######## block 1 ########
**Block 1: signal wires on met1**

Scale bar: 20 um. Supply wires on this layer in grey.
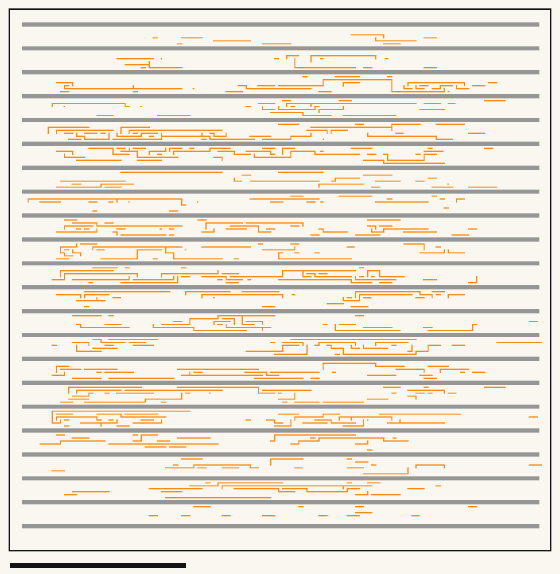
[src/rtl/serial_arith_pkg.sv]
// Shared types for the bit-serial arithmetic units.
// Holds the FSM encoding and default operand width.
package serial_arith_pkg;

    localparam int DEFAULT_WIDTH = 8;

    typedef enum logic [1:0] {
        IDLE = 2'b00,
        RUN  = 2'b01,
        DONE = 2'b10
    } state_t;

endpackage

[src/rtl/full_adder.sv]
// Single-bit full adder cell.
// Used by the bit-serial adder.
module full_adder (
    input  logic A,
    input  logic B,
    input  logic Cin,
    output logic S,
    output logic Cout
);

    assign S    = A ^ B ^ Cin;
    assign Cout = (A & B) | (A & Cin) | (B & Cin);

endmodule

[src/rtl/serial_adder.sv]
// Bit-serial WIDTH-bit adder, LSB first, one full-adder cell.
// Registered sum, carry-out and signed overflow with start/done.
module serial_adder
    import serial_arith_pkg::*;
#(
    parameter int WIDTH = DEFAULT_WIDTH
) (
    input  logic             clk,
    input  logic             rst,
    input  logic             start,
    input  logic [WIDTH-1:0] A,
    input  logic [WIDTH-1:0] B,
    input  logic             Cin,
    output logic             busy,
    output logic             done,
    output logic [WIDTH-1:0] S,
    output logic             Cout,
    output logic             ovf
);

    localparam int CW = $clog2(WIDTH);
    localparam logic [CW-1:0] LAST = CW'(WIDTH - 1);

    state_t state;
    state_t state_next;

    logic [WIDTH-1:0] a_sr;
    logic [WIDTH-1:0] b_sr;
    logic [WIDTH-1:0] sum_sr;
    logic             carry;
    logic             carry_msb;
    logic [CW-1:0]    cnt;

    logic fa_s;
    logic fa_cout;
    logic last_bit;
    logic load;
    logic step;
    logic finish;
    logic busy_next;

    full_adder u_fa (
        .A    (a_sr[0]),
        .B    (b_sr[0]),
        .Cin  (carry),
        .S    (fa_s),
        .Cout (fa_cout)
    );

    assign last_bit = (cnt == LAST);

    always_ff @(posedge clk) begin
        if (rst) begin
            state <= IDLE;
        end else begin
            state <= state_next;
        end
    end

    always_comb begin
        state_next = state;
        unique case (state)
            IDLE:    if (start) state_next = RUN;
            RUN:     if (last_bit) state_next = DONE;
            DONE:    state_next = IDLE;
            default: state_next = IDLE;
        endcase
    end

    always_comb begin
        load      = (state == IDLE) && start;
        step      = (state == RUN);
        finish    = (state == DONE);
        busy_next = load || (state != IDLE);
    end

    always_ff @(posedge clk) begin
        if (rst) begin
            a_sr      <= '0;
            b_sr      <= '0;
            sum_sr    <= '0;
            carry     <= 1'b0;
            carry_msb <= 1'b0;
            cnt       <= '0;
        end else if (load) begin
            a_sr      <= A;
            b_sr      <= B;
            sum_sr    <= '0;
            carry     <= Cin;
            carry_msb <= 1'b0;
            cnt       <= '0;
        end else if (step) begin
            a_sr   <= a_sr >> 1;
            b_sr   <= b_sr >> 1;
            sum_sr <= {fa_s, sum_sr[WIDTH-1:1]};
            carry  <= fa_cout;
            // carry entering the MSB is needed for signed overflow
            if (last_bit) begin
                carry_msb <= carry;
            end else begin
                cnt <= cnt + CW'(1);
            end
        end
    end

    always_ff @(posedge clk) begin
        if (rst) begin
            busy <= 1'b0;
            done <= 1'b0;
            S    <= '0;
            Cout <= 1'b0;
            ovf  <= 1'b0;
        end else begin
            busy <= busy_next;
            done <= finish;
            if (finish) begin
                S    <= sum_sr;
                Cout <= carry;
                ovf  <= carry_msb ^ carry;
            end
        end
    end

endmodule

[config.mk]
export PLATFORM = sky130hd
export DESIGN_NAME = serial_adder
export DESIGN_NICKNAME = d
export VERILOG_FILES = /design/src/rtl/serial_arith_pkg.sv /design/src/rtl/full_adder.sv /design/src/rtl/serial_adder.sv
export SDC_FILE = /design/constraint.sdc
export NUM_CORES = 1
export LEC_CHECK = 0
export CORE_UTILIZATION = 51
export CTS_CLUSTER_DIAMETER = 100
export DETAILED_ROUTE_END_ITERATION = 6
export PLACE_DENSITY = 0.77
export SLEW_MARGIN = 20
export SYNTH_ARGS = -nofsm -noshare
export SYNTH_HDL_FRONTEND = slang
export SYNTH_HIERARCHICAL = 1
export SYNTH_SLANG_ARGS = --single-unit
export TNS_END_PERCENT = 100
[constraint.sdc]
create_clock -name clk -period 1.65 [get_ports clk]
set_clock_uncertainty 0.1 [all_clocks]
set_input_delay 0.4125 -clock clk [delete_from_list [all_inputs] [get_ports clk]]
set_output_delay 0.4125 -clock clk [all_outputs]
set_load 0.05 [all_outputs]
==> impl_metrics.env <==
# flow metrics
export IMPL_cts_resized=0
export IMPL_overflow=0
export IMPL_buffers_excl_clock=43
export IMPL_wl_per_cell_um=11.4
export IMPL_fmax_ghz=0.646
export IMPL_tns_ps=0
export IMPL_post_place_ws_ps=-240
export IMPL_fin_nets=269
export IMPL_fp_nets=235
export IMPL_cp_slowest_cell="clkdlybuf4s50_1"
export IMPL_reg2reg_to="b_sr[2]$_SDFFE_PP0P_"
export IMPL_reg2reg_depth=5
export IMPL_via_count=1497
export IMPL_dieArea_um2=3780
export IMPL_grt_use_met2_pct=36.4
export IMPL_powerDensity_nw_per_um2=854
export IMPL_logic_area_um2=826
export IMPL_ios=32
export IMPL_hold_viol=0
export IMPL_finalCritPeriodShare_pct=93.8
export IMPL_warnings=26
export IMPL_cp_max_fo=14
export IMPL_ys_chip_area_um2=1800
export IMPL_critPathMaxStageDelay_ps=490
export IMPL_status="finished clean"
export IMPL_slew_viol_final=0
export IMPL_drt_iter0_drc=46
About 'signal wires on met1' of block 1:
nets with wire on the layer = 235
share of all routed wire = 44%
main direction = horizontal
longest straight run = 17.5 um
wire length on this layer = 1480 um


######## block 2 ########
<file path="src/rtl/program_loader.sv">
// rtl/program_loader.sv - byte-stream bootloader driving the instruction/data memory write port
//
// Receives a 16-bit word count (high byte first) followed by N big-endian
// 32-bit words over a valid/ready byte stream, and writes them to consecutive
// memory addresses starting at BASE_ADDR. Holds the core in busy while loading.
//
// Optional feature macro: LOADER_CHECKSUM_EN
//   When defined, one extra byte follows the last word and must equal the XOR
//   of all 4N data bytes; a mismatch raises error instead of done.
//
// Parameters:
//   DEPTH      memory depth in words (upper bound on the image)
//   BASE_ADDR  address of the first word written
//
// Ports:
//   clk        in   1   clock (memory write clock is the same clock)
//   reset      in   1   asynchronous active-high reset
//   start      in   1   one-cycle load request, honoured only when idle
//   in_data    in   8   stream byte
//   in_valid   in   1   in_data valid
//   in_ready   out  1   loader accepts a byte this cycle
//   mem_data   out  32  word to memory
//   mem_addr   out  10  memory address
//   mem_write  out  1   memory write strobe, one cycle per word
//   busy       out  1   load in progress
//   done       out  1   one-cycle pulse on successful completion
//   error      out  1   sticky fault flag, cleared by the next accepted start

module program_loader #(
  parameter int DEPTH     = 128,
  parameter int BASE_ADDR = 0
) (
  input  logic        clk,
  input  logic        reset,
  input  logic        start,
  input  logic [7:0]  in_data,
  input  logic        in_valid,
  output logic        in_ready,
  output logic [31:0] mem_data,
  output logic [9:0]  mem_addr,
  output logic        mem_write,
  output logic        busy,
  output logic        done,
  output logic        error
);

  typedef enum logic [2:0] {
    S_IDLE, S_HDR_HI, S_HDR_LO, S_WORD, S_WRITE, S_CHECK, S_FINISH
  } state_t;

  localparam logic [9:0]  BASE  = 10'(BASE_ADDR);
  localparam logic [16:0] MAX_N = 17'(DEPTH - BASE_ADDR);

  state_t      state_q, state_d;
  logic [7:0]  cnt_hi_q;
  logic [15:0] n_q;
  logic [15:0] idx_q;
  logic [1:0]  byte_cnt_q;
  logic [31:0] mem_data_q;
  logic [9:0]  mem_addr_q;
  logic        error_q;
`ifdef LOADER_CHECKSUM_EN
  logic [7:0]  csum_q;
`endif

  logic        accept;
  logic [15:0] hdr_n;
  logic        hdr_bad;
  logic        last_word;

  assign accept    = in_valid & in_ready;
  assign hdr_n     = {cnt_hi_q, in_data};
  // Widened compare so a count of 0xFFFF cannot alias into range.
  assign hdr_bad   = (hdr_n == 16'd0) || ({1'b0, hdr_n} > MAX_N);
  assign last_word = (idx_q == n_q - 16'd1);

  // State register
  always_ff @(posedge clk or posedge reset) begin
    if (reset) state_q <= S_IDLE;
    else       state_q <= state_d;
  end

  // Next-state logic
  always_comb begin
    state_d = state_q;
    case (state_q)
      S_IDLE:   if (start) state_d = S_HDR_HI;
      S_HDR_HI: if (accept) state_d = S_HDR_LO;
      S_HDR_LO: if (accept) state_d = hdr_bad ? S_IDLE : S_WORD;
      S_WORD:   if (accept && byte_cnt_q == 2'd3) state_d = S_WRITE;
      S_WRITE: begin
        if (!last_word) state_d = S_WORD;
`ifdef LOADER_CHECKSUM_EN
        else            state_d = S_CHECK;
`else
        else            state_d = S_FINISH;
`endif
      end
`ifdef LOADER_CHECKSUM_EN
      S_CHECK:  if (accept) state_d = (in_data == csum_q) ? S_FINISH : S_IDLE;
`endif
      S_FINISH: state_d = S_IDLE;
      default:  state_d = S_IDLE;
    endcase
  end

  // Output decode (pure function of state)
  always_comb begin
    in_ready  = 1'b0;
    mem_write = 1'b0;
    done      = 1'b0;
    busy      = (state_q != S_IDLE);
    case (state_q)
      S_HDR_HI, S_HDR_LO, S_WORD: in_ready = 1'b1;
`ifdef LOADER_CHECKSUM_EN
      S_CHECK:  in_ready = 1'b1;
`endif
      S_WRITE:  mem_write = 1'b1;
      S_FINISH: done = 1'b1;
      default:  ;
    endcase
  end

  // Datapath: header, word assembly, index/address and error flag
  always_ff @(posedge clk or posedge reset) begin
    if (reset) begin
      cnt_hi_q   <= 8'd0;
      n_q        <= 16'd0;
      idx_q      <= 16'd0;
      byte_cnt_q <= 2'd0;
      mem_data_q <= 32'd0;
      mem_addr_q <= BASE;
      error_q    <= 1'b0;
`ifdef LOADER_CHECKSUM_EN
      csum_q     <= 8'd0;
`endif
    end else begin
      case (state_q)
        S_IDLE: if (start) begin
          error_q    <= 1'b0;
          idx_q      <= 16'd0;
          byte_cnt_q <= 2'd0;
          mem_addr_q <= BASE;
`ifdef LOADER_CHECKSUM_EN
          csum_q     <= 8'd0;
`endif
        end
        S_HDR_HI: if (accept) cnt_hi_q <= in_data;
        S_HDR_LO: if (accept) begin
          n_q <= hdr_n;
          if (hdr_bad) error_q <= 1'b1;
        end
        S_WORD: if (accept) begin
          // Shifting left lands the first byte in [31:24] after four accepts;
          // the 2-bit counter wraps back to 0 ready for the next word.
          mem_data_q <= {mem_data_q[23:0], in_data};
          byte_cnt_q <= byte_cnt_q + 2'd1;
`ifdef LOADER_CHECKSUM_EN
          csum_q     <= csum_q ^ in_data;
`endif
        end
        S_WRITE: if (!last_word) begin
          idx_q      <= idx_q + 16'd1;
          mem_addr_q <= mem_addr_q + 10'd1;
        end
`ifdef LOADER_CHECKSUM_EN
        S_CHECK: if (accept && in_data != csum_q) error_q <= 1'b1;
`endif
        default: ;
      endcase
    end
  end

  assign mem_data = mem_data_q;
  assign mem_addr = mem_addr_q;
  assign error    = error_q;

endmodule
</file>
<file path="config.mk">
export PLATFORM = sky130hd
export DESIGN_NAME = program_loader
export DESIGN_NICKNAME = d
export VERILOG_FILES = /design/src/rtl/program_loader.sv
export SDC_FILE = /design/constraint.sdc
export NUM_CORES = 1
export LEC_CHECK = 0
export CAP_MARGIN = 20
export CORE_AREA = 3 3 104 106
export CTS_CLUSTER_SIZE = 28
export DETAILED_ROUTE_END_ITERATION = 8
export DIE_AREA = 0 0 107 109
export PLACE_DENSITY = 0.62
export SLEW_MARGIN = 20
export SYNTH_ARGS = -nofsm -noshare
export SYNTH_HDL_FRONTEND = slang
export SYNTH_SLANG_ARGS = --single-unit
</file>
<file path="constraint.sdc">
create_clock -name clk -period 4.48 [get_ports clk]
set_clock_uncertainty 0.1 [all_clocks]
set_input_delay 1.344 -clock clk [delete_from_list [all_inputs] [get_ports clk]]
set_output_delay 1.344 -clock clk [all_outputs]
set_load 0.02 [all_outputs]
</file>
**Block 2: signal wires on met1**

Scale bar: 20 um. Supply wires on this layer in grey.
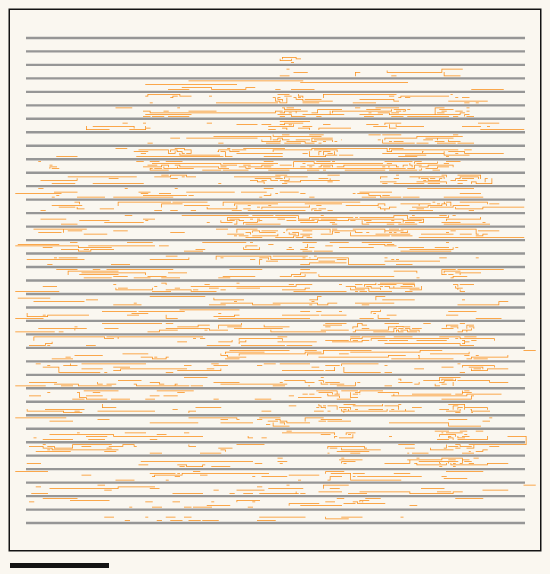
longest straight run = 30.4 um
nets with wire on the layer = 436
main direction = horizontal

==> impl_metrics.env <==
# flow metrics
export IMPL_status="finished clean"
export IMPL_cts_resized=0
export IMPL_die_x_um=107
export IMPL_topCombFamilyByArea="simple AND/OR/NAND/NOR gates"
export IMPL_worst_slack_ps=556
export IMPL_ios=59
export IMPL_groute_usage_overall_pct=18.3
export IMPL_syn_inst=406
export IMPL_p_comb_share_pct=42.7
export IMPL_worst_hold_slack_ps=412
export IMPL_seq_area_share_pct=41.7
export IMPL_lay_top_cells="88 x dfrtp_1, 58 x clkdlybuf4s50_1, 55 x mux2_2, 28 x nand2_1, 23 x nor2_1"
export IMPL_postCtsSetupBuffers=0
export IMPL_ys_cells=406
export IMPL_ys_warnings_count=0
export IMPL_hpwl_mm=7.05
export IMPL_holdPathStages=1
export IMPL_synth_simple_area_share_pct=16.1
export IMPL_min_to="mem_data[24]$_DFFE_PP0P_"
export IMPL_finalSetupViolCount=0
export IMPL_logic_gates=286
**Block 2: metal 2**

Scale bar: 20 um.
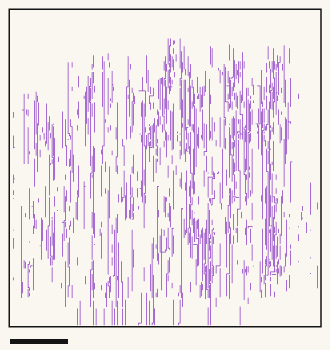
share of all routed wire = 48%
wire length on this layer = 4740 um
nets with wire on the layer = 416
longest straight run = 42.8 um


######## block 3 ########
**Block 3: signal wires on met1**

Scale bar: 100 um. Supply wires on this layer in grey.
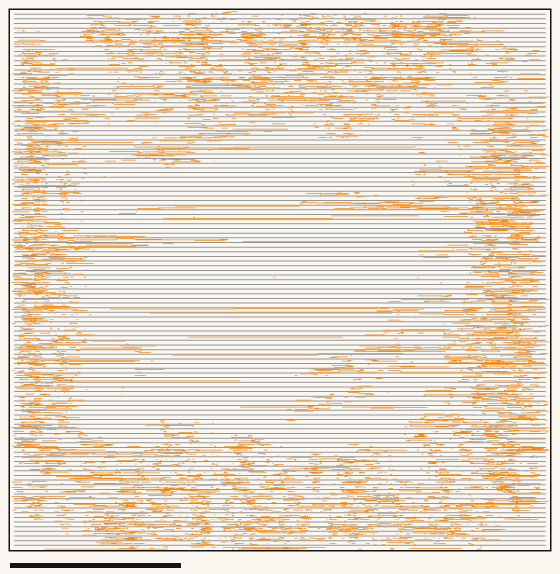
==> config.mk <==
export PLATFORM = sky130hd
export DESIGN_NAME = vect_pipe
export DESIGN_NICKNAME = d
export VERILOG_FILES = /design/src/rtl/vect_pipe.sv
export SDC_FILE = /design/constraint.sdc
export NUM_CORES = 1
export LEC_CHECK = 0
export CORE_MARGIN = 2
export CORE_UTILIZATION = 30
export CTS_BUF_LIST = sky130_fd_sc_hd__clkbuf_4
export DETAILED_ROUTE_END_ITERATION = 8
export PLACE_DENSITY = 0.62
export SLEW_MARGIN = 20
export SYNTH_ARGS = -nofsm -noshare
export SYNTH_HDL_FRONTEND = slang
export SYNTH_SLANG_ARGS = --single-unit
==> constraint.sdc <==
create_clock -name clk -period 35.7 [get_ports clk]
set_input_delay 7.14 -clock clk [delete_from_list [all_inputs] [get_ports clk]]
set_output_delay 7.14 -clock clk [all_outputs]
set_load 0.03 [all_outputs]
==> src/rtl/vect_pipe.sv <==
// vect_pipe: DEPTH-stage bubble-collapsing vector pipeline; in_valid/in_ready/in_vect/in_mask in, out_valid/out_ready/out_vect/out_mask out, flush discards, count = occupied stages
module vect_pipe #(
  parameter int WIDTH = 43,
  parameter int N_EL = 8,
  parameter int DEPTH = 2
) (
  input  logic                         clk,
  input  logic                         rst,
  input  logic                         flush,
  input  logic                         in_valid,
  output logic                         in_ready,
  input  logic [N_EL*WIDTH-1:0]        in_vect,
  input  logic [N_EL-1:0]              in_mask,
  output logic                         out_valid,
  input  logic                         out_ready,
  output logic [N_EL*WIDTH-1:0]        out_vect,
  output logic [N_EL-1:0]              out_mask,
  output logic [$clog2(DEPTH+1)-1:0]   count
);
  localparam int DW = N_EL * WIDTH;
  localparam int CW = $clog2(DEPTH + 1);
  logic [DEPTH-1:0] valid;
  logic [DEPTH-1:0] ready;
  logic [DW-1:0] data [DEPTH];
  logic [N_EL-1:0] mask [DEPTH];
  logic [DW-1:0] in_masked;
  logic accept, emit;
  for (genvar i = 0; i < N_EL; i++) begin : g_lane
    assign in_masked[i*WIDTH +: WIDTH] = in_mask[i] ? in_vect[i*WIDTH +: WIDTH] : '0;
  end
  for (genvar k = 0; k < DEPTH; k++) begin : g_ready
    assign ready[k] = out_ready | ~&valid[DEPTH-1:k];
  end
  assign in_ready = ready[0];
  assign accept = in_valid & in_ready;
  assign emit = valid[DEPTH-1] & out_ready;
  assign out_valid = valid[DEPTH-1];
  assign out_vect = data[DEPTH-1];
  assign out_mask = mask[DEPTH-1];
  always_ff @(posedge clk) begin
    if (rst) begin
      valid <= '0;
      count <= '0;
      for (int k = 0; k < DEPTH; k++) begin
        data[k] <= '0;
        mask[k] <= '0;
      end
    end else begin
      if (ready[0]) valid[0] <= in_valid;
      if (accept) begin
        data[0] <= in_masked;
        mask[0] <= in_mask;
      end
      for (int k = 1; k < DEPTH; k++) begin
        if (ready[k]) begin
          valid[k] <= valid[k-1];
          if (valid[k-1]) begin
            data[k] <= data[k-1];
            mask[k] <= mask[k-1];
          end
        end
      end
      if (flush) valid <= '0;
      if (flush) count <= '0;
      else if (accept & ~emit) count <= count + CW'(1);
      else if (emit & ~accept) count <= count - CW'(1);
    end
  end
endmodule

==> impl_metrics.env <==
# flow metrics
export IMPL_status="finished clean"
export IMPL_grt_max_degree=304
export IMPL_crit_path_end_kind="output pin"
export IMPL_grt_pass1_vias=16400
export IMPL_detail_route_antenna_nets=0
export IMPL_critPathMaxStageDelay_ps=660
export IMPL_cp_max_fo=4
export IMPL_topCellsByArea="edfxtp_1 73%, buf_4 9.6%, and2_1 7.8%"
export IMPL_p_comb_share_pct=10.2
export IMPL_tns_ps=0
export IMPL_dpl_cell_count=3437
export IMPL_nonClkBufAreaFrac_pct=19.8
export IMPL_ir_drop_mv=0.0236
export IMPL_seqCellArea_um2=21200
export IMPL_fin_total_pwr_mw=1.83
export IMPL_core_area_um2=96300
export IMPL_finalCritPeriodShare_pct=44.2
export IMPL_async_flop_share_pct=0
export IMPL_drt_iter0_drc=828
export IMPL_p_switching_mw=0.444
export IMPL_tritoncts="done"
## Picture notes: 'signal wires on met1' of block 3
main direction = horizontal
longest straight run = 156 um


######## block 4 ########
**Block 4: signal wires on met1**

Scale bar: 200 um. Supply wires on this layer in grey.
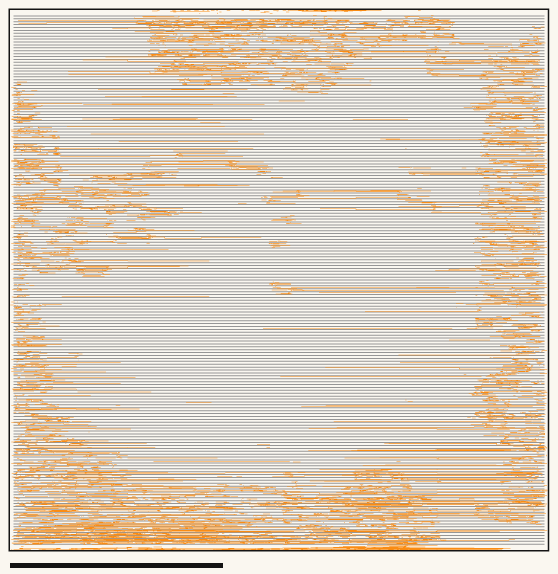
**Block 4: metal 2**

Scale bar: 200 um.
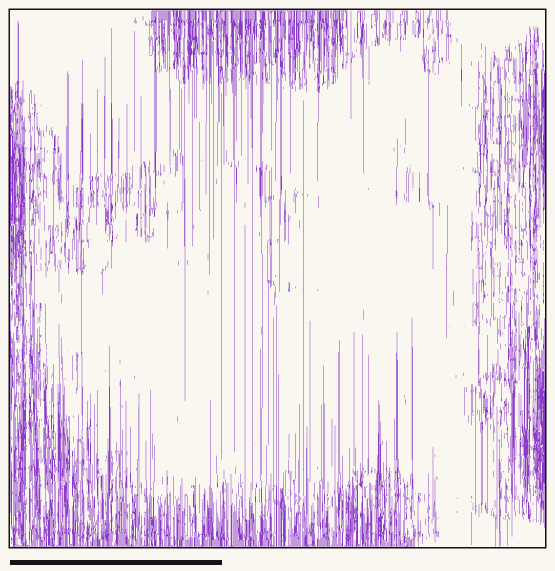
File: config.mk
export PLATFORM = sky130hd
export DESIGN_NAME = mod_q_sched
export DESIGN_NICKNAME = d
export VERILOG_FILES = /design/src/rtl/mod_q_sched.sv
export SDC_FILE = /design/constraint.sdc
export NUM_CORES = 1
export LEC_CHECK = 0
export CORE_AREA = 3 3 501 503
export DETAILED_ROUTE_END_ITERATION = 10
export DIE_AREA = 0 0 504 506
export DONT_BUFFER_PORTS = 1
export PLACE_DENSITY = 0.3
export SYNTH_ARGS = -nofsm -noshare
export SYNTH_HDL_FRONTEND = slang
export SYNTH_SLANG_ARGS = --single-unit
File: constraint.sdc
create_clock -name clk -period 5.6 [get_ports clk]
set_input_delay 1.68 -clock clk [delete_from_list [all_inputs] [get_ports clk]]
set_output_delay 1.68 -clock clk [all_outputs]
set_load 0.01 [all_outputs]
File: src/rtl/mod_q_sched.sv
// -----------------------------------------------------------------------------
// mod_q_sched
//
// Arbitrates two requesters onto one shared mod-q reducer. One operation is in
// flight at a time. An accepted operand is registered onto red_a, the reducer
// is kicked with a single-cycle red_start, and its result (or a timeout error
// when red_done never arrives) is presented as a held response until consumed.
//
// Parameters
//   N        operand / result width in bits
//   TIMEOUT  wait budget in cycles, counted from the red_start cycle (>= 2)
//
// Ports
//   clk, rst_n              clock, asynchronous active-low reset
//   reqX_valid/ready/a      requester X operand handshake (X = 0, 1)
//   red_start, red_a        reducer start pulse and registered operand
//   red_done, red_b         reducer completion strobe and result
//   rsp_valid/ready         response handshake
//   rsp_id, rsp_b, rsp_err  requester index, result, timeout flag
//   busy                    high whenever an operation is in progress
// -----------------------------------------------------------------------------
module mod_q_sched #(
  parameter int unsigned N       = 256,
  parameter int unsigned TIMEOUT = 64
) (
  input  logic         clk,
  input  logic         rst_n,
  input  logic         req0_valid,
  output logic         req0_ready,
  input  logic [N-1:0] req0_a,
  input  logic         req1_valid,
  output logic         req1_ready,
  input  logic [N-1:0] req1_a,
  output logic         red_start,
  output logic [N-1:0] red_a,
  input  logic         red_done,
  input  logic [N-1:0] red_b,
  output logic         rsp_valid,
  output logic         rsp_id,
  output logic [N-1:0] rsp_b,
  output logic         rsp_err,
  input  logic         rsp_ready,
  output logic         busy
);

  localparam int unsigned    CntW    = $clog2(TIMEOUT + 1);
  localparam logic [CntW-1:0] CntLast = CntW'(TIMEOUT - 1);

  typedef enum logic [1:0] {
    StIdle,
    StIssue,
    StWait,
    StResp
  } state_e;

  state_e          r_state;
  state_e          w_state_d;
  logic            r_last_grant;
  logic            w_last_grant_d;
  logic [N-1:0]    r_red_a;
  logic [N-1:0]    w_red_a_d;
  logic [N-1:0]    r_rsp_b;
  logic [N-1:0]    w_rsp_b_d;
  logic            r_rsp_id;
  logic            w_rsp_id_d;
  logic            r_rsp_err;
  logic            w_rsp_err_d;
  logic [CntW-1:0] r_cnt;
  logic [CntW-1:0] w_cnt_d;

  logic            w_idle;
  logic            w_grant1;
  logic            w_hs;
  logic [CntW-1:0] w_cnt_inc;
  logic            w_timeout;

  // Round-robin between two: req1 wins when it is alone, or when both are
  // valid and req0 was the previous winner.
  assign w_idle     = (r_state == StIdle);
  assign w_grant1   = req1_valid & (~req0_valid | ~r_last_grant);
  assign req0_ready = w_idle & req0_valid & ~w_grant1;
  assign req1_ready = w_idle & w_grant1;
  // Any valid requester in IDLE is granted, so a handshake happens.
  assign w_hs       = w_idle & (req0_valid | req1_valid);

  // Counter value the current WAIT cycle would advance to; hitting TIMEOUT-1
  // ends the wait, which places the error response TIMEOUT cycles after
  // red_start.
  assign w_cnt_inc  = r_cnt + CntW'(1);
  assign w_timeout  = (w_cnt_inc == CntLast);

  always_ff @(posedge clk or negedge rst_n) begin
    if (!rst_n) begin
      r_state <= StIdle;
    end else begin
      r_state <= w_state_d;
    end
  end

  always_comb begin
    w_state_d      = r_state;
    w_last_grant_d = r_last_grant;
    w_red_a_d      = r_red_a;
    w_rsp_b_d      = r_rsp_b;
    w_rsp_id_d     = r_rsp_id;
    w_rsp_err_d    = r_rsp_err;
    w_cnt_d        = r_cnt;

    unique case (r_state)
      StIdle: begin
        if (w_hs) begin
          w_red_a_d      = w_grant1 ? req1_a : req0_a;
          w_rsp_id_d     = w_grant1;
          w_last_grant_d = w_grant1;
          w_state_d      = StIssue;
        end
      end
      StIssue: begin
        w_cnt_d   = '0;
        w_state_d = StWait;
      end
      StWait: begin
        // red_done takes priority over a timeout landing in the same cycle.
        if (red_done) begin
          w_rsp_b_d   = red_b;
          w_rsp_err_d = 1'b0;
          w_state_d   = StResp;
        end else if (w_timeout) begin
          w_rsp_b_d   = '0;
          w_rsp_err_d = 1'b1;
          w_cnt_d     = w_cnt_inc;
          w_state_d   = StResp;
        end else begin
          w_cnt_d = w_cnt_inc;
        end
      end
      StResp: begin
        if (rsp_ready) begin
          w_state_d = StIdle;
        end
      end
      default: begin
        w_state_d = StIdle;
      end
    endcase
  end

  always_ff @(posedge clk or negedge rst_n) begin
    if (!rst_n) begin
      r_last_grant <= 1'b1;
      r_red_a      <= '0;
      r_rsp_b      <= '0;
      r_rsp_id     <= 1'b0;
      r_rsp_err    <= 1'b0;
      r_cnt        <= '0;
    end else begin
      r_last_grant <= w_last_grant_d;
      r_red_a      <= w_red_a_d;
      r_rsp_b      <= w_rsp_b_d;
      r_rsp_id     <= w_rsp_id_d;
      r_rsp_err    <= w_rsp_err_d;
      r_cnt        <= w_cnt_d;
    end
  end

  assign red_start = (r_state == StIssue);
  assign red_a     = r_red_a;
  assign rsp_valid = (r_state == StResp);
  assign rsp_id    = r_rsp_id;
  assign rsp_b     = r_rsp_b;
  assign rsp_err   = r_rsp_err;
  assign busy      = ~w_idle;

endmodule
==> impl_metrics.env <==
# flow metrics
export IMPL_status="complete, but fails checks"
export IMPL_violations="slew limit"
export IMPL_n_antenna_cell=24
export IMPL_io_buffers=0
export IMPL_warnings=56
export IMPL_crit_chain="a21boi_4 -> and2_1"
export IMPL_crit_buf_inv=0
export IMPL_r2r_slack_ps=2520
export IMPL_drtPass1Iterations=5
export IMPL_cp_slowest_cell="and2_1"
export IMPL_comb_power_mw=5.42
export IMPL_topCombFamilyByArea="AND-OR/OR-AND gates"
export IMPL_groute_usage_overall_pct=12.7
export IMPL_postSynthAreaPerCell_um2=10.1
export IMPL_cp_max_fo=4
export IMPL_slew_viol_final=218
export IMPL_ys_cells=2601
export IMPL_drive_gt1_share_pct=15.1
export IMPL_synthXorXnorAreaFrac_pct=0.200
export IMPL_n_all_inverters=5
export IMPL_tns_ps=0
About 'signal wires on met1' of block 4:
nets with wire on the layer = 2985
wire length on this layer = 60.8 mm
longest straight run = 217 um

About 'metal 2' of block 4:
share of all routed wire = 47%
longest straight run = 429 um
main direction = vertical
wire length on this layer = 78.4 mm
nets with wire on the layer = 2555


######## block 5 ########
## src/rtl/ir_queue.sv

```systemverilog
// Instruction buffer: DEPTH-entry FIFO of {instruction, PC} pairs with valid/ready on both sides and flush.
// Define IR_QUEUE_BYPASS_EN to let an instruction pass straight to decode when the buffer is empty.
module ir_queue #(
    parameter int WIDTH    = 32,
    parameter int PC_WIDTH = 32,
    parameter int DEPTH    = 4
) (
    input  logic                       clk,
    input  logic                       rst,
    input  logic                       flush,
    input  logic                       in_valid,
    output logic                       in_ready,
    input  logic [WIDTH-1:0]           in_instr,
    input  logic [PC_WIDTH-1:0]        in_pc,
    output logic                       out_valid,
    input  logic                       out_ready,
    output logic [WIDTH-1:0]           out_instr,
    output logic [PC_WIDTH-1:0]        out_pc,
    output logic [$clog2(DEPTH+1)-1:0] count
);

    localparam int          PW      = $clog2(DEPTH);
    localparam int          CW      = $clog2(DEPTH + 1);
    localparam int unsigned DEPTH_U = DEPTH;

    logic [WIDTH-1:0]    instr_mem [DEPTH];
    logic [PC_WIDTH-1:0] pc_mem    [DEPTH];
    logic [PW-1:0]       wr_ptr;
    logic [PW-1:0]       rd_ptr;

    logic stored;
    logic bypass;
    logic push;
    logic pop;

    always_comb begin
        stored   = (count != '0);
        in_ready = (count < CW'(DEPTH));
`ifdef IR_QUEUE_BYPASS_EN
        bypass   = !stored && in_valid && !flush;
`else
        bypass   = 1'b0;
`endif
        out_valid = stored || bypass;
        out_instr = '0;
        out_pc    = '0;
        if (bypass) begin
            out_instr = in_instr;
            out_pc    = in_pc;
        end else if (stored) begin
            out_instr = instr_mem[rd_ptr];
            out_pc    = pc_mem[rd_ptr];
        end
        // A bypassed instruction that decode takes this cycle never enters storage.
        pop  = stored && out_ready && !flush;
        push = in_valid && in_ready && !flush && !(bypass && out_ready);
    end

    always_ff @(posedge clk or posedge rst) begin
        if (rst) begin
            wr_ptr <= '0;
            rd_ptr <= '0;
            count  <= '0;
            for (int unsigned i = 0; i < DEPTH_U; i++) begin
                instr_mem[i] <= '0;
                pc_mem[i]    <= '0;
            end
        end else if (flush) begin
            wr_ptr <= '0;
            rd_ptr <= '0;
            count  <= '0;
        end else begin
            if (push) begin
                instr_mem[wr_ptr] <= in_instr;
                pc_mem[wr_ptr]    <= in_pc;
                wr_ptr            <= wr_ptr + PW'(1);
            end
            if (pop) begin
                rd_ptr <= rd_ptr + PW'(1);
            end
            case ({push, pop})
                2'b10:   count <= count + CW'(1);
                2'b01:   count <= count - CW'(1);
                default: count <= count;
            endcase
        end
    end

endmodule

```

## config.mk

```make
export PLATFORM = sky130hd
export DESIGN_NAME = ir_queue
export DESIGN_NICKNAME = d
export VERILOG_FILES = /design/src/rtl/ir_queue.sv
export SDC_FILE = /design/constraint.sdc
export NUM_CORES = 1
export LEC_CHECK = 0
export CORE_ASPECT_RATIO = 1.4
export CORE_MARGIN = 2
export CORE_UTILIZATION = 25
export CTS_BUF_LIST = sky130_fd_sc_hd__clkbuf_8
export DETAILED_ROUTE_END_ITERATION = 6
export PLACE_DENSITY = 0.41
export SLEW_MARGIN = 25
export SYNTH_ARGS = -nofsm -noshare
export SYNTH_HDL_FRONTEND = slang
export SYNTH_SLANG_ARGS = --single-unit
```

## constraint.sdc

```tcl
create_clock -name clk -period 13.1 [get_ports clk]
set_input_delay 3.275 -clock clk [delete_from_list [all_inputs] [get_ports clk]]
set_output_delay 3.275 -clock clk [all_outputs]
set_load 0.005 [all_outputs]
```

**Block 5: signal wires on met1**

Scale bar: 50 um. Supply wires on this layer in grey.
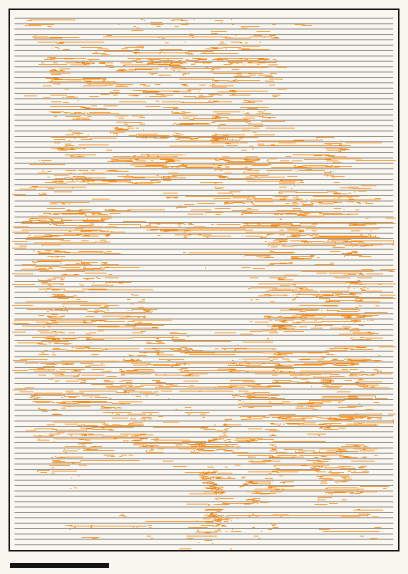
share of all routed wire = 43%
nets with wire on the layer = 893
main direction = horizontal

**Block 5: metal 2**

Scale bar: 50 um.
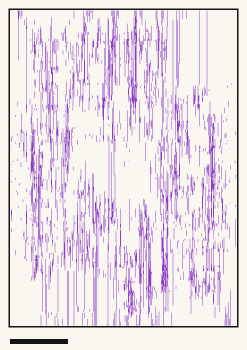
longest straight run = 112 um
nets with wire on the layer = 900
share of all routed wire = 50%
wire length on this layer = 16300 um
main direction = vertical

==> impl_metrics.env <==
# flow metrics
export IMPL_lay_top_cells="261 x dfrtp_1, 180 x mux2_4, 137 x clkdlybuf4s50_1, 76 x mux2_2"
export IMPL_async_flop_share_pct=100
export IMPL_startpoint_type="flop"
export IMPL_ys_ff=263
export IMPL_finalCritPeriodShare_pct=51.2
export IMPL_grt_met3_usage_pct=3.12
export IMPL_critPathCapture="out_instr[5]"
export IMPL_die_x_um=196
export IMPL_status="finished clean"
export IMPL_worst_hold_slack_ps=498
export IMPL_ios=138
export IMPL_min_to="pc_mem[88]$_DFFE_PP0P_"
export IMPL_logic_gates=431
export IMPL_detail_route_antenna_nets=0
export IMPL_htreeDepth=2
export IMPL_top_regs="instr_mem: 128 flops, pc_mem: 128 flops, count: 3 flops"
export IMPL_power_frac_seq_pct=43.2
export IMPL_largestClassByArea="registers"
export IMPL_hp_class="flop to flop"
export IMPL_grt_pass1_wl_mm=50.9
export IMPL_crit_chain="buf_4 -> mux4_2 -> and2_1 -> clkdlybuf4s50_1"
export IMPL_synth_distinct_cells=32
export IMPL_route_top_layer_used="met5"
export IMPL_taps=650
export IMPL_postSynthAreaPerCell_um2=17.2
export IMPL_worst_path_stages=4
export IMPL_r2r_start="count[2]$_DFFE_PP0P_"
**Block 5: signal wires on met3**

Cells faint in the background.
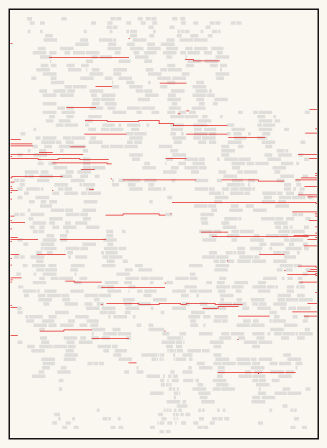
nets with wire on the layer = 72
wire length on this layer = 1520 um
longest straight run = 91.8 um
main direction = horizontal
share of all routed wire = 4.7%


######## block 6 ########
**Block 6: track usage over the die**

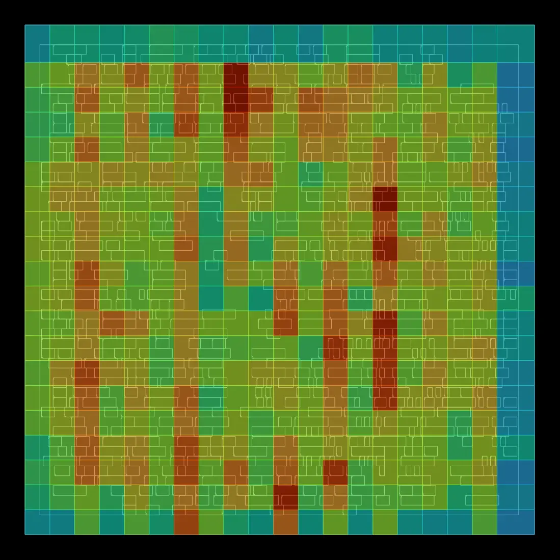
**Block 6: metal 2**

Scale bar: 50 um.
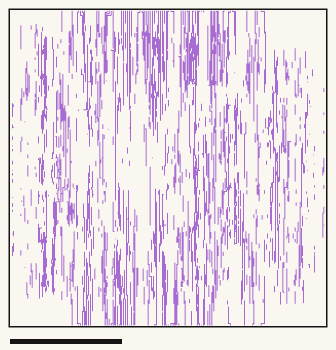
$ cat src/rtl/rf_alu_pkg.sv
// Shared encodings for the RF_ALU command sequencer.
// The ALU_control values are the same ones the RF_ALU datapath decodes.
package rf_alu_pkg;

  localparam logic [6:0] OP_RTYPE = 7'b0110011;
  localparam logic [6:0] OP_SET   = 7'b0000000;

  localparam logic [2:0] F3_ADD_SUB = 3'b000;
  localparam logic [2:0] F3_AND     = 3'b111;
  localparam logic [2:0] F3_OR      = 3'b110;
  localparam logic [2:0] F3_XOR     = 3'b100;
  localparam logic [2:0] F3_SLT     = 3'b010;

  localparam logic [6:0] F7_BASE = 7'b0000000;
  localparam logic [6:0] F7_ALT  = 7'b0100000;

  localparam logic [3:0] ALU_AND = 4'b0000;
  localparam logic [3:0] ALU_OR  = 4'b0001;
  localparam logic [3:0] ALU_ADD = 4'b0010;
  localparam logic [3:0] ALU_XOR = 4'b0011;
  localparam logic [3:0] ALU_SUB = 4'b0110;
  localparam logic [3:0] ALU_SLT = 4'b0111;

  localparam int unsigned OPC_LSB = 0;
  localparam int unsigned OPC_MSB = 6;
  localparam int unsigned RD_LSB  = 7;
  localparam int unsigned RD_MSB  = 11;
  localparam int unsigned F3_LSB  = 12;
  localparam int unsigned F3_MSB  = 14;
  localparam int unsigned RS1_LSB = 15;
  localparam int unsigned RS1_MSB = 19;
  localparam int unsigned RS2_LSB = 20;
  localparam int unsigned RS2_MSB = 24;
  localparam int unsigned F7_LSB  = 25;
  localparam int unsigned F7_MSB  = 31;

  typedef enum logic [2:0] {
    StIdle,
    StRead,
    StExec,
    StWb,
    StSet,
    StResp
  } state_e;

endpackage

$ cat src/rtl/rf_alu_decode.sv
// Combinational (funct7, funct3) to ALU_control decode with an illegal flag.
module rf_alu_decode
  import rf_alu_pkg::*;
(
  input  logic [6:0] funct7,
  input  logic [2:0] funct3,
  output logic [3:0] alu_ctrl,
  output logic       illegal
);

  always_comb begin
    alu_ctrl = ALU_AND;
    illegal  = 1'b0;
    case ({funct7, funct3})
      {F7_BASE, F3_ADD_SUB}: alu_ctrl = ALU_ADD;
      {F7_ALT,  F3_ADD_SUB}: alu_ctrl = ALU_SUB;
      {F7_BASE, F3_AND}:     alu_ctrl = ALU_AND;
      {F7_BASE, F3_OR}:      alu_ctrl = ALU_OR;
      {F7_BASE, F3_XOR}:     alu_ctrl = ALU_XOR;
      {F7_BASE, F3_SLT}:     alu_ctrl = ALU_SLT;
      default:               illegal  = 1'b1;
    endcase
  end

endmodule

$ cat src/rtl/rf_alu_ctrl.sv
// Command sequencer driving the RF_ALU datapath: accepts one instruction, steps
// READ/EXEC/WB (or SET), then holds a response until it is accepted.
module rf_alu_ctrl
  import rf_alu_pkg::*;
(
  input  logic        clk,
  input  logic        rst,
  input  logic        cmd_valid,
  output logic        cmd_ready,
  input  logic [31:0] cmd_instr,
  input  logic [31:0] cmd_data,
  output logic [31:0] instr,
  output logic [3:0]  ALU_control,
  output logic        RegSet,
  output logic        RegWrite,
  output logic [31:0] Writedata,
  input  logic [31:0] ALU_result,
  input  logic        Zero,
  output logic        resp_valid,
  input  logic        resp_ready,
  output logic [31:0] resp_result,
  output logic        resp_zero,
  output logic        resp_err
);

  state_e      state_q, state_d;
  logic [31:0] ir_q, ir_d;
  logic [31:0] data_q, data_d;
  logic [3:0]  alu_q, alu_d;
  logic [31:0] result_d;
  logic        zero_d, err_d;
  logic [3:0]  dec_ctrl;
  logic        dec_illegal;
  logic [6:0]  opcode;
  logic [4:0]  rd_d;
  logic        drive_alu, drive_set;

  assign opcode = cmd_instr[OPC_MSB:OPC_LSB];

  rf_alu_decode u_decode (
    .funct7   (cmd_instr[F7_MSB:F7_LSB]),
    .funct3   (cmd_instr[F3_MSB:F3_LSB]),
    .alu_ctrl (dec_ctrl),
    .illegal  (dec_illegal)
  );

  always_comb begin
    state_d  = state_q;
    ir_d     = ir_q;
    data_d   = data_q;
    alu_d    = alu_q;
    result_d = resp_result;
    zero_d   = resp_zero;
    err_d    = resp_err;
    case (state_q)
      StIdle: begin
        if (cmd_valid) begin
          ir_d     = cmd_instr;
          data_d   = cmd_data;
          alu_d    = dec_ctrl;
          zero_d   = 1'b0;
          err_d    = 1'b0;
          result_d = '0;
          if (opcode == OP_RTYPE && !dec_illegal) begin
            state_d = StRead;
          end else if (opcode == OP_SET) begin
            state_d  = StSet;
            result_d = cmd_data;
          end else begin
            // Illegal commands use the SET slot with nothing driven, giving
            // the same one-cycle turnaround as a register set.
            state_d = StSet;
            err_d   = 1'b1;
          end
        end
      end
      StRead: state_d = StExec;
      StExec: begin
        result_d = ALU_result;
        zero_d   = Zero;
        state_d  = StWb;
      end
      StWb:   state_d = StResp;
      StSet:  state_d = StResp;
      StResp: if (resp_ready) state_d = StIdle;
      default: state_d = StIdle;
    endcase
  end

  assign rd_d      = ir_d[RD_MSB:RD_LSB];
  assign drive_alu = (state_d == StRead) || (state_d == StExec) || (state_d == StWb);
  assign drive_set = (state_d == StSet) && !err_d;

  // Outputs are registered from next-state so they line up with the state.
  always_ff @(posedge clk or posedge rst) begin
    if (rst) begin
      state_q     <= StIdle;
      ir_q        <= '0;
      data_q      <= '0;
      alu_q       <= '0;
      cmd_ready   <= 1'b1;
      instr       <= '0;
      ALU_control <= '0;
      RegSet      <= 1'b0;
      RegWrite    <= 1'b0;
      Writedata   <= '0;
      resp_valid  <= 1'b0;
      resp_result <= '0;
      resp_zero   <= 1'b0;
      resp_err    <= 1'b0;
    end else begin
      state_q     <= state_d;
      ir_q        <= ir_d;
      data_q      <= data_d;
      alu_q       <= alu_d;
      cmd_ready   <= (state_d == StIdle);
      instr       <= drive_alu ? ir_d : (drive_set ? {20'b0, rd_d, 7'b0} : '0);
      ALU_control <= drive_alu ? alu_d : '0;
      RegSet      <= drive_set && (rd_d != 5'd0);
      RegWrite    <= (state_d == StWb) && (rd_d != 5'd0);
      Writedata   <= drive_set ? data_d : '0;
      resp_valid  <= (state_d == StResp);
      resp_result <= result_d;
      resp_zero   <= zero_d;
      resp_err    <= err_d;
    end
  end

endmodule

$ cat config.mk
export PLATFORM = sky130hd
export DESIGN_NAME = rf_alu_ctrl
export DESIGN_NICKNAME = d
export VERILOG_FILES = /design/src/rtl/rf_alu_pkg.sv /design/src/rtl/rf_alu_decode.sv /design/src/rtl/rf_alu_ctrl.sv
export SDC_FILE = /design/constraint.sdc
export NUM_CORES = 1
export LEC_CHECK = 0
export ABC_CLOCK_PERIOD_IN_PS = 7900
export CELL_PAD_IN_SITES_DETAIL_PLACEMENT = 1
export CELL_PAD_IN_SITES_GLOBAL_PLACEMENT = 1
export CORE_MARGIN = 4
export CORE_UTILIZATION = 36
export DETAILED_ROUTE_END_ITERATION = 6
export PLACE_DENSITY_LB_ADDON = 0.1
export SYNTH_ARGS = -nofsm -noshare
export SYNTH_HDL_FRONTEND = slang
export SYNTH_SLANG_ARGS = --single-unit
export TNS_END_PERCENT = 50
$ cat constraint.sdc
create_clock -name clk -period 7.9 [get_ports clk]
set_input_delay 1.58 -clock clk [delete_from_list [all_inputs] [get_ports clk]]
set_output_delay 1.58 -clock clk [all_outputs]
set_load 0.005 [all_outputs]
==> impl_metrics.env <==
# flow metrics
export IMPL_via_count=4491
export IMPL_timing_max_cap_violations=0
export IMPL_p_comb_share_pct=31.2
export IMPL_reg2reg_depth=5
export IMPL_pg_seq_mw=1.30
export IMPL_n_clock_buffer=21
export IMPL_clkPwrFrac_pct=26.9
export IMPL_gp_congestion=0.756
export IMPL_swShare_pct=29.5
export IMPL_clkCellAreaFrac_pct=6.33
export IMPL_ys_sh_mux_pct=6.81
export IMPL_wl_met2_mm=8.76
export IMPL_ys_cells=479
export IMPL_startpoint_type="input port"
export IMPL_finalCritPeriodShare_pct=48.0
export IMPL_holdPathStages=2
export IMPL_hold_viol=0
export IMPL_crit_path_start="cmd_valid"
export IMPL_status="finished clean"
export IMPL_numClockSinks=177
export IMPL_io_buffers=206
export IMPL_fp_utilization_pct=37.0
export IMPL_post_place_ws_ps=3600
export IMPL_warnings=28
export IMPL_drt_iter0_drc=232
export IMPL_cts_made_buffers=17
export IMPL_ys_seq_share_pct=69.1
export IMPL_min_period_ps=3800
export IMPL_wl_met3_mm=1.31
export IMPL_synth_distinct_cells=42
Notes on 'track usage over the die' of block 6 above:
final core utilization: 53.6%
met1 Resource Use GR: 21.7%

Notes on 'metal 2' of block 6 above:
longest straight run = 55.1 um
main direction = vertical
wire length on this layer = 8760 um
nets with wire on the layer = 713
share of all routed wire = 50%


######## block 7 ########
**Block 7: track usage over the die**

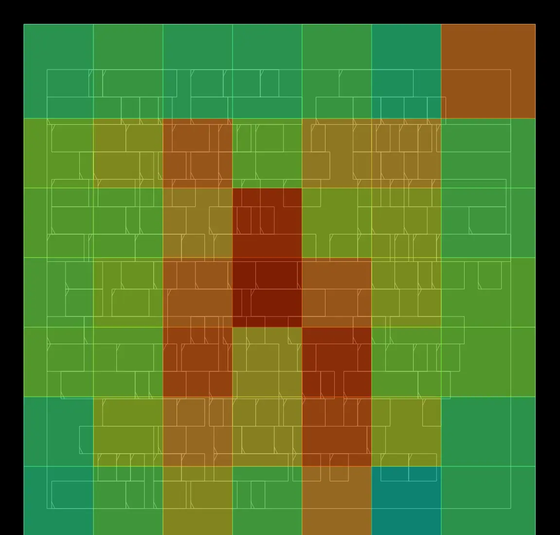
**Block 7: metal 2**

Scale bar: 20 um.
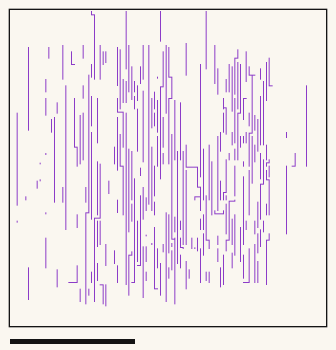
### config.mk
export PLATFORM = sky130hd
export DESIGN_NAME = reset_sequencer_flat
export DESIGN_NICKNAME = d
export VERILOG_FILES = /design/src/rtl/reset_seq_pkg.sv /design/src/rtl/reset_sequencer_if.sv /design/src/rtl/reset_seq_timer.sv /design/src/rtl/reset_sequencer.sv /design/src/flat_wrapper.sv
export SDC_FILE = /design/constraint.sdc
export NUM_CORES = 1
export LEC_CHECK = 0
export CAP_MARGIN = 5
export CORE_MARGIN = 2
export CORE_UTILIZATION = 56
export CTS_CLUSTER_SIZE = 12
export DETAILED_ROUTE_END_ITERATION = 8
export PLACE_DENSITY = 0.77
export SLEW_MARGIN = 20
export SYNTH_ARGS = -nofsm -noshare
export SYNTH_HDL_FRONTEND = slang
export SYNTH_SLANG_ARGS = --single-unit
### constraint.sdc
create_clock -name CLK -period 3.1 [get_ports CLK]
set_input_delay 0.31 -clock CLK [delete_from_list [all_inputs] [get_ports CLK]]
set_output_delay 0.31 -clock CLK [all_outputs]
set_load 0.01 [all_outputs]
### src/rtl/reset_seq_pkg.sv
// Shared types and constants for the staged reset sequencer.
// Optional software restart is enabled by defining RESET_SEQ_SWRST_EN.
package reset_seq_pkg;

   typedef enum logic [1:0] {
      DELAY    = 2'd0,
      ACK_WAIT = 2'd1,
      DONE     = 2'd2,
      FAULT    = 2'd3
   } seq_state_e;

   localparam int DEF_NUM_STAGES  = 4;
   localparam int DEF_STAGE_DELAY = 16;
   localparam int DEF_ACK_TIMEOUT = 1024;

   function automatic int clog2(input int v);
      int r;
      r = 0;
      for (int i = 0; i < 31; i++)
         if ((1 << i) < v) r = i + 1;
      return r;
   endfunction

   // Stage index width; never zero even for a single stage.
   function automatic int idx_width(input int n);
      return (clog2(n) > 1) ? clog2(n) : 1;
   endfunction

endpackage

### src/rtl/reset_sequencer_if.sv
// Per-domain reset / acknowledge bundle between the sequencer and its domains.
interface reset_sequencer_if
   import reset_seq_pkg::*;
#(
   parameter int NUM_STAGES = DEF_NUM_STAGES,
   parameter int IDX_W      = idx_width(NUM_STAGES)
);
   logic [NUM_STAGES-1:0] STAGE_ACK;
   logic [NUM_STAGES-1:0] STAGE_RST_N;
   logic                  SEQ_DONE;
   logic                  SEQ_FAULT;
   logic [IDX_W-1:0]      FAULT_STAGE;

   modport master (
      input  STAGE_ACK,
      output STAGE_RST_N, SEQ_DONE, SEQ_FAULT, FAULT_STAGE
   );

   modport slave (
      output STAGE_ACK,
      input  STAGE_RST_N, SEQ_DONE, SEQ_FAULT, FAULT_STAGE
   );
endinterface

### src/rtl/reset_seq_timer.sv
// Shared up-counter: synchronous clear, count enable and terminal-count compare.
module reset_seq_timer
   import reset_seq_pkg::*;
#(
   parameter int CNT_W = 11
) (
   input  logic             CLK,
   input  logic             rst_n,
   input  logic             clr,
   input  logic             en,
   input  logic [CNT_W-1:0] tc_val,
   output logic             tc
);
   logic [CNT_W-1:0] cnt_q;

   always_ff @(posedge CLK) begin
      if (!rst_n || clr) cnt_q <= '0;
      else if (en)       cnt_q <= cnt_q + 1'b1;
   end

   assign tc = (cnt_q == tc_val);
endmodule

### src/rtl/reset_sequencer.sv
// Releases NUM_STAGES reset domains in order, each after a settling delay and an ack.
// Define RESET_SEQ_SWRST_EN to add SW_RST_REQ, restarting the sequence from DONE/FAULT.
module reset_sequencer
   import reset_seq_pkg::*;
#(
   parameter int NUM_STAGES  = DEF_NUM_STAGES,
   parameter int STAGE_DELAY = DEF_STAGE_DELAY,
   parameter int ACK_TIMEOUT = DEF_ACK_TIMEOUT
) (
   input  logic               CLK,
   input  logic               FABRIC_RESET_N,
`ifdef RESET_SEQ_SWRST_EN
   input  logic               SW_RST_REQ,
`endif
   reset_sequencer_if.master  seq
);
   localparam int IDX_W = idx_width(NUM_STAGES);
   localparam int CNT_W = clog2(((STAGE_DELAY > ACK_TIMEOUT) ? STAGE_DELAY : ACK_TIMEOUT) + 1);
   localparam logic [IDX_W-1:0] LAST_IDX = IDX_W'(NUM_STAGES - 1);

   seq_state_e            state_q, state_d;
   logic [IDX_W-1:0]      idx_q, idx_d;
   logic [IDX_W-1:0]      fstage_q, fstage_d;
   logic [NUM_STAGES-1:0] rst_n_q, rst_n_d;
   logic                  tmr_clr, tmr_en, tmr_tc;
   logic [CNT_W-1:0]      tmr_tc_val;
   logic                  ack_cur;
   logic                  sw_rst;

`ifdef RESET_SEQ_SWRST_EN
   assign sw_rst = SW_RST_REQ;
`else
   assign sw_rst = 1'b0;
`endif

   assign ack_cur = seq.STAGE_ACK[idx_q];

   reset_seq_timer #(.CNT_W(CNT_W)) u_timer (
      .CLK    (CLK),
      .rst_n  (FABRIC_RESET_N),
      .clr    (tmr_clr),
      .en     (tmr_en),
      .tc_val (tmr_tc_val),
      .tc     (tmr_tc)
   );

   always_comb begin
      state_d    = state_q;
      idx_d      = idx_q;
      fstage_d   = fstage_q;
      rst_n_d    = rst_n_q;
      tmr_clr    = 1'b0;
      tmr_en     = 1'b0;
      tmr_tc_val = CNT_W'(STAGE_DELAY - 1);
      case (state_q)
         DELAY: begin
            if (tmr_tc) begin
               rst_n_d[idx_q] = 1'b1;
               tmr_clr        = 1'b1;
               state_d        = ACK_WAIT;
            end else begin
               tmr_en = 1'b1;
            end
         end
         ACK_WAIT: begin
            tmr_tc_val = CNT_W'(ACK_TIMEOUT - 1);
            // Ack is checked first so it wins over a coincident timeout.
            if (ack_cur) begin
               tmr_clr = 1'b1;
               if (idx_q == LAST_IDX) begin
                  state_d = DONE;
                  rst_n_d = '1;
               end else begin
                  idx_d   = idx_q + 1'b1;
                  state_d = DELAY;
               end
            end else if (tmr_tc) begin
               tmr_clr  = 1'b1;
               state_d  = FAULT;
               rst_n_d  = '0;
               fstage_d = idx_q;
            end else begin
               tmr_en = 1'b1;
            end
         end
         DONE, FAULT: begin
            if (sw_rst) begin
               state_d  = DELAY;
               idx_d    = '0;
               fstage_d = '0;
               rst_n_d  = '0;
               tmr_clr  = 1'b1;
            end
         end
         default: state_d = DELAY;
      endcase
   end

   always_ff @(posedge CLK) begin
      if (!FABRIC_RESET_N) begin
         state_q  <= DELAY;
         idx_q    <= '0;
         fstage_q <= '0;
         rst_n_q  <= '0;
      end else begin
         state_q  <= state_d;
         idx_q    <= idx_d;
         fstage_q <= fstage_d;
         rst_n_q  <= rst_n_d;
      end
   end

   assign seq.STAGE_RST_N = rst_n_q;
   assign seq.SEQ_DONE    = (state_q == DONE);
   assign seq.SEQ_FAULT   = (state_q == FAULT);
   assign seq.FAULT_STAGE = fstage_q;
endmodule
### src/flat_wrapper.sv
// flat-port wrapper written by rule: the top's interface ports become plain ports
module reset_sequencer_flat import reset_seq_pkg::*;
#(
   parameter int NUM_STAGES  = DEF_NUM_STAGES,
   parameter int STAGE_DELAY = DEF_STAGE_DELAY,
   parameter int ACK_TIMEOUT = DEF_ACK_TIMEOUT
)
  (CLK, FABRIC_RESET_N, seq_STAGE_ACK, seq_STAGE_RST_N, seq_SEQ_DONE, seq_SEQ_FAULT, seq_FAULT_STAGE);
  reset_sequencer_if #(.NUM_STAGES(NUM_STAGES)) seq_i ();
  input  logic CLK;
  input  logic FABRIC_RESET_N;
  input wire logic [$bits(seq_i.STAGE_ACK)-1:0] seq_STAGE_ACK;
  output wire logic [$bits(seq_i.STAGE_RST_N)-1:0] seq_STAGE_RST_N;
  output wire logic [$bits(seq_i.SEQ_DONE)-1:0] seq_SEQ_DONE;
  output wire logic [$bits(seq_i.SEQ_FAULT)-1:0] seq_SEQ_FAULT;
  output wire logic [$bits(seq_i.FAULT_STAGE)-1:0] seq_FAULT_STAGE;
  assign seq_i.STAGE_ACK = seq_STAGE_ACK;
  assign seq_STAGE_RST_N = seq_i.STAGE_RST_N;
  assign seq_SEQ_DONE = seq_i.SEQ_DONE;
  assign seq_SEQ_FAULT = seq_i.SEQ_FAULT;
  assign seq_FAULT_STAGE = seq_i.FAULT_STAGE;
  reset_sequencer #(.NUM_STAGES(NUM_STAGES), .STAGE_DELAY(STAGE_DELAY), .ACK_TIMEOUT(ACK_TIMEOUT)) u_core (.CLK(CLK), .FABRIC_RESET_N(FABRIC_RESET_N), .seq(seq_i));
endmodule
==> impl_metrics.env <==
# flow metrics
export IMPL_postCtsSetupBuffers=0
export IMPL_wl_met3_um=77
export IMPL_worst_slew_pin_slew_ps=529
export IMPL_io_buffers=13
export IMPL_placed_area_um2=1340
export IMPL_gp_congestion=0.833
export IMPL_post_place_ws_ps=796
export IMPL_finalInstanceArea_um2=1370
export IMPL_fillCellCount=168
export IMPL_fin_skew_ps=1.16
export IMPL_topCombFamilyByArea="simple AND/OR/NAND/NOR gates"
export IMPL_warnings=29
export IMPL_grt_busiest_layer="met2"
export IMPL_cp_data_arrival_time_ps=2460
export IMPL_edf_count=0
export IMPL_status="finished clean"
export IMPL_p_int_mw=0.335
export IMPL_worst_path_stages=5
About 'track usage over the die' of block 7:
met3 Use GR: 3.57%
DR WL/cell: 14.6 um
met1 Resource Use GR: 29.4%

About 'metal 2' of block 7:
wire length on this layer = 1240 um
longest straight run = 27.5 um
nets with wire on the layer = 127
share of all routed wire = 48%
main direction = vertical


######## block 8 ########
**Block 8: signal wires on met1**

Scale bar: 20 um. Supply wires on this layer in grey.
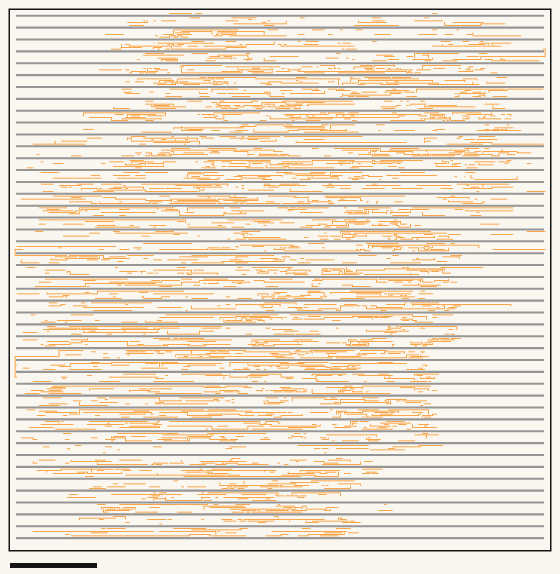
===== src/rtl/dev_timer_pkg.sv =====
// Shared definitions for the device-latency timer: opcodes, channel opcode
// table and FSM state encoding.
package dev_timer_pkg;

  localparam logic [5:0] HDTOINST = 6'b100011;
  localparam logic [5:0] HDTOREG  = 6'b100100;
  localparam logic [5:0] REGTOHD  = 6'b100101;

  localparam int CH_HD  = 0;
  localparam int MAX_CH = 8;

  // Entry i is the single opcode of channel i; entry 0 is unused because
  // the HD channel owns the three opcodes above.
  localparam logic [MAX_CH-1:0][5:0] CH_OPC = {
    6'b101101, 6'b101100, 6'b101011, 6'b101010,
    6'b101001, 6'b100111, 6'b100110, 6'b000000
  };

  typedef enum logic [1:0] {
    IDLE = 2'd0,
    WAIT = 2'd1,
    DONE = 2'd2
  } state_e;

endpackage


===== src/rtl/dev_timer_if.sv =====
// Decoder/control-unit side bundle of the device-latency timer.
interface dev_timer_if #(
  parameter int N_CH   = 4,
  parameter int LAT_W  = 16,
  parameter int STAT_W = 32
);
  localparam int CH_W = $clog2(N_CH);

  logic              is_act;
  logic [5:0]        opcode;
  logic              cfg_we;
  logic [CH_W-1:0]   cfg_ch;
  logic [LAT_W-1:0]  cfg_lat;
  logic              stat_clr;
  logic              ready;
  logic              busy;
  logic              done;
  logic              is_dev_op;
  logic [CH_W-1:0]   cur_ch;
  logic [STAT_W-1:0] stall_cnt;

  modport master (
    output is_act, opcode, cfg_we, cfg_ch, cfg_lat, stat_clr,
    input  ready, busy, done, is_dev_op, cur_ch, stall_cnt
  );

  modport slave (
    input  is_act, opcode, cfg_we, cfg_ch, cfg_lat, stat_clr,
    output ready, busy, done, is_dev_op, cur_ch, stall_cnt
  );
endinterface


===== src/rtl/dev_timer_op_decode.sv =====
// Opcode to device-channel decode; purely combinational so the instruction
// decoder can reuse it.
module dev_op_decode
  import dev_timer_pkg::*;
#(
  parameter int N_CH = 4,
  localparam int CH_W = $clog2(N_CH)
) (
  input  logic [5:0]      opcode,
  output logic            is_dev_op,
  output logic [CH_W-1:0] ch
);

  always_comb begin
    is_dev_op = 1'b0;
    ch        = '0;
    if (opcode == HDTOINST || opcode == HDTOREG || opcode == REGTOHD) begin
      is_dev_op = 1'b1;
      ch        = CH_W'(CH_HD);
    end else begin
      for (int i = 1; i < N_CH && i < MAX_CH; i++) begin
        if (opcode == CH_OPC[i]) begin
          is_dev_op = 1'b1;
          ch        = CH_W'(i);
        end
      end
    end
  end

endmodule


===== src/rtl/dev_timer.sv =====
// Multi-channel device-latency timer: stalls ready for the decoded channel's
// programmed latency, pulses done, and keeps a saturating stall statistic.
module dev_timer
  import dev_timer_pkg::*;
#(
  parameter int N_CH    = 4,
  parameter int LAT_W   = 16,
  parameter int HD_LAT  = 4,
  parameter int DEF_LAT = 1,
  parameter int STAT_W  = 32
) (
  input  logic      clk,
  input  logic      rst_n,
  dev_timer_if.slave bus
);
  localparam int CH_W = $clog2(N_CH);

  logic [LAT_W-1:0]  lat [N_CH];
  logic              dec_vld;
  logic [CH_W-1:0]   dec_ch;
  logic [LAT_W-1:0]  lat_sel, lat_eff;
  logic [LAT_W-1:0]  cnt;
  logic [CH_W-1:0]   cur_ch;
  logic [STAT_W-1:0] stall_cnt;
  logic              start;
  state_e            state, state_nxt;

  dev_op_decode #(.N_CH(N_CH)) u_dec (
    .opcode    (bus.opcode),
    .is_dev_op (dec_vld),
    .ch        (dec_ch)
  );

  // A write landing in a start cycle is seen only by the next start, since
  // the start samples lat[] before the edge.
  for (genvar g = 0; g < N_CH; g++) begin : g_lat
    always_ff @(posedge clk or negedge rst_n) begin
      if (!rst_n)
        lat[g] <= (g == CH_HD) ? LAT_W'(HD_LAT) : LAT_W'(DEF_LAT);
      else if (bus.cfg_we && bus.cfg_ch == CH_W'(g))
        lat[g] <= bus.cfg_lat;
    end
  end

  assign lat_sel = lat[dec_ch];
  assign lat_eff = (lat_sel == '0) ? LAT_W'(1) : lat_sel;
  assign start   = bus.is_act & dec_vld;

  always_ff @(posedge clk or negedge rst_n) begin
    if (!rst_n) state <= IDLE;
    else        state <= state_nxt;
  end

  always_comb begin
    state_nxt = state;
    if (!bus.is_act) begin
      state_nxt = IDLE;
    end else begin
      case (state)
        IDLE:    if (dec_vld) state_nxt = (lat_eff == LAT_W'(1)) ? DONE : WAIT;
        WAIT:    if (cnt == LAT_W'(1)) state_nxt = DONE;
        DONE:    state_nxt = IDLE;
        default: state_nxt = IDLE;
      endcase
    end
  end

  // IDLE ready is combinational on the decode so a back-to-back op never
  // lets a spurious ready through.
  always_comb begin
    bus.ready = 1'b1;
    bus.done  = 1'b0;
    case (state)
      IDLE:    bus.ready = ~start;
      WAIT:    bus.ready = ~bus.is_act;
      DONE:    bus.done  = bus.is_act;
      default: ;
    endcase
  end

  assign bus.busy = (state != IDLE);

  always_ff @(posedge clk or negedge rst_n) begin
    if (!rst_n) begin
      cnt    <= '0;
      cur_ch <= '0;
    end else if (!bus.is_act) begin
      cnt <= '0;
    end else if (state == IDLE && dec_vld) begin
      cnt    <= lat_eff - LAT_W'(1);
      cur_ch <= dec_ch;
    end else if (state == WAIT && cnt != LAT_W'(1)) begin
      cnt <= cnt - LAT_W'(1);
    end
  end

  always_ff @(posedge clk or negedge rst_n) begin
    if (!rst_n)
      stall_cnt <= '0;
    else if (bus.stat_clr)
      stall_cnt <= '0;
    else if (bus.is_act && !bus.ready && !(&stall_cnt))
      stall_cnt <= stall_cnt + STAT_W'(1);
  end

  assign bus.cur_ch    = cur_ch;
  assign bus.stall_cnt = stall_cnt;
  assign bus.is_dev_op = dec_vld;

endmodule


===== src/flat_wrapper.sv =====
// flat-port wrapper written by rule: the top's interface ports become plain ports
module dev_timer_flat import dev_timer_pkg::*;
#(
  parameter int N_CH    = 4,
  parameter int LAT_W   = 16,
  parameter int HD_LAT  = 4,
  parameter int DEF_LAT = 1,
  parameter int STAT_W  = 32
)
  (clk, rst_n, bus_is_act, bus_opcode, bus_cfg_we, bus_cfg_ch, bus_cfg_lat, bus_stat_clr, bus_ready, bus_busy, bus_done, bus_is_dev_op, bus_cur_ch, bus_stall_cnt);
  dev_timer_if #(.N_CH(N_CH), .LAT_W(LAT_W), .STAT_W(STAT_W)) bus_i ();
  input  logic clk;
  input  logic rst_n;
  input wire logic [$bits(bus_i.is_act)-1:0] bus_is_act;
  input wire logic [$bits(bus_i.opcode)-1:0] bus_opcode;
  input wire logic [$bits(bus_i.cfg_we)-1:0] bus_cfg_we;
  input wire logic [$bits(bus_i.cfg_ch)-1:0] bus_cfg_ch;
  input wire logic [$bits(bus_i.cfg_lat)-1:0] bus_cfg_lat;
  input wire logic [$bits(bus_i.stat_clr)-1:0] bus_stat_clr;
  output wire logic [$bits(bus_i.ready)-1:0] bus_ready;
  output wire logic [$bits(bus_i.busy)-1:0] bus_busy;
  output wire logic [$bits(bus_i.done)-1:0] bus_done;
  output wire logic [$bits(bus_i.is_dev_op)-1:0] bus_is_dev_op;
  output wire logic [$bits(bus_i.cur_ch)-1:0] bus_cur_ch;
  output wire logic [$bits(bus_i.stall_cnt)-1:0] bus_stall_cnt;
  assign bus_i.is_act = bus_is_act;
  assign bus_i.opcode = bus_opcode;
  assign bus_i.cfg_we = bus_cfg_we;
  assign bus_i.cfg_ch = bus_cfg_ch;
  assign bus_i.cfg_lat = bus_cfg_lat;
  assign bus_i.stat_clr = bus_stat_clr;
  assign bus_ready = bus_i.ready;
  assign bus_busy = bus_i.busy;
  assign bus_done = bus_i.done;
  assign bus_is_dev_op = bus_i.is_dev_op;
  assign bus_cur_ch = bus_i.cur_ch;
  assign bus_stall_cnt = bus_i.stall_cnt;
  dev_timer #(.N_CH(N_CH), .LAT_W(LAT_W), .HD_LAT(HD_LAT), .DEF_LAT(DEF_LAT), .STAT_W(STAT_W)) u_core (.clk(clk), .rst_n(rst_n), .bus(bus_i));
endmodule

===== config.mk =====
export PLATFORM = sky130hd
export DESIGN_NAME = dev_timer_flat
export DESIGN_NICKNAME = d
export VERILOG_FILES = /design/src/rtl/dev_timer_pkg.sv /design/src/rtl/dev_timer_if.sv /design/src/rtl/dev_timer_op_decode.sv /design/src/rtl/dev_timer.sv /design/src/flat_wrapper.sv
export SDC_FILE = /design/constraint.sdc
export NUM_CORES = 1
export LEC_CHECK = 0
export CAP_MARGIN = 20
export CELL_PAD_IN_SITES_DETAIL_PLACEMENT = 1
export CELL_PAD_IN_SITES_GLOBAL_PLACEMENT = 2
export CORE_UTILIZATION = 41
export CTS_CLUSTER_SIZE = 28
export DETAILED_ROUTE_END_ITERATION = 6
export GPL_ROUTABILITY_DRIVEN = 0
export GPL_TIMING_DRIVEN = 0
export PLACE_DENSITY = 0.95
export SYNTH_ARGS = -nofsm -noshare
export SYNTH_HDL_FRONTEND = slang
export SYNTH_HIERARCHICAL = 1
export SYNTH_SLANG_ARGS = --single-unit

===== constraint.sdc =====
create_clock -name clk -period 3.8 [get_ports clk]
set_input_delay 0.95 -clock clk [delete_from_list [all_inputs] [get_ports clk]]
set_output_delay 0.95 -clock clk [all_outputs]
set_load 0.05 [all_outputs]

==> impl_metrics.env <==
# flow metrics
export IMPL_cp_slowest_cell="or4_4"
export IMPL_viasPerCell=5.73
export IMPL_p_leak_nw=3.27
export IMPL_powerDensity_nw_per_um2=477
export IMPL_fillCellCount=1483
export IMPL_status="finished clean"
export IMPL_grt_max_degree=65
export IMPL_ir_drop_mv=0.342
export IMPL_path_class="input port to flop"
export IMPL_die_h_um=124
export IMPL_grt_use_met2_pct=41.2
export IMPL_worstPathRequired_ps=4070
export IMPL_worst_slack_ps=38.5
export IMPL_grt_pass1_vias=5108
export IMPL_logic_area_um2=3150
export IMPL_worst_hold_slack_ps=501
export IMPL_cts_made_buffers=17
export IMPL_r2r_slack_ps=990
export IMPL_relSlewSlack_pct=28.0
export IMPL_layout_cells_non_filler=848
export IMPL_min_period_ps=3760
## Picture notes: 'signal wires on met1' of block 8
wire length on this layer = 7760 um
main direction = horizontal


######## block 9 ########
--- config.mk ---
export PLATFORM = sky130hd
export DESIGN_NAME = str_div_pipe
export DESIGN_NICKNAME = d
export VERILOG_FILES = /design/src/rtl/str_div_pipe.sv
export SDC_FILE = /design/constraint.sdc
export NUM_CORES = 1
export LEC_CHECK = 0
export ABC_AREA = 1
export ABC_CLOCK_PERIOD_IN_PS = 11510
export CORE_ASPECT_RATIO = 0.6
export CORE_UTILIZATION = 35
export DETAILED_ROUTE_END_ITERATION = 16
export GPL_ROUTABILITY_DRIVEN = 1
export GPL_TIMING_DRIVEN = 0
export SLEW_MARGIN = 20
export SYNTH_ARGS = -nofsm -noshare
export SYNTH_HDL_FRONTEND = slang
export SYNTH_SLANG_ARGS = --single-unit
--- constraint.sdc ---
create_clock -name clk -period 11.51 [get_ports clk]
set_input_delay 1.7265 -clock clk [delete_from_list [all_inputs] [get_ports clk]]
set_output_delay 1.7265 -clock clk [all_outputs]
set_load 0.05 [all_outputs]
--- src/rtl/str_div_pipe.sv ---
// Streaming restoring divider. Operands enter through a valid/ready handshake,
// ride through ceil(DDW/BPS) iteration stages that each resolve BPS quotient
// bits, and leave through one registered result stage that applies signs and
// the divide-by-zero quotient. Every stage stalls independently under
// backpressure, so transfers are never lost, duplicated or reordered.
module str_div_pipe #(
  parameter int DDW    = 16,
  parameter int DSW    = 16,
  parameter int BPS    = 1,
  parameter int SIGNED = 0,
  parameter int UW     = 1
) (
  input  logic           clk,
  input  logic           rst_n,
  input  logic [DDW-1:0] in_dividend,
  input  logic [DSW-1:0] in_divisor,
  input  logic [UW-1:0]  in_user,
  input  logic           in_last,
  input  logic           in_valid,
  output logic           in_ready,
  output logic [DDW-1:0] out_quotient,
  output logic [DSW-1:0] out_remainder,
  output logic           out_dbz,
  output logic           out_ovf,
  output logic [UW-1:0]  out_user,
  output logic           out_last,
  output logic           out_valid,
  input  logic           out_ready
);

  localparam int NS     = (DDW + BPS - 1) / BPS;
  localparam int LAST_N = DDW - (NS - 1) * BPS;

  // n restoring steps on {partial remainder, dividend/quotient shifter}.
  // The compare operand is one bit wider than the divisor so the shifted
  // remainder never wraps; after the step it is back below the divisor.
  function automatic logic [DSW+DDW-1:0] div_steps(input logic [DSW-1:0] rem_in,
                                                   input logic [DDW-1:0] dq_in,
                                                   input logic [DSW-1:0] dsr,
                                                   input int n);
    logic [DSW:0]   r;
    logic [DSW-1:0] rl;
    logic [DDW-1:0] q;
    rl = rem_in;
    q  = dq_in;
    r  = '0;
    for (int i = 0; i < BPS; i++) begin
      if (i < n) begin
        r = {rl, q[DDW-1]};
        q = {q[DDW-2:0], 1'b0};
        if (r >= {1'b0, dsr}) begin
          r    = r - {1'b0, dsr};
          q[0] = 1'b1;
        end
        rl = r[DSW-1:0];
      end
    end
    return {rl, q};
  endfunction

  // Conditional two's-complement negate, dividend/quotient width.
  function automatic logic [DDW-1:0] cneg_q(input logic [DDW-1:0] v, input logic en);
    logic signed [DDW-1:0] s;
    s = signed'(v);
    return en ? unsigned'(-s) : v;
  endfunction

  // Conditional two's-complement negate, divisor/remainder width.
  function automatic logic [DSW-1:0] cneg_r(input logic [DSW-1:0] v, input logic en);
    logic signed [DSW-1:0] s;
    s = signed'(v);
    return en ? unsigned'(-s) : v;
  endfunction

  logic           dvd_neg, dsr_neg, in_dbz, in_ovf;
  logic [DDW-1:0] dvd_mag;
  logic [DSW-1:0] dsr_mag;

  // Operand magnitudes and special-case flags, formed before the first stage.
  always_comb begin
    dvd_neg = (SIGNED != 0) && in_dividend[DDW-1];
    dsr_neg = (SIGNED != 0) && in_divisor[DSW-1];
    dvd_mag = cneg_q(in_dividend, dvd_neg);
    dsr_mag = cneg_r(in_divisor, dsr_neg);
    in_dbz  = (in_divisor == '0);
    in_ovf  = (SIGNED != 0) && (in_dividend == {1'b1, {(DDW-1){1'b0}}}) &&
              (in_divisor == '1);
  end

  logic [NS-1:0]  vld_p, rdy_p, negq_p, negr_p, dbz_p, ovf_p, last_p;
  logic [DSW-1:0] rem_p  [NS];
  logic [DDW-1:0] dq_p   [NS];
  logic [DSW-1:0] dsr_p  [NS];
  logic [UW-1:0]  user_p [NS];
  logic           res_rdy;

  assign res_rdy  = ~out_valid | out_ready;
  assign in_ready = rdy_p[0];

  for (genvar k = 0; k < NS; k++) begin : g_stage
    logic           up_vld, negq_i, negr_i, dbz_i, ovf_i, last_i;
    logic [DSW-1:0] rem_i, dsr_i;
    logic [DDW-1:0] dq_i;
    logic [UW-1:0]  user_i;
    logic [DSW+DDW-1:0] step;

    if (k == 0) begin : g_src_in
      assign up_vld = in_valid;
      assign rem_i  = '0;
      assign dq_i   = dvd_mag;
      assign dsr_i  = dsr_mag;
      assign negq_i = dvd_neg ^ dsr_neg;
      assign negr_i = dvd_neg;
      assign dbz_i  = in_dbz;
      assign ovf_i  = in_ovf;
      assign user_i = in_user;
      assign last_i = in_last;
    end else begin : g_src_prev
      assign up_vld = vld_p[k-1];
      assign rem_i  = rem_p[k-1];
      assign dq_i   = dq_p[k-1];
      assign dsr_i  = dsr_p[k-1];
      assign negq_i = negq_p[k-1];
      assign negr_i = negr_p[k-1];
      assign dbz_i  = dbz_p[k-1];
      assign ovf_i  = ovf_p[k-1];
      assign user_i = user_p[k-1];
      assign last_i = last_p[k-1];
    end

    // A stage can accept whenever any stage from here to the output has a bubble.
    assign rdy_p[k] = res_rdy | ~(&vld_p[NS-1:k]);
    assign step     = div_steps(rem_i, dq_i, dsr_i, (k == NS - 1) ? LAST_N : BPS);

    // Stage valid: follows upstream whenever this stage can move.
    always_ff @(posedge clk or negedge rst_n) begin
      if (!rst_n) vld_p[k] <= 1'b0;
      else if (rdy_p[k]) vld_p[k] <= up_vld;
    end

    // Stage data: loads on its own handshake only, holds while stalled.
    always_ff @(posedge clk) begin
      if (rdy_p[k] && up_vld) begin
        rem_p[k]  <= step[DSW+DDW-1:DDW];
        dq_p[k]   <= step[DDW-1:0];
        dsr_p[k]  <= dsr_i;
        negq_p[k] <= negq_i;
        negr_p[k] <= negr_i;
        dbz_p[k]  <= dbz_i;
        ovf_p[k]  <= ovf_i;
        user_p[k] <= user_i;
        last_p[k] <= last_i;
      end
    end
  end

  // ---- result stage ----
  // With a zero divisor the iterations subtract nothing, so the remainder
  // register already holds the low DSW dividend bits (magnitude); negating it
  // for a negative dividend restores the raw truncated dividend. Only the
  // quotient needs forcing. The overflow case naturally yields 2^(DDW-1), r=0.
  logic [DDW-1:0] q_fin;
  logic [DSW-1:0] r_fin;

  assign q_fin = dbz_p[NS-1] ? '1 : cneg_q(dq_p[NS-1], negq_p[NS-1]);
  assign r_fin = cneg_r(rem_p[NS-1], negr_p[NS-1]);

  // Output register: cleared by reset, loads on its handshake, holds otherwise.
  always_ff @(posedge clk or negedge rst_n) begin
    if (!rst_n) begin
      out_valid     <= 1'b0;
      out_quotient  <= '0;
      out_remainder <= '0;
      out_dbz       <= 1'b0;
      out_ovf       <= 1'b0;
      out_user      <= '0;
      out_last      <= 1'b0;
    end else begin
      if (res_rdy) out_valid <= vld_p[NS-1];
      if (res_rdy && vld_p[NS-1]) begin
        out_quotient  <= q_fin;
        out_remainder <= r_fin;
        out_dbz       <= dbz_p[NS-1];
        out_ovf       <= ovf_p[NS-1];
        out_user      <= user_p[NS-1];
        out_last      <= last_p[NS-1];
      end
    end
  end

endmodule

==> impl_metrics.env <==
# flow metrics
export IMPL_status="finished clean"
export IMPL_layout_cells_non_filler=7263
export IMPL_n_antenna_cell=4
export IMPL_rsz0062_at_grt="false"
export IMPL_synth_top_flop_cell="edfxtp_1"
export IMPL_fin_skew_ps=49.9
export IMPL_area_growth_syn_to_layout_pct=14.1
export IMPL_synthXorXnorAreaFrac_pct=1.90
export IMPL_largestClassByArea="registers"
export IMPL_gp_congestion=0.952
export IMPL_reg2reg_to="dq_p[1][65]$_DFFE_PP_"
export IMPL_grt_max_degree=52
export IMPL_relSlewSlack_pct=38.2
export IMPL_fin_nets=5702
export IMPL_drtPass1Iterations=6
export IMPL_htreeDepth=3
export IMPL_syn_inst=5222
export IMPL_grt_pass1_wl_mm=192
export IMPL_ys_cells=5222
export IMPL_worst_path_stages=6
**Block 9: signal wires on met1**

Scale bar: 100 um. Supply wires on this layer in grey.
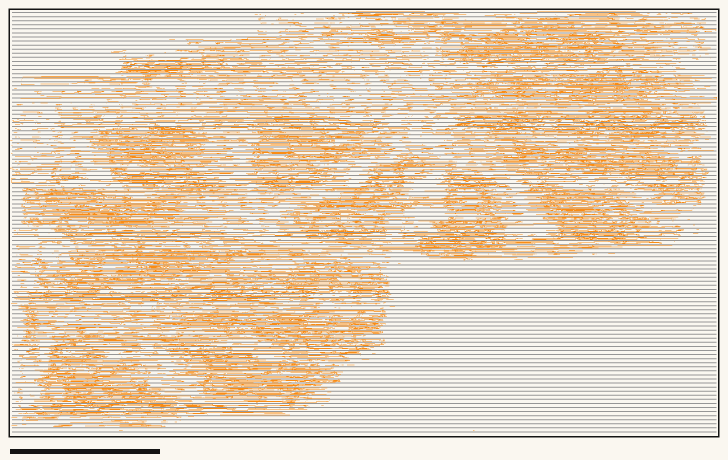
wire length on this layer = 69.2 mm
longest straight run = 131 um
nets with wire on the layer = 5528
main direction = horizontal
share of all routed wire = 55%

**Block 9: metal 2**

Scale bar: 100 um.
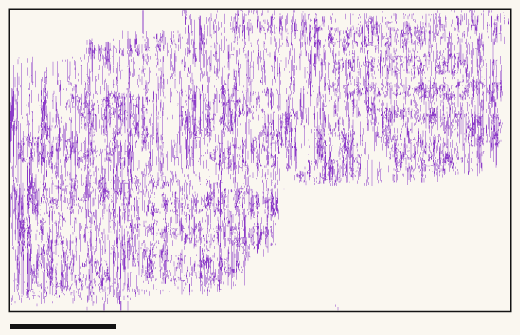
longest straight run = 89.2 um
nets with wire on the layer = 4403


######## block 10 ########
**Block 10: signal wires on met1**

Scale bar: 20 um. Supply wires on this layer in grey.
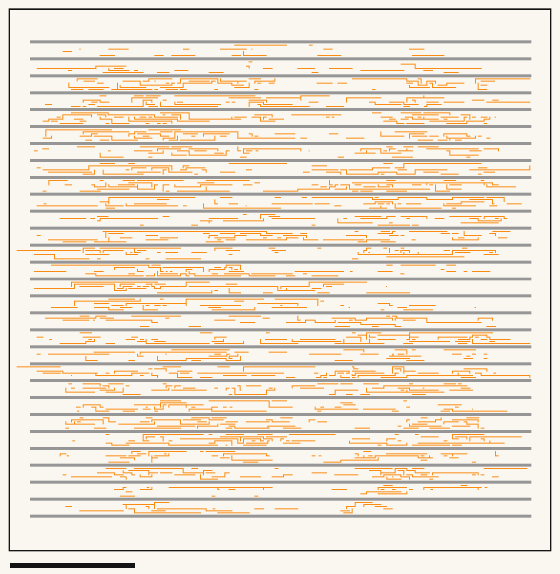
**Block 10: metal 2**

Scale bar: 20 um.
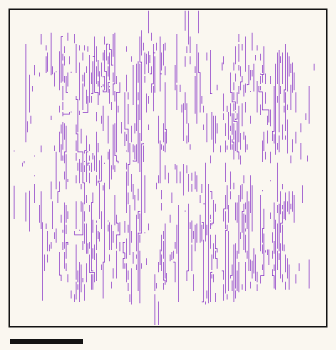
File: src/rtl/player_input_ctrl.sv
// Multi-player button front end: per-key sync + debounce, then one HIT/STAND per turn step over valid/ack.
// Optional idle timeout (forced STAND) is compiled in with PLAYER_INPUT_TIMEOUT_EN.
package player_input_pkg;
    typedef enum logic [1:0] {
        NONE  = 2'd0,
        HIT   = 2'd1,
        STAND = 2'd2
    } gameCommand;
endpackage

module player_input_ctrl
    import player_input_pkg::*;
#(
    parameter int NUM_PLAYERS     = 2,
    parameter int DEBOUNCE_CYCLES = 500000,
    parameter int TIMEOUT_CYCLES  = 50000000,
    localparam int PW = (NUM_PLAYERS > 1) ? $clog2(NUM_PLAYERS) : 1
) (
    input  logic                     clk,
    input  logic                     reset_n,
    input  logic [2*NUM_PLAYERS-1:0] KEY,
    input  logic                     turn_valid,
    input  logic [PW-1:0]            turn_player,
    input  logic                     cmd_ack,
    output logic                     cmd_valid,
    output gameCommand               cmd,
    output logic [PW-1:0]            cmd_player,
    output logic [2*NUM_PLAYERS-1:0] keys_pressed
`ifdef PLAYER_INPUT_TIMEOUT_EN
    ,
    output logic                     cmd_timeout
`endif
);

    localparam int NK     = 2 * NUM_PLAYERS;
    localparam int DB_LIM = (DEBOUNCE_CYCLES > 1) ? DEBOUNCE_CYCLES - 1 : 0;
    localparam int DBW    = ($clog2(DB_LIM + 1) > 0) ? $clog2(DB_LIM + 1) : 1;

    typedef enum logic [1:0] {
        IDLE,
        WAIT_PRESS,
        HOLD,
        WAIT_RELEASE
    } state_t;

    logic [NK-1:0] db_vec;
    logic [NK-1:0] db_prev_q;
    logic [NK-1:0] press_ev;
    logic [1:0]    cur_ev;
    logic [1:0]    cur_held;

    state_t        state_q;
    logic [PW-1:0] cur_player_q;
    logic          cmd_valid_q;
    gameCommand    cmd_q;
    logic [PW-1:0] cmd_player_q;

    // Per key: raw is active-low, debounced state is stored active-high.
    generate
        for (genvar gi = 0; gi < NK; gi++) begin : g_key
            logic           sync1_q;
            logic           sync2_q;
            logic           db_q;
            logic [DBW-1:0] cnt_q;

            always_ff @(posedge clk) begin
                if (!reset_n) begin
                    sync1_q <= 1'b1;
                    sync2_q <= 1'b1;
                    db_q    <= 1'b0;
                    cnt_q   <= '0;
                end else begin
                    sync1_q <= KEY[gi];
                    sync2_q <= sync1_q;
                    if (!sync2_q == db_q) begin
                        cnt_q <= '0;
                    end else if (cnt_q == DBW'(DB_LIM)) begin
                        db_q  <= ~db_q;
                        cnt_q <= '0;
                    end else begin
                        cnt_q <= cnt_q + 1'b1;
                    end
                end
            end

            assign db_vec[gi] = db_q;
        end
    endgenerate

    always_ff @(posedge clk) begin
        if (!reset_n) begin
            db_prev_q <= '0;
        end else begin
            db_prev_q <= db_vec;
        end
    end

    assign press_ev = db_vec & ~db_prev_q;

    always_comb begin
        cur_ev   = 2'b00;
        cur_held = 2'b00;
        for (int p = 0; p < NUM_PLAYERS; p++) begin
            if (cur_player_q == PW'(p)) begin
                cur_ev   = press_ev[2*p +: 2];
                cur_held = db_vec[2*p +: 2];
            end
        end
    end

`ifdef PLAYER_INPUT_TIMEOUT_EN
    localparam int TO_LIM = (TIMEOUT_CYCLES > 1) ? TIMEOUT_CYCLES - 1 : 0;
    localparam int TOW    = ($clog2(TO_LIM + 1) > 0) ? $clog2(TO_LIM + 1) : 1;
    logic [TOW-1:0] to_cnt_q;
    logic           cmd_timeout_q;
    assign cmd_timeout = cmd_timeout_q;
`else
    // The timeout length only matters when the timeout logic is compiled in.
    if (TIMEOUT_CYCLES < 1) begin : g_timeout_unused
    end
`endif

    always_ff @(posedge clk) begin
        if (!reset_n) begin
            state_q      <= IDLE;
            cur_player_q <= '0;
            cmd_valid_q  <= 1'b0;
            cmd_q        <= NONE;
            cmd_player_q <= '0;
`ifdef PLAYER_INPUT_TIMEOUT_EN
            to_cnt_q      <= '0;
            cmd_timeout_q <= 1'b0;
`endif
        end else begin
            case (state_q)
                IDLE: begin
                    cmd_valid_q <= 1'b0;
                    cmd_q       <= NONE;
                    if (turn_valid) begin
                        cur_player_q <= turn_player;
                        state_q      <= WAIT_PRESS;
`ifdef PLAYER_INPUT_TIMEOUT_EN
                        to_cnt_q <= '0;
`endif
                    end
                end
                WAIT_PRESS: begin
                    if (!turn_valid) begin
                        state_q <= IDLE;
                    end else if (cur_ev[1]) begin
                        cmd_q        <= STAND;
                        cmd_valid_q  <= 1'b1;
                        cmd_player_q <= cur_player_q;
                        state_q      <= HOLD;
                    end else if (cur_ev[0]) begin
                        cmd_q        <= HIT;
                        cmd_valid_q  <= 1'b1;
                        cmd_player_q <= cur_player_q;
                        state_q      <= HOLD;
`ifdef PLAYER_INPUT_TIMEOUT_EN
                    end else if (to_cnt_q == TOW'(TO_LIM)) begin
                        cmd_q         <= STAND;
                        cmd_valid_q   <= 1'b1;
                        cmd_timeout_q <= 1'b1;
                        cmd_player_q  <= cur_player_q;
                        state_q       <= HOLD;
                    end else begin
                        to_cnt_q <= to_cnt_q + 1'b1;
`endif
                    end
                end
                HOLD: begin
                    if (!turn_valid) begin
                        cmd_valid_q <= 1'b0;
                        cmd_q       <= NONE;
                        state_q     <= IDLE;
`ifdef PLAYER_INPUT_TIMEOUT_EN
                        cmd_timeout_q <= 1'b0;
`endif
                    end else if (cmd_ack) begin
                        cmd_valid_q <= 1'b0;
                        cmd_q       <= NONE;
                        state_q     <= WAIT_RELEASE;
`ifdef PLAYER_INPUT_TIMEOUT_EN
                        cmd_timeout_q <= 1'b0;
`endif
                    end
                end
                WAIT_RELEASE: begin
                    // A fresh command needs both of this player's keys up first.
                    if (!turn_valid) begin
                        state_q <= IDLE;
                    end else if (cur_held == 2'b00) begin
                        state_q <= WAIT_PRESS;
`ifdef PLAYER_INPUT_TIMEOUT_EN
                        to_cnt_q <= '0;
`endif
                    end
                end
                default: state_q <= IDLE;
            endcase
        end
    end

    assign cmd_valid    = cmd_valid_q;
    assign cmd          = cmd_q;
    assign cmd_player   = cmd_player_q;
    assign keys_pressed = db_vec;

endmodule

File: config.mk
export PLATFORM = sky130hd
export DESIGN_NAME = player_input_ctrl
export DESIGN_NICKNAME = d
export VERILOG_FILES = /design/src/rtl/player_input_ctrl.sv
export SDC_FILE = /design/constraint.sdc
export NUM_CORES = 1
export LEC_CHECK = 0
export CAP_MARGIN = 20
export CORE_MARGIN = 3
export CORE_UTILIZATION = 64
export DETAILED_ROUTE_END_ITERATION = 10
export PLACE_DENSITY = 0.83
export RECOVER_POWER = 100
export SYNTH_ARGS = -nofsm -noshare
export SYNTH_HDL_FRONTEND = slang
export SYNTH_SLANG_ARGS = --single-unit
File: constraint.sdc
create_clock -name clk -period 6 [get_ports clk]
set_clock_uncertainty 0.2 [all_clocks]
set_input_delay 1.8 -clock clk [delete_from_list [all_inputs] [get_ports clk]]
set_output_delay 1.8 -clock clk [all_outputs]
set_load 0.02 [all_outputs]
==> impl_metrics.env <==
# flow metrics
export IMPL_synth_simple_area_share_pct=29.0
export IMPL_yosys_area_top_type_share_pct=47.5
export IMPL_gp_congestion=0.813
export IMPL_syn_inst=468
export IMPL_crit_buf_inv=1
export IMPL_cp_slowest_cell="dlygate4sd3_1"
export IMPL_die_h_um=86.7
export IMPL_worst_slew_pin_slew_ps=934
export IMPL_finalInstanceArea_um2=4510
export IMPL_status="finished clean"
export IMPL_ys_warnings_count=0
export IMPL_grt_use_met2_pct=34.2
export IMPL_grt_met3_usage_pct=6.37
export IMPL_wl_per_cell_um=12.3
export IMPL_logic_area_um2=2020
export IMPL_wl_met3_um=236
export IMPL_path_clk_slew_ps=90
export IMPL_wl_met1_mm=3.37
export IMPL_dieArea_um2=7520
export IMPL_die_x_um=86.7
export IMPL_numClockSinks=99
export IMPL_nonClkBufAreaFrac_pct=3.55
export IMPL_taps=75
export IMPL_relSlewSlack_pct=37.7
export IMPL_drtPass1Iterations=4
export IMPL_grt_pass1_vias=2868
export IMPL_largestClassByArea="logic gates"
export IMPL_viasPerCell=5.45
export IMPL_postSynthAreaPerCell_um2=8.91
export IMPL_worst_hold_slack_ps=215
Notes on 'signal wires on met1' of block 10 above:
nets with wire on the layer = 467
longest straight run = 26.2 um
wire length on this layer = 3370 um
share of all routed wire = 49%
main direction = horizontal

Notes on 'metal 2' of block 10 above:
main direction = vertical
wire length on this layer = 3170 um
nets with wire on the layer = 401
longest straight run = 32.6 um


######## block 11 ########
**Block 11: metal 2**

Scale bar: 50 um.
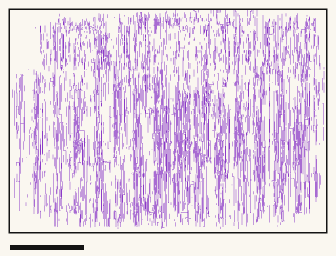
**Block 11: track usage over the die**

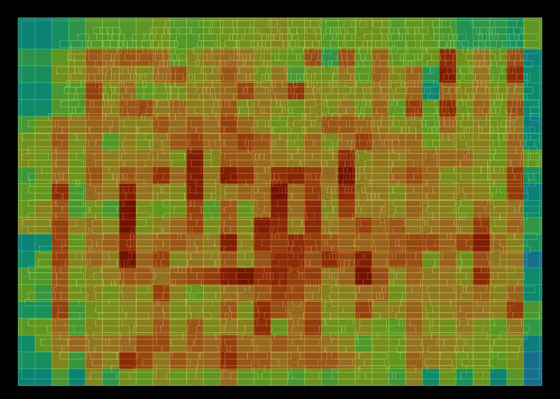
**Block 11: signal wires on met3**

Cells faint in the background.
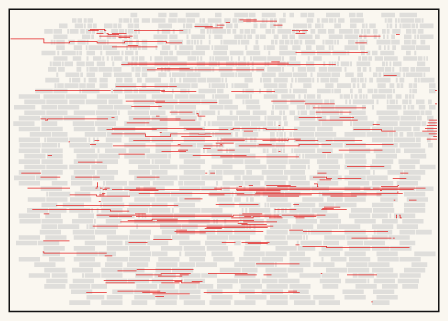
File: src/rtl/capture_gray_frontend.sv
// -----------------------------------------------------------------------------
// capture_gray_frontend
//
// Front end of the video stitcher. A sequencer FSM captures one frame of
// camera bytes (R,G,B per pixel) into an on-chip frame buffer, replays the
// buffer through an RGB->grayscale converter, streams the gray pixels to the
// downstream memory and then waits for that memory to report completion.
//
// Ports
//   clk         rising-edge clock for all logic
//   rst         synchronous active-high reset
//   start       1-cycle pulse, starts a frame from IDLE
//   clear       buffer wipe in IDLE (one word per cycle), pointer reset otherwise
//   cam_valid   camera byte valid (used only while capturing)
//   cam_data    camera byte, R,G,B order per pixel
//   ds_done     downstream memory finished (used only while draining)
//   cam_enable  camera runs while high
//   gray_data   gray pixel, valid with gray_valid
//   gray_valid  1-cycle strobe per gray pixel
//   ds_enable   downstream memory enable
//   ds_rw       downstream mode: 1 = write, 0 = read
//   busy        FSM not in IDLE
//   frame_done  1-cycle pulse on return to IDLE after a completed frame
// -----------------------------------------------------------------------------
module capture_gray_frontend #(
    parameter int PIX_W = 8,
    parameter int NPIX  = 16,
    parameter int AW    = 6
) (
    input  logic             clk,
    input  logic             rst,
    input  logic             start,
    input  logic             clear,
    input  logic             cam_valid,
    input  logic [PIX_W-1:0] cam_data,
    input  logic             ds_done,
    output logic             cam_enable,
    output logic [PIX_W-1:0] gray_data,
    output logic             gray_valid,
    output logic             ds_enable,
    output logic             ds_rw,
    output logic             busy,
    output logic             frame_done
);

    localparam int DEPTH = 3 * NPIX;
    localparam int CNT_W = $clog2(NPIX + 1);
    localparam int SUM_W = 2 * PIX_W;
    // Luma weights, channel 0 = R, 1 = G, 2 = B (they sum to 256).
    localparam logic [23:0] WEIGHTS = {8'd29, 8'd150, 8'd77};

    typedef enum logic [1:0] {
        IDLE    = 2'd0,
        CAPTURE = 2'd1,
        CONVERT = 2'd2,
        DRAIN   = 2'd3
    } state_t;

    state_t           state_reg;
    logic [AW-1:0]    wr_ptr_reg;
    logic [AW-1:0]    rd_ptr_reg;
    logic [1:0]       phase_reg;      // read issue slot: 0..2 read, 3 pause
    logic [1:0]       trip_reg;       // which channel the next valid byte is
    logic [CNT_W-1:0] gray_cnt_reg;
    logic             rd_valid_reg;
    logic [PIX_W-1:0] rd_data_reg;
    logic [PIX_W-1:0] r_reg;
    logic [PIX_W-1:0] g_reg;

    logic             cam_enable_reg;
    logic [PIX_W-1:0] gray_data_reg;
    logic             gray_valid_reg;
    logic             ds_enable_reg;
    logic             ds_rw_reg;
    logic             busy_reg;
    logic             frame_done_reg;

    assign cam_enable = cam_enable_reg;
    assign gray_data  = gray_data_reg;
    assign gray_valid = gray_valid_reg;
    assign ds_enable  = ds_enable_reg;
    assign ds_rw      = ds_rw_reg;
    assign busy       = busy_reg;
    assign frame_done = frame_done_reg;

    // ------------------------------------------------------------------
    // Frame buffer: write port driven by capture or clear sweep, one
    // registered read port addressed by rd_ptr. Contents are never reset.
    // ------------------------------------------------------------------
    logic [PIX_W-1:0] mem [DEPTH];
    logic             mem_we;
    logic [PIX_W-1:0] mem_wdata;

    always_comb begin
        mem_we    = 1'b0;
        mem_wdata = cam_data;
        if (!rst) begin
            if (state_reg == IDLE && clear) begin
                mem_we    = 1'b1;
                mem_wdata = '0;
            end else if (state_reg == CAPTURE && !clear && cam_valid) begin
                mem_we = 1'b1;
            end
        end
    end

    always_ff @(posedge clk) begin
        if (mem_we) begin
            mem[wr_ptr_reg] <= mem_wdata;
        end
        rd_data_reg <= mem[rd_ptr_reg];
    end

    // ------------------------------------------------------------------
    // Grayscale arithmetic. The B channel is taken straight from the read
    // register so the pixel is finished in the cycle after B arrives.
    // ------------------------------------------------------------------
    logic [PIX_W-1:0] chan [3];
    logic [SUM_W-1:0] prod [3];
    logic [SUM_W-1:0] gray_sum;
    logic [PIX_W-1:0] gray_calc;

    assign chan[0] = r_reg;
    assign chan[1] = g_reg;
    assign chan[2] = rd_data_reg;

    generate
        for (genvar gi = 0; gi < 3; gi++) begin : g_weight
            assign prod[gi] = SUM_W'(chan[gi]) * SUM_W'(WEIGHTS[gi*8 +: 8]);
        end
    endgenerate

    assign gray_sum  = prod[0] + prod[1] + prod[2];
    assign gray_calc = gray_sum[8 +: PIX_W];

    // ------------------------------------------------------------------
    // Sequencer
    // ------------------------------------------------------------------
    always_ff @(posedge clk) begin
        if (rst) begin
            state_reg      <= IDLE;
            wr_ptr_reg     <= '0;
            rd_ptr_reg     <= '0;
            phase_reg      <= '0;
            trip_reg       <= '0;
            gray_cnt_reg   <= '0;
            rd_valid_reg   <= 1'b0;
            r_reg          <= '0;
            g_reg          <= '0;
            cam_enable_reg <= 1'b0;
            gray_data_reg  <= '0;
            gray_valid_reg <= 1'b0;
            ds_enable_reg  <= 1'b0;
            ds_rw_reg      <= 1'b0;
            busy_reg       <= 1'b0;
            frame_done_reg <= 1'b0;
        end else begin
            gray_valid_reg <= 1'b0;
            frame_done_reg <= 1'b0;

            case (state_reg)
                IDLE: begin
                    if (clear) begin
                        // Sweep pointer for the buffer wipe.
                        wr_ptr_reg <= (wr_ptr_reg == AW'(DEPTH - 1)) ? '0
                                                                     : wr_ptr_reg + 1'b1;
                    end
                    if (start) begin
                        state_reg      <= CAPTURE;
                        wr_ptr_reg     <= '0;
                        rd_ptr_reg     <= '0;
                        phase_reg      <= '0;
                        trip_reg       <= '0;
                        gray_cnt_reg   <= '0;
                        rd_valid_reg   <= 1'b0;
                        cam_enable_reg <= 1'b1;
                        busy_reg       <= 1'b1;
                    end
                end

                CAPTURE: begin
                    if (clear) begin
                        wr_ptr_reg <= '0;
                        rd_ptr_reg <= '0;
                    end else if (cam_valid) begin
                        wr_ptr_reg <= wr_ptr_reg + 1'b1;
                        if (wr_ptr_reg == AW'(DEPTH - 1)) begin
                            state_reg      <= CONVERT;
                            cam_enable_reg <= 1'b0;
                            ds_enable_reg  <= 1'b1;
                            ds_rw_reg      <= 1'b1;
                        end
                    end
                end

                CONVERT: begin
                    if (gray_cnt_reg == CNT_W'(NPIX)) begin
                        state_reg    <= DRAIN;
                        ds_rw_reg    <= 1'b0;
                        rd_valid_reg <= 1'b0;
                    end else begin
                        // Read issue: three reads then one pause slot, so
                        // each pixel takes exactly four cycles.
                        if (phase_reg != 2'd3) begin
                            phase_reg <= phase_reg + 1'b1;
                            if (rd_ptr_reg < AW'(DEPTH)) begin
                                rd_valid_reg <= 1'b1;
                                rd_ptr_reg   <= rd_ptr_reg + 1'b1;
                            end else begin
                                rd_valid_reg <= 1'b0;
                            end
                        end else begin
                            phase_reg    <= '0;
                            rd_valid_reg <= 1'b0;
                        end

                        // Byte consumption, one cycle behind the read.
                        if (rd_valid_reg) begin
                            case (trip_reg)
                                2'd0: begin
                                    r_reg    <= rd_data_reg;
                                    trip_reg <= 2'd1;
                                end
                                2'd1: begin
                                    g_reg    <= rd_data_reg;
                                    trip_reg <= 2'd2;
                                end
                                2'd2: begin
                                    gray_data_reg  <= gray_calc;
                                    gray_valid_reg <= 1'b1;
                                    gray_cnt_reg   <= gray_cnt_reg + 1'b1;
                                    trip_reg       <= 2'd0;
                                end
                                default: trip_reg <= 2'd0;
                            endcase
                        end
                    end
                    if (clear) begin
                        wr_ptr_reg <= '0;
                        rd_ptr_reg <= '0;
                    end
                end

                DRAIN: begin
                    if (clear) begin
                        wr_ptr_reg <= '0;
                        rd_ptr_reg <= '0;
                    end
                    if (ds_done) begin
                        state_reg      <= IDLE;
                        ds_enable_reg  <= 1'b0;
                        ds_rw_reg      <= 1'b0;
                        busy_reg       <= 1'b0;
                        frame_done_reg <= 1'b1;
                    end
                end

                default: state_reg <= IDLE;
            endcase
        end
    end

endmodule

File: config.mk
export PLATFORM = sky130hd
export DESIGN_NAME = capture_gray_frontend
export DESIGN_NICKNAME = d
export VERILOG_FILES = /design/src/rtl/capture_gray_frontend.sv
export SDC_FILE = /design/constraint.sdc
export NUM_CORES = 1
export LEC_CHECK = 0
export CAP_MARGIN = 10
export CORE_ASPECT_RATIO = 0.7
export CORE_UTILIZATION = 65
export DETAILED_ROUTE_END_ITERATION = 8
export PLACE_DENSITY_LB_ADDON = 0.2
export SETUP_SLACK_MARGIN = 0.3
export SLEW_MARGIN = 20
export SYNTH_ARGS = -nofsm -noshare
export SYNTH_HDL_FRONTEND = slang
export SYNTH_SLANG_ARGS = --single-unit
File: constraint.sdc
create_clock -name clk -period 10.5 [get_ports clk]
set_input_delay 1.575 -clock clk [delete_from_list [all_inputs] [get_ports clk]]
set_output_delay 1.575 -clock clk [all_outputs]
set_load 0.01 [all_outputs]
==> impl_metrics.env <==
# flow metrics
export IMPL_critPathCapture="gray_data[4]$_SDFFE_PP0P_"
export IMPL_ctsRootBufferMaster="clkbuf_16"
export IMPL_warnings=32
export IMPL_fillCellCount=1953
export IMPL_wl_met3_mm=3.79
export IMPL_powerDensity_nw_per_um2=238
export IMPL_logic_area_um2=7190
export IMPL_swShare_pct=32.7
export IMPL_crit_buf_inv=4
export IMPL_r2r_slack_ps=4180
export IMPL_core_area_um2=31100
export IMPL_p_comb_share_pct=34.8
export IMPL_topCombFamilyByArea="multiplexers"
export IMPL_hold_viol=0
export IMPL_grt_pass1_wl_mm=65.6
export IMPL_path_clk_slew_ps=70
export IMPL_n_antenna_cell=0
export IMPL_viasPerCell=6.24
export IMPL_ys_chip_area_um2=20600
export IMPL_clk_latency_ps=550
export IMPL_fp_utilization_pct=66.0
export IMPL_reg2reg_depth=24
export IMPL_drcViolationCount=0
export IMPL_status="finished clean"
export IMPL_synth_most_common_cell="edfxtp_1"
export IMPL_worstPathRequired_ps=10980
export IMPL_p_int_mw=3.60
export IMPL_cp_slowest_cell="fa_1"
export IMPL_finalSetupViolCount=0
Notes on 'metal 2' of block 11 above:
longest straight run = 76.2 um
share of all routed wire = 45%
nets with wire on the layer = 1251

Notes on 'track usage over the die' of block 11 above:
met2 Track Usage GR: 41.2%
final core utilization: 72.0%
DR WL/cell: 25.1 um
total global-route track usage: 28.0%
met1 Resource Use GR: 42.7%

Notes on 'signal wires on met3' of block 11 above:
main direction = horizontal
share of all routed wire = 8.8%


######## block 12 ########
**Block 12: signal wires on met1**

Scale bar: 50 um. Supply wires on this layer in grey.
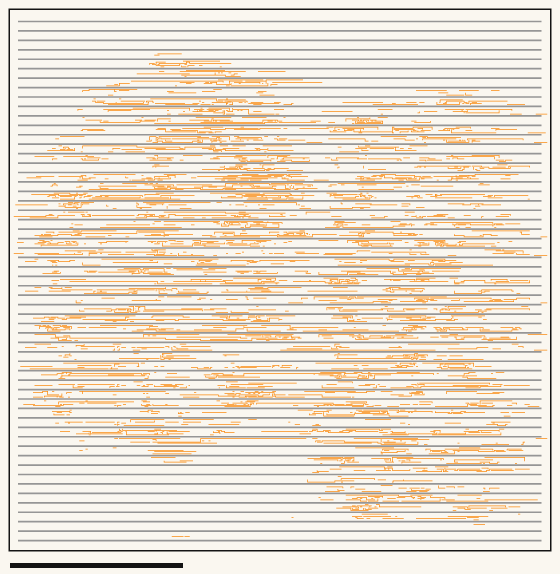
**Block 12: metal 2**

Scale bar: 50 um.
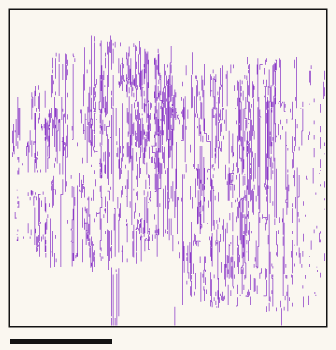
`src/rtl/seq_div_pkg.sv`:
```
// Shared types and constants for the seq_div_q16 signed fixed-point divider.
package seq_div_pkg;

  localparam int unsigned IN_W_DEF      = 15;
  localparam int unsigned FRAC_BITS_DEF = 16;
  localparam int unsigned OUT_W_DEF     = 32;

  localparam int unsigned DIV_ITER = IN_W_DEF + FRAC_BITS_DEF;

  localparam logic [OUT_W_DEF-1:0] POS_SAT = 32'h7FFF_FFFF;
  localparam logic [OUT_W_DEF-1:0] NEG_SAT = 32'h8000_0000;

  typedef enum logic [2:0] {
    StIdle,
    StCalc,
    StSign,
    StZero,
    StDone
  } state_e;

endpackage

```
`src/rtl/seq_div_q16_if.sv`:
```
// Request/response bundle between a numerator/denominator requester and seq_div_q16.
interface seq_div_q16_if #(
  parameter int unsigned IN_W  = 15,
  parameter int unsigned OUT_W = 32
);

  logic             in_valid;
  logic             in_ready;
  logic [IN_W-1:0]  dataa;
  logic [IN_W-1:0]  datab;
  logic             out_valid;
  logic             out_ready;
  logic [OUT_W-1:0] result;
  logic             divbyzero;

  modport master (
    output in_valid, dataa, datab, out_ready,
    input  in_ready, out_valid, result, divbyzero
  );

  modport slave (
    input  in_valid, dataa, datab, out_ready,
    output in_ready, out_valid, result, divbyzero
  );

endinterface

```
`src/rtl/div_step.sv`:
```
// One combinational restoring-division step: shift in a bit, trial-subtract the divisor.
module div_step #(
  parameter int unsigned W = 16
) (
  input  logic [W-1:0] rem,
  input  logic [W-1:0] divisor,
  input  logic         bit_in,
  output logic [W-1:0] rem_next,
  output logic         q_bit
);

  logic [W:0] shifted;

  assign shifted  = {rem, bit_in};
  assign q_bit    = (shifted >= {1'b0, divisor});
  assign rem_next = q_bit ? W'(shifted - {1'b0, divisor}) : W'(shifted);

endmodule

```
`src/rtl/seq_div_q16.sv`:
```
// Iterative signed divider returning a Q16.16 quotient and a divide-by-zero flag.
// Define SEQ_DIV_ROUND_EN for round-half-away-from-zero (one extra guard iteration).
module seq_div_q16
  import seq_div_pkg::*;
#(
  parameter int unsigned IN_W      = IN_W_DEF,
  parameter int unsigned FRAC_BITS = FRAC_BITS_DEF,
  parameter int unsigned OUT_W     = OUT_W_DEF
) (
  input  logic          clk,
  input  logic          rst,
  seq_div_q16_if.slave  bus
);

  localparam int unsigned DivW = IN_W + FRAC_BITS;
`ifdef SEQ_DIV_ROUND_EN
  localparam int unsigned Iter = DivW + 1;
`else
  localparam int unsigned Iter = DivW;
`endif
  localparam int unsigned CntW = $clog2(Iter + 1);
  localparam int unsigned RemW = IN_W + 1;

  localparam logic [OUT_W-1:0] PosSat = {1'b0, {(OUT_W-1){1'b1}}};
  localparam logic [OUT_W-1:0] NegSat = {1'b1, {(OUT_W-1){1'b0}}};

  state_e            state_q, state_d;
  logic [CntW-1:0]   cnt_q, cnt_d;
  logic [Iter-1:0]   dvd_q, dvd_d;
  logic [Iter-1:0]   quo_q, quo_d;
  logic [RemW-1:0]   rem_q, rem_d;
  logic [IN_W-1:0]   dvs_q, dvs_d;
  logic              sign_q, sign_d;
  logic              neg_a_q, neg_a_d;
  logic [OUT_W-1:0]  result_q, result_d;
  logic              dbz_q, dbz_d;
  logic              ovalid_q, ovalid_d;

  logic [IN_W-1:0]   abs_a, abs_b;
  logic [RemW-1:0]   step_rem;
  logic              step_q;
  logic [DivW-1:0]   mag;
  logic [OUT_W-1:0]  mag_ext;

  assign abs_a = bus.dataa[IN_W-1] ? -bus.dataa : bus.dataa;
  assign abs_b = bus.datab[IN_W-1] ? -bus.datab : bus.datab;

`ifdef SEQ_DIV_ROUND_EN
  // Guard bit is the first discarded fraction bit; adding it rounds half away from zero.
  assign mag = quo_q[Iter-1:1] + DivW'(quo_q[0]);
`else
  assign mag = quo_q;
`endif
  assign mag_ext = OUT_W'(mag);

  div_step #(
    .W (RemW)
  ) u_div_step (
    .rem      (rem_q),
    .divisor  (RemW'(dvs_q)),
    .bit_in   (dvd_q[Iter-1]),
    .rem_next (step_rem),
    .q_bit    (step_q)
  );

  always_comb begin
    state_d  = state_q;
    cnt_d    = cnt_q;
    dvd_d    = dvd_q;
    quo_d    = quo_q;
    rem_d    = rem_q;
    dvs_d    = dvs_q;
    sign_d   = sign_q;
    neg_a_d  = neg_a_q;
    result_d = result_q;
    dbz_d    = dbz_q;
    ovalid_d = ovalid_q;

    unique case (state_q)
      StIdle: begin
        if (bus.in_valid) begin
          sign_d  = bus.dataa[IN_W-1] ^ bus.datab[IN_W-1];
          neg_a_d = bus.dataa[IN_W-1];
          dvs_d   = abs_b;
          // Numerator magnitude pre-shifted by FRAC_BITS (plus guard slot when rounding).
          dvd_d   = Iter'(abs_a) << (Iter - IN_W);
          quo_d   = '0;
          rem_d   = '0;
          cnt_d   = CntW'(Iter);
          state_d = (bus.datab == '0) ? StZero : StCalc;
        end
      end
      StCalc: begin
        rem_d = step_rem;
        quo_d = {quo_q[Iter-2:0], step_q};
        dvd_d = dvd_q << 1;
        cnt_d = cnt_q - CntW'(1);
        if (cnt_q == CntW'(1)) begin
          state_d = StSign;
        end
      end
      StSign: begin
        result_d = sign_q ? -mag_ext : mag_ext;
        dbz_d    = 1'b0;
        ovalid_d = 1'b1;
        state_d  = StDone;
      end
      StZero: begin
        result_d = neg_a_q ? NegSat : PosSat;
        dbz_d    = 1'b1;
        ovalid_d = 1'b1;
        state_d  = StDone;
      end
      StDone: begin
        if (bus.out_ready) begin
          ovalid_d = 1'b0;
          state_d  = StIdle;
        end
      end
      default: state_d = StIdle;
    endcase
  end

  always_ff @(posedge clk or negedge rst) begin
    if (!rst) begin
      state_q  <= StIdle;
      cnt_q    <= '0;
      dvd_q    <= '0;
      quo_q    <= '0;
      rem_q    <= '0;
      dvs_q    <= '0;
      sign_q   <= 1'b0;
      neg_a_q  <= 1'b0;
      result_q <= '0;
      dbz_q    <= 1'b0;
      ovalid_q <= 1'b0;
    end else begin
      state_q  <= state_d;
      cnt_q    <= cnt_d;
      dvd_q    <= dvd_d;
      quo_q    <= quo_d;
      rem_q    <= rem_d;
      dvs_q    <= dvs_d;
      sign_q   <= sign_d;
      neg_a_q  <= neg_a_d;
      result_q <= result_d;
      dbz_q    <= dbz_d;
      ovalid_q <= ovalid_d;
    end
  end

  assign bus.in_ready  = (state_q == StIdle);
  assign bus.out_valid = ovalid_q;
  assign bus.result    = result_q;
  assign bus.divbyzero = dbz_q;

endmodule

```
`src/flat_wrapper.sv`:
```
// flat-port wrapper written by rule: the top's interface ports become plain ports
module seq_div_q16_flat import seq_div_pkg::*;
#(
  parameter int unsigned IN_W      = IN_W_DEF,
  parameter int unsigned FRAC_BITS = FRAC_BITS_DEF,
  parameter int unsigned OUT_W     = OUT_W_DEF
)
  (clk, rst, bus_in_valid, bus_dataa, bus_datab, bus_out_ready, bus_in_ready, bus_out_valid, bus_result, bus_divbyzero);
  seq_div_q16_if #(.IN_W(IN_W), .OUT_W(OUT_W)) bus_i ();
  input  logic clk;
  input  logic rst;
  input wire logic [$bits(bus_i.in_valid)-1:0] bus_in_valid;
  input wire logic [$bits(bus_i.dataa)-1:0] bus_dataa;
  input wire logic [$bits(bus_i.datab)-1:0] bus_datab;
  input wire logic [$bits(bus_i.out_ready)-1:0] bus_out_ready;
  output wire logic [$bits(bus_i.in_ready)-1:0] bus_in_ready;
  output wire logic [$bits(bus_i.out_valid)-1:0] bus_out_valid;
  output wire logic [$bits(bus_i.result)-1:0] bus_result;
  output wire logic [$bits(bus_i.divbyzero)-1:0] bus_divbyzero;
  assign bus_i.in_valid = bus_in_valid;
  assign bus_i.dataa = bus_dataa;
  assign bus_i.datab = bus_datab;
  assign bus_i.out_ready = bus_out_ready;
  assign bus_in_ready = bus_i.in_ready;
  assign bus_out_valid = bus_i.out_valid;
  assign bus_result = bus_i.result;
  assign bus_divbyzero = bus_i.divbyzero;
  seq_div_q16 #(.IN_W(IN_W), .FRAC_BITS(FRAC_BITS), .OUT_W(OUT_W)) u_core (.clk(clk), .rst(rst), .bus(bus_i));
endmodule
```
`config.mk`:
```
export PLATFORM = sky130hd
export DESIGN_NAME = seq_div_q16_flat
export DESIGN_NICKNAME = d
export VERILOG_FILES = /design/src/rtl/seq_div_pkg.sv /design/src/rtl/seq_div_q16_if.sv /design/src/rtl/div_step.sv /design/src/rtl/seq_div_q16.sv /design/src/flat_wrapper.sv
export SDC_FILE = /design/constraint.sdc
export NUM_CORES = 1
export LEC_CHECK = 0
export CAP_MARGIN = 5
export CORE_MARGIN = 2
export CORE_UTILIZATION = 30
export DETAILED_ROUTE_END_ITERATION = 8
export MAX_ROUTING_LAYER = met4
export PLACE_DENSITY = 0.49
export SETUP_SLACK_MARGIN = 0.5
export SYNTH_ARGS = -nofsm -noshare
export SYNTH_HDL_FRONTEND = slang
export SYNTH_SLANG_ARGS = --single-unit
```
`constraint.sdc`:
```
create_clock -name clk -period 2.7 [get_ports clk]
set_input_delay 0.405 -clock clk [delete_from_list [all_inputs] [get_ports clk]]
set_output_delay 0.405 -clock clk [all_outputs]
set_load 0.02 [all_outputs]
```
==> impl_metrics.env <==
# flow metrics
export IMPL_hold_viol=2
export IMPL_dieArea_um2=24200
export IMPL_violations="hold timing"
export IMPL_status="complete, but fails checks"
export IMPL_grt_antenna_before_repair=0
export IMPL_relSlewSlack_pct=51.7
export IMPL_groute_usage_overall_pct=15.9
export IMPL_n_all_inverters=30
export IMPL_tns_ps=0
export IMPL_fin_nets=950
export IMPL_area_growth_syn_to_layout_pct=35.5
export IMPL_p_comb_share_pct=57.6
export IMPL_rows=55
export IMPL_grt_busiest_layer="met2"
export IMPL_powerDensity_nw_per_um2=1470
export IMPL_min_period_ps=2340
export IMPL_seqCellArea_um2=3040
export IMPL_worst_hold_slack_ps=-5.10
## Picture notes: 'signal wires on met1' of block 12
share of all routed wire = 49%
nets with wire on the layer = 871

## Picture notes: 'metal 2' of block 12
longest straight run = 64.3 um
share of all routed wire = 47%


######## block 13 ########
**Block 13: track usage over the die**

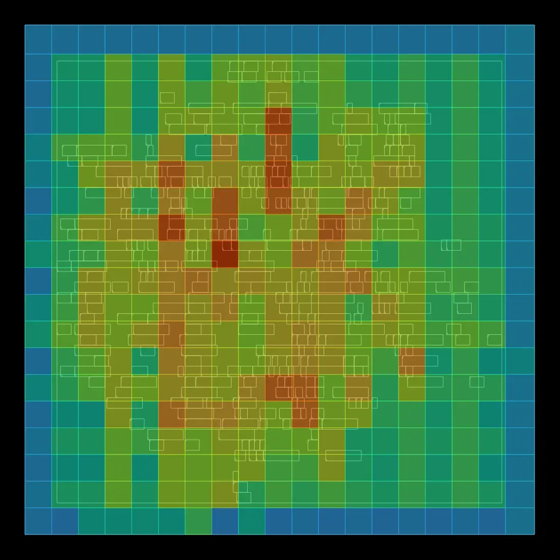
**Block 13: signal wires on met3**

Cells faint in the background.
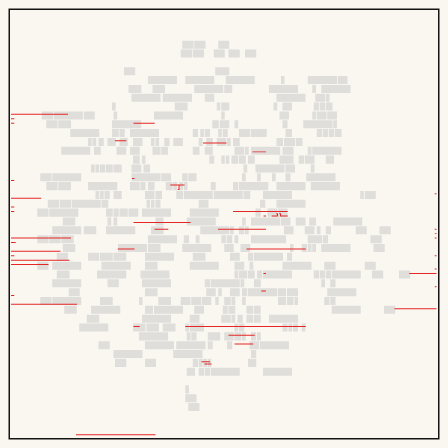
**Block 13: metal 4**

Scale bar: 50 um. Supply wires on this layer in grey.
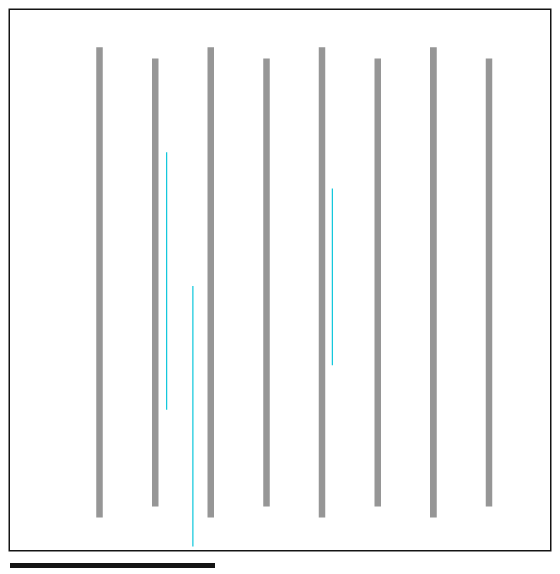
--- src/rtl/cpu_pkg.sv ---
// Shared CPU definitions: instruction/PC widths, loader framing constant and loader FSM states.
package cpu_pkg;

    localparam logic [7:0]  SYNC_BYTE = 8'hA5;
    localparam int unsigned INSTR_W   = 16;
    localparam int unsigned PC_W      = 8;

    typedef enum logic [2:0] {
        LD_IDLE,
        LD_LEN,
        LD_HI,
        LD_LO,
        LD_WR,
        LD_CHK
    } loader_state_t;

endpackage

--- src/rtl/prog_loader.sv ---
// Program loader: turns a framed byte stream into instruction RAM writes and
// holds the CPU in reset until a frame with a good checksum has been loaded.
module prog_loader
    import cpu_pkg::*;
#(
    parameter int unsigned ADDR_W  = PC_W,
    parameter int unsigned DATA_W  = INSTR_W,
    parameter int unsigned TIMEOUT = 1000
) (
    input  logic              clk,
    input  logic              rst,
    input  logic              in_valid,
    input  logic [7:0]        in_data,
    output logic              in_ready,
    output logic              mem_we,
    output logic [ADDR_W-1:0] mem_addr,
    output logic [DATA_W-1:0] mem_wdata,
    output logic              cpu_rst_n,
    output logic              busy,
    output logic              done,
    output logic              err
);

    localparam int unsigned CNT_W = ADDR_W + 1;
    localparam int unsigned TW    = $clog2(TIMEOUT + 1);

    loader_state_t     state_q, state_d;
    logic [CNT_W-1:0]  len_q;
    logic [CNT_W-1:0]  cnt_q;
    logic [ADDR_W-1:0] addr_q;
    logic [7:0]        chk_q;
    logic [7:0]        hi_q;
    logic [7:0]        lo_q;
    logic [TW-1:0]     tmo_q;
    logic              cpu_rst_n_q;
    logic              err_q;
    logic              done_q;

    logic accept;
    logic counting;
    logic tmo_expire;

    always_ff @(posedge clk or posedge rst) begin
        if (rst) begin
            state_q <= LD_IDLE;
        end else begin
            state_q <= state_d;
        end
    end

    always_comb begin
        state_d    = state_q;
        in_ready   = (state_q != LD_WR);
        mem_we     = (state_q == LD_WR);
        busy       = (state_q != LD_IDLE);
        accept     = in_valid && in_ready;
        counting   = (state_q == LD_LEN) || (state_q == LD_HI) ||
                     (state_q == LD_LO)  || (state_q == LD_CHK);
        tmo_expire = counting && !accept && (tmo_q == TW'(TIMEOUT - 1));

        case (state_q)
            LD_IDLE: if (accept && in_data == SYNC_BYTE) state_d = LD_LEN;
            LD_LEN:  if (accept) state_d = LD_HI;
            LD_HI:   if (accept) state_d = LD_LO;
            LD_LO:   if (accept) state_d = LD_WR;
            LD_WR:   state_d = (cnt_q + CNT_W'(1) == len_q) ? LD_CHK : LD_HI;
            LD_CHK:  if (accept) state_d = LD_IDLE;
            default: state_d = LD_IDLE;
        endcase

        if (tmo_expire) state_d = LD_IDLE;
    end

    always_ff @(posedge clk or posedge rst) begin
        if (rst) begin
            len_q       <= '0;
            cnt_q       <= '0;
            addr_q      <= '0;
            chk_q       <= '0;
            hi_q        <= '0;
            lo_q        <= '0;
            tmo_q       <= '0;
            cpu_rst_n_q <= 1'b0;
            err_q       <= 1'b0;
            done_q      <= 1'b0;
        end else begin
            done_q <= 1'b0;

            if (!counting || accept) begin
                tmo_q <= '0;
            end else begin
                tmo_q <= tmo_q + TW'(1);
            end

            case (state_q)
                LD_IDLE: begin
                    if (accept && in_data == SYNC_BYTE) begin
                        cpu_rst_n_q <= 1'b0;
                        err_q       <= 1'b0;
                    end
                end
                LD_LEN: begin
                    if (accept) begin
                        // LEN=0 encodes a full 2**ADDR_W-word image
                        len_q  <= (in_data == 8'h00) ? (CNT_W'(1) << ADDR_W) : CNT_W'(in_data);
                        cnt_q  <= '0;
                        addr_q <= '0;
                        chk_q  <= '0;
                    end
                end
                LD_HI: begin
                    if (accept) begin
                        hi_q  <= in_data;
                        chk_q <= chk_q ^ in_data;
                    end
                end
                LD_LO: begin
                    if (accept) begin
                        lo_q  <= in_data;
                        chk_q <= chk_q ^ in_data;
                    end
                end
                LD_WR: begin
                    addr_q <= addr_q + ADDR_W'(1);
                    cnt_q  <= cnt_q + CNT_W'(1);
                end
                LD_CHK: begin
                    if (accept) begin
                        if (in_data == chk_q) begin
                            done_q      <= 1'b1;
                            cpu_rst_n_q <= 1'b1;
                        end else begin
                            err_q <= 1'b1;
                        end
                    end
                end
                default: ;
            endcase

            if (tmo_expire) begin
                err_q       <= 1'b1;
                cpu_rst_n_q <= 1'b0;
            end
        end
    end

    assign mem_addr  = addr_q;
    assign mem_wdata = {hi_q, lo_q};
    assign cpu_rst_n = cpu_rst_n_q;
    assign done      = done_q;
    assign err       = err_q;

endmodule

--- config.mk ---
export PLATFORM = sky130hd
export DESIGN_NAME = prog_loader
export DESIGN_NICKNAME = d
export VERILOG_FILES = /design/src/rtl/cpu_pkg.sv /design/src/rtl/prog_loader.sv
export SDC_FILE = /design/constraint.sdc
export NUM_CORES = 1
export LEC_CHECK = 0
export CORE_MARGIN = 8
export CORE_UTILIZATION = 25
export CTS_CLUSTER_DIAMETER = 120
export DETAILED_ROUTE_END_ITERATION = 16
export PLACE_DENSITY = 0.46
export SYNTH_ARGS = -nofsm -noshare
export SYNTH_HDL_FRONTEND = slang
export SYNTH_SLANG_ARGS = --single-unit
--- constraint.sdc ---
create_clock -name clk -period 4.1 [get_ports clk]
set_clock_uncertainty 0.15 [all_clocks]
set_input_delay 0.82 -clock clk [delete_from_list [all_inputs] [get_ports clk]]
set_output_delay 0.82 -clock clk [all_outputs]
set_load 0.01 [all_outputs]
==> impl_metrics.env <==
# flow metrics
export IMPL_status="finished clean"
export IMPL_topCellsByArea="dfrtp_1 49%, mux2_2 8.1%, nand2_1 4.7%"
export IMPL_seq_area_share_pct=39.4
export IMPL_rows=42
export IMPL_ctsRootBufferMaster="clkbuf_16"
export IMPL_ir_drop_mv=0.278
export IMPL_crit_chain="nor2_1 -> nand2_1 -> clkdlybuf4s50_1"
export IMPL_min_to="cpu_rst_n$_DFFE_PP0P_"
export IMPL_clk_latency_ps=320
export IMPL_rsz0062_at_grt="false"
export IMPL_synth_top_flop_cell="dfrtp_1"
export IMPL_p_clk_mw=0.751
export IMPL_cts_hold_buffers=0
export IMPL_ys_cells=329
export IMPL_wl_met3_um=324
export IMPL_wl_met1_mm=3.99
export IMPL_min_period_ps=3330
export IMPL_slew_viol_final=0
About 'track usage over the die' of block 13:
met1 Resource Use GR: 12.7%
met2 Track Usage GR: 15.6%

About 'signal wires on met3' of block 13:
main direction = horizontal
longest straight run = 36.8 um
share of all routed wire = 3.9%

About 'metal 4' of block 13:
longest straight run = 63.2 um
share of all routed wire = 2.0%


######## block 14 ########
**Block 14: signal wires on met1**

Scale bar: 20 um. Supply wires on this layer in grey.
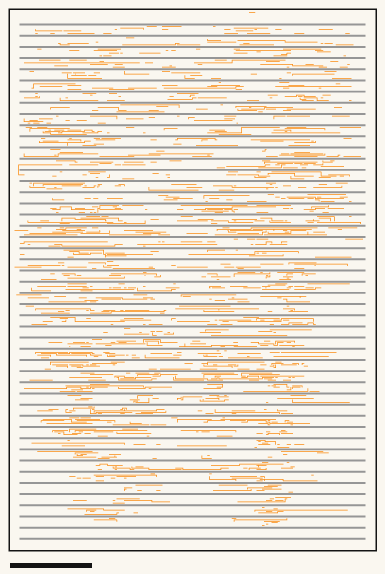
**Block 14: metal 2**

Scale bar: 20 um.
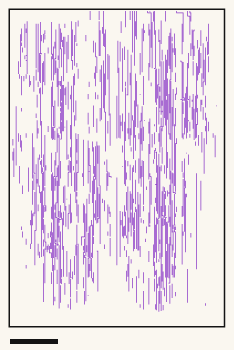
**Block 14: signal wires on met3**

Cells faint in the background.
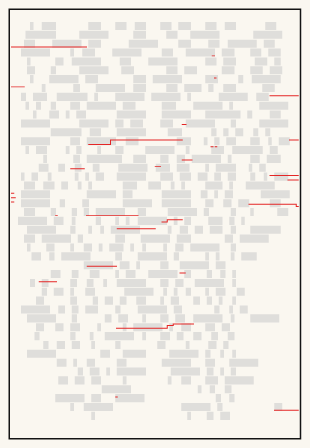
### src/rtl/uart_pkg.sv
// Shared UART types and frame constants for the PHY and its bit timers.
package uart_pkg;

   localparam int         DATA_BITS = 8;
   localparam int         TIMER_W   = 16;
   localparam logic [2:0] LAST_BIT  = 3'(DATA_BITS - 1);

   typedef enum logic [1:0] {
      TX_IDLE  = 2'd0,
      TX_START = 2'd1,
      TX_DATA  = 2'd2,
      TX_STOP  = 2'd3
   } tx_state_t;

   typedef enum logic [2:0] {
      RX_IDLE      = 3'd0,
      RX_START     = 3'd1,
      RX_DATA      = 3'd2,
      RX_STOP      = 3'd3,
      RX_WAIT_IDLE = 3'd4
   } rx_state_t;

endpackage

### src/rtl/uart_bit_timer.sv
// Loadable down-counter; tick is high while the count has reached zero.
module uart_bit_timer
   import uart_pkg::*;
(
   input  logic               clk,
   input  logic               rstn,
   input  logic               load,
   input  logic [TIMER_W-1:0] load_val,
   output logic               tick
);

   logic [TIMER_W-1:0] cnt_r;

   // Count down from the loaded value and park at zero until reloaded.
   always_ff @(posedge clk or negedge rstn) begin
      if (!rstn) begin
         cnt_r <= {TIMER_W{1'b0}};
      end else if (load) begin
         cnt_r <= load_val;
      end else if (cnt_r != {TIMER_W{1'b0}}) begin
         cnt_r <= cnt_r - {{(TIMER_W-1){1'b0}}, 1'b1};
      end else begin
         cnt_r <= cnt_r;
      end
   end

   assign tick = (cnt_r == {TIMER_W{1'b0}});

endmodule

### src/rtl/uart_phy.sv
// 8N1 UART PHY: independent transmitter and receiver with a one-byte RX holding register.
module uart_phy
   import uart_pkg::*;
#(
   parameter int BAUD_DIV = 868
) (
   input  logic       clk,
   input  logic       rstn,
   input  logic       tx_valid,
   input  logic [7:0] tx_data,
   output logic       tx_ready,
   output logic       rx_valid,
   output logic [7:0] rx_data,
   input  logic       rx_ready,
   output logic       uart_txd,
   input  logic       uart_rxd,
   output logic       rx_overrun,
   output logic       rx_frame_err
);

   // Timer reload values: a full bit, and half a bit to land mid-bit after the start edge.
   localparam logic [TIMER_W-1:0] BIT_LD  = TIMER_W'(BAUD_DIV - 1);
   localparam logic [TIMER_W-1:0] HALF_LD = TIMER_W'((BAUD_DIV / 2) - 1);

   // ---------------- transmitter ----------------
   tx_state_t  tx_state_r;
   logic [7:0] tx_shift_r;
   logic [2:0] tx_bit_r;
   logic       txd_r;
   logic       tx_ready_r;
   logic       tx_accept_s;
   logic       tx_load_s;
   logic       tx_tick_s;

   // Acceptance and timer reload: restart the bit period on accept and on every bit boundary.
   always_comb begin
      tx_accept_s = tx_valid && tx_ready_r;
      tx_load_s   = tx_accept_s || ((tx_state_r != TX_IDLE) && tx_tick_s);
   end

   uart_bit_timer u_tx_timer (
      .clk      (clk),
      .rstn     (rstn),
      .load     (tx_load_s),
      .load_val (BIT_LD),
      .tick     (tx_tick_s)
   );

   // TX state machine; the line and ready are registered so they change exactly on bit boundaries.
   always_ff @(posedge clk or negedge rstn) begin
      if (!rstn) begin
         tx_state_r <= TX_IDLE;
         tx_shift_r <= 8'h00;
         tx_bit_r   <= 3'd0;
         txd_r      <= 1'b1;
         tx_ready_r <= 1'b1;
      end else begin
         case (tx_state_r)
            TX_IDLE: begin
               txd_r <= 1'b1;
               if (tx_accept_s) begin
                  tx_shift_r <= tx_data;
                  txd_r      <= 1'b0;
                  tx_ready_r <= 1'b0;
                  tx_state_r <= TX_START;
               end
            end
            TX_START: begin
               if (tx_tick_s) begin
                  txd_r      <= tx_shift_r[0];
                  tx_shift_r <= {1'b0, tx_shift_r[7:1]};
                  tx_bit_r   <= 3'd0;
                  tx_state_r <= TX_DATA;
               end
            end
            TX_DATA: begin
               if (tx_tick_s) begin
                  if (tx_bit_r == LAST_BIT) begin
                     txd_r      <= 1'b1;
                     tx_state_r <= TX_STOP;
                  end else begin
                     txd_r      <= tx_shift_r[0];
                     tx_shift_r <= {1'b0, tx_shift_r[7:1]};
                     tx_bit_r   <= tx_bit_r + 3'd1;
                  end
               end
            end
            TX_STOP: begin
               if (tx_tick_s) begin
                  tx_ready_r <= 1'b1;
                  tx_state_r <= TX_IDLE;
               end
            end
            default: begin
               txd_r      <= 1'b1;
               tx_ready_r <= 1'b1;
               tx_state_r <= TX_IDLE;
            end
         endcase
      end
   end

   assign uart_txd = txd_r;
   assign tx_ready = tx_ready_r;

   // ---------------- receiver ----------------
   rx_state_t          rx_state_r;
   logic               sync1_r;
   logic               sync2_r;
   logic               rxd_prev_r;
   logic [7:0]         rx_shift_r;
   logic [2:0]         rx_bit_r;
   logic               rx_valid_r;
   logic [7:0]         rx_data_r;
   logic               rx_overrun_r;
   logic               rx_frame_err_r;
   logic               rx_fall_s;
   logic               rx_load_s;
   logic [TIMER_W-1:0] rx_load_val_s;
   logic               rx_tick_s;

   // Two-flop synchronizer on the asynchronous line plus a delayed copy for edge detection.
   always_ff @(posedge clk or negedge rstn) begin
      if (!rstn) begin
         sync1_r    <= 1'b1;
         sync2_r    <= 1'b1;
         rxd_prev_r <= 1'b1;
      end else begin
         sync1_r    <= uart_rxd;
         sync2_r    <= sync1_r;
         rxd_prev_r <= sync2_r;
      end
   end

   // Timer reload: half a bit after the start edge, then whole bits between mid-bit samples.
   always_comb begin
      rx_fall_s     = rxd_prev_r && !sync2_r;
      rx_load_s     = 1'b0;
      rx_load_val_s = BIT_LD;
      case (rx_state_r)
         RX_IDLE: begin
            if (rx_fall_s) begin
               rx_load_s     = 1'b1;
               rx_load_val_s = HALF_LD;
            end else begin
               rx_load_s     = 1'b0;
            end
         end
         RX_START, RX_DATA: begin
            if (rx_tick_s) begin
               rx_load_s = 1'b1;
            end else begin
               rx_load_s = 1'b0;
            end
         end
         default: begin
            rx_load_s = 1'b0;
         end
      endcase
   end

   uart_bit_timer u_rx_timer (
      .clk      (clk),
      .rstn     (rstn),
      .load     (rx_load_s),
      .load_val (rx_load_val_s),
      .tick     (rx_tick_s)
   );

   // RX state machine with holding register, handshake and one-cycle error pulses.
   always_ff @(posedge clk or negedge rstn) begin
      if (!rstn) begin
         rx_state_r     <= RX_IDLE;
         rx_shift_r     <= 8'h00;
         rx_bit_r       <= 3'd0;
         rx_valid_r     <= 1'b0;
         rx_data_r      <= 8'h00;
         rx_overrun_r   <= 1'b0;
         rx_frame_err_r <= 1'b0;
      end else begin
         rx_overrun_r   <= 1'b0;
         rx_frame_err_r <= 1'b0;
         if (rx_valid_r && rx_ready) begin
            rx_valid_r <= 1'b0;
         end
         case (rx_state_r)
            RX_IDLE: begin
               if (rx_fall_s) begin
                  rx_state_r <= RX_START;
               end
            end
            RX_START: begin
               if (rx_tick_s) begin
                  rx_bit_r   <= 3'd0;
                  rx_state_r <= sync2_r ? RX_IDLE : RX_DATA;
               end
            end
            RX_DATA: begin
               if (rx_tick_s) begin
                  rx_shift_r <= {sync2_r, rx_shift_r[7:1]};
                  rx_bit_r   <= rx_bit_r + 3'd1;
                  if (rx_bit_r == LAST_BIT) begin
                     rx_state_r <= RX_STOP;
                  end
               end
            end
            RX_STOP: begin
               if (rx_tick_s) begin
                  if (!sync2_r) begin
                     rx_frame_err_r <= 1'b1;
                     rx_state_r     <= RX_WAIT_IDLE;
                  end else if (!rx_valid_r || rx_ready) begin
                     rx_data_r  <= rx_shift_r;
                     rx_valid_r <= 1'b1;
                     rx_state_r <= RX_IDLE;
                  end else begin
                     rx_overrun_r <= 1'b1;
                     rx_state_r   <= RX_IDLE;
                  end
               end
            end
            RX_WAIT_IDLE: begin
               if (sync2_r) begin
                  rx_state_r <= RX_IDLE;
               end
            end
            default: begin
               rx_state_r <= RX_IDLE;
            end
         endcase
      end
   end

   assign rx_valid     = rx_valid_r;
   assign rx_data      = rx_data_r;
   assign rx_overrun   = rx_overrun_r;
   assign rx_frame_err = rx_frame_err_r;

endmodule
### config.mk
export PLATFORM = sky130hd
export DESIGN_NAME = uart_phy
export DESIGN_NICKNAME = d
export VERILOG_FILES = /design/src/rtl/uart_pkg.sv /design/src/rtl/uart_bit_timer.sv /design/src/rtl/uart_phy.sv
export SDC_FILE = /design/constraint.sdc
export NUM_CORES = 1
export LEC_CHECK = 0
export CELL_PAD_IN_SITES_DETAIL_PLACEMENT = 2
export CELL_PAD_IN_SITES_GLOBAL_PLACEMENT = 2
export CORE_ASPECT_RATIO = 1.5
export CORE_MARGIN = 2
export CORE_UTILIZATION = 35
export DETAILED_ROUTE_END_ITERATION = 8
export MAX_ROUTING_LAYER = met4
export PLACE_DENSITY = 0.72
export SLEW_MARGIN = 20
export SYNTH_ARGS = -nofsm -noshare
export SYNTH_HDL_FRONTEND = slang
export SYNTH_SLANG_ARGS = --single-unit
export TNS_END_PERCENT = 5
### constraint.sdc
create_clock -name clk -period 2.5 [get_ports clk]
set_input_delay 0.625 -clock clk [delete_from_list [all_inputs] [get_ports clk]]
set_output_delay 0.625 -clock clk [all_outputs]
set_load 0.02 [all_outputs]
==> impl_metrics.env <==
# flow metrics
export IMPL_finalSetupViolCount=0
export IMPL_lay_top_count="dfrtp_1"
export IMPL_finalInstanceArea_um2=4670
export IMPL_fp_utilization_pct=35.9
export IMPL_swShare_pct=34.8
export IMPL_worst_path_stages=6
export IMPL_wl_met2_mm=5.71
export IMPL_pg_seq_mw=1.72
export IMPL_cp_slowest_cell="or4_4"
export IMPL_status="finished clean"
export IMPL_cts_made_buffers=9
export IMPL_wl_met3_um=193
export IMPL_dieArea_um2=11700
export IMPL_io_buffers=25
export IMPL_buffers_excl_clock=43
export IMPL_largestClassByArea="registers"
Notes on 'signal wires on met1' of block 14 above:
main direction = horizontal
longest straight run = 28.1 um
nets with wire on the layer = 398

Notes on 'metal 2' of block 14 above:
longest straight run = 41.5 um
wire length on this layer = 5710 um
main direction = vertical

Notes on 'signal wires on met3' of block 14 above:
nets with wire on the layer = 17
longest straight run = 23.0 um
share of all routed wire = 1.9%
main direction = horizontal


######## block 15 ########
**Block 15: signal wires on met1**

Scale bar: 20 um. Supply wires on this layer in grey.
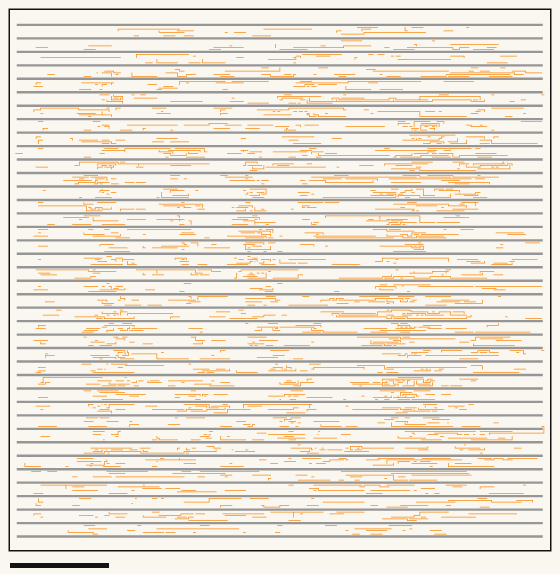
**Block 15: metal 2**

Scale bar: 20 um.
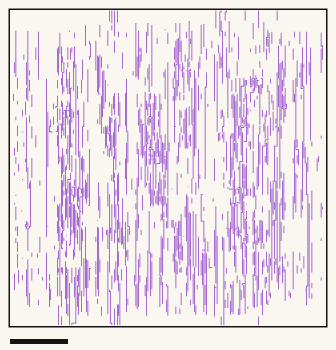
**Block 15: signal wires on met3**

Cells faint in the background.
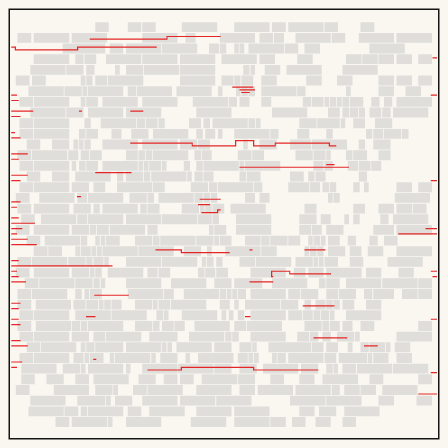
===== config.mk =====
export PLATFORM = sky130hd
export DESIGN_NAME = tree_accumulator
export DESIGN_NICKNAME = d
export VERILOG_FILES = /design/src/rtl/tree_accumulator.sv
export SDC_FILE = /design/constraint.sdc
export NUM_CORES = 1
export LEC_CHECK = 0
export CORE_UTILIZATION = 57
export DETAILED_ROUTE_END_ITERATION = 7
export PLACE_DENSITY = 0.77
export REMOVE_ABC_BUFFERS = 1
export SYNTH_ARGS = -nofsm -noshare
export SYNTH_HDL_FRONTEND = slang
export SYNTH_SLANG_ARGS = --single-unit

===== constraint.sdc =====
create_clock -name clk -period 3.8 [get_ports clk]
set_clock_uncertainty 0.2 [all_clocks]
set_input_delay 0.76 -clock clk [delete_from_list [all_inputs] [get_ports clk]]
set_output_delay 0.76 -clock clk [all_outputs]
set_load 0.1 [all_outputs]

===== src/rtl/tree_accumulator.sv =====
// Registered binary adder tree over NO_IN signed samples, followed by a framed
// accumulator that emits one (optionally saturated) sum per frame with a sticky overflow flag.
module tree_accumulator #(
  parameter int IN_BITWIDTH  = 8,
  parameter int OUT_BITWIDTH = 16,
  parameter int NO_IN        = 5,
  parameter int SATURATE     = 1
) (
  input  logic                                clk,
  input  logic                                rst_n,
  input  logic                                vld_in,
  input  logic                                first,
  input  logic                                last,
  input  logic [NO_IN-1:0][IN_BITWIDTH-1:0]   data_in,
  output logic                                vld_out,
  output logic signed [OUT_BITWIDTH-1:0]      data_out,
  output logic                                ovf
);

  localparam int D  = $clog2(NO_IN);
  localparam int SW = IN_BITWIDTH + D;
  localparam int MSB = OUT_BITWIDTH - 1;
  localparam logic signed [OUT_BITWIDTH-1:0] ACC_MAX = {1'b0, {(OUT_BITWIDTH-1){1'b1}}};
  localparam logic signed [OUT_BITWIDTH-1:0] ACC_MIN = {1'b1, {(OUT_BITWIDTH-1){1'b0}}};

  function automatic int n_at(input int k);
    int n;
    n = NO_IN;
    for (int i = 0; i < k; i++) n = (n + 1) / 2;
    return n;
  endfunction

  function automatic int clamp_idx(input int i);
    return (i < NO_IN) ? i : NO_IN - 1;
  endfunction

  // Level 0 is the input register; level D holds the single tree result.
  logic signed [SW-1:0] lvl_q [0:D][0:NO_IN-1];
  logic signed [SW-1:0] lvl_d [0:D][0:NO_IN-1];
  logic [D:0]           vld_q, first_q, last_q;
  logic [D:0]           vld_d, first_d, last_d;

  always_comb begin
    for (int k = 0; k <= D; k++)
      for (int j = 0; j < NO_IN; j++)
        lvl_d[k][j] = '0;
    for (int j = 0; j < NO_IN; j++)
      lvl_d[0][j] = SW'($signed(data_in[j]));
    for (int k = 1; k <= D; k++) begin
      for (int j = 0; j < NO_IN; j++) begin
        if (2*j + 1 < n_at(k-1))
          lvl_d[k][j] = lvl_q[k-1][clamp_idx(2*j)] + lvl_q[k-1][clamp_idx(2*j+1)];
        else if (2*j < n_at(k-1))
          lvl_d[k][j] = lvl_q[k-1][clamp_idx(2*j)];
      end
    end
    vld_d[0]   = vld_in;
    first_d[0] = first;
    last_d[0]  = last;
    for (int k = 1; k <= D; k++) begin
      vld_d[k]   = vld_q[k-1];
      first_d[k] = first_q[k-1];
      last_d[k]  = last_q[k-1];
    end
  end

  always_ff @(posedge clk or negedge rst_n) begin
    if (!rst_n) begin
      for (int k = 0; k <= D; k++)
        for (int j = 0; j < NO_IN; j++)
          lvl_q[k][j] <= '0;
      vld_q   <= '0;
      first_q <= '0;
      last_q  <= '0;
    end else begin
      lvl_q   <= lvl_d;
      vld_q   <= vld_d;
      first_q <= first_d;
      last_q  <= last_d;
    end
  end

  logic                           t_vld, t_first, t_last;
  logic signed [OUT_BITWIDTH-1:0] t_ext;

  assign t_vld   = vld_q[D];
  assign t_first = first_q[D];
  assign t_last  = last_q[D];
  assign t_ext   = OUT_BITWIDTH'(lvl_q[D][0]);

  logic                           open_q;
  logic signed [OUT_BITWIDTH-1:0] acc_q, acc_d, base;
  logic signed [OUT_BITWIDTH:0]   sum_d;
  logic                           ovf_acc_q, ovf_acc_d, use_acc, ovf_now;
  logic                           vld_out_q, ovf_q;
  logic signed [OUT_BITWIDTH-1:0] data_out_q;

  // open_q low means the next valid beat starts a fresh frame.
  always_comb begin
    use_acc   = open_q & ~t_first;
    base      = use_acc ? acc_q : '0;
    sum_d     = {base[MSB], base} + {t_ext[MSB], t_ext};
    ovf_now   = sum_d[OUT_BITWIDTH] ^ sum_d[MSB];
    acc_d     = sum_d[MSB:0];
    if (ovf_now && (SATURATE != 0))
      acc_d = sum_d[OUT_BITWIDTH] ? ACC_MIN : ACC_MAX;
    ovf_acc_d = ovf_now | (use_acc & ovf_acc_q);
  end

  always_ff @(posedge clk or negedge rst_n) begin
    if (!rst_n) begin
      open_q     <= 1'b0;
      acc_q      <= '0;
      ovf_acc_q  <= 1'b0;
      vld_out_q  <= 1'b0;
      data_out_q <= '0;
      ovf_q      <= 1'b0;
    end else begin
      vld_out_q <= t_vld & t_last;
      if (t_vld) begin
        acc_q     <= acc_d;
        ovf_acc_q <= ovf_acc_d;
        open_q    <= ~t_last;
        if (t_last) begin
          data_out_q <= acc_d;
          ovf_q      <= ovf_acc_d;
        end
      end
    end
  end

  assign vld_out  = vld_out_q;
  assign data_out = data_out_q;
  assign ovf      = ovf_q;

endmodule


==> impl_metrics.env <==
# flow metrics
export IMPL_worstPathRequired_ps=3900
export IMPL_grt_max_degree=122
export IMPL_path_delay_family="adder cells"
export IMPL_buffers_excl_clock=68
export IMPL_critPathCapture="acc_q[14]$_DFFE_PN0P_"
export IMPL_grt_pass1_vias=4264
export IMPL_grt_busiest_layer="met2"
export IMPL_slew_viol_final=0
export IMPL_lay_top_cells="144 x dfrtp_1, 61 x clkdlybuf4s50_1, 51 x ha_1, 34 x inv_1, 33 x a21oi_1"
export IMPL_relSlewSlack_pct=31.1
export IMPL_fin_total_pwr_mw=6.75
export IMPL_finalCritPeriodShare_pct=91.1
export IMPL_ys_chip_area_um2=6540
export IMPL_logic_area_um2=2750
export IMPL_design_seq_count=144
export IMPL_min_period_ps=3460
export IMPL_syn_inst=522
export IMPL_async_flop_share_pct=100
export IMPL_cts_resized=0
export IMPL_clkPwrFrac_pct=23.5
export IMPL_fmax_ghz=0.289
export IMPL_n_antenna_cell=0
export IMPL_status="finished clean"
Notes on 'signal wires on met1' of block 15 above:
wire length on this layer = 4480 um
nets with wire on the layer = 641
main direction = horizontal
share of all routed wire = 40%

Notes on 'metal 2' of block 15 above:
nets with wire on the layer = 609
main direction = vertical
wire length on this layer = 6130 um

Notes on 'signal wires on met3' of block 15 above:
wire length on this layer = 442 um
longest straight run = 27.6 um
share of all routed wire = 3.9%


######## block 16 ########
==> config.mk <==
export PLATFORM = sky130hd
export DESIGN_NAME = seq_match_monitor_flat
export DESIGN_NICKNAME = d
export VERILOG_FILES = /design/src/rtl/seq_match_monitor_if.sv /design/src/rtl/seq_match_monitor.sv /design/src/flat_wrapper.sv
export SDC_FILE = /design/constraint.sdc
export NUM_CORES = 1
export LEC_CHECK = 0
export CORE_MARGIN = 5
export CORE_UTILIZATION = 30
export DETAILED_ROUTE_END_ITERATION = 7
export PLACE_DENSITY_LB_ADDON = 0.12
export REMOVE_ABC_BUFFERS = 1
export SYNTH_ARGS = -nofsm -noshare
export SYNTH_HDL_FRONTEND = slang
export SYNTH_SLANG_ARGS = --single-unit
export TNS_END_PERCENT = 10
==> constraint.sdc <==
create_clock -name clk -period 3.29 [get_ports clk]
set_input_delay 0.658 -clock clk [delete_from_list [all_inputs] [get_ports clk]]
set_output_delay 0.658 -clock clk [all_outputs]
set_load 0.01 [all_outputs]
==> src/rtl/seq_match_monitor_if.sv <==
// Bundles the detector input, control inputs and statistics/report outputs
// of the match monitor. The master side is the monitor itself; the slave
// side is whatever drives the detector input and consumes the report.
interface seq_match_monitor_if #(
  parameter int CNT_W = 8
);
  logic             det;
  logic             en;
  logic             clr;
  logic [CNT_W-1:0] win_cnt;
  logic [CNT_W-1:0] total_cnt;
  logic             rpt_valid;
  logic             rpt_ready;
  logic [CNT_W-1:0] rpt_data;
  logic             alarm;
  logic             overrun;

  modport master (
    input  det, en, clr, rpt_ready,
    output win_cnt, total_cnt, rpt_valid, rpt_data, alarm, overrun
  );

  modport slave (
    output det, en, clr, rpt_ready,
    input  win_cnt, total_cnt, rpt_valid, rpt_data, alarm, overrun
  );
endinterface

==> src/rtl/seq_match_monitor.sv <==
// Match statistics monitor: counts rising edges of the detector output per
// fixed window of enabled cycles, keeps a saturating total, publishes each
// closed window's count on a valid/ready report port and raises sticky
// alarm (threshold reached) and overrun (report overwritten) flags.
module seq_match_monitor #(
  parameter int CNT_W   = 8,
  parameter int WIN_LEN = 64,
  parameter int THRESH  = 4
) (
  input logic                clk,
  input logic                rst,
  seq_match_monitor_if.master bus
);

  localparam int TMR_W = (WIN_LEN > 2) ? $clog2(WIN_LEN) : 1;
  localparam logic [CNT_W-1:0] CNT_MAX  = '1;
  localparam logic [CNT_W-1:0] THRESH_C = CNT_W'(THRESH);
  localparam logic [TMR_W-1:0] TMR_LAST = TMR_W'(WIN_LEN - 1);

  typedef enum logic [1:0] {IDLE, RUN, PAUSE} state_t;

  state_t           state_reg, state_next;
  logic             det_prev_reg, det_prev_next;
  logic [TMR_W-1:0] timer_reg, timer_next;
  logic [CNT_W-1:0] win_cnt_reg, win_cnt_next;
  logic [CNT_W-1:0] total_cnt_reg, total_cnt_next;
  logic             rpt_valid_reg, rpt_valid_next;
  logic [CNT_W-1:0] rpt_data_reg, rpt_data_next;
  logic             alarm_reg, alarm_next;
  logic             overrun_reg, overrun_next;

  // Combinational helpers shared by the next-state logic.
  logic             match_evt;
  logic             terminal;
  logic [CNT_W-1:0] win_inc;
  logic [CNT_W-1:0] total_inc;

  // Edge detection, saturating increments and window-close detection.
  always_comb begin
    match_evt = bus.en & bus.det & ~det_prev_reg;
    terminal  = bus.en && (timer_reg == TMR_LAST);
    win_inc   = (match_evt && (win_cnt_reg != CNT_MAX)) ? win_cnt_reg + 1'b1 : win_cnt_reg;
    total_inc = (match_evt && (total_cnt_reg != CNT_MAX)) ? total_cnt_reg + 1'b1 : total_cnt_reg;
  end

  // Next-state logic: FSM transitions plus counter, report and flag updates.
  always_comb begin
    state_next     = state_reg;
    det_prev_next  = det_prev_reg;
    timer_next     = timer_reg;
    win_cnt_next   = win_cnt_reg;
    total_cnt_next = total_cnt_reg;
    rpt_valid_next = rpt_valid_reg;
    rpt_data_next  = rpt_data_reg;
    alarm_next     = alarm_reg;
    overrun_next   = overrun_reg;

    case (state_reg)
      IDLE:    if (bus.en)  state_next = RUN;
      RUN:     if (!bus.en) state_next = PAUSE;
      PAUSE:   if (bus.en)  state_next = RUN;
      default: state_next = IDLE;
    endcase

    // Every enabled cycle advances the window, whichever state it starts in;
    // an event on the closing cycle still belongs to the closing window.
    if (bus.en) begin
      det_prev_next  = bus.det;
      timer_next     = terminal ? '0 : timer_reg + TMR_W'(1);
      win_cnt_next   = terminal ? '0 : win_inc;
      total_cnt_next = total_inc;
      if (win_inc >= THRESH_C) alarm_next = 1'b1;
    end

    // A new report wins over an acceptance on the same cycle; overwriting
    // a report the consumer has not taken is recorded as an overrun.
    if (terminal) begin
      rpt_valid_next = 1'b1;
      rpt_data_next  = win_inc;
      if (rpt_valid_reg && !bus.rpt_ready) overrun_next = 1'b1;
    end else if (rpt_valid_reg && bus.rpt_ready) begin
      rpt_valid_next = 1'b0;
    end

    if (bus.clr) begin
      state_next     = IDLE;
      det_prev_next  = 1'b0;
      timer_next     = '0;
      win_cnt_next   = '0;
      total_cnt_next = '0;
      rpt_valid_next = 1'b0;
      rpt_data_next  = '0;
      alarm_next     = 1'b0;
      overrun_next   = 1'b0;
    end
  end

  // State and datapath registers; reset discards any partial window at once.
  always_ff @(posedge clk or negedge rst) begin
    if (!rst) begin
      state_reg     <= IDLE;
      det_prev_reg  <= 1'b0;
      timer_reg     <= '0;
      win_cnt_reg   <= '0;
      total_cnt_reg <= '0;
      rpt_valid_reg <= 1'b0;
      rpt_data_reg  <= '0;
      alarm_reg     <= 1'b0;
      overrun_reg   <= 1'b0;
    end else begin
      state_reg     <= state_next;
      det_prev_reg  <= det_prev_next;
      timer_reg     <= timer_next;
      win_cnt_reg   <= win_cnt_next;
      total_cnt_reg <= total_cnt_next;
      rpt_valid_reg <= rpt_valid_next;
      rpt_data_reg  <= rpt_data_next;
      alarm_reg     <= alarm_next;
      overrun_reg   <= overrun_next;
    end
  end

  assign bus.win_cnt   = win_cnt_reg;
  assign bus.total_cnt = total_cnt_reg;
  assign bus.rpt_valid = rpt_valid_reg;
  assign bus.rpt_data  = rpt_data_reg;
  assign bus.alarm     = alarm_reg;
  assign bus.overrun   = overrun_reg;

endmodule

==> src/flat_wrapper.sv <==
// flat-port wrapper written by rule: the top's interface ports become plain ports
module seq_match_monitor_flat 
#(
  parameter int CNT_W   = 8,
  parameter int WIN_LEN = 64,
  parameter int THRESH  = 4
)
  (clk, rst, bus_det, bus_en, bus_clr, bus_rpt_ready, bus_win_cnt, bus_total_cnt, bus_rpt_valid, bus_rpt_data, bus_alarm, bus_overrun);
  seq_match_monitor_if #(.CNT_W(CNT_W)) bus_i ();
  input logic clk;
  input logic rst;
  input wire logic [$bits(bus_i.det)-1:0] bus_det;
  input wire logic [$bits(bus_i.en)-1:0] bus_en;
  input wire logic [$bits(bus_i.clr)-1:0] bus_clr;
  input wire logic [$bits(bus_i.rpt_ready)-1:0] bus_rpt_ready;
  output wire logic [$bits(bus_i.win_cnt)-1:0] bus_win_cnt;
  output wire logic [$bits(bus_i.total_cnt)-1:0] bus_total_cnt;
  output wire logic [$bits(bus_i.rpt_valid)-1:0] bus_rpt_valid;
  output wire logic [$bits(bus_i.rpt_data)-1:0] bus_rpt_data;
  output wire logic [$bits(bus_i.alarm)-1:0] bus_alarm;
  output wire logic [$bits(bus_i.overrun)-1:0] bus_overrun;
  assign bus_i.det = bus_det;
  assign bus_i.en = bus_en;
  assign bus_i.clr = bus_clr;
  assign bus_i.rpt_ready = bus_rpt_ready;
  assign bus_win_cnt = bus_i.win_cnt;
  assign bus_total_cnt = bus_i.total_cnt;
  assign bus_rpt_valid = bus_i.rpt_valid;
  assign bus_rpt_data = bus_i.rpt_data;
  assign bus_alarm = bus_i.alarm;
  assign bus_overrun = bus_i.overrun;
  seq_match_monitor #(.CNT_W(CNT_W), .WIN_LEN(WIN_LEN), .THRESH(THRESH)) u_core (.clk(clk), .rst(rst), .bus(bus_i));
endmodule
**Block 16: signal wires on met1**

Scale bar: 20 um. Supply wires on this layer in grey.
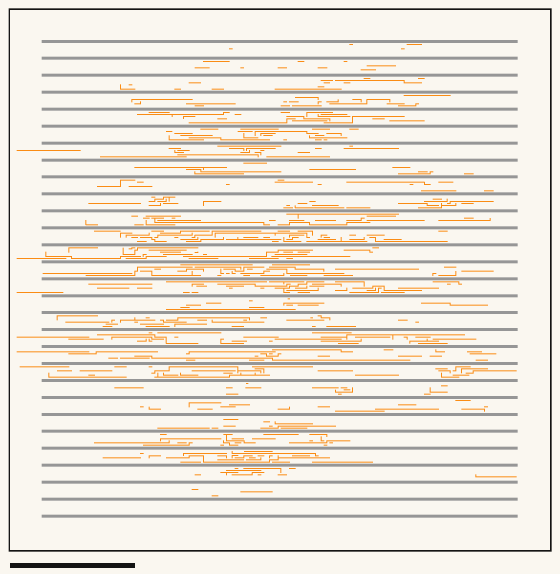
nets with wire on the layer = 193
wire length on this layer = 2080 um
longest straight run = 22.1 um

**Block 16: metal 2**

Scale bar: 20 um.
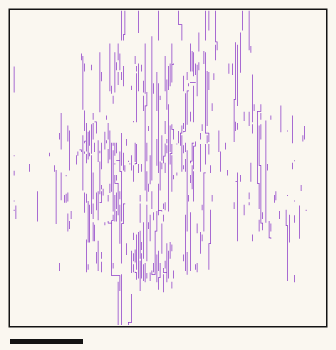
longest straight run = 39.4 um
nets with wire on the layer = 186
wire length on this layer = 1900 um
share of all routed wire = 45%

==> impl_metrics.env <==
# flow metrics
export IMPL_warnings=25
export IMPL_ys_ff=34
export IMPL_cts_max_path_buffers=2
export IMPL_reg2reg_to="u_core.bus.win_cnt[1]$_DFFE_PN0P_"
export IMPL_rsz0062_at_grt="false"
export IMPL_routed_wl_mm=4.26
export IMPL_synth_most_common_cell="dfrtp_1"
export IMPL_syn_inst=178
export IMPL_rows=28
export IMPL_numClockSinks=34
export IMPL_edf_count=0
export IMPL_fmax_ghz=0.430
export IMPL_hp_start="u_core.bus.overrun$_DFFE_PN0P_"
export IMPL_logic_gates=134
export IMPL_cts_resized=0
export IMPL_ys_chip_area_um2=1760
export IMPL_drt_iter0_drc=63
export IMPL_drtPass1Iterations=5
export IMPL_holdPathStages=2
export IMPL_comb_area_share_pct=37.9
export IMPL_die_h_um=86.6
export IMPL_powerDensity_nw_per_um2=379
export IMPL_min_to="u_core.bus.overrun$_DFFE_PN0P_"
export IMPL_critPathCapture="u_core.bus.win_cnt[1]$_DFFE_PN0P_"
export IMPL_status="finished clean"
export IMPL_path_clk_slew_ps=70
export IMPL_hpwl_mm=3.09
export IMPL_ys_warnings_count=0
export IMPL_groute_usage_overall_pct=12.3
export IMPL_overflow=0
**Block 16: signal wires on met3**

Cells faint in the background.
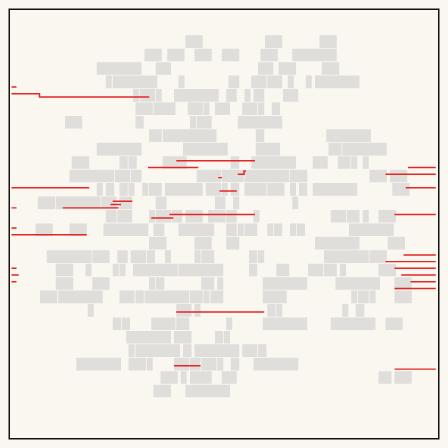
main direction = horizontal
nets with wire on the layer = 28
wire length on this layer = 235 um


######## block 17 ########
**Block 17: signal wires on met1**

Scale bar: 20 um. Supply wires on this layer in grey.
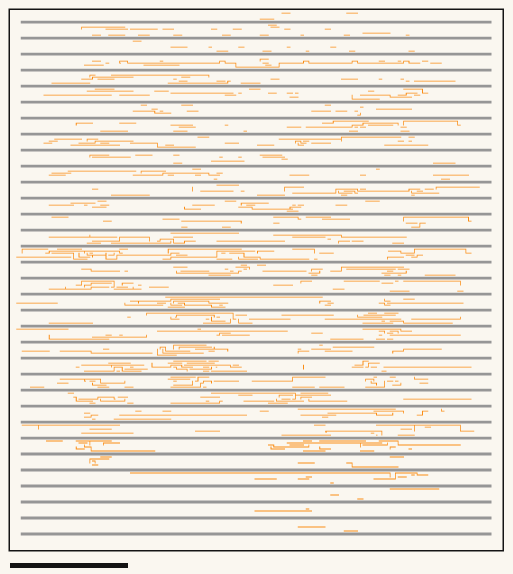
**Block 17: metal 2**

Scale bar: 20 um.
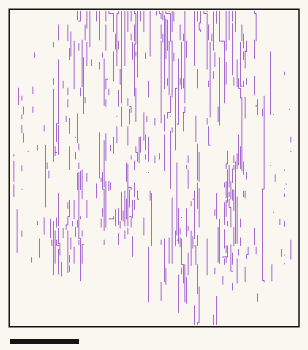
## src/rtl/xy_dac_scheduler.sv

```systemverilog
// Time-shares the X/Y oscilloscope DAC pair between two point sources.
// Round-robin arbitration on sample ticks; each point is shown blanked (SETTLE) then lit (DWELL).
module xy_dac_scheduler #(
  parameter int DAC_BITS     = 8,
  parameter int TICK_DIV     = 12,
  parameter int SETTLE_TICKS = 1,
  parameter int DWELL_TICKS  = 2
) (
  input  logic                CLOCK_50,
  input  logic                reset_n,
  input  logic                enable,
  input  logic                req0_valid,
  input  logic [DAC_BITS-1:0] req0_x,
  input  logic [DAC_BITS-1:0] req0_y,
  output logic                req0_ready,
  input  logic                req1_valid,
  input  logic [DAC_BITS-1:0] req1_x,
  input  logic [DAC_BITS-1:0] req1_y,
  output logic                req1_ready,
  output logic [DAC_BITS-1:0] x_dac,
  output logic [DAC_BITS-1:0] y_dac,
  output logic                blank,
  output logic                grant,
  output logic [15:0]         point_count
);

  localparam int TW   = (TICK_DIV > 1) ? $clog2(TICK_DIV) : 1;
  localparam int PMAX = (SETTLE_TICKS > DWELL_TICKS) ? SETTLE_TICKS : DWELL_TICKS;
  localparam int CW   = $clog2(PMAX + 1);

  localparam logic [TW-1:0] TICK_LAST   = TW'(TICK_DIV - 1);
  localparam logic [TW-1:0] TICK_ONE    = TW'(1);
  localparam logic [CW-1:0] SETTLE_LOAD = CW'(SETTLE_TICKS);
  localparam logic [CW-1:0] DWELL_LOAD  = CW'(DWELL_TICKS);
  localparam logic [CW-1:0] PH_ONE      = CW'(1);

  typedef enum logic [1:0] {
    IDLE,
    SETTLE,
    DWELL
  } state_t;

  state_t        state, state_nx;
  logic [TW-1:0] tick_cnt;
  logic [CW-1:0] ph_cnt, ph_cnt_nx;
  logic          last_grant;
  logic          tick;
  logic          phase_end;
  logic          accept_slot;
  logic          winner;
  logic          transfer;

  always_ff @(posedge CLOCK_50 or negedge reset_n) begin
    if (!reset_n) begin
      tick_cnt <= '0;
    end else if (enable) begin
      tick_cnt <= (tick_cnt == TICK_LAST) ? '0 : tick_cnt + TICK_ONE;
    end
  end

  assign tick      = enable && (tick_cnt == TICK_LAST);
  // ph_cnt holds the ticks remaining in the current phase, so 1 marks its final tick
  assign phase_end = (ph_cnt == PH_ONE);

  always_comb begin
    accept_slot = tick && ((state == IDLE) || ((state == DWELL) && phase_end));
    winner      = (req0_valid && req1_valid) ? ~last_grant : req1_valid;
    transfer    = reset_n && accept_slot && (req0_valid || req1_valid);
    req0_ready  = transfer && !winner;
    req1_ready  = transfer && winner;
  end

  always_comb begin
    state_nx  = state;
    ph_cnt_nx = ph_cnt;
    case (state)
      SETTLE: begin
        if (tick) begin
          if (phase_end) begin
            state_nx  = DWELL;
            ph_cnt_nx = DWELL_LOAD;
          end else begin
            ph_cnt_nx = ph_cnt - PH_ONE;
          end
        end
      end
      DWELL: begin
        if (tick) begin
          if (phase_end) begin
            state_nx = IDLE;
          end else begin
            ph_cnt_nx = ph_cnt - PH_ONE;
          end
        end
      end
      default: ;
    endcase
    // a transfer on the final dwell tick overrides the return to IDLE
    if (transfer) begin
      if (SETTLE_TICKS == 0) begin
        state_nx  = DWELL;
        ph_cnt_nx = DWELL_LOAD;
      end else begin
        state_nx  = SETTLE;
        ph_cnt_nx = SETTLE_LOAD;
      end
    end
  end

  always_ff @(posedge CLOCK_50 or negedge reset_n) begin
    if (!reset_n) begin
      state       <= IDLE;
      ph_cnt      <= '0;
      x_dac       <= '0;
      y_dac       <= '0;
      blank       <= 1'b1;
      grant       <= 1'b0;
      last_grant  <= 1'b1;
      point_count <= '0;
    end else begin
      state  <= state_nx;
      ph_cnt <= ph_cnt_nx;
      blank  <= (state_nx != DWELL);
      if (transfer) begin
        x_dac       <= winner ? req1_x : req0_x;
        y_dac       <= winner ? req1_y : req0_y;
        grant       <= winner;
        last_grant  <= winner;
        point_count <= point_count + 16'd1;
      end
    end
  end

endmodule
```

## config.mk

```make
export PLATFORM = sky130hd
export DESIGN_NAME = xy_dac_scheduler
export DESIGN_NICKNAME = d
export VERILOG_FILES = /design/src/rtl/xy_dac_scheduler.sv
export SDC_FILE = /design/constraint.sdc
export NUM_CORES = 1
export LEC_CHECK = 0
export CAP_MARGIN = 0
export CORE_ASPECT_RATIO = 1.1
export CORE_MARGIN = 1.5
export CORE_UTILIZATION = 30
export CTS_CLUSTER_SIZE = 12
export DETAILED_ROUTE_END_ITERATION = 10
export PLACE_DENSITY_LB_ADDON = 0.12
export SETUP_SLACK_MARGIN = 0.5
export SLEW_MARGIN = 10
export SYNTH_ARGS = -nofsm -noshare
export SYNTH_HDL_FRONTEND = slang
export SYNTH_SLANG_ARGS = --single-unit
```

## constraint.sdc

```tcl
create_clock -name CLOCK_50 -period 5.31 [get_ports CLOCK_50]
set_input_delay 1.062 -clock CLOCK_50 [delete_from_list [all_inputs] [get_ports CLOCK_50]]
set_output_delay 1.062 -clock CLOCK_50 [all_outputs]
set_load 0.005 [all_outputs]
```

==> impl_metrics.env <==
# flow metrics
export IMPL_status="finished clean"
export IMPL_fin_total_pwr_mw=0.656
export IMPL_timing_max_cap_violations=0
export IMPL_grt_pass1_wl_mm=7.90
export IMPL_area_growth_syn_to_layout_pct=40.6
export IMPL_p_int_mw=0.489
export IMPL_groute_usage_overall_pct=13.0
export IMPL_nonClkBufAreaFrac_pct=24.4
export IMPL_hpwl_mm=3.38
export IMPL_tns_ps=0
export IMPL_regMostFlops="point_count"
export IMPL_p_comb_share_pct=13.8
export IMPL_drtPass1Iterations=4
export IMPL_holdPathStages=2
export IMPL_ys_sh_mux_pct=8.95
export IMPL_n_antenna_cell=0
export IMPL_powerDensity_nw_per_um2=217
export IMPL_reg2reg_to="point_count[7]$_DFFE_PN0P_"
export IMPL_finalCritPeriodShare_pct=79.4
About 'signal wires on met1' of block 17:
wire length on this layer = 2180 um
nets with wire on the layer = 270
share of all routed wire = 46%

About 'metal 2' of block 17:
main direction = vertical
share of all routed wire = 47%
longest straight run = 27.0 um
nets with wire on the layer = 253
wire length on this layer = 2230 um


######## block 18 ########
<file path="config.mk">
export PLATFORM = sky130hd
export DESIGN_NAME = imem_fetch_ctrl_flat
export DESIGN_NICKNAME = d
export VERILOG_FILES = /design/src/rtl/imem_pkg.sv /design/src/rtl/imem_fetch_ctrl_if.sv /design/src/rtl/imem_ifid_reg.sv /design/src/rtl/imem_fetch_ctrl.sv /design/src/flat_wrapper.sv
export SDC_FILE = /design/constraint.sdc
export NUM_CORES = 1
export LEC_CHECK = 0
export CAP_MARGIN = 10
export CORE_ASPECT_RATIO = 1.1
export CORE_UTILIZATION = 42
export CTS_CLUSTER_SIZE = 12
export DETAILED_ROUTE_END_ITERATION = 16
export PLACE_DENSITY = 0.81
export SLEW_MARGIN = 20
export SYNTH_ARGS = -nofsm -noshare
export SYNTH_HDL_FRONTEND = slang
export SYNTH_SLANG_ARGS = --single-unit
export TNS_END_PERCENT = 30
</file>
<file path="constraint.sdc">
create_clock -name clk -period 5.3 [get_ports clk]
set_clock_uncertainty 0.05 [all_clocks]
set_input_delay 0.795 -clock clk [delete_from_list [all_inputs] [get_ports clk]]
set_output_delay 0.795 -clock clk [all_outputs]
set_load 0.02 [all_outputs]
</file>
<file path="src/rtl/imem_pkg.sv">
// Shared definitions for the instruction-fetch slice: FSM state codes, word geometry and NOP.
package imem_pkg;

  localparam logic [1:0] FETCH_IDLE = 2'd0;
  localparam logic [1:0] FETCH_RUN  = 2'd1;
  localparam logic [1:0] FETCH_HALT = 2'd2;

  localparam int unsigned INST_BYTES = 4;
  localparam logic [31:0] PC_STEP    = 32'(INST_BYTES);
  localparam logic [31:0] NOP_INST   = 32'h0000_0000;

  typedef enum logic [1:0] {
    StIdle = FETCH_IDLE,
    StRun  = FETCH_RUN,
    StHalt = FETCH_HALT
  } fetch_state_e;

  function automatic logic is_word_aligned(input logic [1:0] addr_lsb);
    return addr_lsb == 2'b00;
  endfunction

endpackage

</file>
<file path="src/rtl/imem_fetch_ctrl_if.sv">
// Fetch-stage bus: control inputs, instruction-memory port, IF/ID outputs and perf counters.
interface imem_fetch_ctrl_if;

  logic        start;
  logic        stall;
  logic        redirect_valid;
  logic [31:0] redirect_pc;
  logic [31:0] imem_pc;
  logic [31:0] imem_inst;
  logic        if_valid;
  logic [31:0] if_inst;
  logic [31:0] if_pc;
  logic [31:0] if_pc_plus4;
  logic        halted;
  logic        fault;
  logic [31:0] fetch_count;
  logic [31:0] stall_count;

  modport master (
    input  start, stall, redirect_valid, redirect_pc, imem_inst,
    output imem_pc, if_valid, if_inst, if_pc, if_pc_plus4, halted, fault,
           fetch_count, stall_count
  );

  modport slave (
    output start, stall, redirect_valid, redirect_pc, imem_inst,
    input  imem_pc, if_valid, if_inst, if_pc, if_pc_plus4, halted, fault,
           fetch_count, stall_count
  );

endinterface

</file>
<file path="src/rtl/imem_ifid_reg.sv">
// IF/ID pipeline register: flush clears only the valid bit, hold freezes everything.
module imem_ifid_reg
  import imem_pkg::*;
(
  input  logic        clk,
  input  logic        reset,
  input  logic        hold,
  input  logic        flush,
  input  logic [31:0] cap_inst,
  input  logic [31:0] cap_pc,
  output logic        if_valid,
  output logic [31:0] if_inst,
  output logic [31:0] if_pc,
  output logic [31:0] if_pc_plus4
);

  logic        valid_q;
  logic [31:0] inst_q;
  logic [31:0] pc_q;
  logic [31:0] pc_plus4_q;

  always_ff @(posedge clk or posedge reset) begin
    if (reset) begin
      valid_q    <= 1'b0;
      inst_q     <= NOP_INST;
      pc_q       <= 32'h0;
      pc_plus4_q <= PC_STEP;
    end else if (flush) begin
      valid_q <= 1'b0;
    end else if (!hold) begin
      valid_q    <= 1'b1;
      inst_q     <= cap_inst;
      pc_q       <= cap_pc;
      pc_plus4_q <= cap_pc + PC_STEP;
    end
  end

  assign if_valid    = valid_q;
  assign if_inst     = inst_q;
  assign if_pc       = pc_q;
  assign if_pc_plus4 = pc_plus4_q;

endmodule

</file>
<file path="src/rtl/imem_fetch_ctrl.sv">
// Instruction fetch controller: owns the PC, sequences IDLE/RUN/HALT and feeds the IF/ID register.
// Optional perf counters are built when IMEM_FETCH_PERF_EN is defined.
module imem_fetch_ctrl
  import imem_pkg::*;
#(
  parameter int unsigned IMEM_BYTES = 116,
  parameter logic [31:0] RESET_PC   = 32'h0
) (
  input  logic                clk,
  input  logic                reset,
  imem_fetch_ctrl_if.master   bus
);

  localparam logic [31:0] LastPc = 32'(IMEM_BYTES - INST_BYTES);

  fetch_state_e state_q, state_d;
  logic [31:0]  pc_q, pc_d;
  logic         fault_q, fault_d;
  logic         flush;
  logic         hold;

  logic        ifid_valid;
  logic [31:0] ifid_inst;
  logic [31:0] ifid_pc;
  logic [31:0] ifid_pc_plus4;

  always_ff @(posedge clk or posedge reset) begin
    if (reset) begin
      state_q <= StIdle;
      pc_q    <= RESET_PC;
      fault_q <= 1'b0;
    end else begin
      state_q <= state_d;
      pc_q    <= pc_d;
      fault_q <= fault_d;
    end
  end

  // Outside of a capturing RUN edge the IF/ID register is flushed; hold only matters on stall.
  always_comb begin
    state_d = state_q;
    pc_d    = pc_q;
    fault_d = fault_q;
    flush   = 1'b1;
    hold    = 1'b0;
    unique case (state_q)
      StIdle: begin
        if (bus.start) state_d = StRun;
      end
      StRun: begin
        if (bus.redirect_valid) begin
          if (!is_word_aligned(bus.redirect_pc[1:0])) begin
            fault_d = 1'b1;
            state_d = StHalt;
          end else begin
            pc_d = bus.redirect_pc;
          end
        end else if (bus.stall) begin
          flush = 1'b0;
          hold  = 1'b1;
        end else if (pc_q > LastPc) begin
          state_d = StHalt;
        end else begin
          flush = 1'b0;
          pc_d  = pc_q + PC_STEP;
        end
      end
      StHalt: begin
        state_d = StHalt;
      end
      default: begin
        state_d = StIdle;
      end
    endcase
  end

  imem_ifid_reg u_ifid (
    .clk         (clk),
    .reset       (reset),
    .hold        (hold),
    .flush       (flush),
    .cap_inst    (bus.imem_inst),
    .cap_pc      (pc_q),
    .if_valid    (ifid_valid),
    .if_inst     (ifid_inst),
    .if_pc       (ifid_pc),
    .if_pc_plus4 (ifid_pc_plus4)
  );

  assign bus.imem_pc     = pc_q;
  assign bus.if_valid    = ifid_valid;
  assign bus.if_inst     = ifid_inst;
  assign bus.if_pc       = ifid_pc;
  assign bus.if_pc_plus4 = ifid_pc_plus4;
  assign bus.halted      = (state_q == StHalt);
  assign bus.fault       = fault_q;

`ifdef IMEM_FETCH_PERF_EN
  logic [31:0] fetch_count_q;
  logic [31:0] stall_count_q;
  logic        fetch_inc;

  assign fetch_inc = !flush && !hold;

  always_ff @(posedge clk or posedge reset) begin
    if (reset) begin
      fetch_count_q <= 32'h0;
      stall_count_q <= 32'h0;
    end else begin
      if (fetch_inc && (fetch_count_q != 32'hFFFF_FFFF)) fetch_count_q <= fetch_count_q + 32'd1;
      if (hold && (stall_count_q != 32'hFFFF_FFFF)) stall_count_q <= stall_count_q + 32'd1;
    end
  end

  assign bus.fetch_count = fetch_count_q;
  assign bus.stall_count = stall_count_q;
`else
  assign bus.fetch_count = 32'h0;
  assign bus.stall_count = 32'h0;
`endif

endmodule

</file>
<file path="src/flat_wrapper.sv">
// flat-port wrapper written by rule: the top's interface ports become plain ports
module imem_fetch_ctrl_flat import imem_pkg::*;
#(
  parameter int unsigned IMEM_BYTES = 116,
  parameter logic [31:0] RESET_PC   = 32'h0
)
  (clk, reset, bus_start, bus_stall, bus_redirect_valid, bus_redirect_pc, bus_imem_inst, bus_imem_pc, bus_if_valid, bus_if_inst, bus_if_pc, bus_if_pc_plus4, bus_halted, bus_fault, bus_fetch_count, bus_stall_count);
  imem_fetch_ctrl_if bus_i ();
  input  logic clk;
  input  logic reset;
  input wire logic [$bits(bus_i.start)-1:0] bus_start;
  input wire logic [$bits(bus_i.stall)-1:0] bus_stall;
  input wire logic [$bits(bus_i.redirect_valid)-1:0] bus_redirect_valid;
  input wire logic [$bits(bus_i.redirect_pc)-1:0] bus_redirect_pc;
  input wire logic [$bits(bus_i.imem_inst)-1:0] bus_imem_inst;
  output wire logic [$bits(bus_i.imem_pc)-1:0] bus_imem_pc;
  output wire logic [$bits(bus_i.if_valid)-1:0] bus_if_valid;
  output wire logic [$bits(bus_i.if_inst)-1:0] bus_if_inst;
  output wire logic [$bits(bus_i.if_pc)-1:0] bus_if_pc;
  output wire logic [$bits(bus_i.if_pc_plus4)-1:0] bus_if_pc_plus4;
  output wire logic [$bits(bus_i.halted)-1:0] bus_halted;
  output wire logic [$bits(bus_i.fault)-1:0] bus_fault;
  output wire logic [$bits(bus_i.fetch_count)-1:0] bus_fetch_count;
  output wire logic [$bits(bus_i.stall_count)-1:0] bus_stall_count;
  assign bus_i.start = bus_start;
  assign bus_i.stall = bus_stall;
  assign bus_i.redirect_valid = bus_redirect_valid;
  assign bus_i.redirect_pc = bus_redirect_pc;
  assign bus_i.imem_inst = bus_imem_inst;
  assign bus_imem_pc = bus_i.imem_pc;
  assign bus_if_valid = bus_i.if_valid;
  assign bus_if_inst = bus_i.if_inst;
  assign bus_if_pc = bus_i.if_pc;
  assign bus_if_pc_plus4 = bus_i.if_pc_plus4;
  assign bus_halted = bus_i.halted;
  assign bus_fault = bus_i.fault;
  assign bus_fetch_count = bus_i.fetch_count;
  assign bus_stall_count = bus_i.stall_count;
  imem_fetch_ctrl #(.IMEM_BYTES(IMEM_BYTES), .RESET_PC(RESET_PC)) u_core (.clk(clk), .reset(reset), .bus(bus_i));
endmodule
</file>
**Block 18: signal wires on met1**

Scale bar: 20 um. Supply wires on this layer in grey.
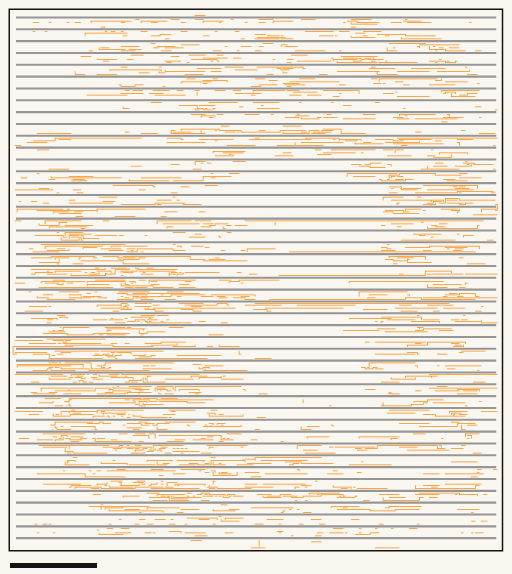
longest straight run = 54.7 um
wire length on this layer = 5310 um
main direction = horizontal
nets with wire on the layer = 625
share of all routed wire = 41%

==> impl_metrics.env <==
# flow metrics
export IMPL_cts_resized=0
export IMPL_cp_slowest_cell="o21ai_1"
export IMPL_post_place_ws_ps=1570
export IMPL_wl_met1_mm=5.31
export IMPL_comb_power_mw=0.784
export IMPL_min_period_ps=3240
export IMPL_largestClassByArea="registers"
export IMPL_ys_warnings_count=0
export IMPL_worst_slack_ps=2060
export IMPL_wl_met2_mm=6.67
export IMPL_seq_area_share_pct=39.9
export IMPL_viasPerCell=4.69
export IMPL_clkPwrFrac_pct=35.6
export IMPL_topCombFamilyByArea="simple AND/OR/NAND/NOR gates"
export IMPL_cts_made_buffers=17
export IMPL_synthXorXnorAreaFrac_pct=0.615
export IMPL_postCtsSetupBuffers=0
export IMPL_status="finished clean"

######## block 19 ########
## config.mk

```make
export PLATFORM = sky130hd
export DESIGN_NAME = rr_arb_8ch
export DESIGN_NICKNAME = d
export VERILOG_FILES = /design/src/rtl/rr_arb_pkg.sv /design/src/rtl/rr_pick8.sv /design/src/rtl/rr_arb_8ch.sv
export SDC_FILE = /design/constraint.sdc
export NUM_CORES = 1
export LEC_CHECK = 0
export CORE_ASPECT_RATIO = 0.8
export CORE_UTILIZATION = 55
export CTS_CLUSTER_SIZE = 24
export DETAILED_ROUTE_END_ITERATION = 8
export PLACE_DENSITY = 0.88
export SLEW_MARGIN = 15
export SYNTH_ARGS = -nofsm -noshare
export SYNTH_HDL_FRONTEND = slang
export SYNTH_SLANG_ARGS = --single-unit
```

## constraint.sdc

```tcl
create_clock -name clk -period 4 [get_ports clk]
set_clock_uncertainty 0.1 [all_clocks]
set_input_delay 0.4 -clock clk [delete_from_list [all_inputs] [get_ports clk]]
set_output_delay 0.4 -clock clk [all_outputs]
set_load 0.01 [all_outputs]
```

## src/rtl/rr_arb_pkg.sv

```systemverilog
// Shared types and sizes for the 8-channel round-robin mux arbiter.
package rr_arb_pkg;

    localparam int unsigned N_CH  = 8;
    localparam int unsigned SEL_W = 3;

    typedef enum logic [1:0] {
        IDLE  = 2'b00,
        GRANT = 2'b01,
        GAP   = 2'b10
    } state_t;

endpackage

```

## src/rtl/rr_pick8.sv

```systemverilog
// Combinational round-robin pick: first requester at or after ptr, wrapping mod 8.
module rr_pick8
    import rr_arb_pkg::*;
(
    input  logic [N_CH-1:0]  req,
    input  logic [SEL_W-1:0] ptr,
    output logic [SEL_W-1:0] idx,
    output logic             any
);

    logic [N_CH-1:0]  rot;
    logic [SEL_W-1:0] off;

    always_comb begin
        // Rotate right so the channel at ptr lands in bit 0.
        rot = N_CH'({req, req} >> ptr);
        off = '0;
        for (int i = int'(N_CH) - 1; i >= 0; i--) begin
            if (rot[i]) begin
                off = SEL_W'(i);
            end
        end
        idx = ptr + off;
        any = |req;
    end

endmodule

```

## src/rtl/rr_arb_8ch.sv

```systemverilog
// Eight-channel round-robin arbiter with hold timer and one-cycle turnaround gap.
module rr_arb_8ch
    import rr_arb_pkg::*;
#(
    parameter int unsigned HOLD_MAX = 16,
    parameter int unsigned CW       = 8
) (
    input  logic              clk,
    input  logic              rst,
    input  logic [N_CH-1:0]   req,
    output logic [N_CH-1:0]   gnt,
    output logic [SEL_W-1:0]  sel,
    output logic              gnt_valid,
    output logic              timeout
);

    state_t            state_q, state_d;
    logic [SEL_W-1:0]  ptr_q, ptr_d;
    logic [CW-1:0]     cnt_q, cnt_d;
    logic [N_CH-1:0]   gnt_q, gnt_d;
    logic [SEL_W-1:0]  sel_q, sel_d;
    logic              gv_q, gv_d;
    logic              tout_q, tout_d;

    logic [SEL_W-1:0]  pick_idx;
    logic              pick_any;

    rr_pick8 u_pick (
        .req (req),
        .ptr (ptr_q),
        .idx (pick_idx),
        .any (pick_any)
    );

    // Next-state and registered-output logic.
    always_comb begin
        state_d = state_q;
        ptr_d   = ptr_q;
        cnt_d   = cnt_q;
        gnt_d   = gnt_q;
        sel_d   = sel_q;
        gv_d    = gv_q;
        tout_d  = 1'b0;

        case (state_q)
            IDLE, GAP: begin
                if (pick_any) begin
                    state_d = GRANT;
                    sel_d   = pick_idx;
                    gnt_d   = N_CH'(1) << pick_idx;
                    gv_d    = 1'b1;
                    cnt_d   = '0;
                end else begin
                    state_d = IDLE;
                end
            end
            GRANT: begin
                cnt_d = cnt_q + CW'(1);
                if (!req[sel_q] || cnt_q == CW'(HOLD_MAX - 1)) begin
                    state_d = GAP;
                    gnt_d   = '0;
                    gv_d    = 1'b0;
                    ptr_d   = sel_q + SEL_W'(1);
                    // A simultaneous release wins over the timer: no pulse then.
                    tout_d  = req[sel_q];
                end
            end
            default: begin
                state_d = IDLE;
                gnt_d   = '0;
                gv_d    = 1'b0;
            end
        endcase
    end

    always_ff @(posedge clk or posedge rst) begin
        if (rst) begin
            state_q <= IDLE;
            ptr_q   <= '0;
            cnt_q   <= '0;
            gnt_q   <= '0;
            sel_q   <= '0;
            gv_q    <= 1'b0;
            tout_q  <= 1'b0;
        end else begin
            state_q <= state_d;
            ptr_q   <= ptr_d;
            cnt_q   <= cnt_d;
            gnt_q   <= gnt_d;
            sel_q   <= sel_d;
            gv_q    <= gv_d;
            tout_q  <= tout_d;
        end
    end

    assign gnt       = gnt_q;
    assign sel       = sel_q;
    assign gnt_valid = gv_q;
    assign timeout   = tout_q;

endmodule

```

**Block 19: signal wires on met1**

Scale bar: 20 um. Supply wires on this layer in grey.
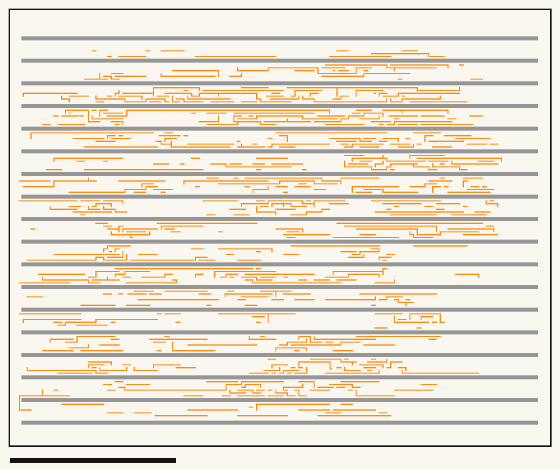
nets with wire on the layer = 199
share of all routed wire = 42%
wire length on this layer = 1740 um
longest straight run = 24.4 um

**Block 19: metal 2**

Scale bar: 20 um.
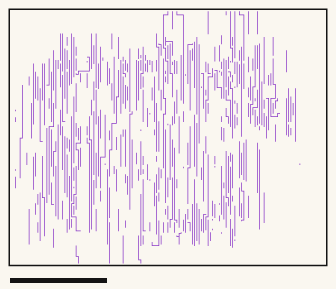
main direction = vertical
share of all routed wire = 48%
nets with wire on the layer = 192
wire length on this layer = 1980 um

**Block 19: signal wires on met3**

Cells faint in the background.
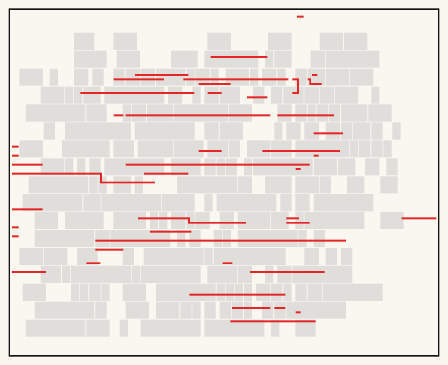
wire length on this layer = 318 um
nets with wire on the layer = 39

==> impl_metrics.env <==
# flow metrics
export IMPL_logic_area_um2=1010
export IMPL_overflow=0
export IMPL_n_all_inverters=7
export IMPL_path_class="input port to flop"
export IMPL_status="finished clean"
export IMPL_power_group_top="combinational cells"
export IMPL_final_util_pct=70.7
export IMPL_drive_gt1_share_pct=10.1
export IMPL_min_to="gnt[5]$_DFFE_PP0P_"
export IMPL_finalInstanceArea_um2=2030
export IMPL_top_cells_by_count="27 x nand2_1, 26 x dfrtp_1, 19 x o21ai_0, 14 x nor2_1, 8 x a21oi_1"
export IMPL_warnings=26
export IMPL_cts_resized=0
export IMPL_route_top_layer_used="met4"
export IMPL_finalCritPeriodShare_pct=84.5
export IMPL_finalSetupViolCount=0
export IMPL_fin_nets=222
export IMPL_slew_viol_final=0
export IMPL_hp_class="flop to flop"

######## block 20 ########
**Block 20: metal 4**

Scale bar: 20 um. Supply wires on this layer in grey.
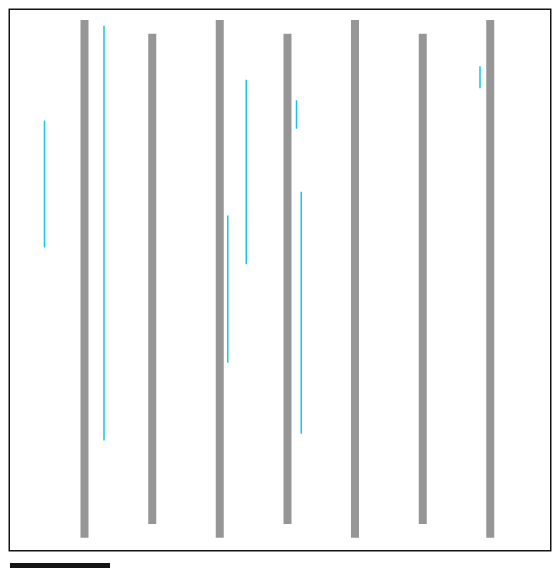
**Block 20: signal wires on met3**

Cells faint in the background.
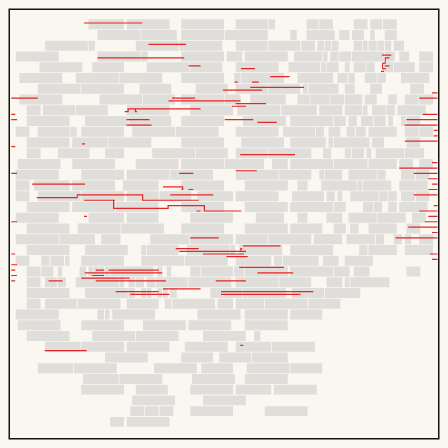
`config.mk`:
```
export PLATFORM = sky130hd
export DESIGN_NAME = fifo_rd_core
export DESIGN_NICKNAME = d
export VERILOG_FILES = /design/src/rtl/fifo_rd_core.sv
export SDC_FILE = /design/constraint.sdc
export NUM_CORES = 1
export LEC_CHECK = 0
export ABC_AREA = 0
export CAP_MARGIN = 10
export CORE_UTILIZATION = 52
export DETAILED_ROUTE_END_ITERATION = 10
export GPL_ROUTABILITY_DRIVEN = 0
export GPL_TIMING_DRIVEN = 0
export HOLD_SLACK_MARGIN = 0.15
export PLACE_DENSITY = 0.84
export SYNTH_ARGS = -nofsm -noshare
export SYNTH_HDL_FRONTEND = slang
export SYNTH_SLANG_ARGS = --single-unit
```
`constraint.sdc`:
```
create_clock -name clk -period 2.5 [get_ports clk]
set_input_delay 0.375 -clock clk [delete_from_list [all_inputs] [get_ports clk]]
set_output_delay 0.375 -clock clk [all_outputs]
set_load 0.005 [all_outputs]
```
`src/rtl/fifo_rd_core.sv`:
```
// Read-side core of a gray-pointer FIFO: storage array, read pointer with empty/almost-empty
// flags, and a two-stage return path of the gray read pointer toward the write side.
module fifo_rd_core #(
  parameter int unsigned DSIZE       = 8,
  parameter int unsigned ASIZE       = 4,
  parameter string       FALLTHROUGH = "TRUE"
) (
  input  logic             clk,
  input  logic             rst,
  input  logic             winc,
  input  logic             wfull,
  input  logic [ASIZE-1:0] waddr,
  input  logic [DSIZE-1:0] wdata,
  input  logic [ASIZE:0]   rq2_wptr,
  input  logic             rinc,
  output logic [DSIZE-1:0] rdata,
  output logic             rempty,
  output logic             arempty,
  output logic [ASIZE-1:0] raddr,
  output logic [ASIZE:0]   rptr,
  output logic [ASIZE:0]   wq2_rptr
);

  localparam int unsigned      Depth  = 1 << ASIZE;
  localparam logic [ASIZE:0]   PtrOne = (ASIZE + 1)'(1);

  function automatic logic [ASIZE:0] bin2gray(input logic [ASIZE:0] b);
    return b ^ (b >> 1);
  endfunction

  logic [DSIZE-1:0] mem_q [Depth];

  logic [ASIZE:0] rbin_q, rbin_d;
  logic [ASIZE:0] rptr_q, rptr_d;
  logic           rempty_q, rempty_d;
  logic           arempty_q, arempty_d;
  logic [ASIZE:0] wq1_rptr_q, wq1_rptr_d;
  logic [ASIZE:0] wq2_rptr_q, wq2_rptr_d;
  logic           rd_en;

  // A read while empty is dropped so the pointer can never pass the write pointer.
  always_comb begin
    rd_en      = rinc & ~rempty_q;
    rbin_d     = rbin_q + (rd_en ? PtrOne : '0);
    rptr_d     = bin2gray(rbin_d);
    rempty_d   = (rptr_d == rq2_wptr);
    arempty_d  = (bin2gray(rbin_d + PtrOne) == rq2_wptr);
    wq1_rptr_d = rptr_q;
    wq2_rptr_d = wq1_rptr_q;
  end

  always_ff @(posedge clk) begin
    if (rst) begin
      rbin_q     <= '0;
      rptr_q     <= '0;
      rempty_q   <= 1'b1;
      arempty_q  <= 1'b0;
      wq1_rptr_q <= '0;
      wq2_rptr_q <= '0;
    end else begin
      rbin_q     <= rbin_d;
      rptr_q     <= rptr_d;
      rempty_q   <= rempty_d;
      arempty_q  <= arempty_d;
      wq1_rptr_q <= wq1_rptr_d;
      wq2_rptr_q <= wq2_rptr_d;
    end
  end

  // Storage is deliberately not reset; after a reset stale words are simply unreachable.
  always_ff @(posedge clk) begin
    if (winc && !wfull) begin
      mem_q[waddr] <= wdata;
    end
  end

  assign raddr    = rbin_q[ASIZE-1:0];
  assign rptr     = rptr_q;
  assign rempty   = rempty_q;
  assign arempty  = arempty_q;
  assign wq2_rptr = wq2_rptr_q;

  if (FALLTHROUGH == "TRUE") begin : g_fallthrough
    assign rdata = mem_q[raddr];
  end else begin : g_registered
    logic [DSIZE-1:0] rdata_q, rdata_d;

    always_comb begin
      rdata_d = rdata_q;
      if (rinc) begin
        rdata_d = mem_q[raddr];
      end
    end

    always_ff @(posedge clk) begin
      if (rst) begin
        rdata_q <= '0;
      end else begin
        rdata_q <= rdata_d;
      end
    end

    assign rdata = rdata_q;
  end

endmodule

```
==> impl_metrics.env <==
# flow metrics
export IMPL_startpoint_type="flop"
export IMPL_fmax_ghz=0.370
export IMPL_cts_max_path_buffers=2
export IMPL_ys_warnings_count=0
export IMPL_adder_share_pct=0.638
export IMPL_wl_met2_mm=6.54
export IMPL_reg2reg_depth=10
export IMPL_finalSetupViolCount=8
export IMPL_worst_slack_ps=-205
export IMPL_fin_total_pwr_mw=5.66
export IMPL_viasPerCell=5.86
export IMPL_pg_seq_mw=2.75
export IMPL_fp_nets=326
export IMPL_p_comb_share_pct=7.2
export IMPL_status="complete, but fails checks"
export IMPL_ys_sh_aoi_pct=1.64
export IMPL_cts_made_buffers=17
export IMPL_violations="setup timing"
export IMPL_synth_simple_area_share_pct=5.47
About 'metal 4' of block 20:
share of all routed wire = 1.9%
longest straight run = 83.0 um
main direction = vertical
wire length on this layer = 232 um

About 'signal wires on met3' of block 20:
share of all routed wire = 5.3%
main direction = horizontal


######## block 21 ########
`src/rtl/video_address_generator.sv`:
```
// Display address generator for the VDG core.
// Produces the display RAM address for the next byte to fetch, the alpha
// character-row preset pulse, the scanline index within the current row
// repeat group, and a pulse flagging fetches that were ignored.
// Bytes-per-line and row-repeat count follow the mode latched at line start.

module video_address_generator #(
    parameter int unsigned ADDR_WIDTH   = 13,
    parameter int unsigned ALPHA_REPEAT = 12
) (
    input  logic                  clk,
    input  logic                  reset,
    input  logic                  fs_n,
    input  logic                  line_start,
    input  logic                  fetch,
    input  logic                  ag,
    input  logic [2:0]            gm,
    output logic [ADDR_WIDTH-1:0] da,
    output logic                  row_clear,
    output logic [3:0]            row_count,
    output logic                  line_overrun
);

    localparam logic [4:0] AlphaRepeat = 5'(ALPHA_REPEAT);
    localparam logic [4:0] LastIdx32   = 5'd31;
    localparam logic [4:0] LastIdx16   = 5'd15;

    // Registered state
    logic [ADDR_WIDTH-1:0] r_line_base;
    logic [4:0]            r_byte_idx;
    logic [3:0]            r_rep;
    logic                  r_first;
    logic                  r_done;
    logic                  r_alpha;      // latched alpha select
    logic                  r_b32;        // latched graphics mode uses 32 bytes per line
    logic [ADDR_WIDTH-1:0] r_da;
    logic                  r_row_clear;
    logic                  r_line_overrun;

    // Next-state values
    logic [ADDR_WIDTH-1:0] w_line_base_d;
    logic [4:0]            w_byte_idx_d;
    logic [3:0]            w_rep_d;
    logic                  w_first_d;
    logic                  w_done_d;
    logic                  w_alpha_d;
    logic                  w_b32_d;
    logic [ADDR_WIDTH-1:0] w_da_d;
    logic                  w_row_clear_d;
    logic                  w_line_overrun_d;

    // Mode decode of the live ag/gm inputs
    logic                  w_new_alpha;
    logic                  w_new_b32;
    logic [4:0]            w_new_r;

    // Geometry of the currently latched mode
    logic                  w_cur_is32;
    logic [4:0]            w_cur_last_idx;
    logic [ADDR_WIDTH-1:0] w_cur_bytes;
    logic                  w_row_wrap;

    // Decode bytes-per-line and repeat count for the mode presented now
    always_comb begin
        w_new_alpha = ~ag;
        w_new_b32   = 1'b1;
        w_new_r     = AlphaRepeat;
        if (ag) begin
            case (gm)
                3'd0, 3'd1: begin
                    w_new_b32 = 1'b0;
                    w_new_r   = 5'd3;
                end
                3'd2: begin
                    w_new_b32 = 1'b1;
                    w_new_r   = 5'd3;
                end
                3'd3: begin
                    w_new_b32 = 1'b0;
                    w_new_r   = 5'd2;
                end
                3'd4: begin
                    w_new_b32 = 1'b1;
                    w_new_r   = 5'd2;
                end
                3'd5: begin
                    w_new_b32 = 1'b0;
                    w_new_r   = 5'd1;
                end
                default: begin
                    w_new_b32 = 1'b1;
                    w_new_r   = 5'd1;
                end
            endcase
        end
    end

    // Geometry of the latched mode; alpha lines are always 32 bytes
    always_comb begin
        w_cur_is32     = r_alpha | r_b32;
        w_cur_last_idx = w_cur_is32 ? LastIdx32 : LastIdx16;
        w_cur_bytes    = w_cur_is32 ? ADDR_WIDTH'(32) : ADDR_WIDTH'(16);
        // Compare against the new R so a mode change that lowers R still
        // closes the current repeat group.
        w_row_wrap     = ({1'b0, r_rep} >= (w_new_r - 5'd1));
    end

    // Next-state logic: frame sync beats line start, line start beats fetch
    always_comb begin
        w_line_base_d    = r_line_base;
        w_byte_idx_d     = r_byte_idx;
        w_rep_d          = r_rep;
        w_first_d        = r_first;
        w_done_d         = r_done;
        w_alpha_d        = r_alpha;
        w_b32_d          = r_b32;
        w_row_clear_d    = 1'b0;
        w_line_overrun_d = 1'b0;

        if (!fs_n) begin
            w_line_base_d = '0;
            w_byte_idx_d  = '0;
            w_rep_d       = '0;
            w_first_d     = 1'b1;
            w_done_d      = 1'b0;
            w_alpha_d     = 1'b1;
            w_b32_d       = 1'b1;
        end else if (line_start) begin
            w_alpha_d        = w_new_alpha;
            w_b32_d          = w_new_b32;
            w_byte_idx_d     = '0;
            w_done_d         = 1'b0;
            // A fetch in the same cycle is dropped
            w_line_overrun_d = fetch;
            if (r_first) begin
                w_first_d     = 1'b0;
                w_line_base_d = '0;
                w_rep_d       = '0;
                w_row_clear_d = w_new_alpha;
            end else if (w_row_wrap) begin
                // Advance by the previous line's byte count
                w_rep_d       = '0;
                w_line_base_d = r_line_base + w_cur_bytes;
                w_row_clear_d = w_new_alpha;
            end else begin
                w_rep_d = r_rep + 4'd1;
            end
        end else if (fetch) begin
            if (r_first || r_done) begin
                w_line_overrun_d = 1'b1;
            end else if (r_byte_idx < w_cur_last_idx) begin
                w_byte_idx_d = r_byte_idx + 5'd1;
            end else begin
                // Last byte consumed: hold the address until next line
                w_done_d = 1'b1;
            end
        end

        w_da_d = w_line_base_d + ADDR_WIDTH'(w_byte_idx_d);
    end

    // State and output registers with asynchronous reset
    always_ff @(posedge clk or posedge reset) begin
        if (reset) begin
            r_line_base    <= '0;
            r_byte_idx     <= '0;
            r_rep          <= '0;
            r_first        <= 1'b1;
            r_done         <= 1'b0;
            r_alpha        <= 1'b1;
            r_b32          <= 1'b1;
            r_da           <= '0;
            r_row_clear    <= 1'b0;
            r_line_overrun <= 1'b0;
        end else begin
            r_line_base    <= w_line_base_d;
            r_byte_idx     <= w_byte_idx_d;
            r_rep          <= w_rep_d;
            r_first        <= w_first_d;
            r_done         <= w_done_d;
            r_alpha        <= w_alpha_d;
            r_b32          <= w_b32_d;
            r_da           <= w_da_d;
            r_row_clear    <= w_row_clear_d;
            r_line_overrun <= w_line_overrun_d;
        end
    end

    // Drive outputs straight from registers
    always_comb begin
        da           = r_da;
        row_clear    = r_row_clear;
        row_count    = r_rep;
        line_overrun = r_line_overrun;
    end

endmodule

```
`config.mk`:
```
export PLATFORM = sky130hd
export DESIGN_NAME = video_address_generator
export DESIGN_NICKNAME = d
export VERILOG_FILES = /design/src/rtl/video_address_generator.sv
export SDC_FILE = /design/constraint.sdc
export NUM_CORES = 1
export LEC_CHECK = 0
export CAP_MARGIN = 20
export CELL_PAD_IN_SITES_DETAIL_PLACEMENT = 1
export CELL_PAD_IN_SITES_GLOBAL_PLACEMENT = 1
export CORE_MARGIN = 2
export CORE_UTILIZATION = 39
export DETAILED_ROUTE_END_ITERATION = 10
export HOLD_SLACK_MARGIN = 0.08
export PLACE_DENSITY_LB_ADDON = 0.1
export RECOVER_POWER = 50
export SKIP_CTS_REPAIR_TIMING = 1
export SLEW_MARGIN = 20
export SYNTH_ARGS = -nofsm -noshare
export SYNTH_HDL_FRONTEND = slang
export SYNTH_SLANG_ARGS = --single-unit
```
`constraint.sdc`:
```
create_clock -name clk -period 3.5 [get_ports clk]
set_input_delay 0.7 -clock clk [delete_from_list [all_inputs] [get_ports clk]]
set_output_delay 0.7 -clock clk [all_outputs]
set_load 0.005 [all_outputs]
```
==> impl_metrics.env <==
# flow metrics
export IMPL_via_count=1789
export IMPL_grt_pass1_wl_mm=9.40
export IMPL_reg2reg_to="da[12]$_DFF_PP0_"
export IMPL_power_frac_seq_pct=48.2
export IMPL_critPathCapture="da[11]$_DFF_PP0_"
export IMPL_viasPerCell=5.00
export IMPL_tritoncts="done"
export IMPL_cp_slowest_cell="or3b_4"
export IMPL_seq_area_share_pct=33.2
export IMPL_grt_use_met2_pct=30.8
export IMPL_status="complete, but fails checks"
export IMPL_rsz0062_at_grt="true"
export IMPL_violations="capacitance limit, slew limit, setup timing"
export IMPL_ys_chip_area_um2=2290
export IMPL_timing_max_cap_violations=1
export IMPL_worst_slack_ps=-3.46
export IMPL_fmax_ghz=0.285
export IMPL_ys_seq_share_pct=45.0
export IMPL_finalSetupViolCount=2
export IMPL_p_comb_share_pct=12.3
export IMPL_ios=28
export IMPL_slew_viol_final=42
export IMPL_adder_share_pct=10.5
export IMPL_ys_sh_aoi_pct=12.4
**Block 21: signal wires on met1**

Scale bar: 20 um. Supply wires on this layer in grey.
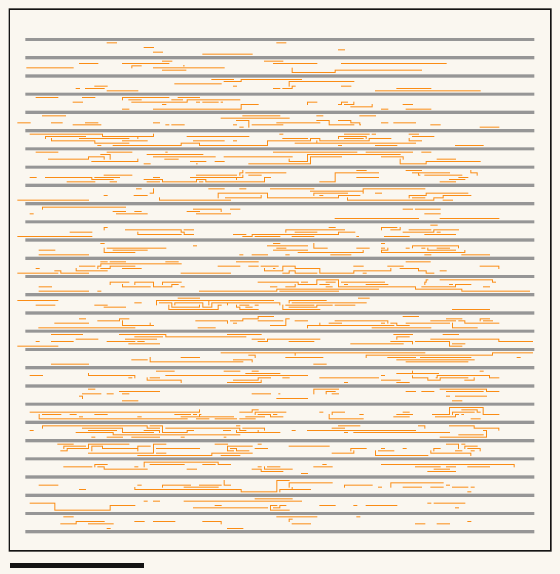
nets with wire on the layer = 287
longest straight run = 30.4 um
main direction = horizontal
share of all routed wire = 49%


######## block 22 ########
**Block 22: signal wires on met1**

Scale bar: 50 um. Supply wires on this layer in grey.
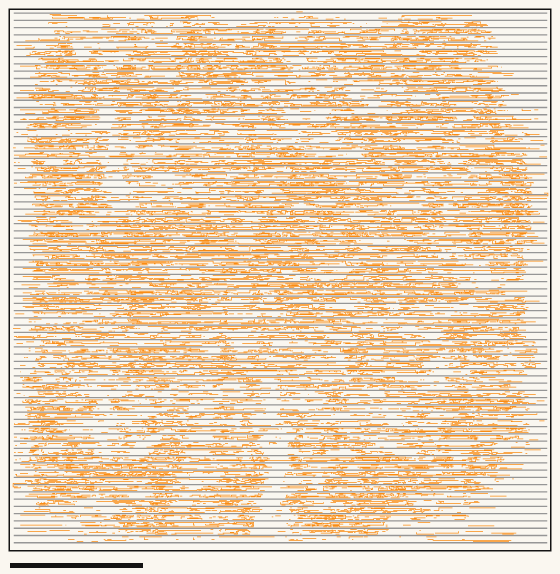
**Block 22: metal 2**

Scale bar: 50 um.
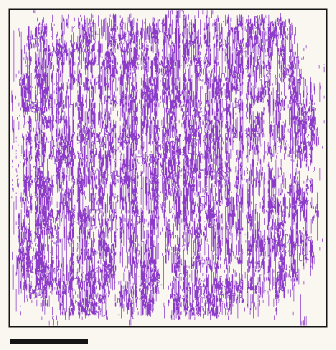
**Block 22: signal wires on met3**

Cells faint in the background.
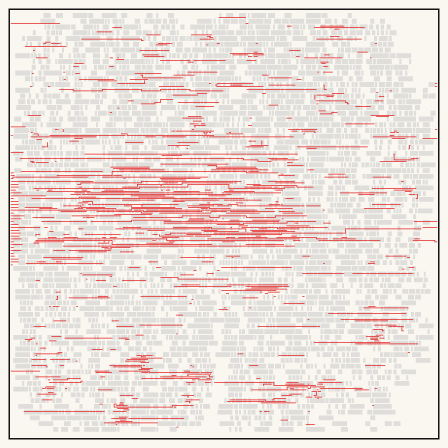
--- config.mk ---
export PLATFORM = sky130hd
export DESIGN_NAME = clock_divider_bank
export DESIGN_NICKNAME = d
export VERILOG_FILES = /design/src/rtl/clock_divider_bank.sv
export SDC_FILE = /design/constraint.sdc
export NUM_CORES = 1
export LEC_CHECK = 0
export CORE_UTILIZATION = 62
export CTS_CLUSTER_SIZE = 30
export DETAILED_ROUTE_END_ITERATION = 12
export GPL_TIMING_DRIVEN = 0
export PLACE_DENSITY = 0.8
export SLEW_MARGIN = 20
export SYNTH_ARGS = -nofsm -noshare
export SYNTH_HDL_FRONTEND = slang
export SYNTH_SLANG_ARGS = --single-unit
--- constraint.sdc ---
create_clock -name clk -period 4.7 [get_ports clk]
set_input_delay 0.94 -clock clk [delete_from_list [all_inputs] [get_ports clk]]
set_output_delay 0.94 -clock clk [all_outputs]
set_load 0.005 [all_outputs]
--- src/rtl/clock_divider_bank.sv ---
// ----------------------------------------------------------------------------
// clock_divider_bank
//
// Generates NUM_CH independent divided clock / strobe outputs from one system
// clock. Each channel has a programmable period, high time and start offset,
// and is gated by its own run enable. A shared resync pulse restarts all
// enabled channels on the same edge so their phases line up again.
//
// Configuration is double-buffered per channel. A write lands in a pending
// set, and the counter only takes the pending values at a safe point: while
// idle, on start/resync, or on a period wrap. A running output therefore never
// produces a partial or glitched period.
//
// Ports
//   clk         in   system clock, all logic on the rising edge
//   rst         in   synchronous active-high reset
//   cfg_we      in   config write strobe (one cycle per write)
//   cfg_ch      in   channel targeted by the write (out-of-range is ignored)
//   cfg_period  in   period in clk cycles (0 behaves as 1)
//   cfg_high    in   high cycles per period (0 = always low, >= period = always high)
//   cfg_offset  in   cycles from start to the first high cycle
//   en          in   per-channel run enable (level)
//   resync      in   one-cycle pulse restarting every enabled channel
//   clk_out     out  registered divided outputs
//   tick        out  one-cycle pulse in the cycle clk_out rises
//   running     out  channel is in its RUN state
// ----------------------------------------------------------------------------
module clock_divider_bank #(
    parameter int NUM_CH     = 4,
    parameter int CNT_W      = 16,
    parameter int DEF_PERIOD = 40,
    parameter int DEF_HIGH   = 20,
    parameter int DEF_OFFSET = 0,
    localparam int CH_W      = (NUM_CH > 1) ? $clog2(NUM_CH) : 1
) (
    input  logic              clk,
    input  logic              rst,
    input  logic              cfg_we,
    input  logic [CH_W-1:0]   cfg_ch,
    input  logic [CNT_W-1:0]  cfg_period,
    input  logic [CNT_W-1:0]  cfg_high,
    input  logic [CNT_W-1:0]  cfg_offset,
    input  logic [NUM_CH-1:0] en,
    input  logic              resync,
    output logic [NUM_CH-1:0] clk_out,
    output logic [NUM_CH-1:0] tick,
    output logic [NUM_CH-1:0] running
);

    typedef enum logic [1:0] {
        ST_IDLE   = 2'd0,
        ST_OFFSET = 2'd1,
        ST_RUN    = 2'd2
    } state_t;

    genvar gi;
    generate
        for (gi = 0; gi < NUM_CH; gi++) begin : g_ch
            state_t           state_q, state_d;
            logic [CNT_W-1:0] cnt_q, cnt_d;
            logic [CNT_W-1:0] ocnt_q, ocnt_d;
            // active set, used by the running counter
            logic [CNT_W-1:0] per_q, per_d;
            logic [CNT_W-1:0] high_q, high_d;
            // pending set, written by the config port
            logic [CNT_W-1:0] per_pend_q, per_pend_d;
            logic [CNT_W-1:0] high_pend_q, high_pend_d;
            logic [CNT_W-1:0] off_pend_q, off_pend_d;
            logic             clk_out_q, clk_out_d;
            logic             tick_q;
            logic             running_q;

            logic             cfg_hit;
            logic             start;
            logic             wrap;
            logic [CNT_W-1:0] per_eff;
            logic [CNT_W-1:0] cnt_inc;

            assign cfg_hit = cfg_we && (cfg_ch == CH_W'(gi));
            // Idle channels start as soon as they are enabled; resync forces
            // the same start sequence from any state.
            assign start   = (state_q == ST_IDLE) || resync;
            assign per_eff = (per_q == '0) ? CNT_W'(1) : per_q;
            assign wrap    = (cnt_q == per_eff - CNT_W'(1));
            assign cnt_inc = cnt_q + CNT_W'(1);

            always_comb begin
                state_d     = state_q;
                cnt_d       = cnt_q;
                ocnt_d      = ocnt_q;
                per_d       = per_q;
                high_d      = high_q;
                clk_out_d   = clk_out_q;
                per_pend_d  = cfg_hit ? cfg_period : per_pend_q;
                high_pend_d = cfg_hit ? cfg_high   : high_pend_q;
                off_pend_d  = cfg_hit ? cfg_offset : off_pend_q;

                if (!en[gi]) begin
                    // Disabled: park in IDLE and keep the active set tracking
                    // the pending set so the next start uses fresh values.
                    state_d   = ST_IDLE;
                    cnt_d     = '0;
                    ocnt_d    = '0;
                    per_d     = per_pend_q;
                    high_d    = high_pend_q;
                    clk_out_d = 1'b0;
                end else if (start) begin
                    per_d  = per_pend_q;
                    high_d = high_pend_q;
                    cnt_d  = '0;
                    if (off_pend_q == '0) begin
                        state_d   = ST_RUN;
                        ocnt_d    = '0;
                        clk_out_d = (high_pend_q != '0);
                    end else begin
                        state_d   = ST_OFFSET;
                        ocnt_d    = off_pend_q - CNT_W'(1);
                        clk_out_d = 1'b0;
                    end
                end else if (state_q == ST_OFFSET) begin
                    if (ocnt_q == '0) begin
                        state_d   = ST_RUN;
                        cnt_d     = '0;
                        per_d     = per_pend_q;
                        high_d    = high_pend_q;
                        clk_out_d = (high_pend_q != '0);
                    end else begin
                        ocnt_d = ocnt_q - CNT_W'(1);
                    end
                end else begin
                    if (wrap) begin
                        // New period begins with the freshly loaded high
                        // time, so a changed H never yields a partial period.
                        cnt_d     = '0;
                        per_d     = per_pend_q;
                        high_d    = high_pend_q;
                        clk_out_d = (high_pend_q != '0);
                    end else begin
                        cnt_d     = cnt_inc;
                        clk_out_d = (cnt_inc < high_q);
                    end
                end
            end

            always_ff @(posedge clk) begin
                if (rst) begin
                    state_q     <= ST_IDLE;
                    cnt_q       <= '0;
                    ocnt_q      <= '0;
                    per_q       <= CNT_W'(DEF_PERIOD);
                    high_q      <= CNT_W'(DEF_HIGH);
                    per_pend_q  <= CNT_W'(DEF_PERIOD);
                    high_pend_q <= CNT_W'(DEF_HIGH);
                    off_pend_q  <= CNT_W'(DEF_OFFSET);
                    clk_out_q   <= 1'b0;
                    tick_q      <= 1'b0;
                    running_q   <= 1'b0;
                end else begin
                    state_q     <= state_d;
                    cnt_q       <= cnt_d;
                    ocnt_q      <= ocnt_d;
                    per_q       <= per_d;
                    high_q      <= high_d;
                    per_pend_q  <= per_pend_d;
                    high_pend_q <= high_pend_d;
                    off_pend_q  <= off_pend_d;
                    clk_out_q   <= clk_out_d;
                    tick_q      <= clk_out_d & ~clk_out_q;
                    running_q   <= (state_d == ST_RUN);
                end
            end

            assign clk_out[gi] = clk_out_q;
            assign tick[gi]    = tick_q;
            assign running[gi] = running_q;
        end
    endgenerate

endmodule
==> impl_metrics.env <==
# flow metrics
export IMPL_ys_sh_aoi_pct=15.7
export IMPL_seq_area_share_pct=33.5
export IMPL_wl_met3_mm=6.82
export IMPL_r2r_slack_ps=290
export IMPL_min_period_ps=4410
export IMPL_logic_gates=2465
export IMPL_fillCellCount=3273
export IMPL_comb_area_share_pct=51.2
export IMPL_taps=525
export IMPL_synth_top_flop_cell="dfxtp_1"
export IMPL_fin_nets=3491
export IMPL_dieArea_um2=41000
export IMPL_topCellsByArea="dfxtp_1 38%, nand2_1 11%, a21oi_1 5.8%"
export IMPL_fin_total_pwr_mw=10.0
export IMPL_largestClassByArea="logic gates"
export IMPL_die_x_um=202
export IMPL_status="finished clean"
export IMPL_p_switching_mw=2.91
export IMPL_warnings=27
export IMPL_fmax_ghz=0.227
export IMPL_ir_drop_mv=0.364
export IMPL_placed_area_um2=26200
export IMPL_worst_path_stages=13
export IMPL_finalInstanceArea_um2=27900
export IMPL_wl_met1_mm=29.9
export IMPL_adder_share_pct=3.87
export IMPL_tritoncts="done"
export IMPL_reg2reg_depth=13
## Picture notes: 'signal wires on met1' of block 22
share of all routed wire = 40%
nets with wire on the layer = 3319
wire length on this layer = 29.9 mm
main direction = horizontal
longest straight run = 52.9 um

## Picture notes: 'metal 2' of block 22
share of all routed wire = 45%
longest straight run = 82.8 um
nets with wire on the layer = 2941
main direction = vertical
wire length on this layer = 33.9 mm

## Picture notes: 'signal wires on met3' of block 22
main direction = horizontal
nets with wire on the layer = 391
longest straight run = 110 um


######## block 23 ########
**Block 23: signal wires on met1**

Scale bar: 100 um. Supply wires on this layer in grey.
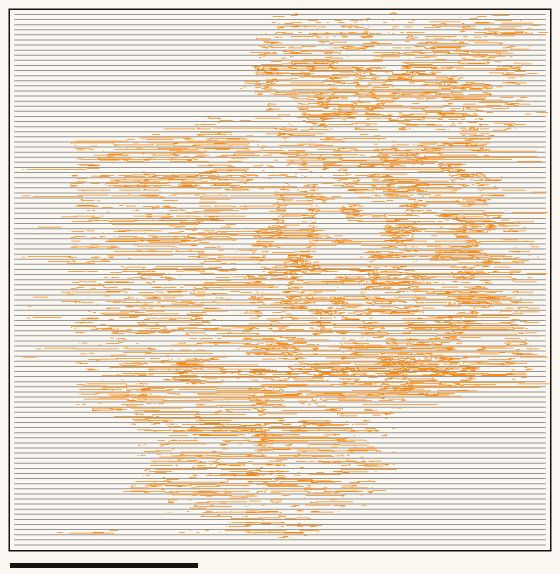
**Block 23: metal 2**

Scale bar: 100 um.
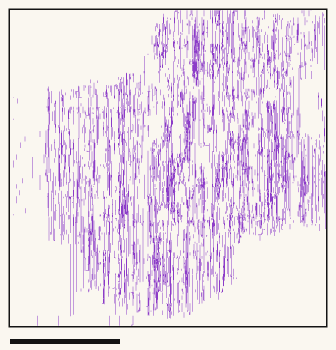
--- src/rtl/running_sum_window_if.sv ---
// Sample-in / sum-pair-out handshake bundle for running_sum_window.
// master drives samples and m_ready; slave is the accumulator itself.
interface running_sum_window_if #(
    parameter int WIDTH  = 32,
    parameter int DATA_W = 16
);
    logic              s_valid;
    logic              s_ready;
    logic [DATA_W-1:0] s_data;
    logic              m_valid;
    logic              m_ready;
    logic [WIDTH-1:0]  m_sum;
    logic [WIDTH-1:0]  m_count;

    modport master (
        output s_valid,
        output s_data,
        output m_ready,
        input  s_ready,
        input  m_valid,
        input  m_sum,
        input  m_count
    );

    modport slave (
        input  s_valid,
        input  s_data,
        input  m_ready,
        output s_ready,
        output m_valid,
        output m_sum,
        output m_count
    );
endinterface

--- src/rtl/running_sum_window.sv ---
// Sliding-window sum/count accumulator feeding the running-mean divider.
// Optional macro RSUM_PRIME_EN: emit pairs only once the window is full.
module running_sum_window #(
    parameter int WIDTH  = 32,
    parameter int DATA_W = 16,
    parameter int DEPTH  = 16
) (
    input  logic                  clk,
    input  logic                  rst_n,
    input  logic                  clear,
    running_sum_window_if.slave   bus
);
    localparam int               PTR_W       = $clog2(DEPTH);
    localparam logic [WIDTH-1:0] ONE_W       = WIDTH'(1);
    localparam logic [WIDTH-1:0] LAST_FILL_W = WIDTH'(DEPTH - 1);
    localparam logic [PTR_W-1:0] PTR_ONE     = PTR_W'(1);

    typedef enum logic [1:0] {
        ST_EMPTY   = 2'd0,
        ST_FILLING = 2'd1,
        ST_FULL    = 2'd2
    } state_t;

    function automatic logic [WIDTH-1:0] sext(input logic [DATA_W-1:0] d);
        return {{(WIDTH-DATA_W){d[DATA_W-1]}}, d};
    endfunction

    state_t            state_r;
    logic [WIDTH-1:0]  sum_r;
    logic [WIDTH-1:0]  count_r;
    logic [PTR_W-1:0]  wr_ptr_r;
    logic [DATA_W-1:0] buf_r [DEPTH];
    logic              m_valid_r;
    logic [WIDTH-1:0]  m_sum_r;
    logic [WIDTH-1:0]  m_count_r;

    logic              s_ready_s;
    logic              accept_s;
    logic              emit_s;
    logic              reach_full_s;
    logic [WIDTH-1:0]  oldest_s;
    logic [WIDTH-1:0]  sum_next_s;
    logic [WIDTH-1:0]  count_next_s;

    // Next window sum/count, handshake qualification and emit decision
    always_comb begin
        oldest_s     = sext(buf_r[wr_ptr_r]);
        reach_full_s = (state_r != ST_FULL) && (count_r == LAST_FILL_W);
        sum_next_s   = sum_r;
        count_next_s = count_r;
        if (state_r == ST_FULL) begin
            // buf_r[wr_ptr_r] still holds the oldest sample: it is overwritten this edge
            sum_next_s   = sum_r + sext(bus.s_data) - oldest_s;
            count_next_s = count_r;
        end else begin
            sum_next_s   = sum_r + sext(bus.s_data);
            count_next_s = count_r + ONE_W;
        end
`ifdef RSUM_PRIME_EN
        emit_s    = (state_r == ST_FULL) || reach_full_s;
        s_ready_s = !clear && ((state_r != ST_FULL) || !m_valid_r || bus.m_ready);
`else
        emit_s    = 1'b1;
        s_ready_s = !clear && (!m_valid_r || bus.m_ready);
`endif
        accept_s = bus.s_valid && s_ready_s;
    end

    // Window state machine, accumulators and registered output pair
    always_ff @(posedge clk or negedge rst_n) begin
        if (!rst_n) begin
            state_r   <= ST_EMPTY;
            sum_r     <= '0;
            count_r   <= '0;
            wr_ptr_r  <= '0;
            m_valid_r <= 1'b0;
            m_sum_r   <= '0;
            m_count_r <= '0;
        end else if (clear) begin
            state_r   <= ST_EMPTY;
            sum_r     <= '0;
            count_r   <= '0;
            wr_ptr_r  <= '0;
            m_valid_r <= 1'b0;
        end else begin
            if (accept_s) begin
                sum_r    <= sum_next_s;
                count_r  <= count_next_s;
                wr_ptr_r <= wr_ptr_r + PTR_ONE;
                case (state_r)
                    ST_EMPTY:   state_r <= reach_full_s ? ST_FULL : ST_FILLING;
                    ST_FILLING: state_r <= reach_full_s ? ST_FULL : ST_FILLING;
                    ST_FULL:    state_r <= ST_FULL;
                    default:    state_r <= ST_EMPTY;
                endcase
            end
            if (accept_s && emit_s) begin
                m_valid_r <= 1'b1;
                m_sum_r   <= sum_next_s;
                m_count_r <= count_next_s;
            end else if (m_valid_r && bus.m_ready) begin
                m_valid_r <= 1'b0;
            end
        end
    end

    // Sample history; stale entries after clear are never read before rewrite
    always_ff @(posedge clk) begin
        if (accept_s) begin
            buf_r[wr_ptr_r] <= bus.s_data;
        end
    end

    assign bus.s_ready = s_ready_s;
    assign bus.m_valid = m_valid_r;
    assign bus.m_sum   = m_sum_r;
    assign bus.m_count = m_count_r;
endmodule

--- src/flat_wrapper.sv ---
// flat-port wrapper written by rule: the top's interface ports become plain ports
module running_sum_window_flat 
#(
    parameter int WIDTH  = 32,
    parameter int DATA_W = 16,
    parameter int DEPTH  = 16
)
  (clk, rst_n, clear, bus_s_valid, bus_s_data, bus_m_ready, bus_s_ready, bus_m_valid, bus_m_sum, bus_m_count);
  running_sum_window_if #(.WIDTH(WIDTH), .DATA_W(DATA_W)) bus_i ();
  input  logic clk;
  input  logic rst_n;
  input  logic clear;
  input wire logic [$bits(bus_i.s_valid)-1:0] bus_s_valid;
  input wire logic [$bits(bus_i.s_data)-1:0] bus_s_data;
  input wire logic [$bits(bus_i.m_ready)-1:0] bus_m_ready;
  output wire logic [$bits(bus_i.s_ready)-1:0] bus_s_ready;
  output wire logic [$bits(bus_i.m_valid)-1:0] bus_m_valid;
  output wire logic [$bits(bus_i.m_sum)-1:0] bus_m_sum;
  output wire logic [$bits(bus_i.m_count)-1:0] bus_m_count;
  assign bus_i.s_valid = bus_s_valid;
  assign bus_i.s_data = bus_s_data;
  assign bus_i.m_ready = bus_m_ready;
  assign bus_s_ready = bus_i.s_ready;
  assign bus_m_valid = bus_i.m_valid;
  assign bus_m_sum = bus_i.m_sum;
  assign bus_m_count = bus_i.m_count;
  running_sum_window #(.WIDTH(WIDTH), .DATA_W(DATA_W), .DEPTH(DEPTH)) u_core (.clk(clk), .rst_n(rst_n), .clear(clear), .bus(bus_i));
endmodule
--- config.mk ---
export PLATFORM = sky130hd
export DESIGN_NAME = running_sum_window_flat
export DESIGN_NICKNAME = d
export VERILOG_FILES = /design/src/rtl/running_sum_window_if.sv /design/src/rtl/running_sum_window.sv /design/src/flat_wrapper.sv
export SDC_FILE = /design/constraint.sdc
export NUM_CORES = 1
export LEC_CHECK = 0
export CORE_MARGIN = 2
export CORE_UTILIZATION = 24
export CTS_CLUSTER_SIZE = 25
export DETAILED_ROUTE_END_ITERATION = 8
export PLACE_DENSITY = 0.4
export SETUP_SLACK_MARGIN = 0.2
export SYNTH_ARGS = -nofsm -noshare
export SYNTH_HDL_FRONTEND = slang
export SYNTH_SLANG_ARGS = --single-unit
export TNS_END_PERCENT = 30
--- constraint.sdc ---
create_clock -name clk -period 5.5 [get_ports clk]
set_input_delay 0.825 -clock clk [delete_from_list [all_inputs] [get_ports clk]]
set_output_delay 0.825 -clock clk [all_outputs]
set_load 0.05 [all_outputs]
==> impl_metrics.env <==
# flow metrics
export IMPL_lay_top_cells="256 x edfxtp_1, 182 x buf_4, 152 x nand2_1, 133 x dfrtp_1, 121 x nor2_1"
export IMPL_p_int_mw=6.09
export IMPL_adder_share_pct=4.54
export IMPL_status="finished clean"
export IMPL_wl_met1_mm=26.3
export IMPL_slew_viol_final=0
export IMPL_worst_slack_ps=536
export IMPL_reg2reg_depth=13
export IMPL_taps=1060
export IMPL_groute_usage_overall_pct=13.3
export IMPL_timing_max_cap_violations=0
export IMPL_cp_max_fo=17
export IMPL_topCellsByArea="edfxtp_1 40%, dfrtp_1 17%, mux4_2 9.2%"
export IMPL_crit_buf_inv=3
export IMPL_overflow=0
export IMPL_postCtsSetupBuffers=0
export IMPL_worst_path_stages=21
export IMPL_ctsRootBufferMaster="clkbuf_16"
export IMPL_powerDensity_nw_per_um2=370
export IMPL_path_clk_slew_ps=60
export IMPL_path_delay_family="AND-OR/OR-AND gates"
export IMPL_io_buffers=86
Notes on 'signal wires on met1' of block 23 above:
nets with wire on the layer = 1744
longest straight run = 88.3 um
wire length on this layer = 26.3 mm
share of all routed wire = 48%
main direction = horizontal

Notes on 'metal 2' of block 23 above:
share of all routed wire = 46%
nets with wire on the layer = 1576


######## block 24 ########
**Block 24: signal wires on met1**

Scale bar: 50 um. Supply wires on this layer in grey.
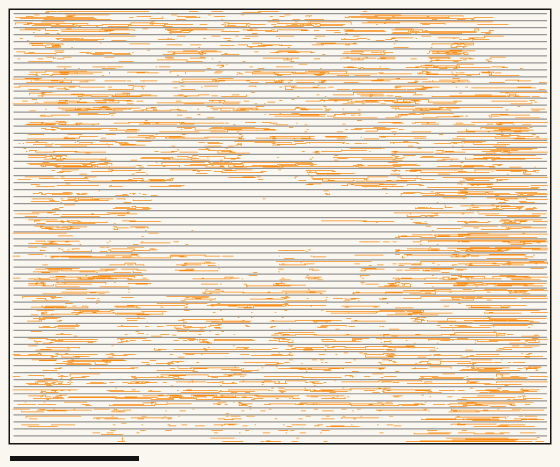
==> src/rtl/apb_arbiter_if.sv <==
// Requester-side and APB-side signal bundle for apb_arbiter.
// master = arbiter view, slave = environment (requesters + APB slave) view.
interface apb_arbiter_if;
    logic [3:0]   req;
    logic [127:0] req_addr;
    logic [3:0]   req_write;
    logic [127:0] req_wdata;
    logic [15:0]  req_strb;
    logic [11:0]  req_prot;
    logic [3:0]   gnt;
    logic [3:0]   done;
    logic [31:0]  rdata;
    logic         err;
    logic [31:0]  paddr;
    logic         pwrite;
    logic [2:0]   pprot;
    logic [31:0]  pwdata;
    logic [3:0]   pstrb;
    logic [3:0]   psel;
    logic         penable;
    logic [31:0]  prdata;
    logic         pready;
    logic         pslverr;

    modport master (
        input  req, req_addr, req_write, req_wdata, req_strb, req_prot,
        input  prdata, pready, pslverr,
        output gnt, done, rdata, err,
        output paddr, pwrite, pprot, pwdata, pstrb, psel, penable
    );

    modport slave (
        output req, req_addr, req_write, req_wdata, req_strb, req_prot,
        output prdata, pready, pslverr,
        input  gnt, done, rdata, err,
        input  paddr, pwrite, pprot, pwdata, pstrb, psel, penable
    );
endinterface

==> src/rtl/apb_arbiter.sv <==
// Four-requester round-robin arbiter driving one APB master port (IDLE/SETUP/ACCESS).
// Define APB_TIMEOUT_EN to end ACCESS with err=1 after TIMEOUT_CYCLES wait cycles.
module apb_arbiter #(
    parameter int unsigned TIMEOUT_CYCLES = 16
) (
    input logic           pclk,
    input logic           preset,
    apb_arbiter_if.master bus
);

    typedef enum logic [1:0] {IDLE, SETUP, ACCESS} state_t;

    state_t      state;
    logic [1:0]  last;
    logic        win_vld;
    logic [1:0]  win_idx;
    logic [1:0]  cand;
    logic        mask_last;
    logic        tmo;
    logic        complete;
    logic        launch;
    logic [3:0]  prot_lsb;
    logic [31:0] win_addr;
    logic [31:0] win_wdata;
    logic [3:0]  win_strb;
    logic [2:0]  win_prot;
    logic        win_write;

    if (TIMEOUT_CYCLES == 0) begin : g_cfg_check
        $error("TIMEOUT_CYCLES must be at least 1");
    end

    // Scan from the highest offset down so the nearest requester after `last` wins.
    always_comb begin
        win_vld = 1'b0;
        win_idx = last;
        cand    = '0;
        for (int k = 4; k >= 1; k--) begin
            cand = last + 2'(k);
            if (bus.req[cand] && !(mask_last && cand == last)) begin
                win_vld = 1'b1;
                win_idx = cand;
            end
        end
    end

    assign mask_last = (state == ACCESS);
    assign prot_lsb  = 4'(win_idx) * 4'd3;
    assign win_addr  = bus.req_addr[{win_idx, 5'd0} +: 32];
    assign win_wdata = bus.req_wdata[{win_idx, 5'd0} +: 32];
    assign win_strb  = bus.req_strb[{win_idx, 2'd0} +: 4];
    assign win_prot  = bus.req_prot[prot_lsb +: 3];
    assign win_write = bus.req_write[win_idx];

`ifdef APB_TIMEOUT_EN
    localparam int unsigned CW = $clog2(TIMEOUT_CYCLES + 1);
    logic [CW-1:0] wait_cnt;

    assign tmo = (state == ACCESS) && !bus.pready && (wait_cnt == CW'(TIMEOUT_CYCLES - 1));

    // Consecutive ACCESS cycles without pready; cleared outside ACCESS.
    always_ff @(posedge pclk) begin
        if (preset || state != ACCESS) begin
            wait_cnt <= '0;
        end else if (!bus.pready) begin
            wait_cnt <= wait_cnt + CW'(1);
        end
    end
`else
    assign tmo = 1'b0;
`endif

    assign complete = (state == ACCESS) && (bus.pready || tmo);
    assign launch   = win_vld && ((state == IDLE) || complete);

    always_ff @(posedge pclk) begin
        if (preset) begin
            state       <= IDLE;
            last        <= 2'd3;
            bus.gnt     <= '0;
            bus.done    <= '0;
            bus.rdata   <= '0;
            bus.err     <= 1'b0;
            bus.psel    <= '0;
            bus.penable <= 1'b0;
            bus.paddr   <= '0;
            bus.pwrite  <= 1'b0;
            bus.pprot   <= '0;
            bus.pwdata  <= '0;
            bus.pstrb   <= '0;
        end else begin
            bus.done <= '0;
            case (state)
                SETUP: begin
                    state       <= ACCESS;
                    bus.penable <= 1'b1;
                end
                ACCESS: begin
                    if (complete) begin
                        bus.done    <= bus.gnt;
                        bus.rdata   <= (tmo || bus.pwrite) ? '0 : bus.prdata;
                        bus.err     <= tmo | bus.pslverr;
                        bus.penable <= 1'b0;
                        bus.gnt     <= '0;
                        bus.psel    <= '0;
                        state       <= IDLE;
                    end
                end
                default: ;
            endcase
            // A new grant overrides the IDLE fall-through, giving back-to-back SETUPs.
            if (launch) begin
                state       <= SETUP;
                last        <= win_idx;
                bus.gnt     <= 4'(4'b0001 << win_idx);
                bus.psel    <= 4'(4'b0001 << win_addr[31:30]);
                bus.penable <= 1'b0;
                bus.paddr   <= win_addr;
                bus.pwrite  <= win_write;
                bus.pprot   <= win_prot;
                bus.pwdata  <= win_wdata;
                bus.pstrb   <= win_strb;
            end
        end
    end

endmodule

==> src/flat_wrapper.sv <==
// flat-port wrapper written by rule: the top's interface ports become plain ports
module apb_arbiter_flat 
#(
    parameter int unsigned TIMEOUT_CYCLES = 16
)
  (pclk, preset, bus_req, bus_req_addr, bus_req_write, bus_req_wdata, bus_req_strb, bus_req_prot, bus_prdata, bus_pready, bus_pslverr, bus_gnt, bus_done, bus_rdata, bus_err, bus_paddr, bus_pwrite, bus_pprot, bus_pwdata, bus_pstrb, bus_psel, bus_penable);
  apb_arbiter_if bus_i ();
  input logic pclk;
  input logic preset;
  input wire logic [$bits(bus_i.req)-1:0] bus_req;
  input wire logic [$bits(bus_i.req_addr)-1:0] bus_req_addr;
  input wire logic [$bits(bus_i.req_write)-1:0] bus_req_write;
  input wire logic [$bits(bus_i.req_wdata)-1:0] bus_req_wdata;
  input wire logic [$bits(bus_i.req_strb)-1:0] bus_req_strb;
  input wire logic [$bits(bus_i.req_prot)-1:0] bus_req_prot;
  input wire logic [$bits(bus_i.prdata)-1:0] bus_prdata;
  input wire logic [$bits(bus_i.pready)-1:0] bus_pready;
  input wire logic [$bits(bus_i.pslverr)-1:0] bus_pslverr;
  output wire logic [$bits(bus_i.gnt)-1:0] bus_gnt;
  output wire logic [$bits(bus_i.done)-1:0] bus_done;
  output wire logic [$bits(bus_i.rdata)-1:0] bus_rdata;
  output wire logic [$bits(bus_i.err)-1:0] bus_err;
  output wire logic [$bits(bus_i.paddr)-1:0] bus_paddr;
  output wire logic [$bits(bus_i.pwrite)-1:0] bus_pwrite;
  output wire logic [$bits(bus_i.pprot)-1:0] bus_pprot;
  output wire logic [$bits(bus_i.pwdata)-1:0] bus_pwdata;
  output wire logic [$bits(bus_i.pstrb)-1:0] bus_pstrb;
  output wire logic [$bits(bus_i.psel)-1:0] bus_psel;
  output wire logic [$bits(bus_i.penable)-1:0] bus_penable;
  assign bus_i.req = bus_req;
  assign bus_i.req_addr = bus_req_addr;
  assign bus_i.req_write = bus_req_write;
  assign bus_i.req_wdata = bus_req_wdata;
  assign bus_i.req_strb = bus_req_strb;
  assign bus_i.req_prot = bus_req_prot;
  assign bus_i.prdata = bus_prdata;
  assign bus_i.pready = bus_pready;
  assign bus_i.pslverr = bus_pslverr;
  assign bus_gnt = bus_i.gnt;
  assign bus_done = bus_i.done;
  assign bus_rdata = bus_i.rdata;
  assign bus_err = bus_i.err;
  assign bus_paddr = bus_i.paddr;
  assign bus_pwrite = bus_i.pwrite;
  assign bus_pprot = bus_i.pprot;
  assign bus_pwdata = bus_i.pwdata;
  assign bus_pstrb = bus_i.pstrb;
  assign bus_psel = bus_i.psel;
  assign bus_penable = bus_i.penable;
  apb_arbiter #(.TIMEOUT_CYCLES(TIMEOUT_CYCLES)) u_core (.pclk(pclk), .preset(preset), .bus(bus_i));
endmodule
==> config.mk <==
export PLATFORM = sky130hd
export DESIGN_NAME = apb_arbiter_flat
export DESIGN_NICKNAME = d
export VERILOG_FILES = /design/src/rtl/apb_arbiter_if.sv /design/src/rtl/apb_arbiter.sv /design/src/flat_wrapper.sv
export SDC_FILE = /design/constraint.sdc
export NUM_CORES = 1
export LEC_CHECK = 0
export ABC_CLOCK_PERIOD_IN_PS = 4550
export CAP_MARGIN = 20
export CELL_PAD_IN_SITES_DETAIL_PLACEMENT = 2
export CELL_PAD_IN_SITES_GLOBAL_PLACEMENT = 2
export CORE_ASPECT_RATIO = 0.8
export CORE_UTILIZATION = 19
export CTS_BUF_LIST = sky130_fd_sc_hd__clkbuf_16
export CTS_CLUSTER_SIZE = 28
export DETAILED_ROUTE_END_ITERATION = 7
export PLACE_DENSITY_LB_ADDON = 0.1
export REMOVE_ABC_BUFFERS = 1
export SLEW_MARGIN = 20
export SYNTH_ARGS = -nofsm -noshare
export SYNTH_HDL_FRONTEND = slang
export SYNTH_SLANG_ARGS = --single-unit
==> constraint.sdc <==
create_clock -name pclk -period 4.55 [get_ports pclk]
set_input_delay 1.1375 -clock pclk [delete_from_list [all_inputs] [get_ports pclk]]
set_output_delay 1.1375 -clock pclk [all_outputs]
set_load 0.05 [all_outputs]
==> impl_metrics.env <==
# flow metrics
export IMPL_wl_met2_mm=17.4
export IMPL_drtPass1Iterations=4
export IMPL_cts_max_path_buffers=2
export IMPL_dieArea_um2=34900
export IMPL_cts_made_buffers=17
export IMPL_ctsRootBufferMaster="clkbuf_16"
export IMPL_warnings=25
export IMPL_rsz0062_at_grt="false"
export IMPL_ys_sh_aoi_pct=40.8
export IMPL_synth_distinct_cells=37
export IMPL_synthXorXnorAreaFrac_pct=0
export IMPL_rows=60
export IMPL_wl_per_cell_um=21.9
export IMPL_fin_total_pwr_mw=4.80
export IMPL_seq_area_share_pct=20.3
export IMPL_status="finished clean"
export IMPL_ys_ff=121
export IMPL_critPathCapture="u_core.bus.psel[0]$_SDFFE_PP0P_"
export IMPL_placed_area_um2=11400
export IMPL_logic_gates=599
export IMPL_async_flop_share_pct=0
export IMPL_cts_hold_buffers=0
## Picture notes: 'signal wires on met1' of block 24
wire length on this layer = 15400 um
main direction = horizontal


######## block 25 ########
**Block 25: signal wires on met1**

Scale bar: 50 um. Supply wires on this layer in grey.
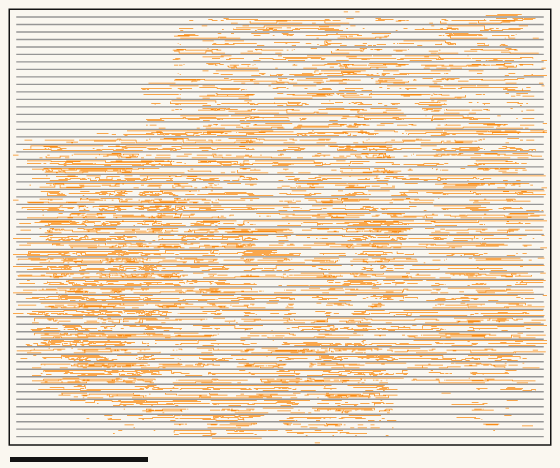
**Block 25: metal 2**

Scale bar: 50 um.
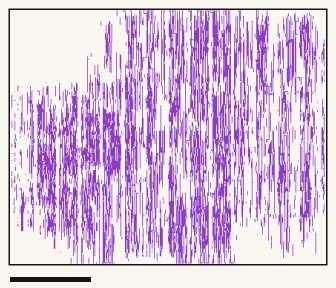
**Block 25: signal wires on met3**

Cells faint in the background.
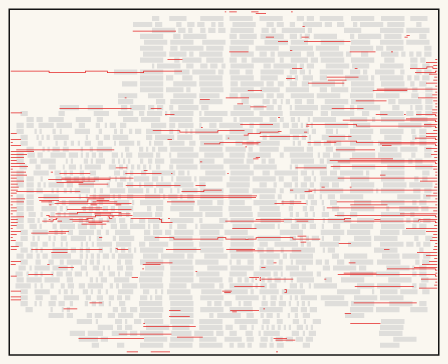
**src/rtl/fetch_pkg.sv**
```systemverilog
// Shared types and field positions for the instruction fetch unit.
package fetch_pkg;

    localparam int unsigned INSTR_W        = 32;
    localparam int unsigned COND_LSB       = 28;
    localparam int unsigned OP_LSB         = 26;
    localparam int unsigned FUNCT_LSB      = 20;
    localparam int unsigned RD_LSB         = 12;
    localparam int unsigned PC_STEP        = 4;
    localparam int unsigned PC_READ_OFFSET = 8;

    typedef enum logic [1:0] {
        IDLE    = 2'd0,
        REQ     = 2'd1,
        DISCARD = 2'd2
    } fetch_state_t;

    typedef struct packed {
        logic [INSTR_W-1:0] pc;
        logic [INSTR_W-1:0] word;
    } fetch_entry_t;

    // Word-align a fetch address.
    function automatic logic [INSTR_W-1:0] align_pc(input logic [INSTR_W-1:0] a);
        return {a[INSTR_W-1:2], 2'b00};
    endfunction

endpackage

```
**src/rtl/instr_fifo.sv**
```systemverilog
// Prefetch FIFO holding fetched words with their PCs; flush wins over push.
module instr_fifo
    import fetch_pkg::*;
#(
    parameter int unsigned DEPTH = 4,
    localparam int unsigned PTR_W = $clog2(DEPTH),
    localparam int unsigned CNT_W = $clog2(DEPTH) + 1
) (
    input  logic               clk,
    input  logic               reset,
    input  logic               push,
    input  fetch_entry_t       push_data,
    input  logic               pop,
    input  logic               flush,
    output logic [CNT_W-1:0]   count,
    output logic               full,
    output logic               empty,
    output fetch_entry_t       head
);

    fetch_entry_t       mem_q [DEPTH];
    logic [PTR_W-1:0]   wr_ptr_q;
    logic [PTR_W-1:0]   rd_ptr_q;
    logic [CNT_W-1:0]   count_q;
    logic               do_push;
    logic               do_pop;

    assign full    = (count_q == CNT_W'(DEPTH));
    assign empty   = (count_q == '0);
    assign do_pop  = pop & ~empty;
    assign do_push = push & (~full | do_pop);

    // Pointer and occupancy bookkeeping.
    always_ff @(posedge clk) begin
        if (reset || flush) begin
            wr_ptr_q <= '0;
            rd_ptr_q <= '0;
            count_q  <= '0;
        end else begin
            if (do_push) wr_ptr_q <= wr_ptr_q + PTR_W'(1);
            if (do_pop)  rd_ptr_q <= rd_ptr_q + PTR_W'(1);
            count_q <= count_q + CNT_W'(do_push) - CNT_W'(do_pop);
        end
    end

    always_ff @(posedge clk) begin
        if (!reset && !flush && do_push) mem_q[wr_ptr_q] <= push_data;
    end

    assign count = count_q;
    assign head  = mem_q[rd_ptr_q];

endmodule

```
**src/rtl/instr_fetch_unit.sv**
```systemverilog
// Instruction fetch: req/ack memory fetch, prefetch buffering, redirect flush.
module instr_fetch_unit
    import fetch_pkg::*;
#(
    parameter int unsigned        DEPTH    = 4,
    parameter logic [INSTR_W-1:0] RESET_PC = 32'h0000_0000
) (
    input  logic               clk,
    input  logic               reset,
    output logic               imem_req,
    output logic [INSTR_W-1:0] imem_addr,
    input  logic               imem_ack,
    input  logic [INSTR_W-1:0] imem_rdata,
    input  logic               redirect,
    input  logic [INSTR_W-1:0] redirect_target,
    output logic               instr_valid,
    input  logic               instr_ready,
    output logic [INSTR_W-1:0] instr,
    output logic [INSTR_W-1:0] instr_pc,
    output logic [INSTR_W-1:0] instr_pc_plus8,
    output logic [3:0]         cond,
    output logic [1:0]         op,
    output logic [5:0]         funct,
    output logic [3:0]         rd
);

    localparam int unsigned CNT_W = $clog2(DEPTH) + 1;

    fetch_state_t       state_q, state_d;
    logic               req_q, req_d;
    logic [INSTR_W-1:0] req_addr_q, req_addr_d;
    logic [INSTR_W-1:0] fetch_pc_q, fetch_pc_d;

    logic [CNT_W-1:0]   fifo_count;
    logic [CNT_W-1:0]   count_next;
    logic               fifo_full;
    logic               fifo_empty;
    fetch_entry_t       fifo_head;
    fetch_entry_t       push_data;
    logic               complete;
    logic               push;
    logic               pop;

    assign complete    = req_q & imem_ack;
    assign push        = (state_q == REQ) & complete & ~redirect;
    assign instr_valid = ~fifo_empty;
    assign pop         = instr_valid & instr_ready & ~redirect;
    assign count_next  = redirect ? '0 : (fifo_count + CNT_W'(push) - CNT_W'(pop));
    assign push_data   = '{pc: req_addr_q, word: imem_rdata};

    instr_fifo #(.DEPTH(DEPTH)) u_fifo (
        .clk       (clk),
        .reset     (reset),
        .push      (push),
        .push_data (push_data),
        .pop       (pop),
        .flush     (redirect),
        .count     (fifo_count),
        .full      (fifo_full),
        .empty     (fifo_empty),
        .head      (fifo_head)
    );

    always_ff @(posedge clk) begin
        if (reset) begin
            state_q    <= IDLE;
            req_q      <= 1'b0;
            req_addr_q <= RESET_PC;
            fetch_pc_q <= RESET_PC;
        end else begin
            state_q    <= state_d;
            req_q      <= req_d;
            req_addr_q <= req_addr_d;
            fetch_pc_q <= fetch_pc_d;
        end
    end

    // Next-state: redirect outranks push, pop and the full stall.
    always_comb begin
        state_d    = state_q;
        fetch_pc_d = fetch_pc_q;
        req_addr_d = req_addr_q;

        if (redirect)  fetch_pc_d = align_pc(redirect_target);
        else if (push) fetch_pc_d = fetch_pc_q + INSTR_W'(PC_STEP);

        case (state_q)
            IDLE: begin
                if (redirect || !fifo_full) state_d = REQ;
            end
            REQ: begin
                if (redirect)      state_d = complete ? REQ : DISCARD;
                else if (complete) state_d = (count_next < CNT_W'(DEPTH)) ? REQ : IDLE;
            end
            DISCARD: begin
                if (complete) state_d = REQ;
            end
            default: state_d = IDLE;
        endcase

        // A fresh request latches the address it will hold until ack.
        if (state_d == REQ && (state_q != REQ || complete)) req_addr_d = fetch_pc_d;

        req_d = (state_d != IDLE);
    end

    assign imem_req       = req_q;
    assign imem_addr      = req_addr_q;
    assign instr          = instr_valid ? fifo_head.word : '0;
    assign instr_pc       = instr_valid ? fifo_head.pc : '0;
    assign instr_pc_plus8 = instr_valid ? (fifo_head.pc + INSTR_W'(PC_READ_OFFSET)) : '0;
    assign cond           = instr[COND_LSB +: 4];
    assign op             = instr[OP_LSB +: 2];
    assign funct          = instr[FUNCT_LSB +: 6];
    assign rd             = instr[RD_LSB +: 4];

endmodule

```
**config.mk**
```make
export PLATFORM = sky130hd
export DESIGN_NAME = instr_fetch_unit
export DESIGN_NICKNAME = d
export VERILOG_FILES = /design/src/rtl/fetch_pkg.sv /design/src/rtl/instr_fifo.sv /design/src/rtl/instr_fetch_unit.sv
export SDC_FILE = /design/constraint.sdc
export NUM_CORES = 1
export LEC_CHECK = 0
export CAP_MARGIN = 10
export CELL_PAD_IN_SITES_DETAIL_PLACEMENT = 1
export CELL_PAD_IN_SITES_GLOBAL_PLACEMENT = 1
export CORE_ASPECT_RATIO = 0.8
export CORE_MARGIN = 2
export CORE_UTILIZATION = 48
export DETAILED_ROUTE_END_ITERATION = 10
export GPL_ROUTABILITY_DRIVEN = 0
export GPL_TIMING_DRIVEN = 0
export PLACE_DENSITY = 0.95
export SYNTH_ARGS = -nofsm -noshare
export SYNTH_HDL_FRONTEND = slang
export SYNTH_SLANG_ARGS = --single-unit
```
**constraint.sdc**
```tcl
create_clock -name clk -period 5.38 [get_ports clk]
set_input_delay 0.807 -clock clk [delete_from_list [all_inputs] [get_ports clk]]
set_output_delay 0.807 -clock clk [all_outputs]
set_load 0.05 [all_outputs]
```
==> impl_metrics.env <==
# flow metrics
export IMPL_path_class="flop to flop"
export IMPL_route_top_layer_used="met4"
export IMPL_tns_ps=0
export IMPL_via_count=9295
export IMPL_post_place_ws_ps=284
export IMPL_final_util_pct=61.7
export IMPL_fin_skew_ps=31.4
export IMPL_yosys_area_top_type_share_pct=54.3
export IMPL_buffers_excl_clock=286
export IMPL_comb_power_mw=0.529
export IMPL_wl_met1_mm=17.1
export IMPL_largestClassByArea="registers"
export IMPL_logic_gates=519
export IMPL_status="finished clean"
export IMPL_core_area_um2=29100
export IMPL_n_clock_buffer=50
export IMPL_tritoncts="done"
export IMPL_n_all_inverters=17
export IMPL_hpwl_mm=28.5
export IMPL_clkCellAreaFrac_pct=6.26
export IMPL_synth_most_common_cell="edfxtp_1"
export IMPL_postCtsSetupBuffers=0
export IMPL_ys_sh_mux_pct=11.4
export IMPL_design_seq_count=332
export IMPL_adder_share_pct=1.03
export IMPL_drt_iter0_drc=759
export IMPL_synth_distinct_cells=60
export IMPL_io_buffers=212
Notes on 'signal wires on met1' of block 25 above:
longest straight run = 54.3 um
main direction = horizontal

Notes on 'metal 2' of block 25 above:
main direction = vertical
wire length on this layer = 21.5 mm
longest straight run = 73.1 um
nets with wire on the layer = 1171
share of all routed wire = 50%

Notes on 'signal wires on met3' of block 25 above:
wire length on this layer = 3120 um
nets with wire on the layer = 222
share of all routed wire = 7.3%
longest straight run = 99.4 um


######## block 26 ########
**Block 26: signal wires on met1**

Scale bar: 50 um. Supply wires on this layer in grey.
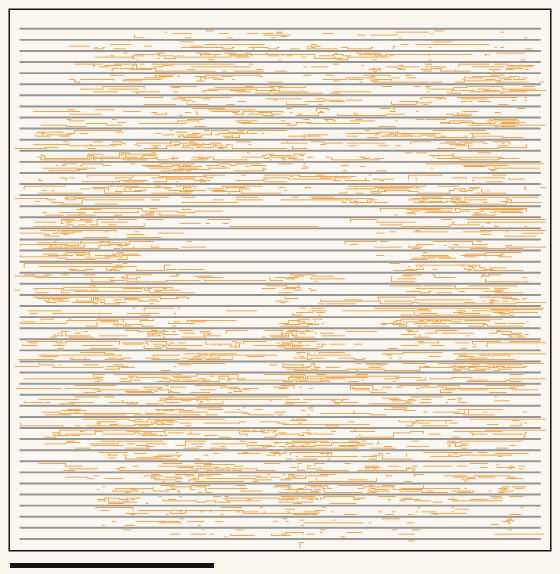
$ cat src/rtl/fetch_pc_unit.sv
// IF-stage PC generator and fetcher: one outstanding imem request, IF/ID register, 1-entry skid buffer.
// Latency: req -> if_valid_o in 2 cycles with a 1-cycle memory; throughput 1 instr / 2 cycles.
// Backpressure: stall_i holds IF/ID; a response that can't load parks in the skid and blocks new reqs. Counters via FETCH_PERF_CNT_EN.
module fetch_pc_unit #(
    parameter logic [31:0] RESET_PC = 32'h0000_0000
) (
    input  logic        clk_i,
    input  logic        rst_ni,
    input  logic        pc_sel_i,
    input  logic [31:0] br_target_i,
    input  logic        stall_i,
    output logic        imem_req_o,
    output logic [31:0] imem_addr_o,
    input  logic        imem_gnt_i,
    input  logic        imem_rvalid_i,
    input  logic [31:0] imem_rdata_i,
    output logic        if_valid_o,
    output logic [31:0] if_pc_o,
    output logic [31:0] if_instr_o
`ifdef FETCH_PERF_CNT_EN
    ,
    output logic [31:0] fetch_cnt_o,
    output logic [31:0] redirect_cnt_o
`endif
);

    localparam logic [31:0] NOP = 32'h0000_0013;

    typedef enum logic [1:0] {
        S_FETCH = 2'd0,
        S_WAIT  = 2'd1,
        S_KILL  = 2'd2
    } state_e;

    state_e      state_q, state_d;
    logic [31:0] pc_q, pc_d;
    logic [31:0] req_pc_q, req_pc_d;
    logic        req_q, req_d;
    logic        skid_vld_q, skid_vld_d;
    logic [31:0] skid_pc_q, skid_pc_d;
    logic [31:0] skid_instr_q, skid_instr_d;
    logic        if_vld_q, if_vld_d;
    logic [31:0] if_pc_q, if_pc_d;
    logic [31:0] if_instr_q, if_instr_d;

    logic        fire;
    logic        resp_vld;
    logic        if_free;

    // req_q is only ever high in FETCH, so a grant is meaningful only then
    assign fire     = req_q & imem_gnt_i;
    assign resp_vld = (state_q == S_WAIT) & imem_rvalid_i;
    assign if_free  = ~if_vld_q | ~stall_i;

    always_comb begin
        state_d      = state_q;
        pc_d         = pc_q;
        req_pc_d     = req_pc_q;
        skid_vld_d   = skid_vld_q;
        skid_pc_d    = skid_pc_q;
        skid_instr_d = skid_instr_q;
        if_vld_d     = if_vld_q;
        if_pc_d      = if_pc_q;
        if_instr_d   = if_instr_q;

        if (pc_sel_i) begin
            pc_d       = br_target_i & ~32'h3;
            if_vld_d   = 1'b0;
            skid_vld_d = 1'b0;
            case (state_q)
                S_FETCH: if (fire) state_d = S_KILL;
                S_WAIT:  state_d = imem_rvalid_i ? S_FETCH : S_KILL;
                S_KILL:  state_d = imem_rvalid_i ? S_FETCH : S_KILL;
                default: state_d = S_FETCH;
            endcase
        end else begin
            case (state_q)
                S_FETCH: begin
                    if (fire) begin
                        req_pc_d = pc_q;
                        pc_d     = pc_q + 32'd4;
                        state_d  = S_WAIT;
                    end
                end
                S_WAIT:  if (imem_rvalid_i) state_d = S_FETCH;
                S_KILL:  if (imem_rvalid_i) state_d = S_FETCH;
                default: state_d = S_FETCH;
            endcase

            // Skid content is older than any new response, so it goes first
            if (!stall_i && skid_vld_q) begin
                if_vld_d   = 1'b1;
                if_pc_d    = skid_pc_q;
                if_instr_d = skid_instr_q;
                skid_vld_d = 1'b0;
                if (resp_vld) begin
                    skid_vld_d   = 1'b1;
                    skid_pc_d    = req_pc_q;
                    skid_instr_d = imem_rdata_i;
                end
            end else if (if_free) begin
                if (resp_vld) begin
                    if_vld_d   = 1'b1;
                    if_pc_d    = req_pc_q;
                    if_instr_d = imem_rdata_i;
                end else if (!stall_i) begin
                    if_vld_d = 1'b0;
                end
            end else if (resp_vld) begin
                skid_vld_d   = 1'b1;
                skid_pc_d    = req_pc_q;
                skid_instr_d = imem_rdata_i;
            end
        end

        req_d = (state_d == S_FETCH) & ~skid_vld_d;
    end

    always_ff @(posedge clk_i or negedge rst_ni) begin
        if (!rst_ni) begin
            state_q      <= S_FETCH;
            pc_q         <= RESET_PC;
            req_pc_q     <= 32'h0;
            req_q        <= 1'b0;
            skid_vld_q   <= 1'b0;
            skid_pc_q    <= 32'h0;
            skid_instr_q <= NOP;
            if_vld_q     <= 1'b0;
            if_pc_q      <= 32'h0;
            if_instr_q   <= NOP;
        end else begin
            state_q      <= state_d;
            pc_q         <= pc_d;
            req_pc_q     <= req_pc_d;
            req_q        <= req_d;
            skid_vld_q   <= skid_vld_d;
            skid_pc_q    <= skid_pc_d;
            skid_instr_q <= skid_instr_d;
            if_vld_q     <= if_vld_d;
            if_pc_q      <= if_pc_d;
            if_instr_q   <= if_instr_d;
        end
    end

    assign imem_req_o  = req_q;
    assign imem_addr_o = pc_q;
    assign if_valid_o  = if_vld_q;
    assign if_pc_o     = if_pc_q;
    assign if_instr_o  = if_instr_q;

`ifdef FETCH_PERF_CNT_EN
    logic [31:0] fetch_cnt_q, fetch_cnt_d;
    logic [31:0] redirect_cnt_q, redirect_cnt_d;

    // Killed responses never reach IF/ID or the skid, so they are not counted
    always_comb begin
        fetch_cnt_d    = fetch_cnt_q;
        redirect_cnt_d = redirect_cnt_q;
        if (resp_vld && !pc_sel_i) fetch_cnt_d = fetch_cnt_q + 32'd1;
        if (pc_sel_i) redirect_cnt_d = redirect_cnt_q + 32'd1;
    end

    always_ff @(posedge clk_i or negedge rst_ni) begin
        if (!rst_ni) begin
            fetch_cnt_q    <= 32'h0;
            redirect_cnt_q <= 32'h0;
        end else begin
            fetch_cnt_q    <= fetch_cnt_d;
            redirect_cnt_q <= redirect_cnt_d;
        end
    end

    assign fetch_cnt_o    = fetch_cnt_q;
    assign redirect_cnt_o = redirect_cnt_q;
`endif

endmodule

$ cat config.mk
export PLATFORM = sky130hd
export DESIGN_NAME = fetch_pc_unit
export DESIGN_NICKNAME = d
export VERILOG_FILES = /design/src/rtl/fetch_pc_unit.sv
export SDC_FILE = /design/constraint.sdc
export NUM_CORES = 1
export LEC_CHECK = 0
export CORE_MARGIN = 2
export CORE_UTILIZATION = 50
export DETAILED_ROUTE_END_ITERATION = 12
export HOLD_SLACK_MARGIN = 0.05
export PLACE_DENSITY = 0.78
export SLEW_MARGIN = 10
export SYNTH_ARGS = -nofsm -noshare
export SYNTH_HDL_FRONTEND = slang
export SYNTH_SLANG_ARGS = --single-unit
$ cat constraint.sdc
create_clock -name clk_i -period 4.3 [get_ports clk_i]
set_clock_uncertainty 0.1 [all_clocks]
set_input_delay 0.86 -clock clk_i [delete_from_list [all_inputs] [get_ports clk_i]]
set_output_delay 0.86 -clock clk_i [all_outputs]
set_load 0.02 [all_outputs]
==> impl_metrics.env <==
# flow metrics
export IMPL_n_antenna_cell=0
export IMPL_placed_area_um2=10000
export IMPL_startpoint_type="input port"
export IMPL_reg2reg_to="req_pc_q[21]$_DFFE_PN0P_"
export IMPL_area_growth_syn_to_layout_pct=28.7
export IMPL_topCombFamilyByArea="multiplexers"
export IMPL_crit_buf_inv=2
export IMPL_ys_sh_mux_pct=20.2
export IMPL_fin_nets=913
export IMPL_n_all_inverters=7
export IMPL_swShare_pct=32.2
export IMPL_path_delay_family="buffers and inverters"
export IMPL_hp_start="if_instr_o[27]$_DFFE_PN0P_"
export IMPL_status="finished clean"
export IMPL_synth_top_flop_cell="dfrtp_1"
export IMPL_worst_hold_slack_ps=382
export IMPL_cp_max_fo=18
export IMPL_cts_made_buffers=17
export IMPL_grt_use_met2_pct=35.4
export IMPL_fillCellCount=1205
export IMPL_fp_utilization_pct=51.6
export IMPL_comb_area_share_pct=31.4
export IMPL_via_count=5703
export IMPL_postCtsSetupBuffers=0
export IMPL_wl_met2_mm=9.00
Notes on 'signal wires on met1' of block 26 above:
nets with wire on the layer = 802
wire length on this layer = 8580 um
main direction = horizontal


######## block 27 ########
[src/rtl/lifo.sv]
// Parameterised register-file LIFO with registered pop data and strobe outputs.
// Build option: define LIFO_OVERWRITE_EN to make a push into a full stack overwrite circularly.
module lifo #(
   parameter int STACK_WIDTH = 18,
   parameter int STACK_SIZE  = 4
) (
   input  logic                   clk,
   input  logic                   reset,
   input  logic                   clear,
   input  logic                   push,
   input  logic                   pop,
   input  logic [STACK_WIDTH-1:0] data_in,
   output logic [STACK_WIDTH-1:0] data_out,
   output logic                   data_valid,
   output logic [STACK_SIZE:0]    count,
   output logic                   full,
   output logic                   empty,
   output logic                   overflow,
   output logic                   underflow
);

   localparam int DEPTH = 2**STACK_SIZE;
   localparam logic [STACK_SIZE:0] FULL_CNT = DEPTH[STACK_SIZE:0];

   logic [STACK_WIDTH-1:0] mem [DEPTH];
   logic [STACK_SIZE-1:0]  ptr;
   logic [STACK_SIZE-1:0]  top;
   logic                   wr_en;
   logic [STACK_SIZE-1:0]  wr_addr;
   logic                   act;

   assign full  = (count == FULL_CNT);
   assign empty = (count == '0);
   assign top   = ptr - 1'b1;
   assign act   = !reset && !clear;

   // Push+pop on a non-empty stack replaces the top word in place.
   always_comb begin
      wr_en   = 1'b0;
      wr_addr = ptr;
      if (act) begin
         if (push && pop && !empty) begin
            wr_en   = 1'b1;
            wr_addr = top;
         end else if (push && !pop) begin
`ifdef LIFO_OVERWRITE_EN
            wr_en = 1'b1;
`else
            wr_en = !full;
`endif
         end
      end
   end

   always_ff @(posedge clk) begin
      if (wr_en) mem[wr_addr] <= data_in;
   end

   always_ff @(posedge clk) begin
      if (reset) begin
         ptr        <= '0;
         count      <= '0;
         data_out   <= '0;
         data_valid <= 1'b0;
         overflow   <= 1'b0;
         underflow  <= 1'b0;
      end else begin
         data_valid <= 1'b0;
         overflow   <= 1'b0;
         underflow  <= 1'b0;
         if (clear) begin
            ptr   <= '0;
            count <= '0;
         end else if (push && pop) begin
            data_valid <= 1'b1;
            data_out   <= empty ? data_in : mem[top];
         end else if (pop) begin
            if (empty) begin
               underflow <= 1'b1;
            end else begin
               data_out   <= mem[top];
               data_valid <= 1'b1;
               ptr        <= top;
               count      <= count - 1'b1;
            end
         end else if (push) begin
            if (!full) begin
               ptr   <= ptr + 1'b1;
               count <= count + 1'b1;
            end else begin
               overflow <= 1'b1;
`ifdef LIFO_OVERWRITE_EN
               // Oldest word is lost; depth stays saturated.
               ptr <= ptr + 1'b1;
`endif
            end
         end
      end
   end

endmodule

[config.mk]
export PLATFORM = sky130hd
export DESIGN_NAME = lifo
export DESIGN_NICKNAME = d
export VERILOG_FILES = /design/src/rtl/lifo.sv
export SDC_FILE = /design/constraint.sdc
export NUM_CORES = 1
export LEC_CHECK = 0
export ABC_AREA = 0
export CAP_MARGIN = 15
export CORE_MARGIN = 4
export CORE_UTILIZATION = 57
export CTS_BUF_LIST = sky130_fd_sc_hd__clkbuf_4
export DETAILED_ROUTE_END_ITERATION = 7
export GPL_TIMING_DRIVEN = 0
export PLACE_DENSITY_LB_ADDON = 0.12
export SLEW_MARGIN = 25
export SYNTH_ARGS = -nofsm -noshare
export SYNTH_HDL_FRONTEND = slang
export SYNTH_SLANG_ARGS = --single-unit
export TNS_END_PERCENT = 5
[constraint.sdc]
create_clock -name clk -period 3.05 [get_ports clk]
set_input_delay 0.61 -clock clk [delete_from_list [all_inputs] [get_ports clk]]
set_output_delay 0.61 -clock clk [all_outputs]
set_load 0.005 [all_outputs]
**Block 27: signal wires on met1**

Scale bar: 50 um. Supply wires on this layer in grey.
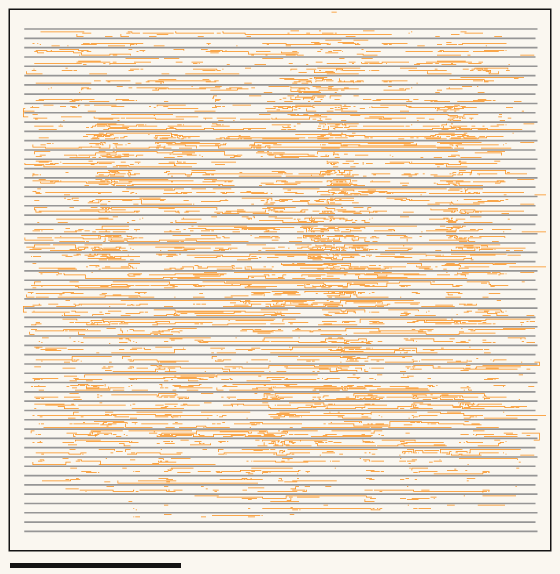
nets with wire on the layer = 857
longest straight run = 53.8 um
wire length on this layer = 11100 um
main direction = horizontal

**Block 27: metal 2**

Scale bar: 50 um.
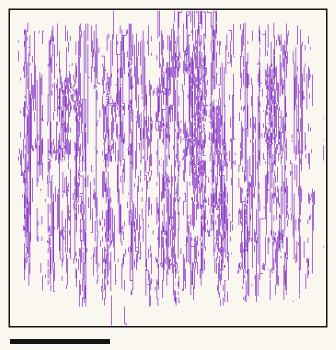
main direction = vertical
share of all routed wire = 51%
nets with wire on the layer = 795

==> impl_metrics.env <==
# flow metrics
export IMPL_ys_sh_aoi_pct=8.34
export IMPL_fin_nets=899
export IMPL_ys_cells=719
export IMPL_largest_reg_flops=288
export IMPL_grt_busiest_layer="met2"
export IMPL_ys_chip_area_um2=12800
export IMPL_crit_path_start="count[0]$_SDFFE_PP0P_"
export IMPL_worst_slack_ps=-88.5
export IMPL_violations="setup timing"
export IMPL_async_flop_share_pct=0
export IMPL_top_area_cell="edfxtp_1"
export IMPL_min_period_ps=3140
export IMPL_status="complete, but fails checks"
export IMPL_post_place_ws_ps=-649
export IMPL_topCellsByArea="edfxtp_1 68%, mux4_2 6.3%, mux2i_1 5.8%"
export IMPL_die_h_um=158
export IMPL_reg2reg_depth=6
export IMPL_finalSetupViolCount=36
export IMPL_ys_ff=318
export IMPL_grt_met3_usage_pct=5.41
export IMPL_comb_power_mw=0.907
export IMPL_tns_ps=-2280
export IMPL_finalInstanceArea_um2=15100


==> notes/layouts.md <==
Pictures saved along the way, in no particular order.

Metal 4.
panel A
Scale bar: 50 um. Supply wires on this layer in grey.
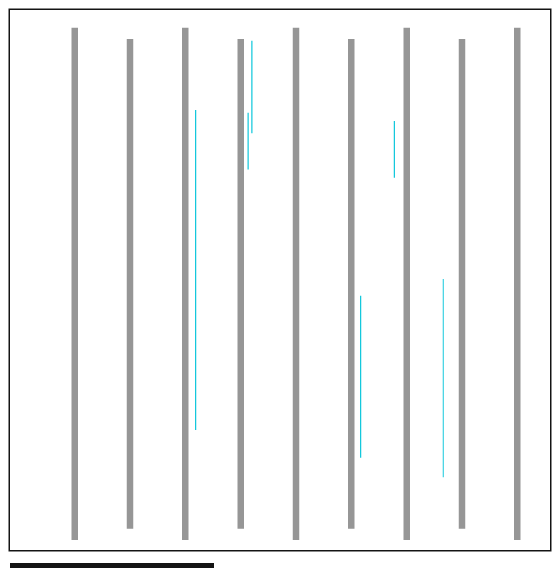
panel B
Scale bar: 200 um. Supply wires on this layer in grey.
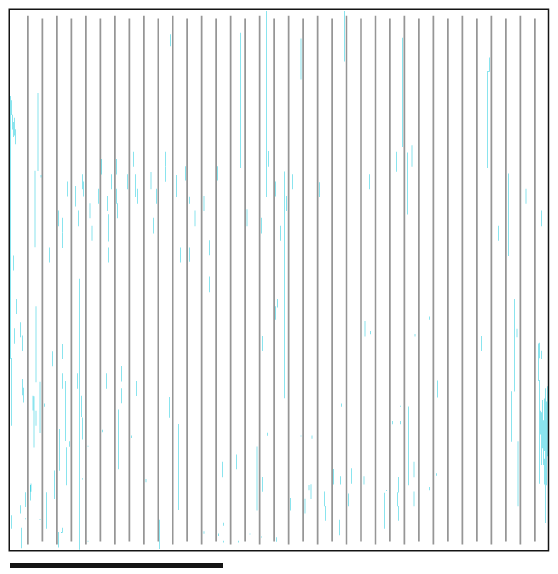
panel C
Scale bar: 100 um. Supply wires on this layer in grey.
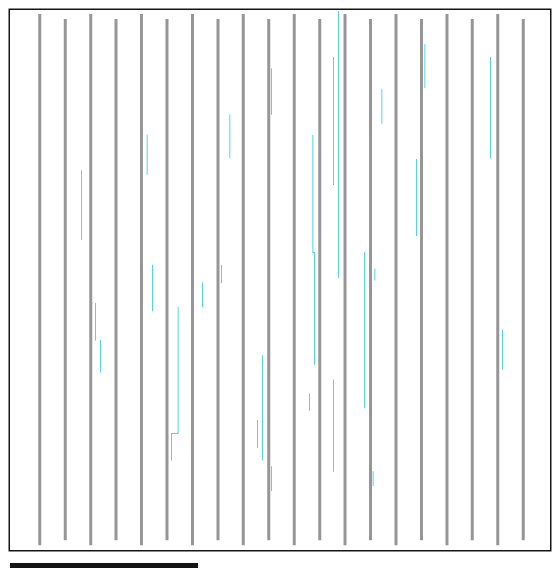
panel D
Scale bar: 50 um. Supply wires on this layer in grey.
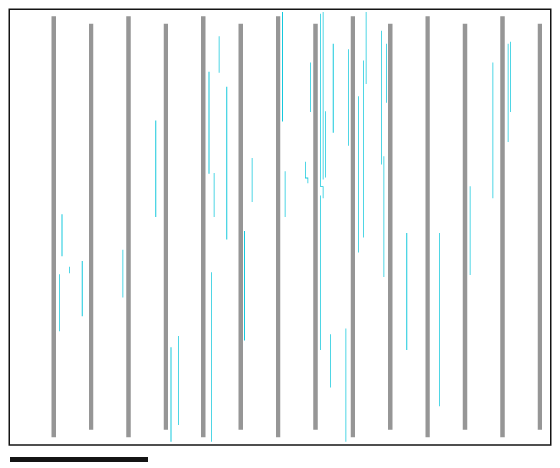
panel E
Scale bar: 50 um. Supply wires on this layer in grey.
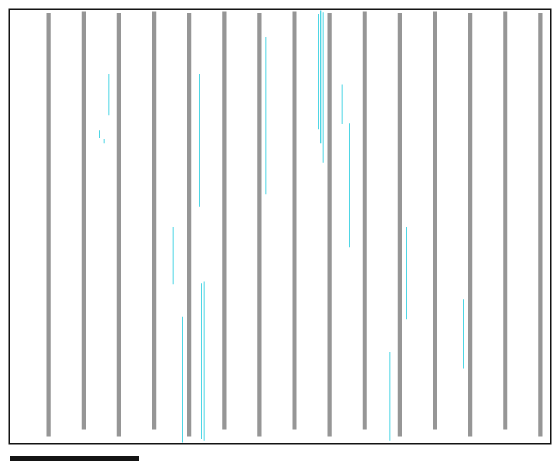
panel F
Scale bar: 20 um. Supply wires on this layer in grey.
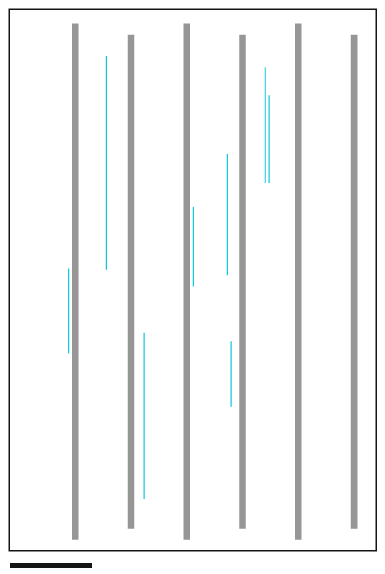
block 14 -> panel F
block 4 -> panel B
block 24 -> panel E
block 23 -> panel C
block 26 -> panel A
block 25 -> panel D
- largest die: panel B
- smallest die: panel F

Key to panel B:
share of all routed wire = 2.9%
nets with wire on the layer = 150
main direction = vertical
longest straight run = 254 um
wire length on this layer = 4810 um


==> notes/layouts.md <==
Pictures saved along the way, in no particular order.

Signal wires on met3.
Cells faint in the background.
Plate I
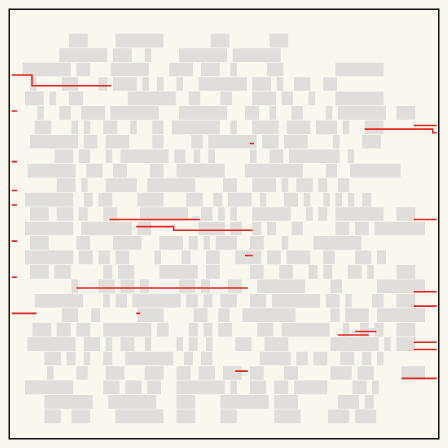
Plate II
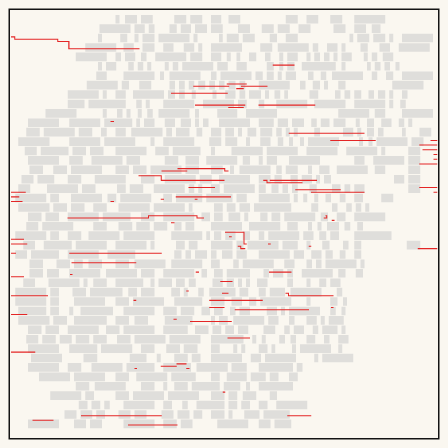
Plate III
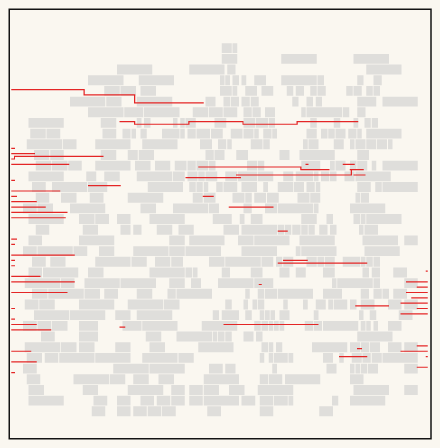
Plate IV
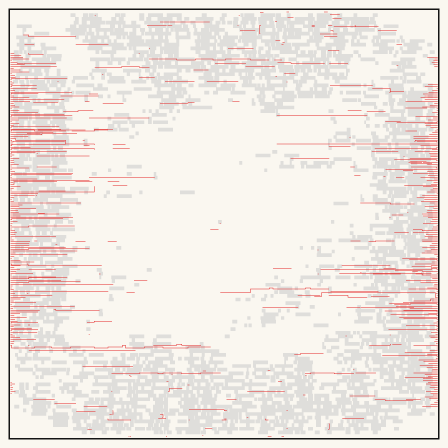
Plate V
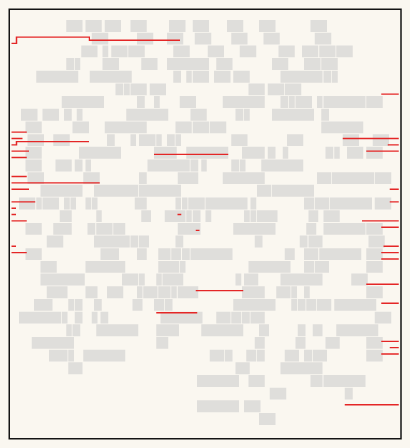
Plate VI
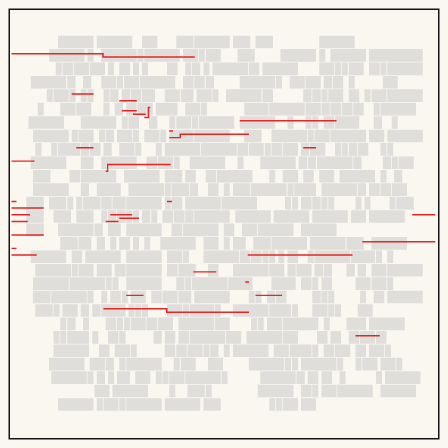
- block 8 = Plate II
- block 21 = Plate I
- block 2 = Plate III
- block 10 = Plate VI
- block 17 = Plate V
- block 3 = Plate IV

Key to Plate II:
longest straight run = 26.4 um
share of all routed wire = 3.2%
nets with wire on the layer = 51
wire length on this layer = 597 um

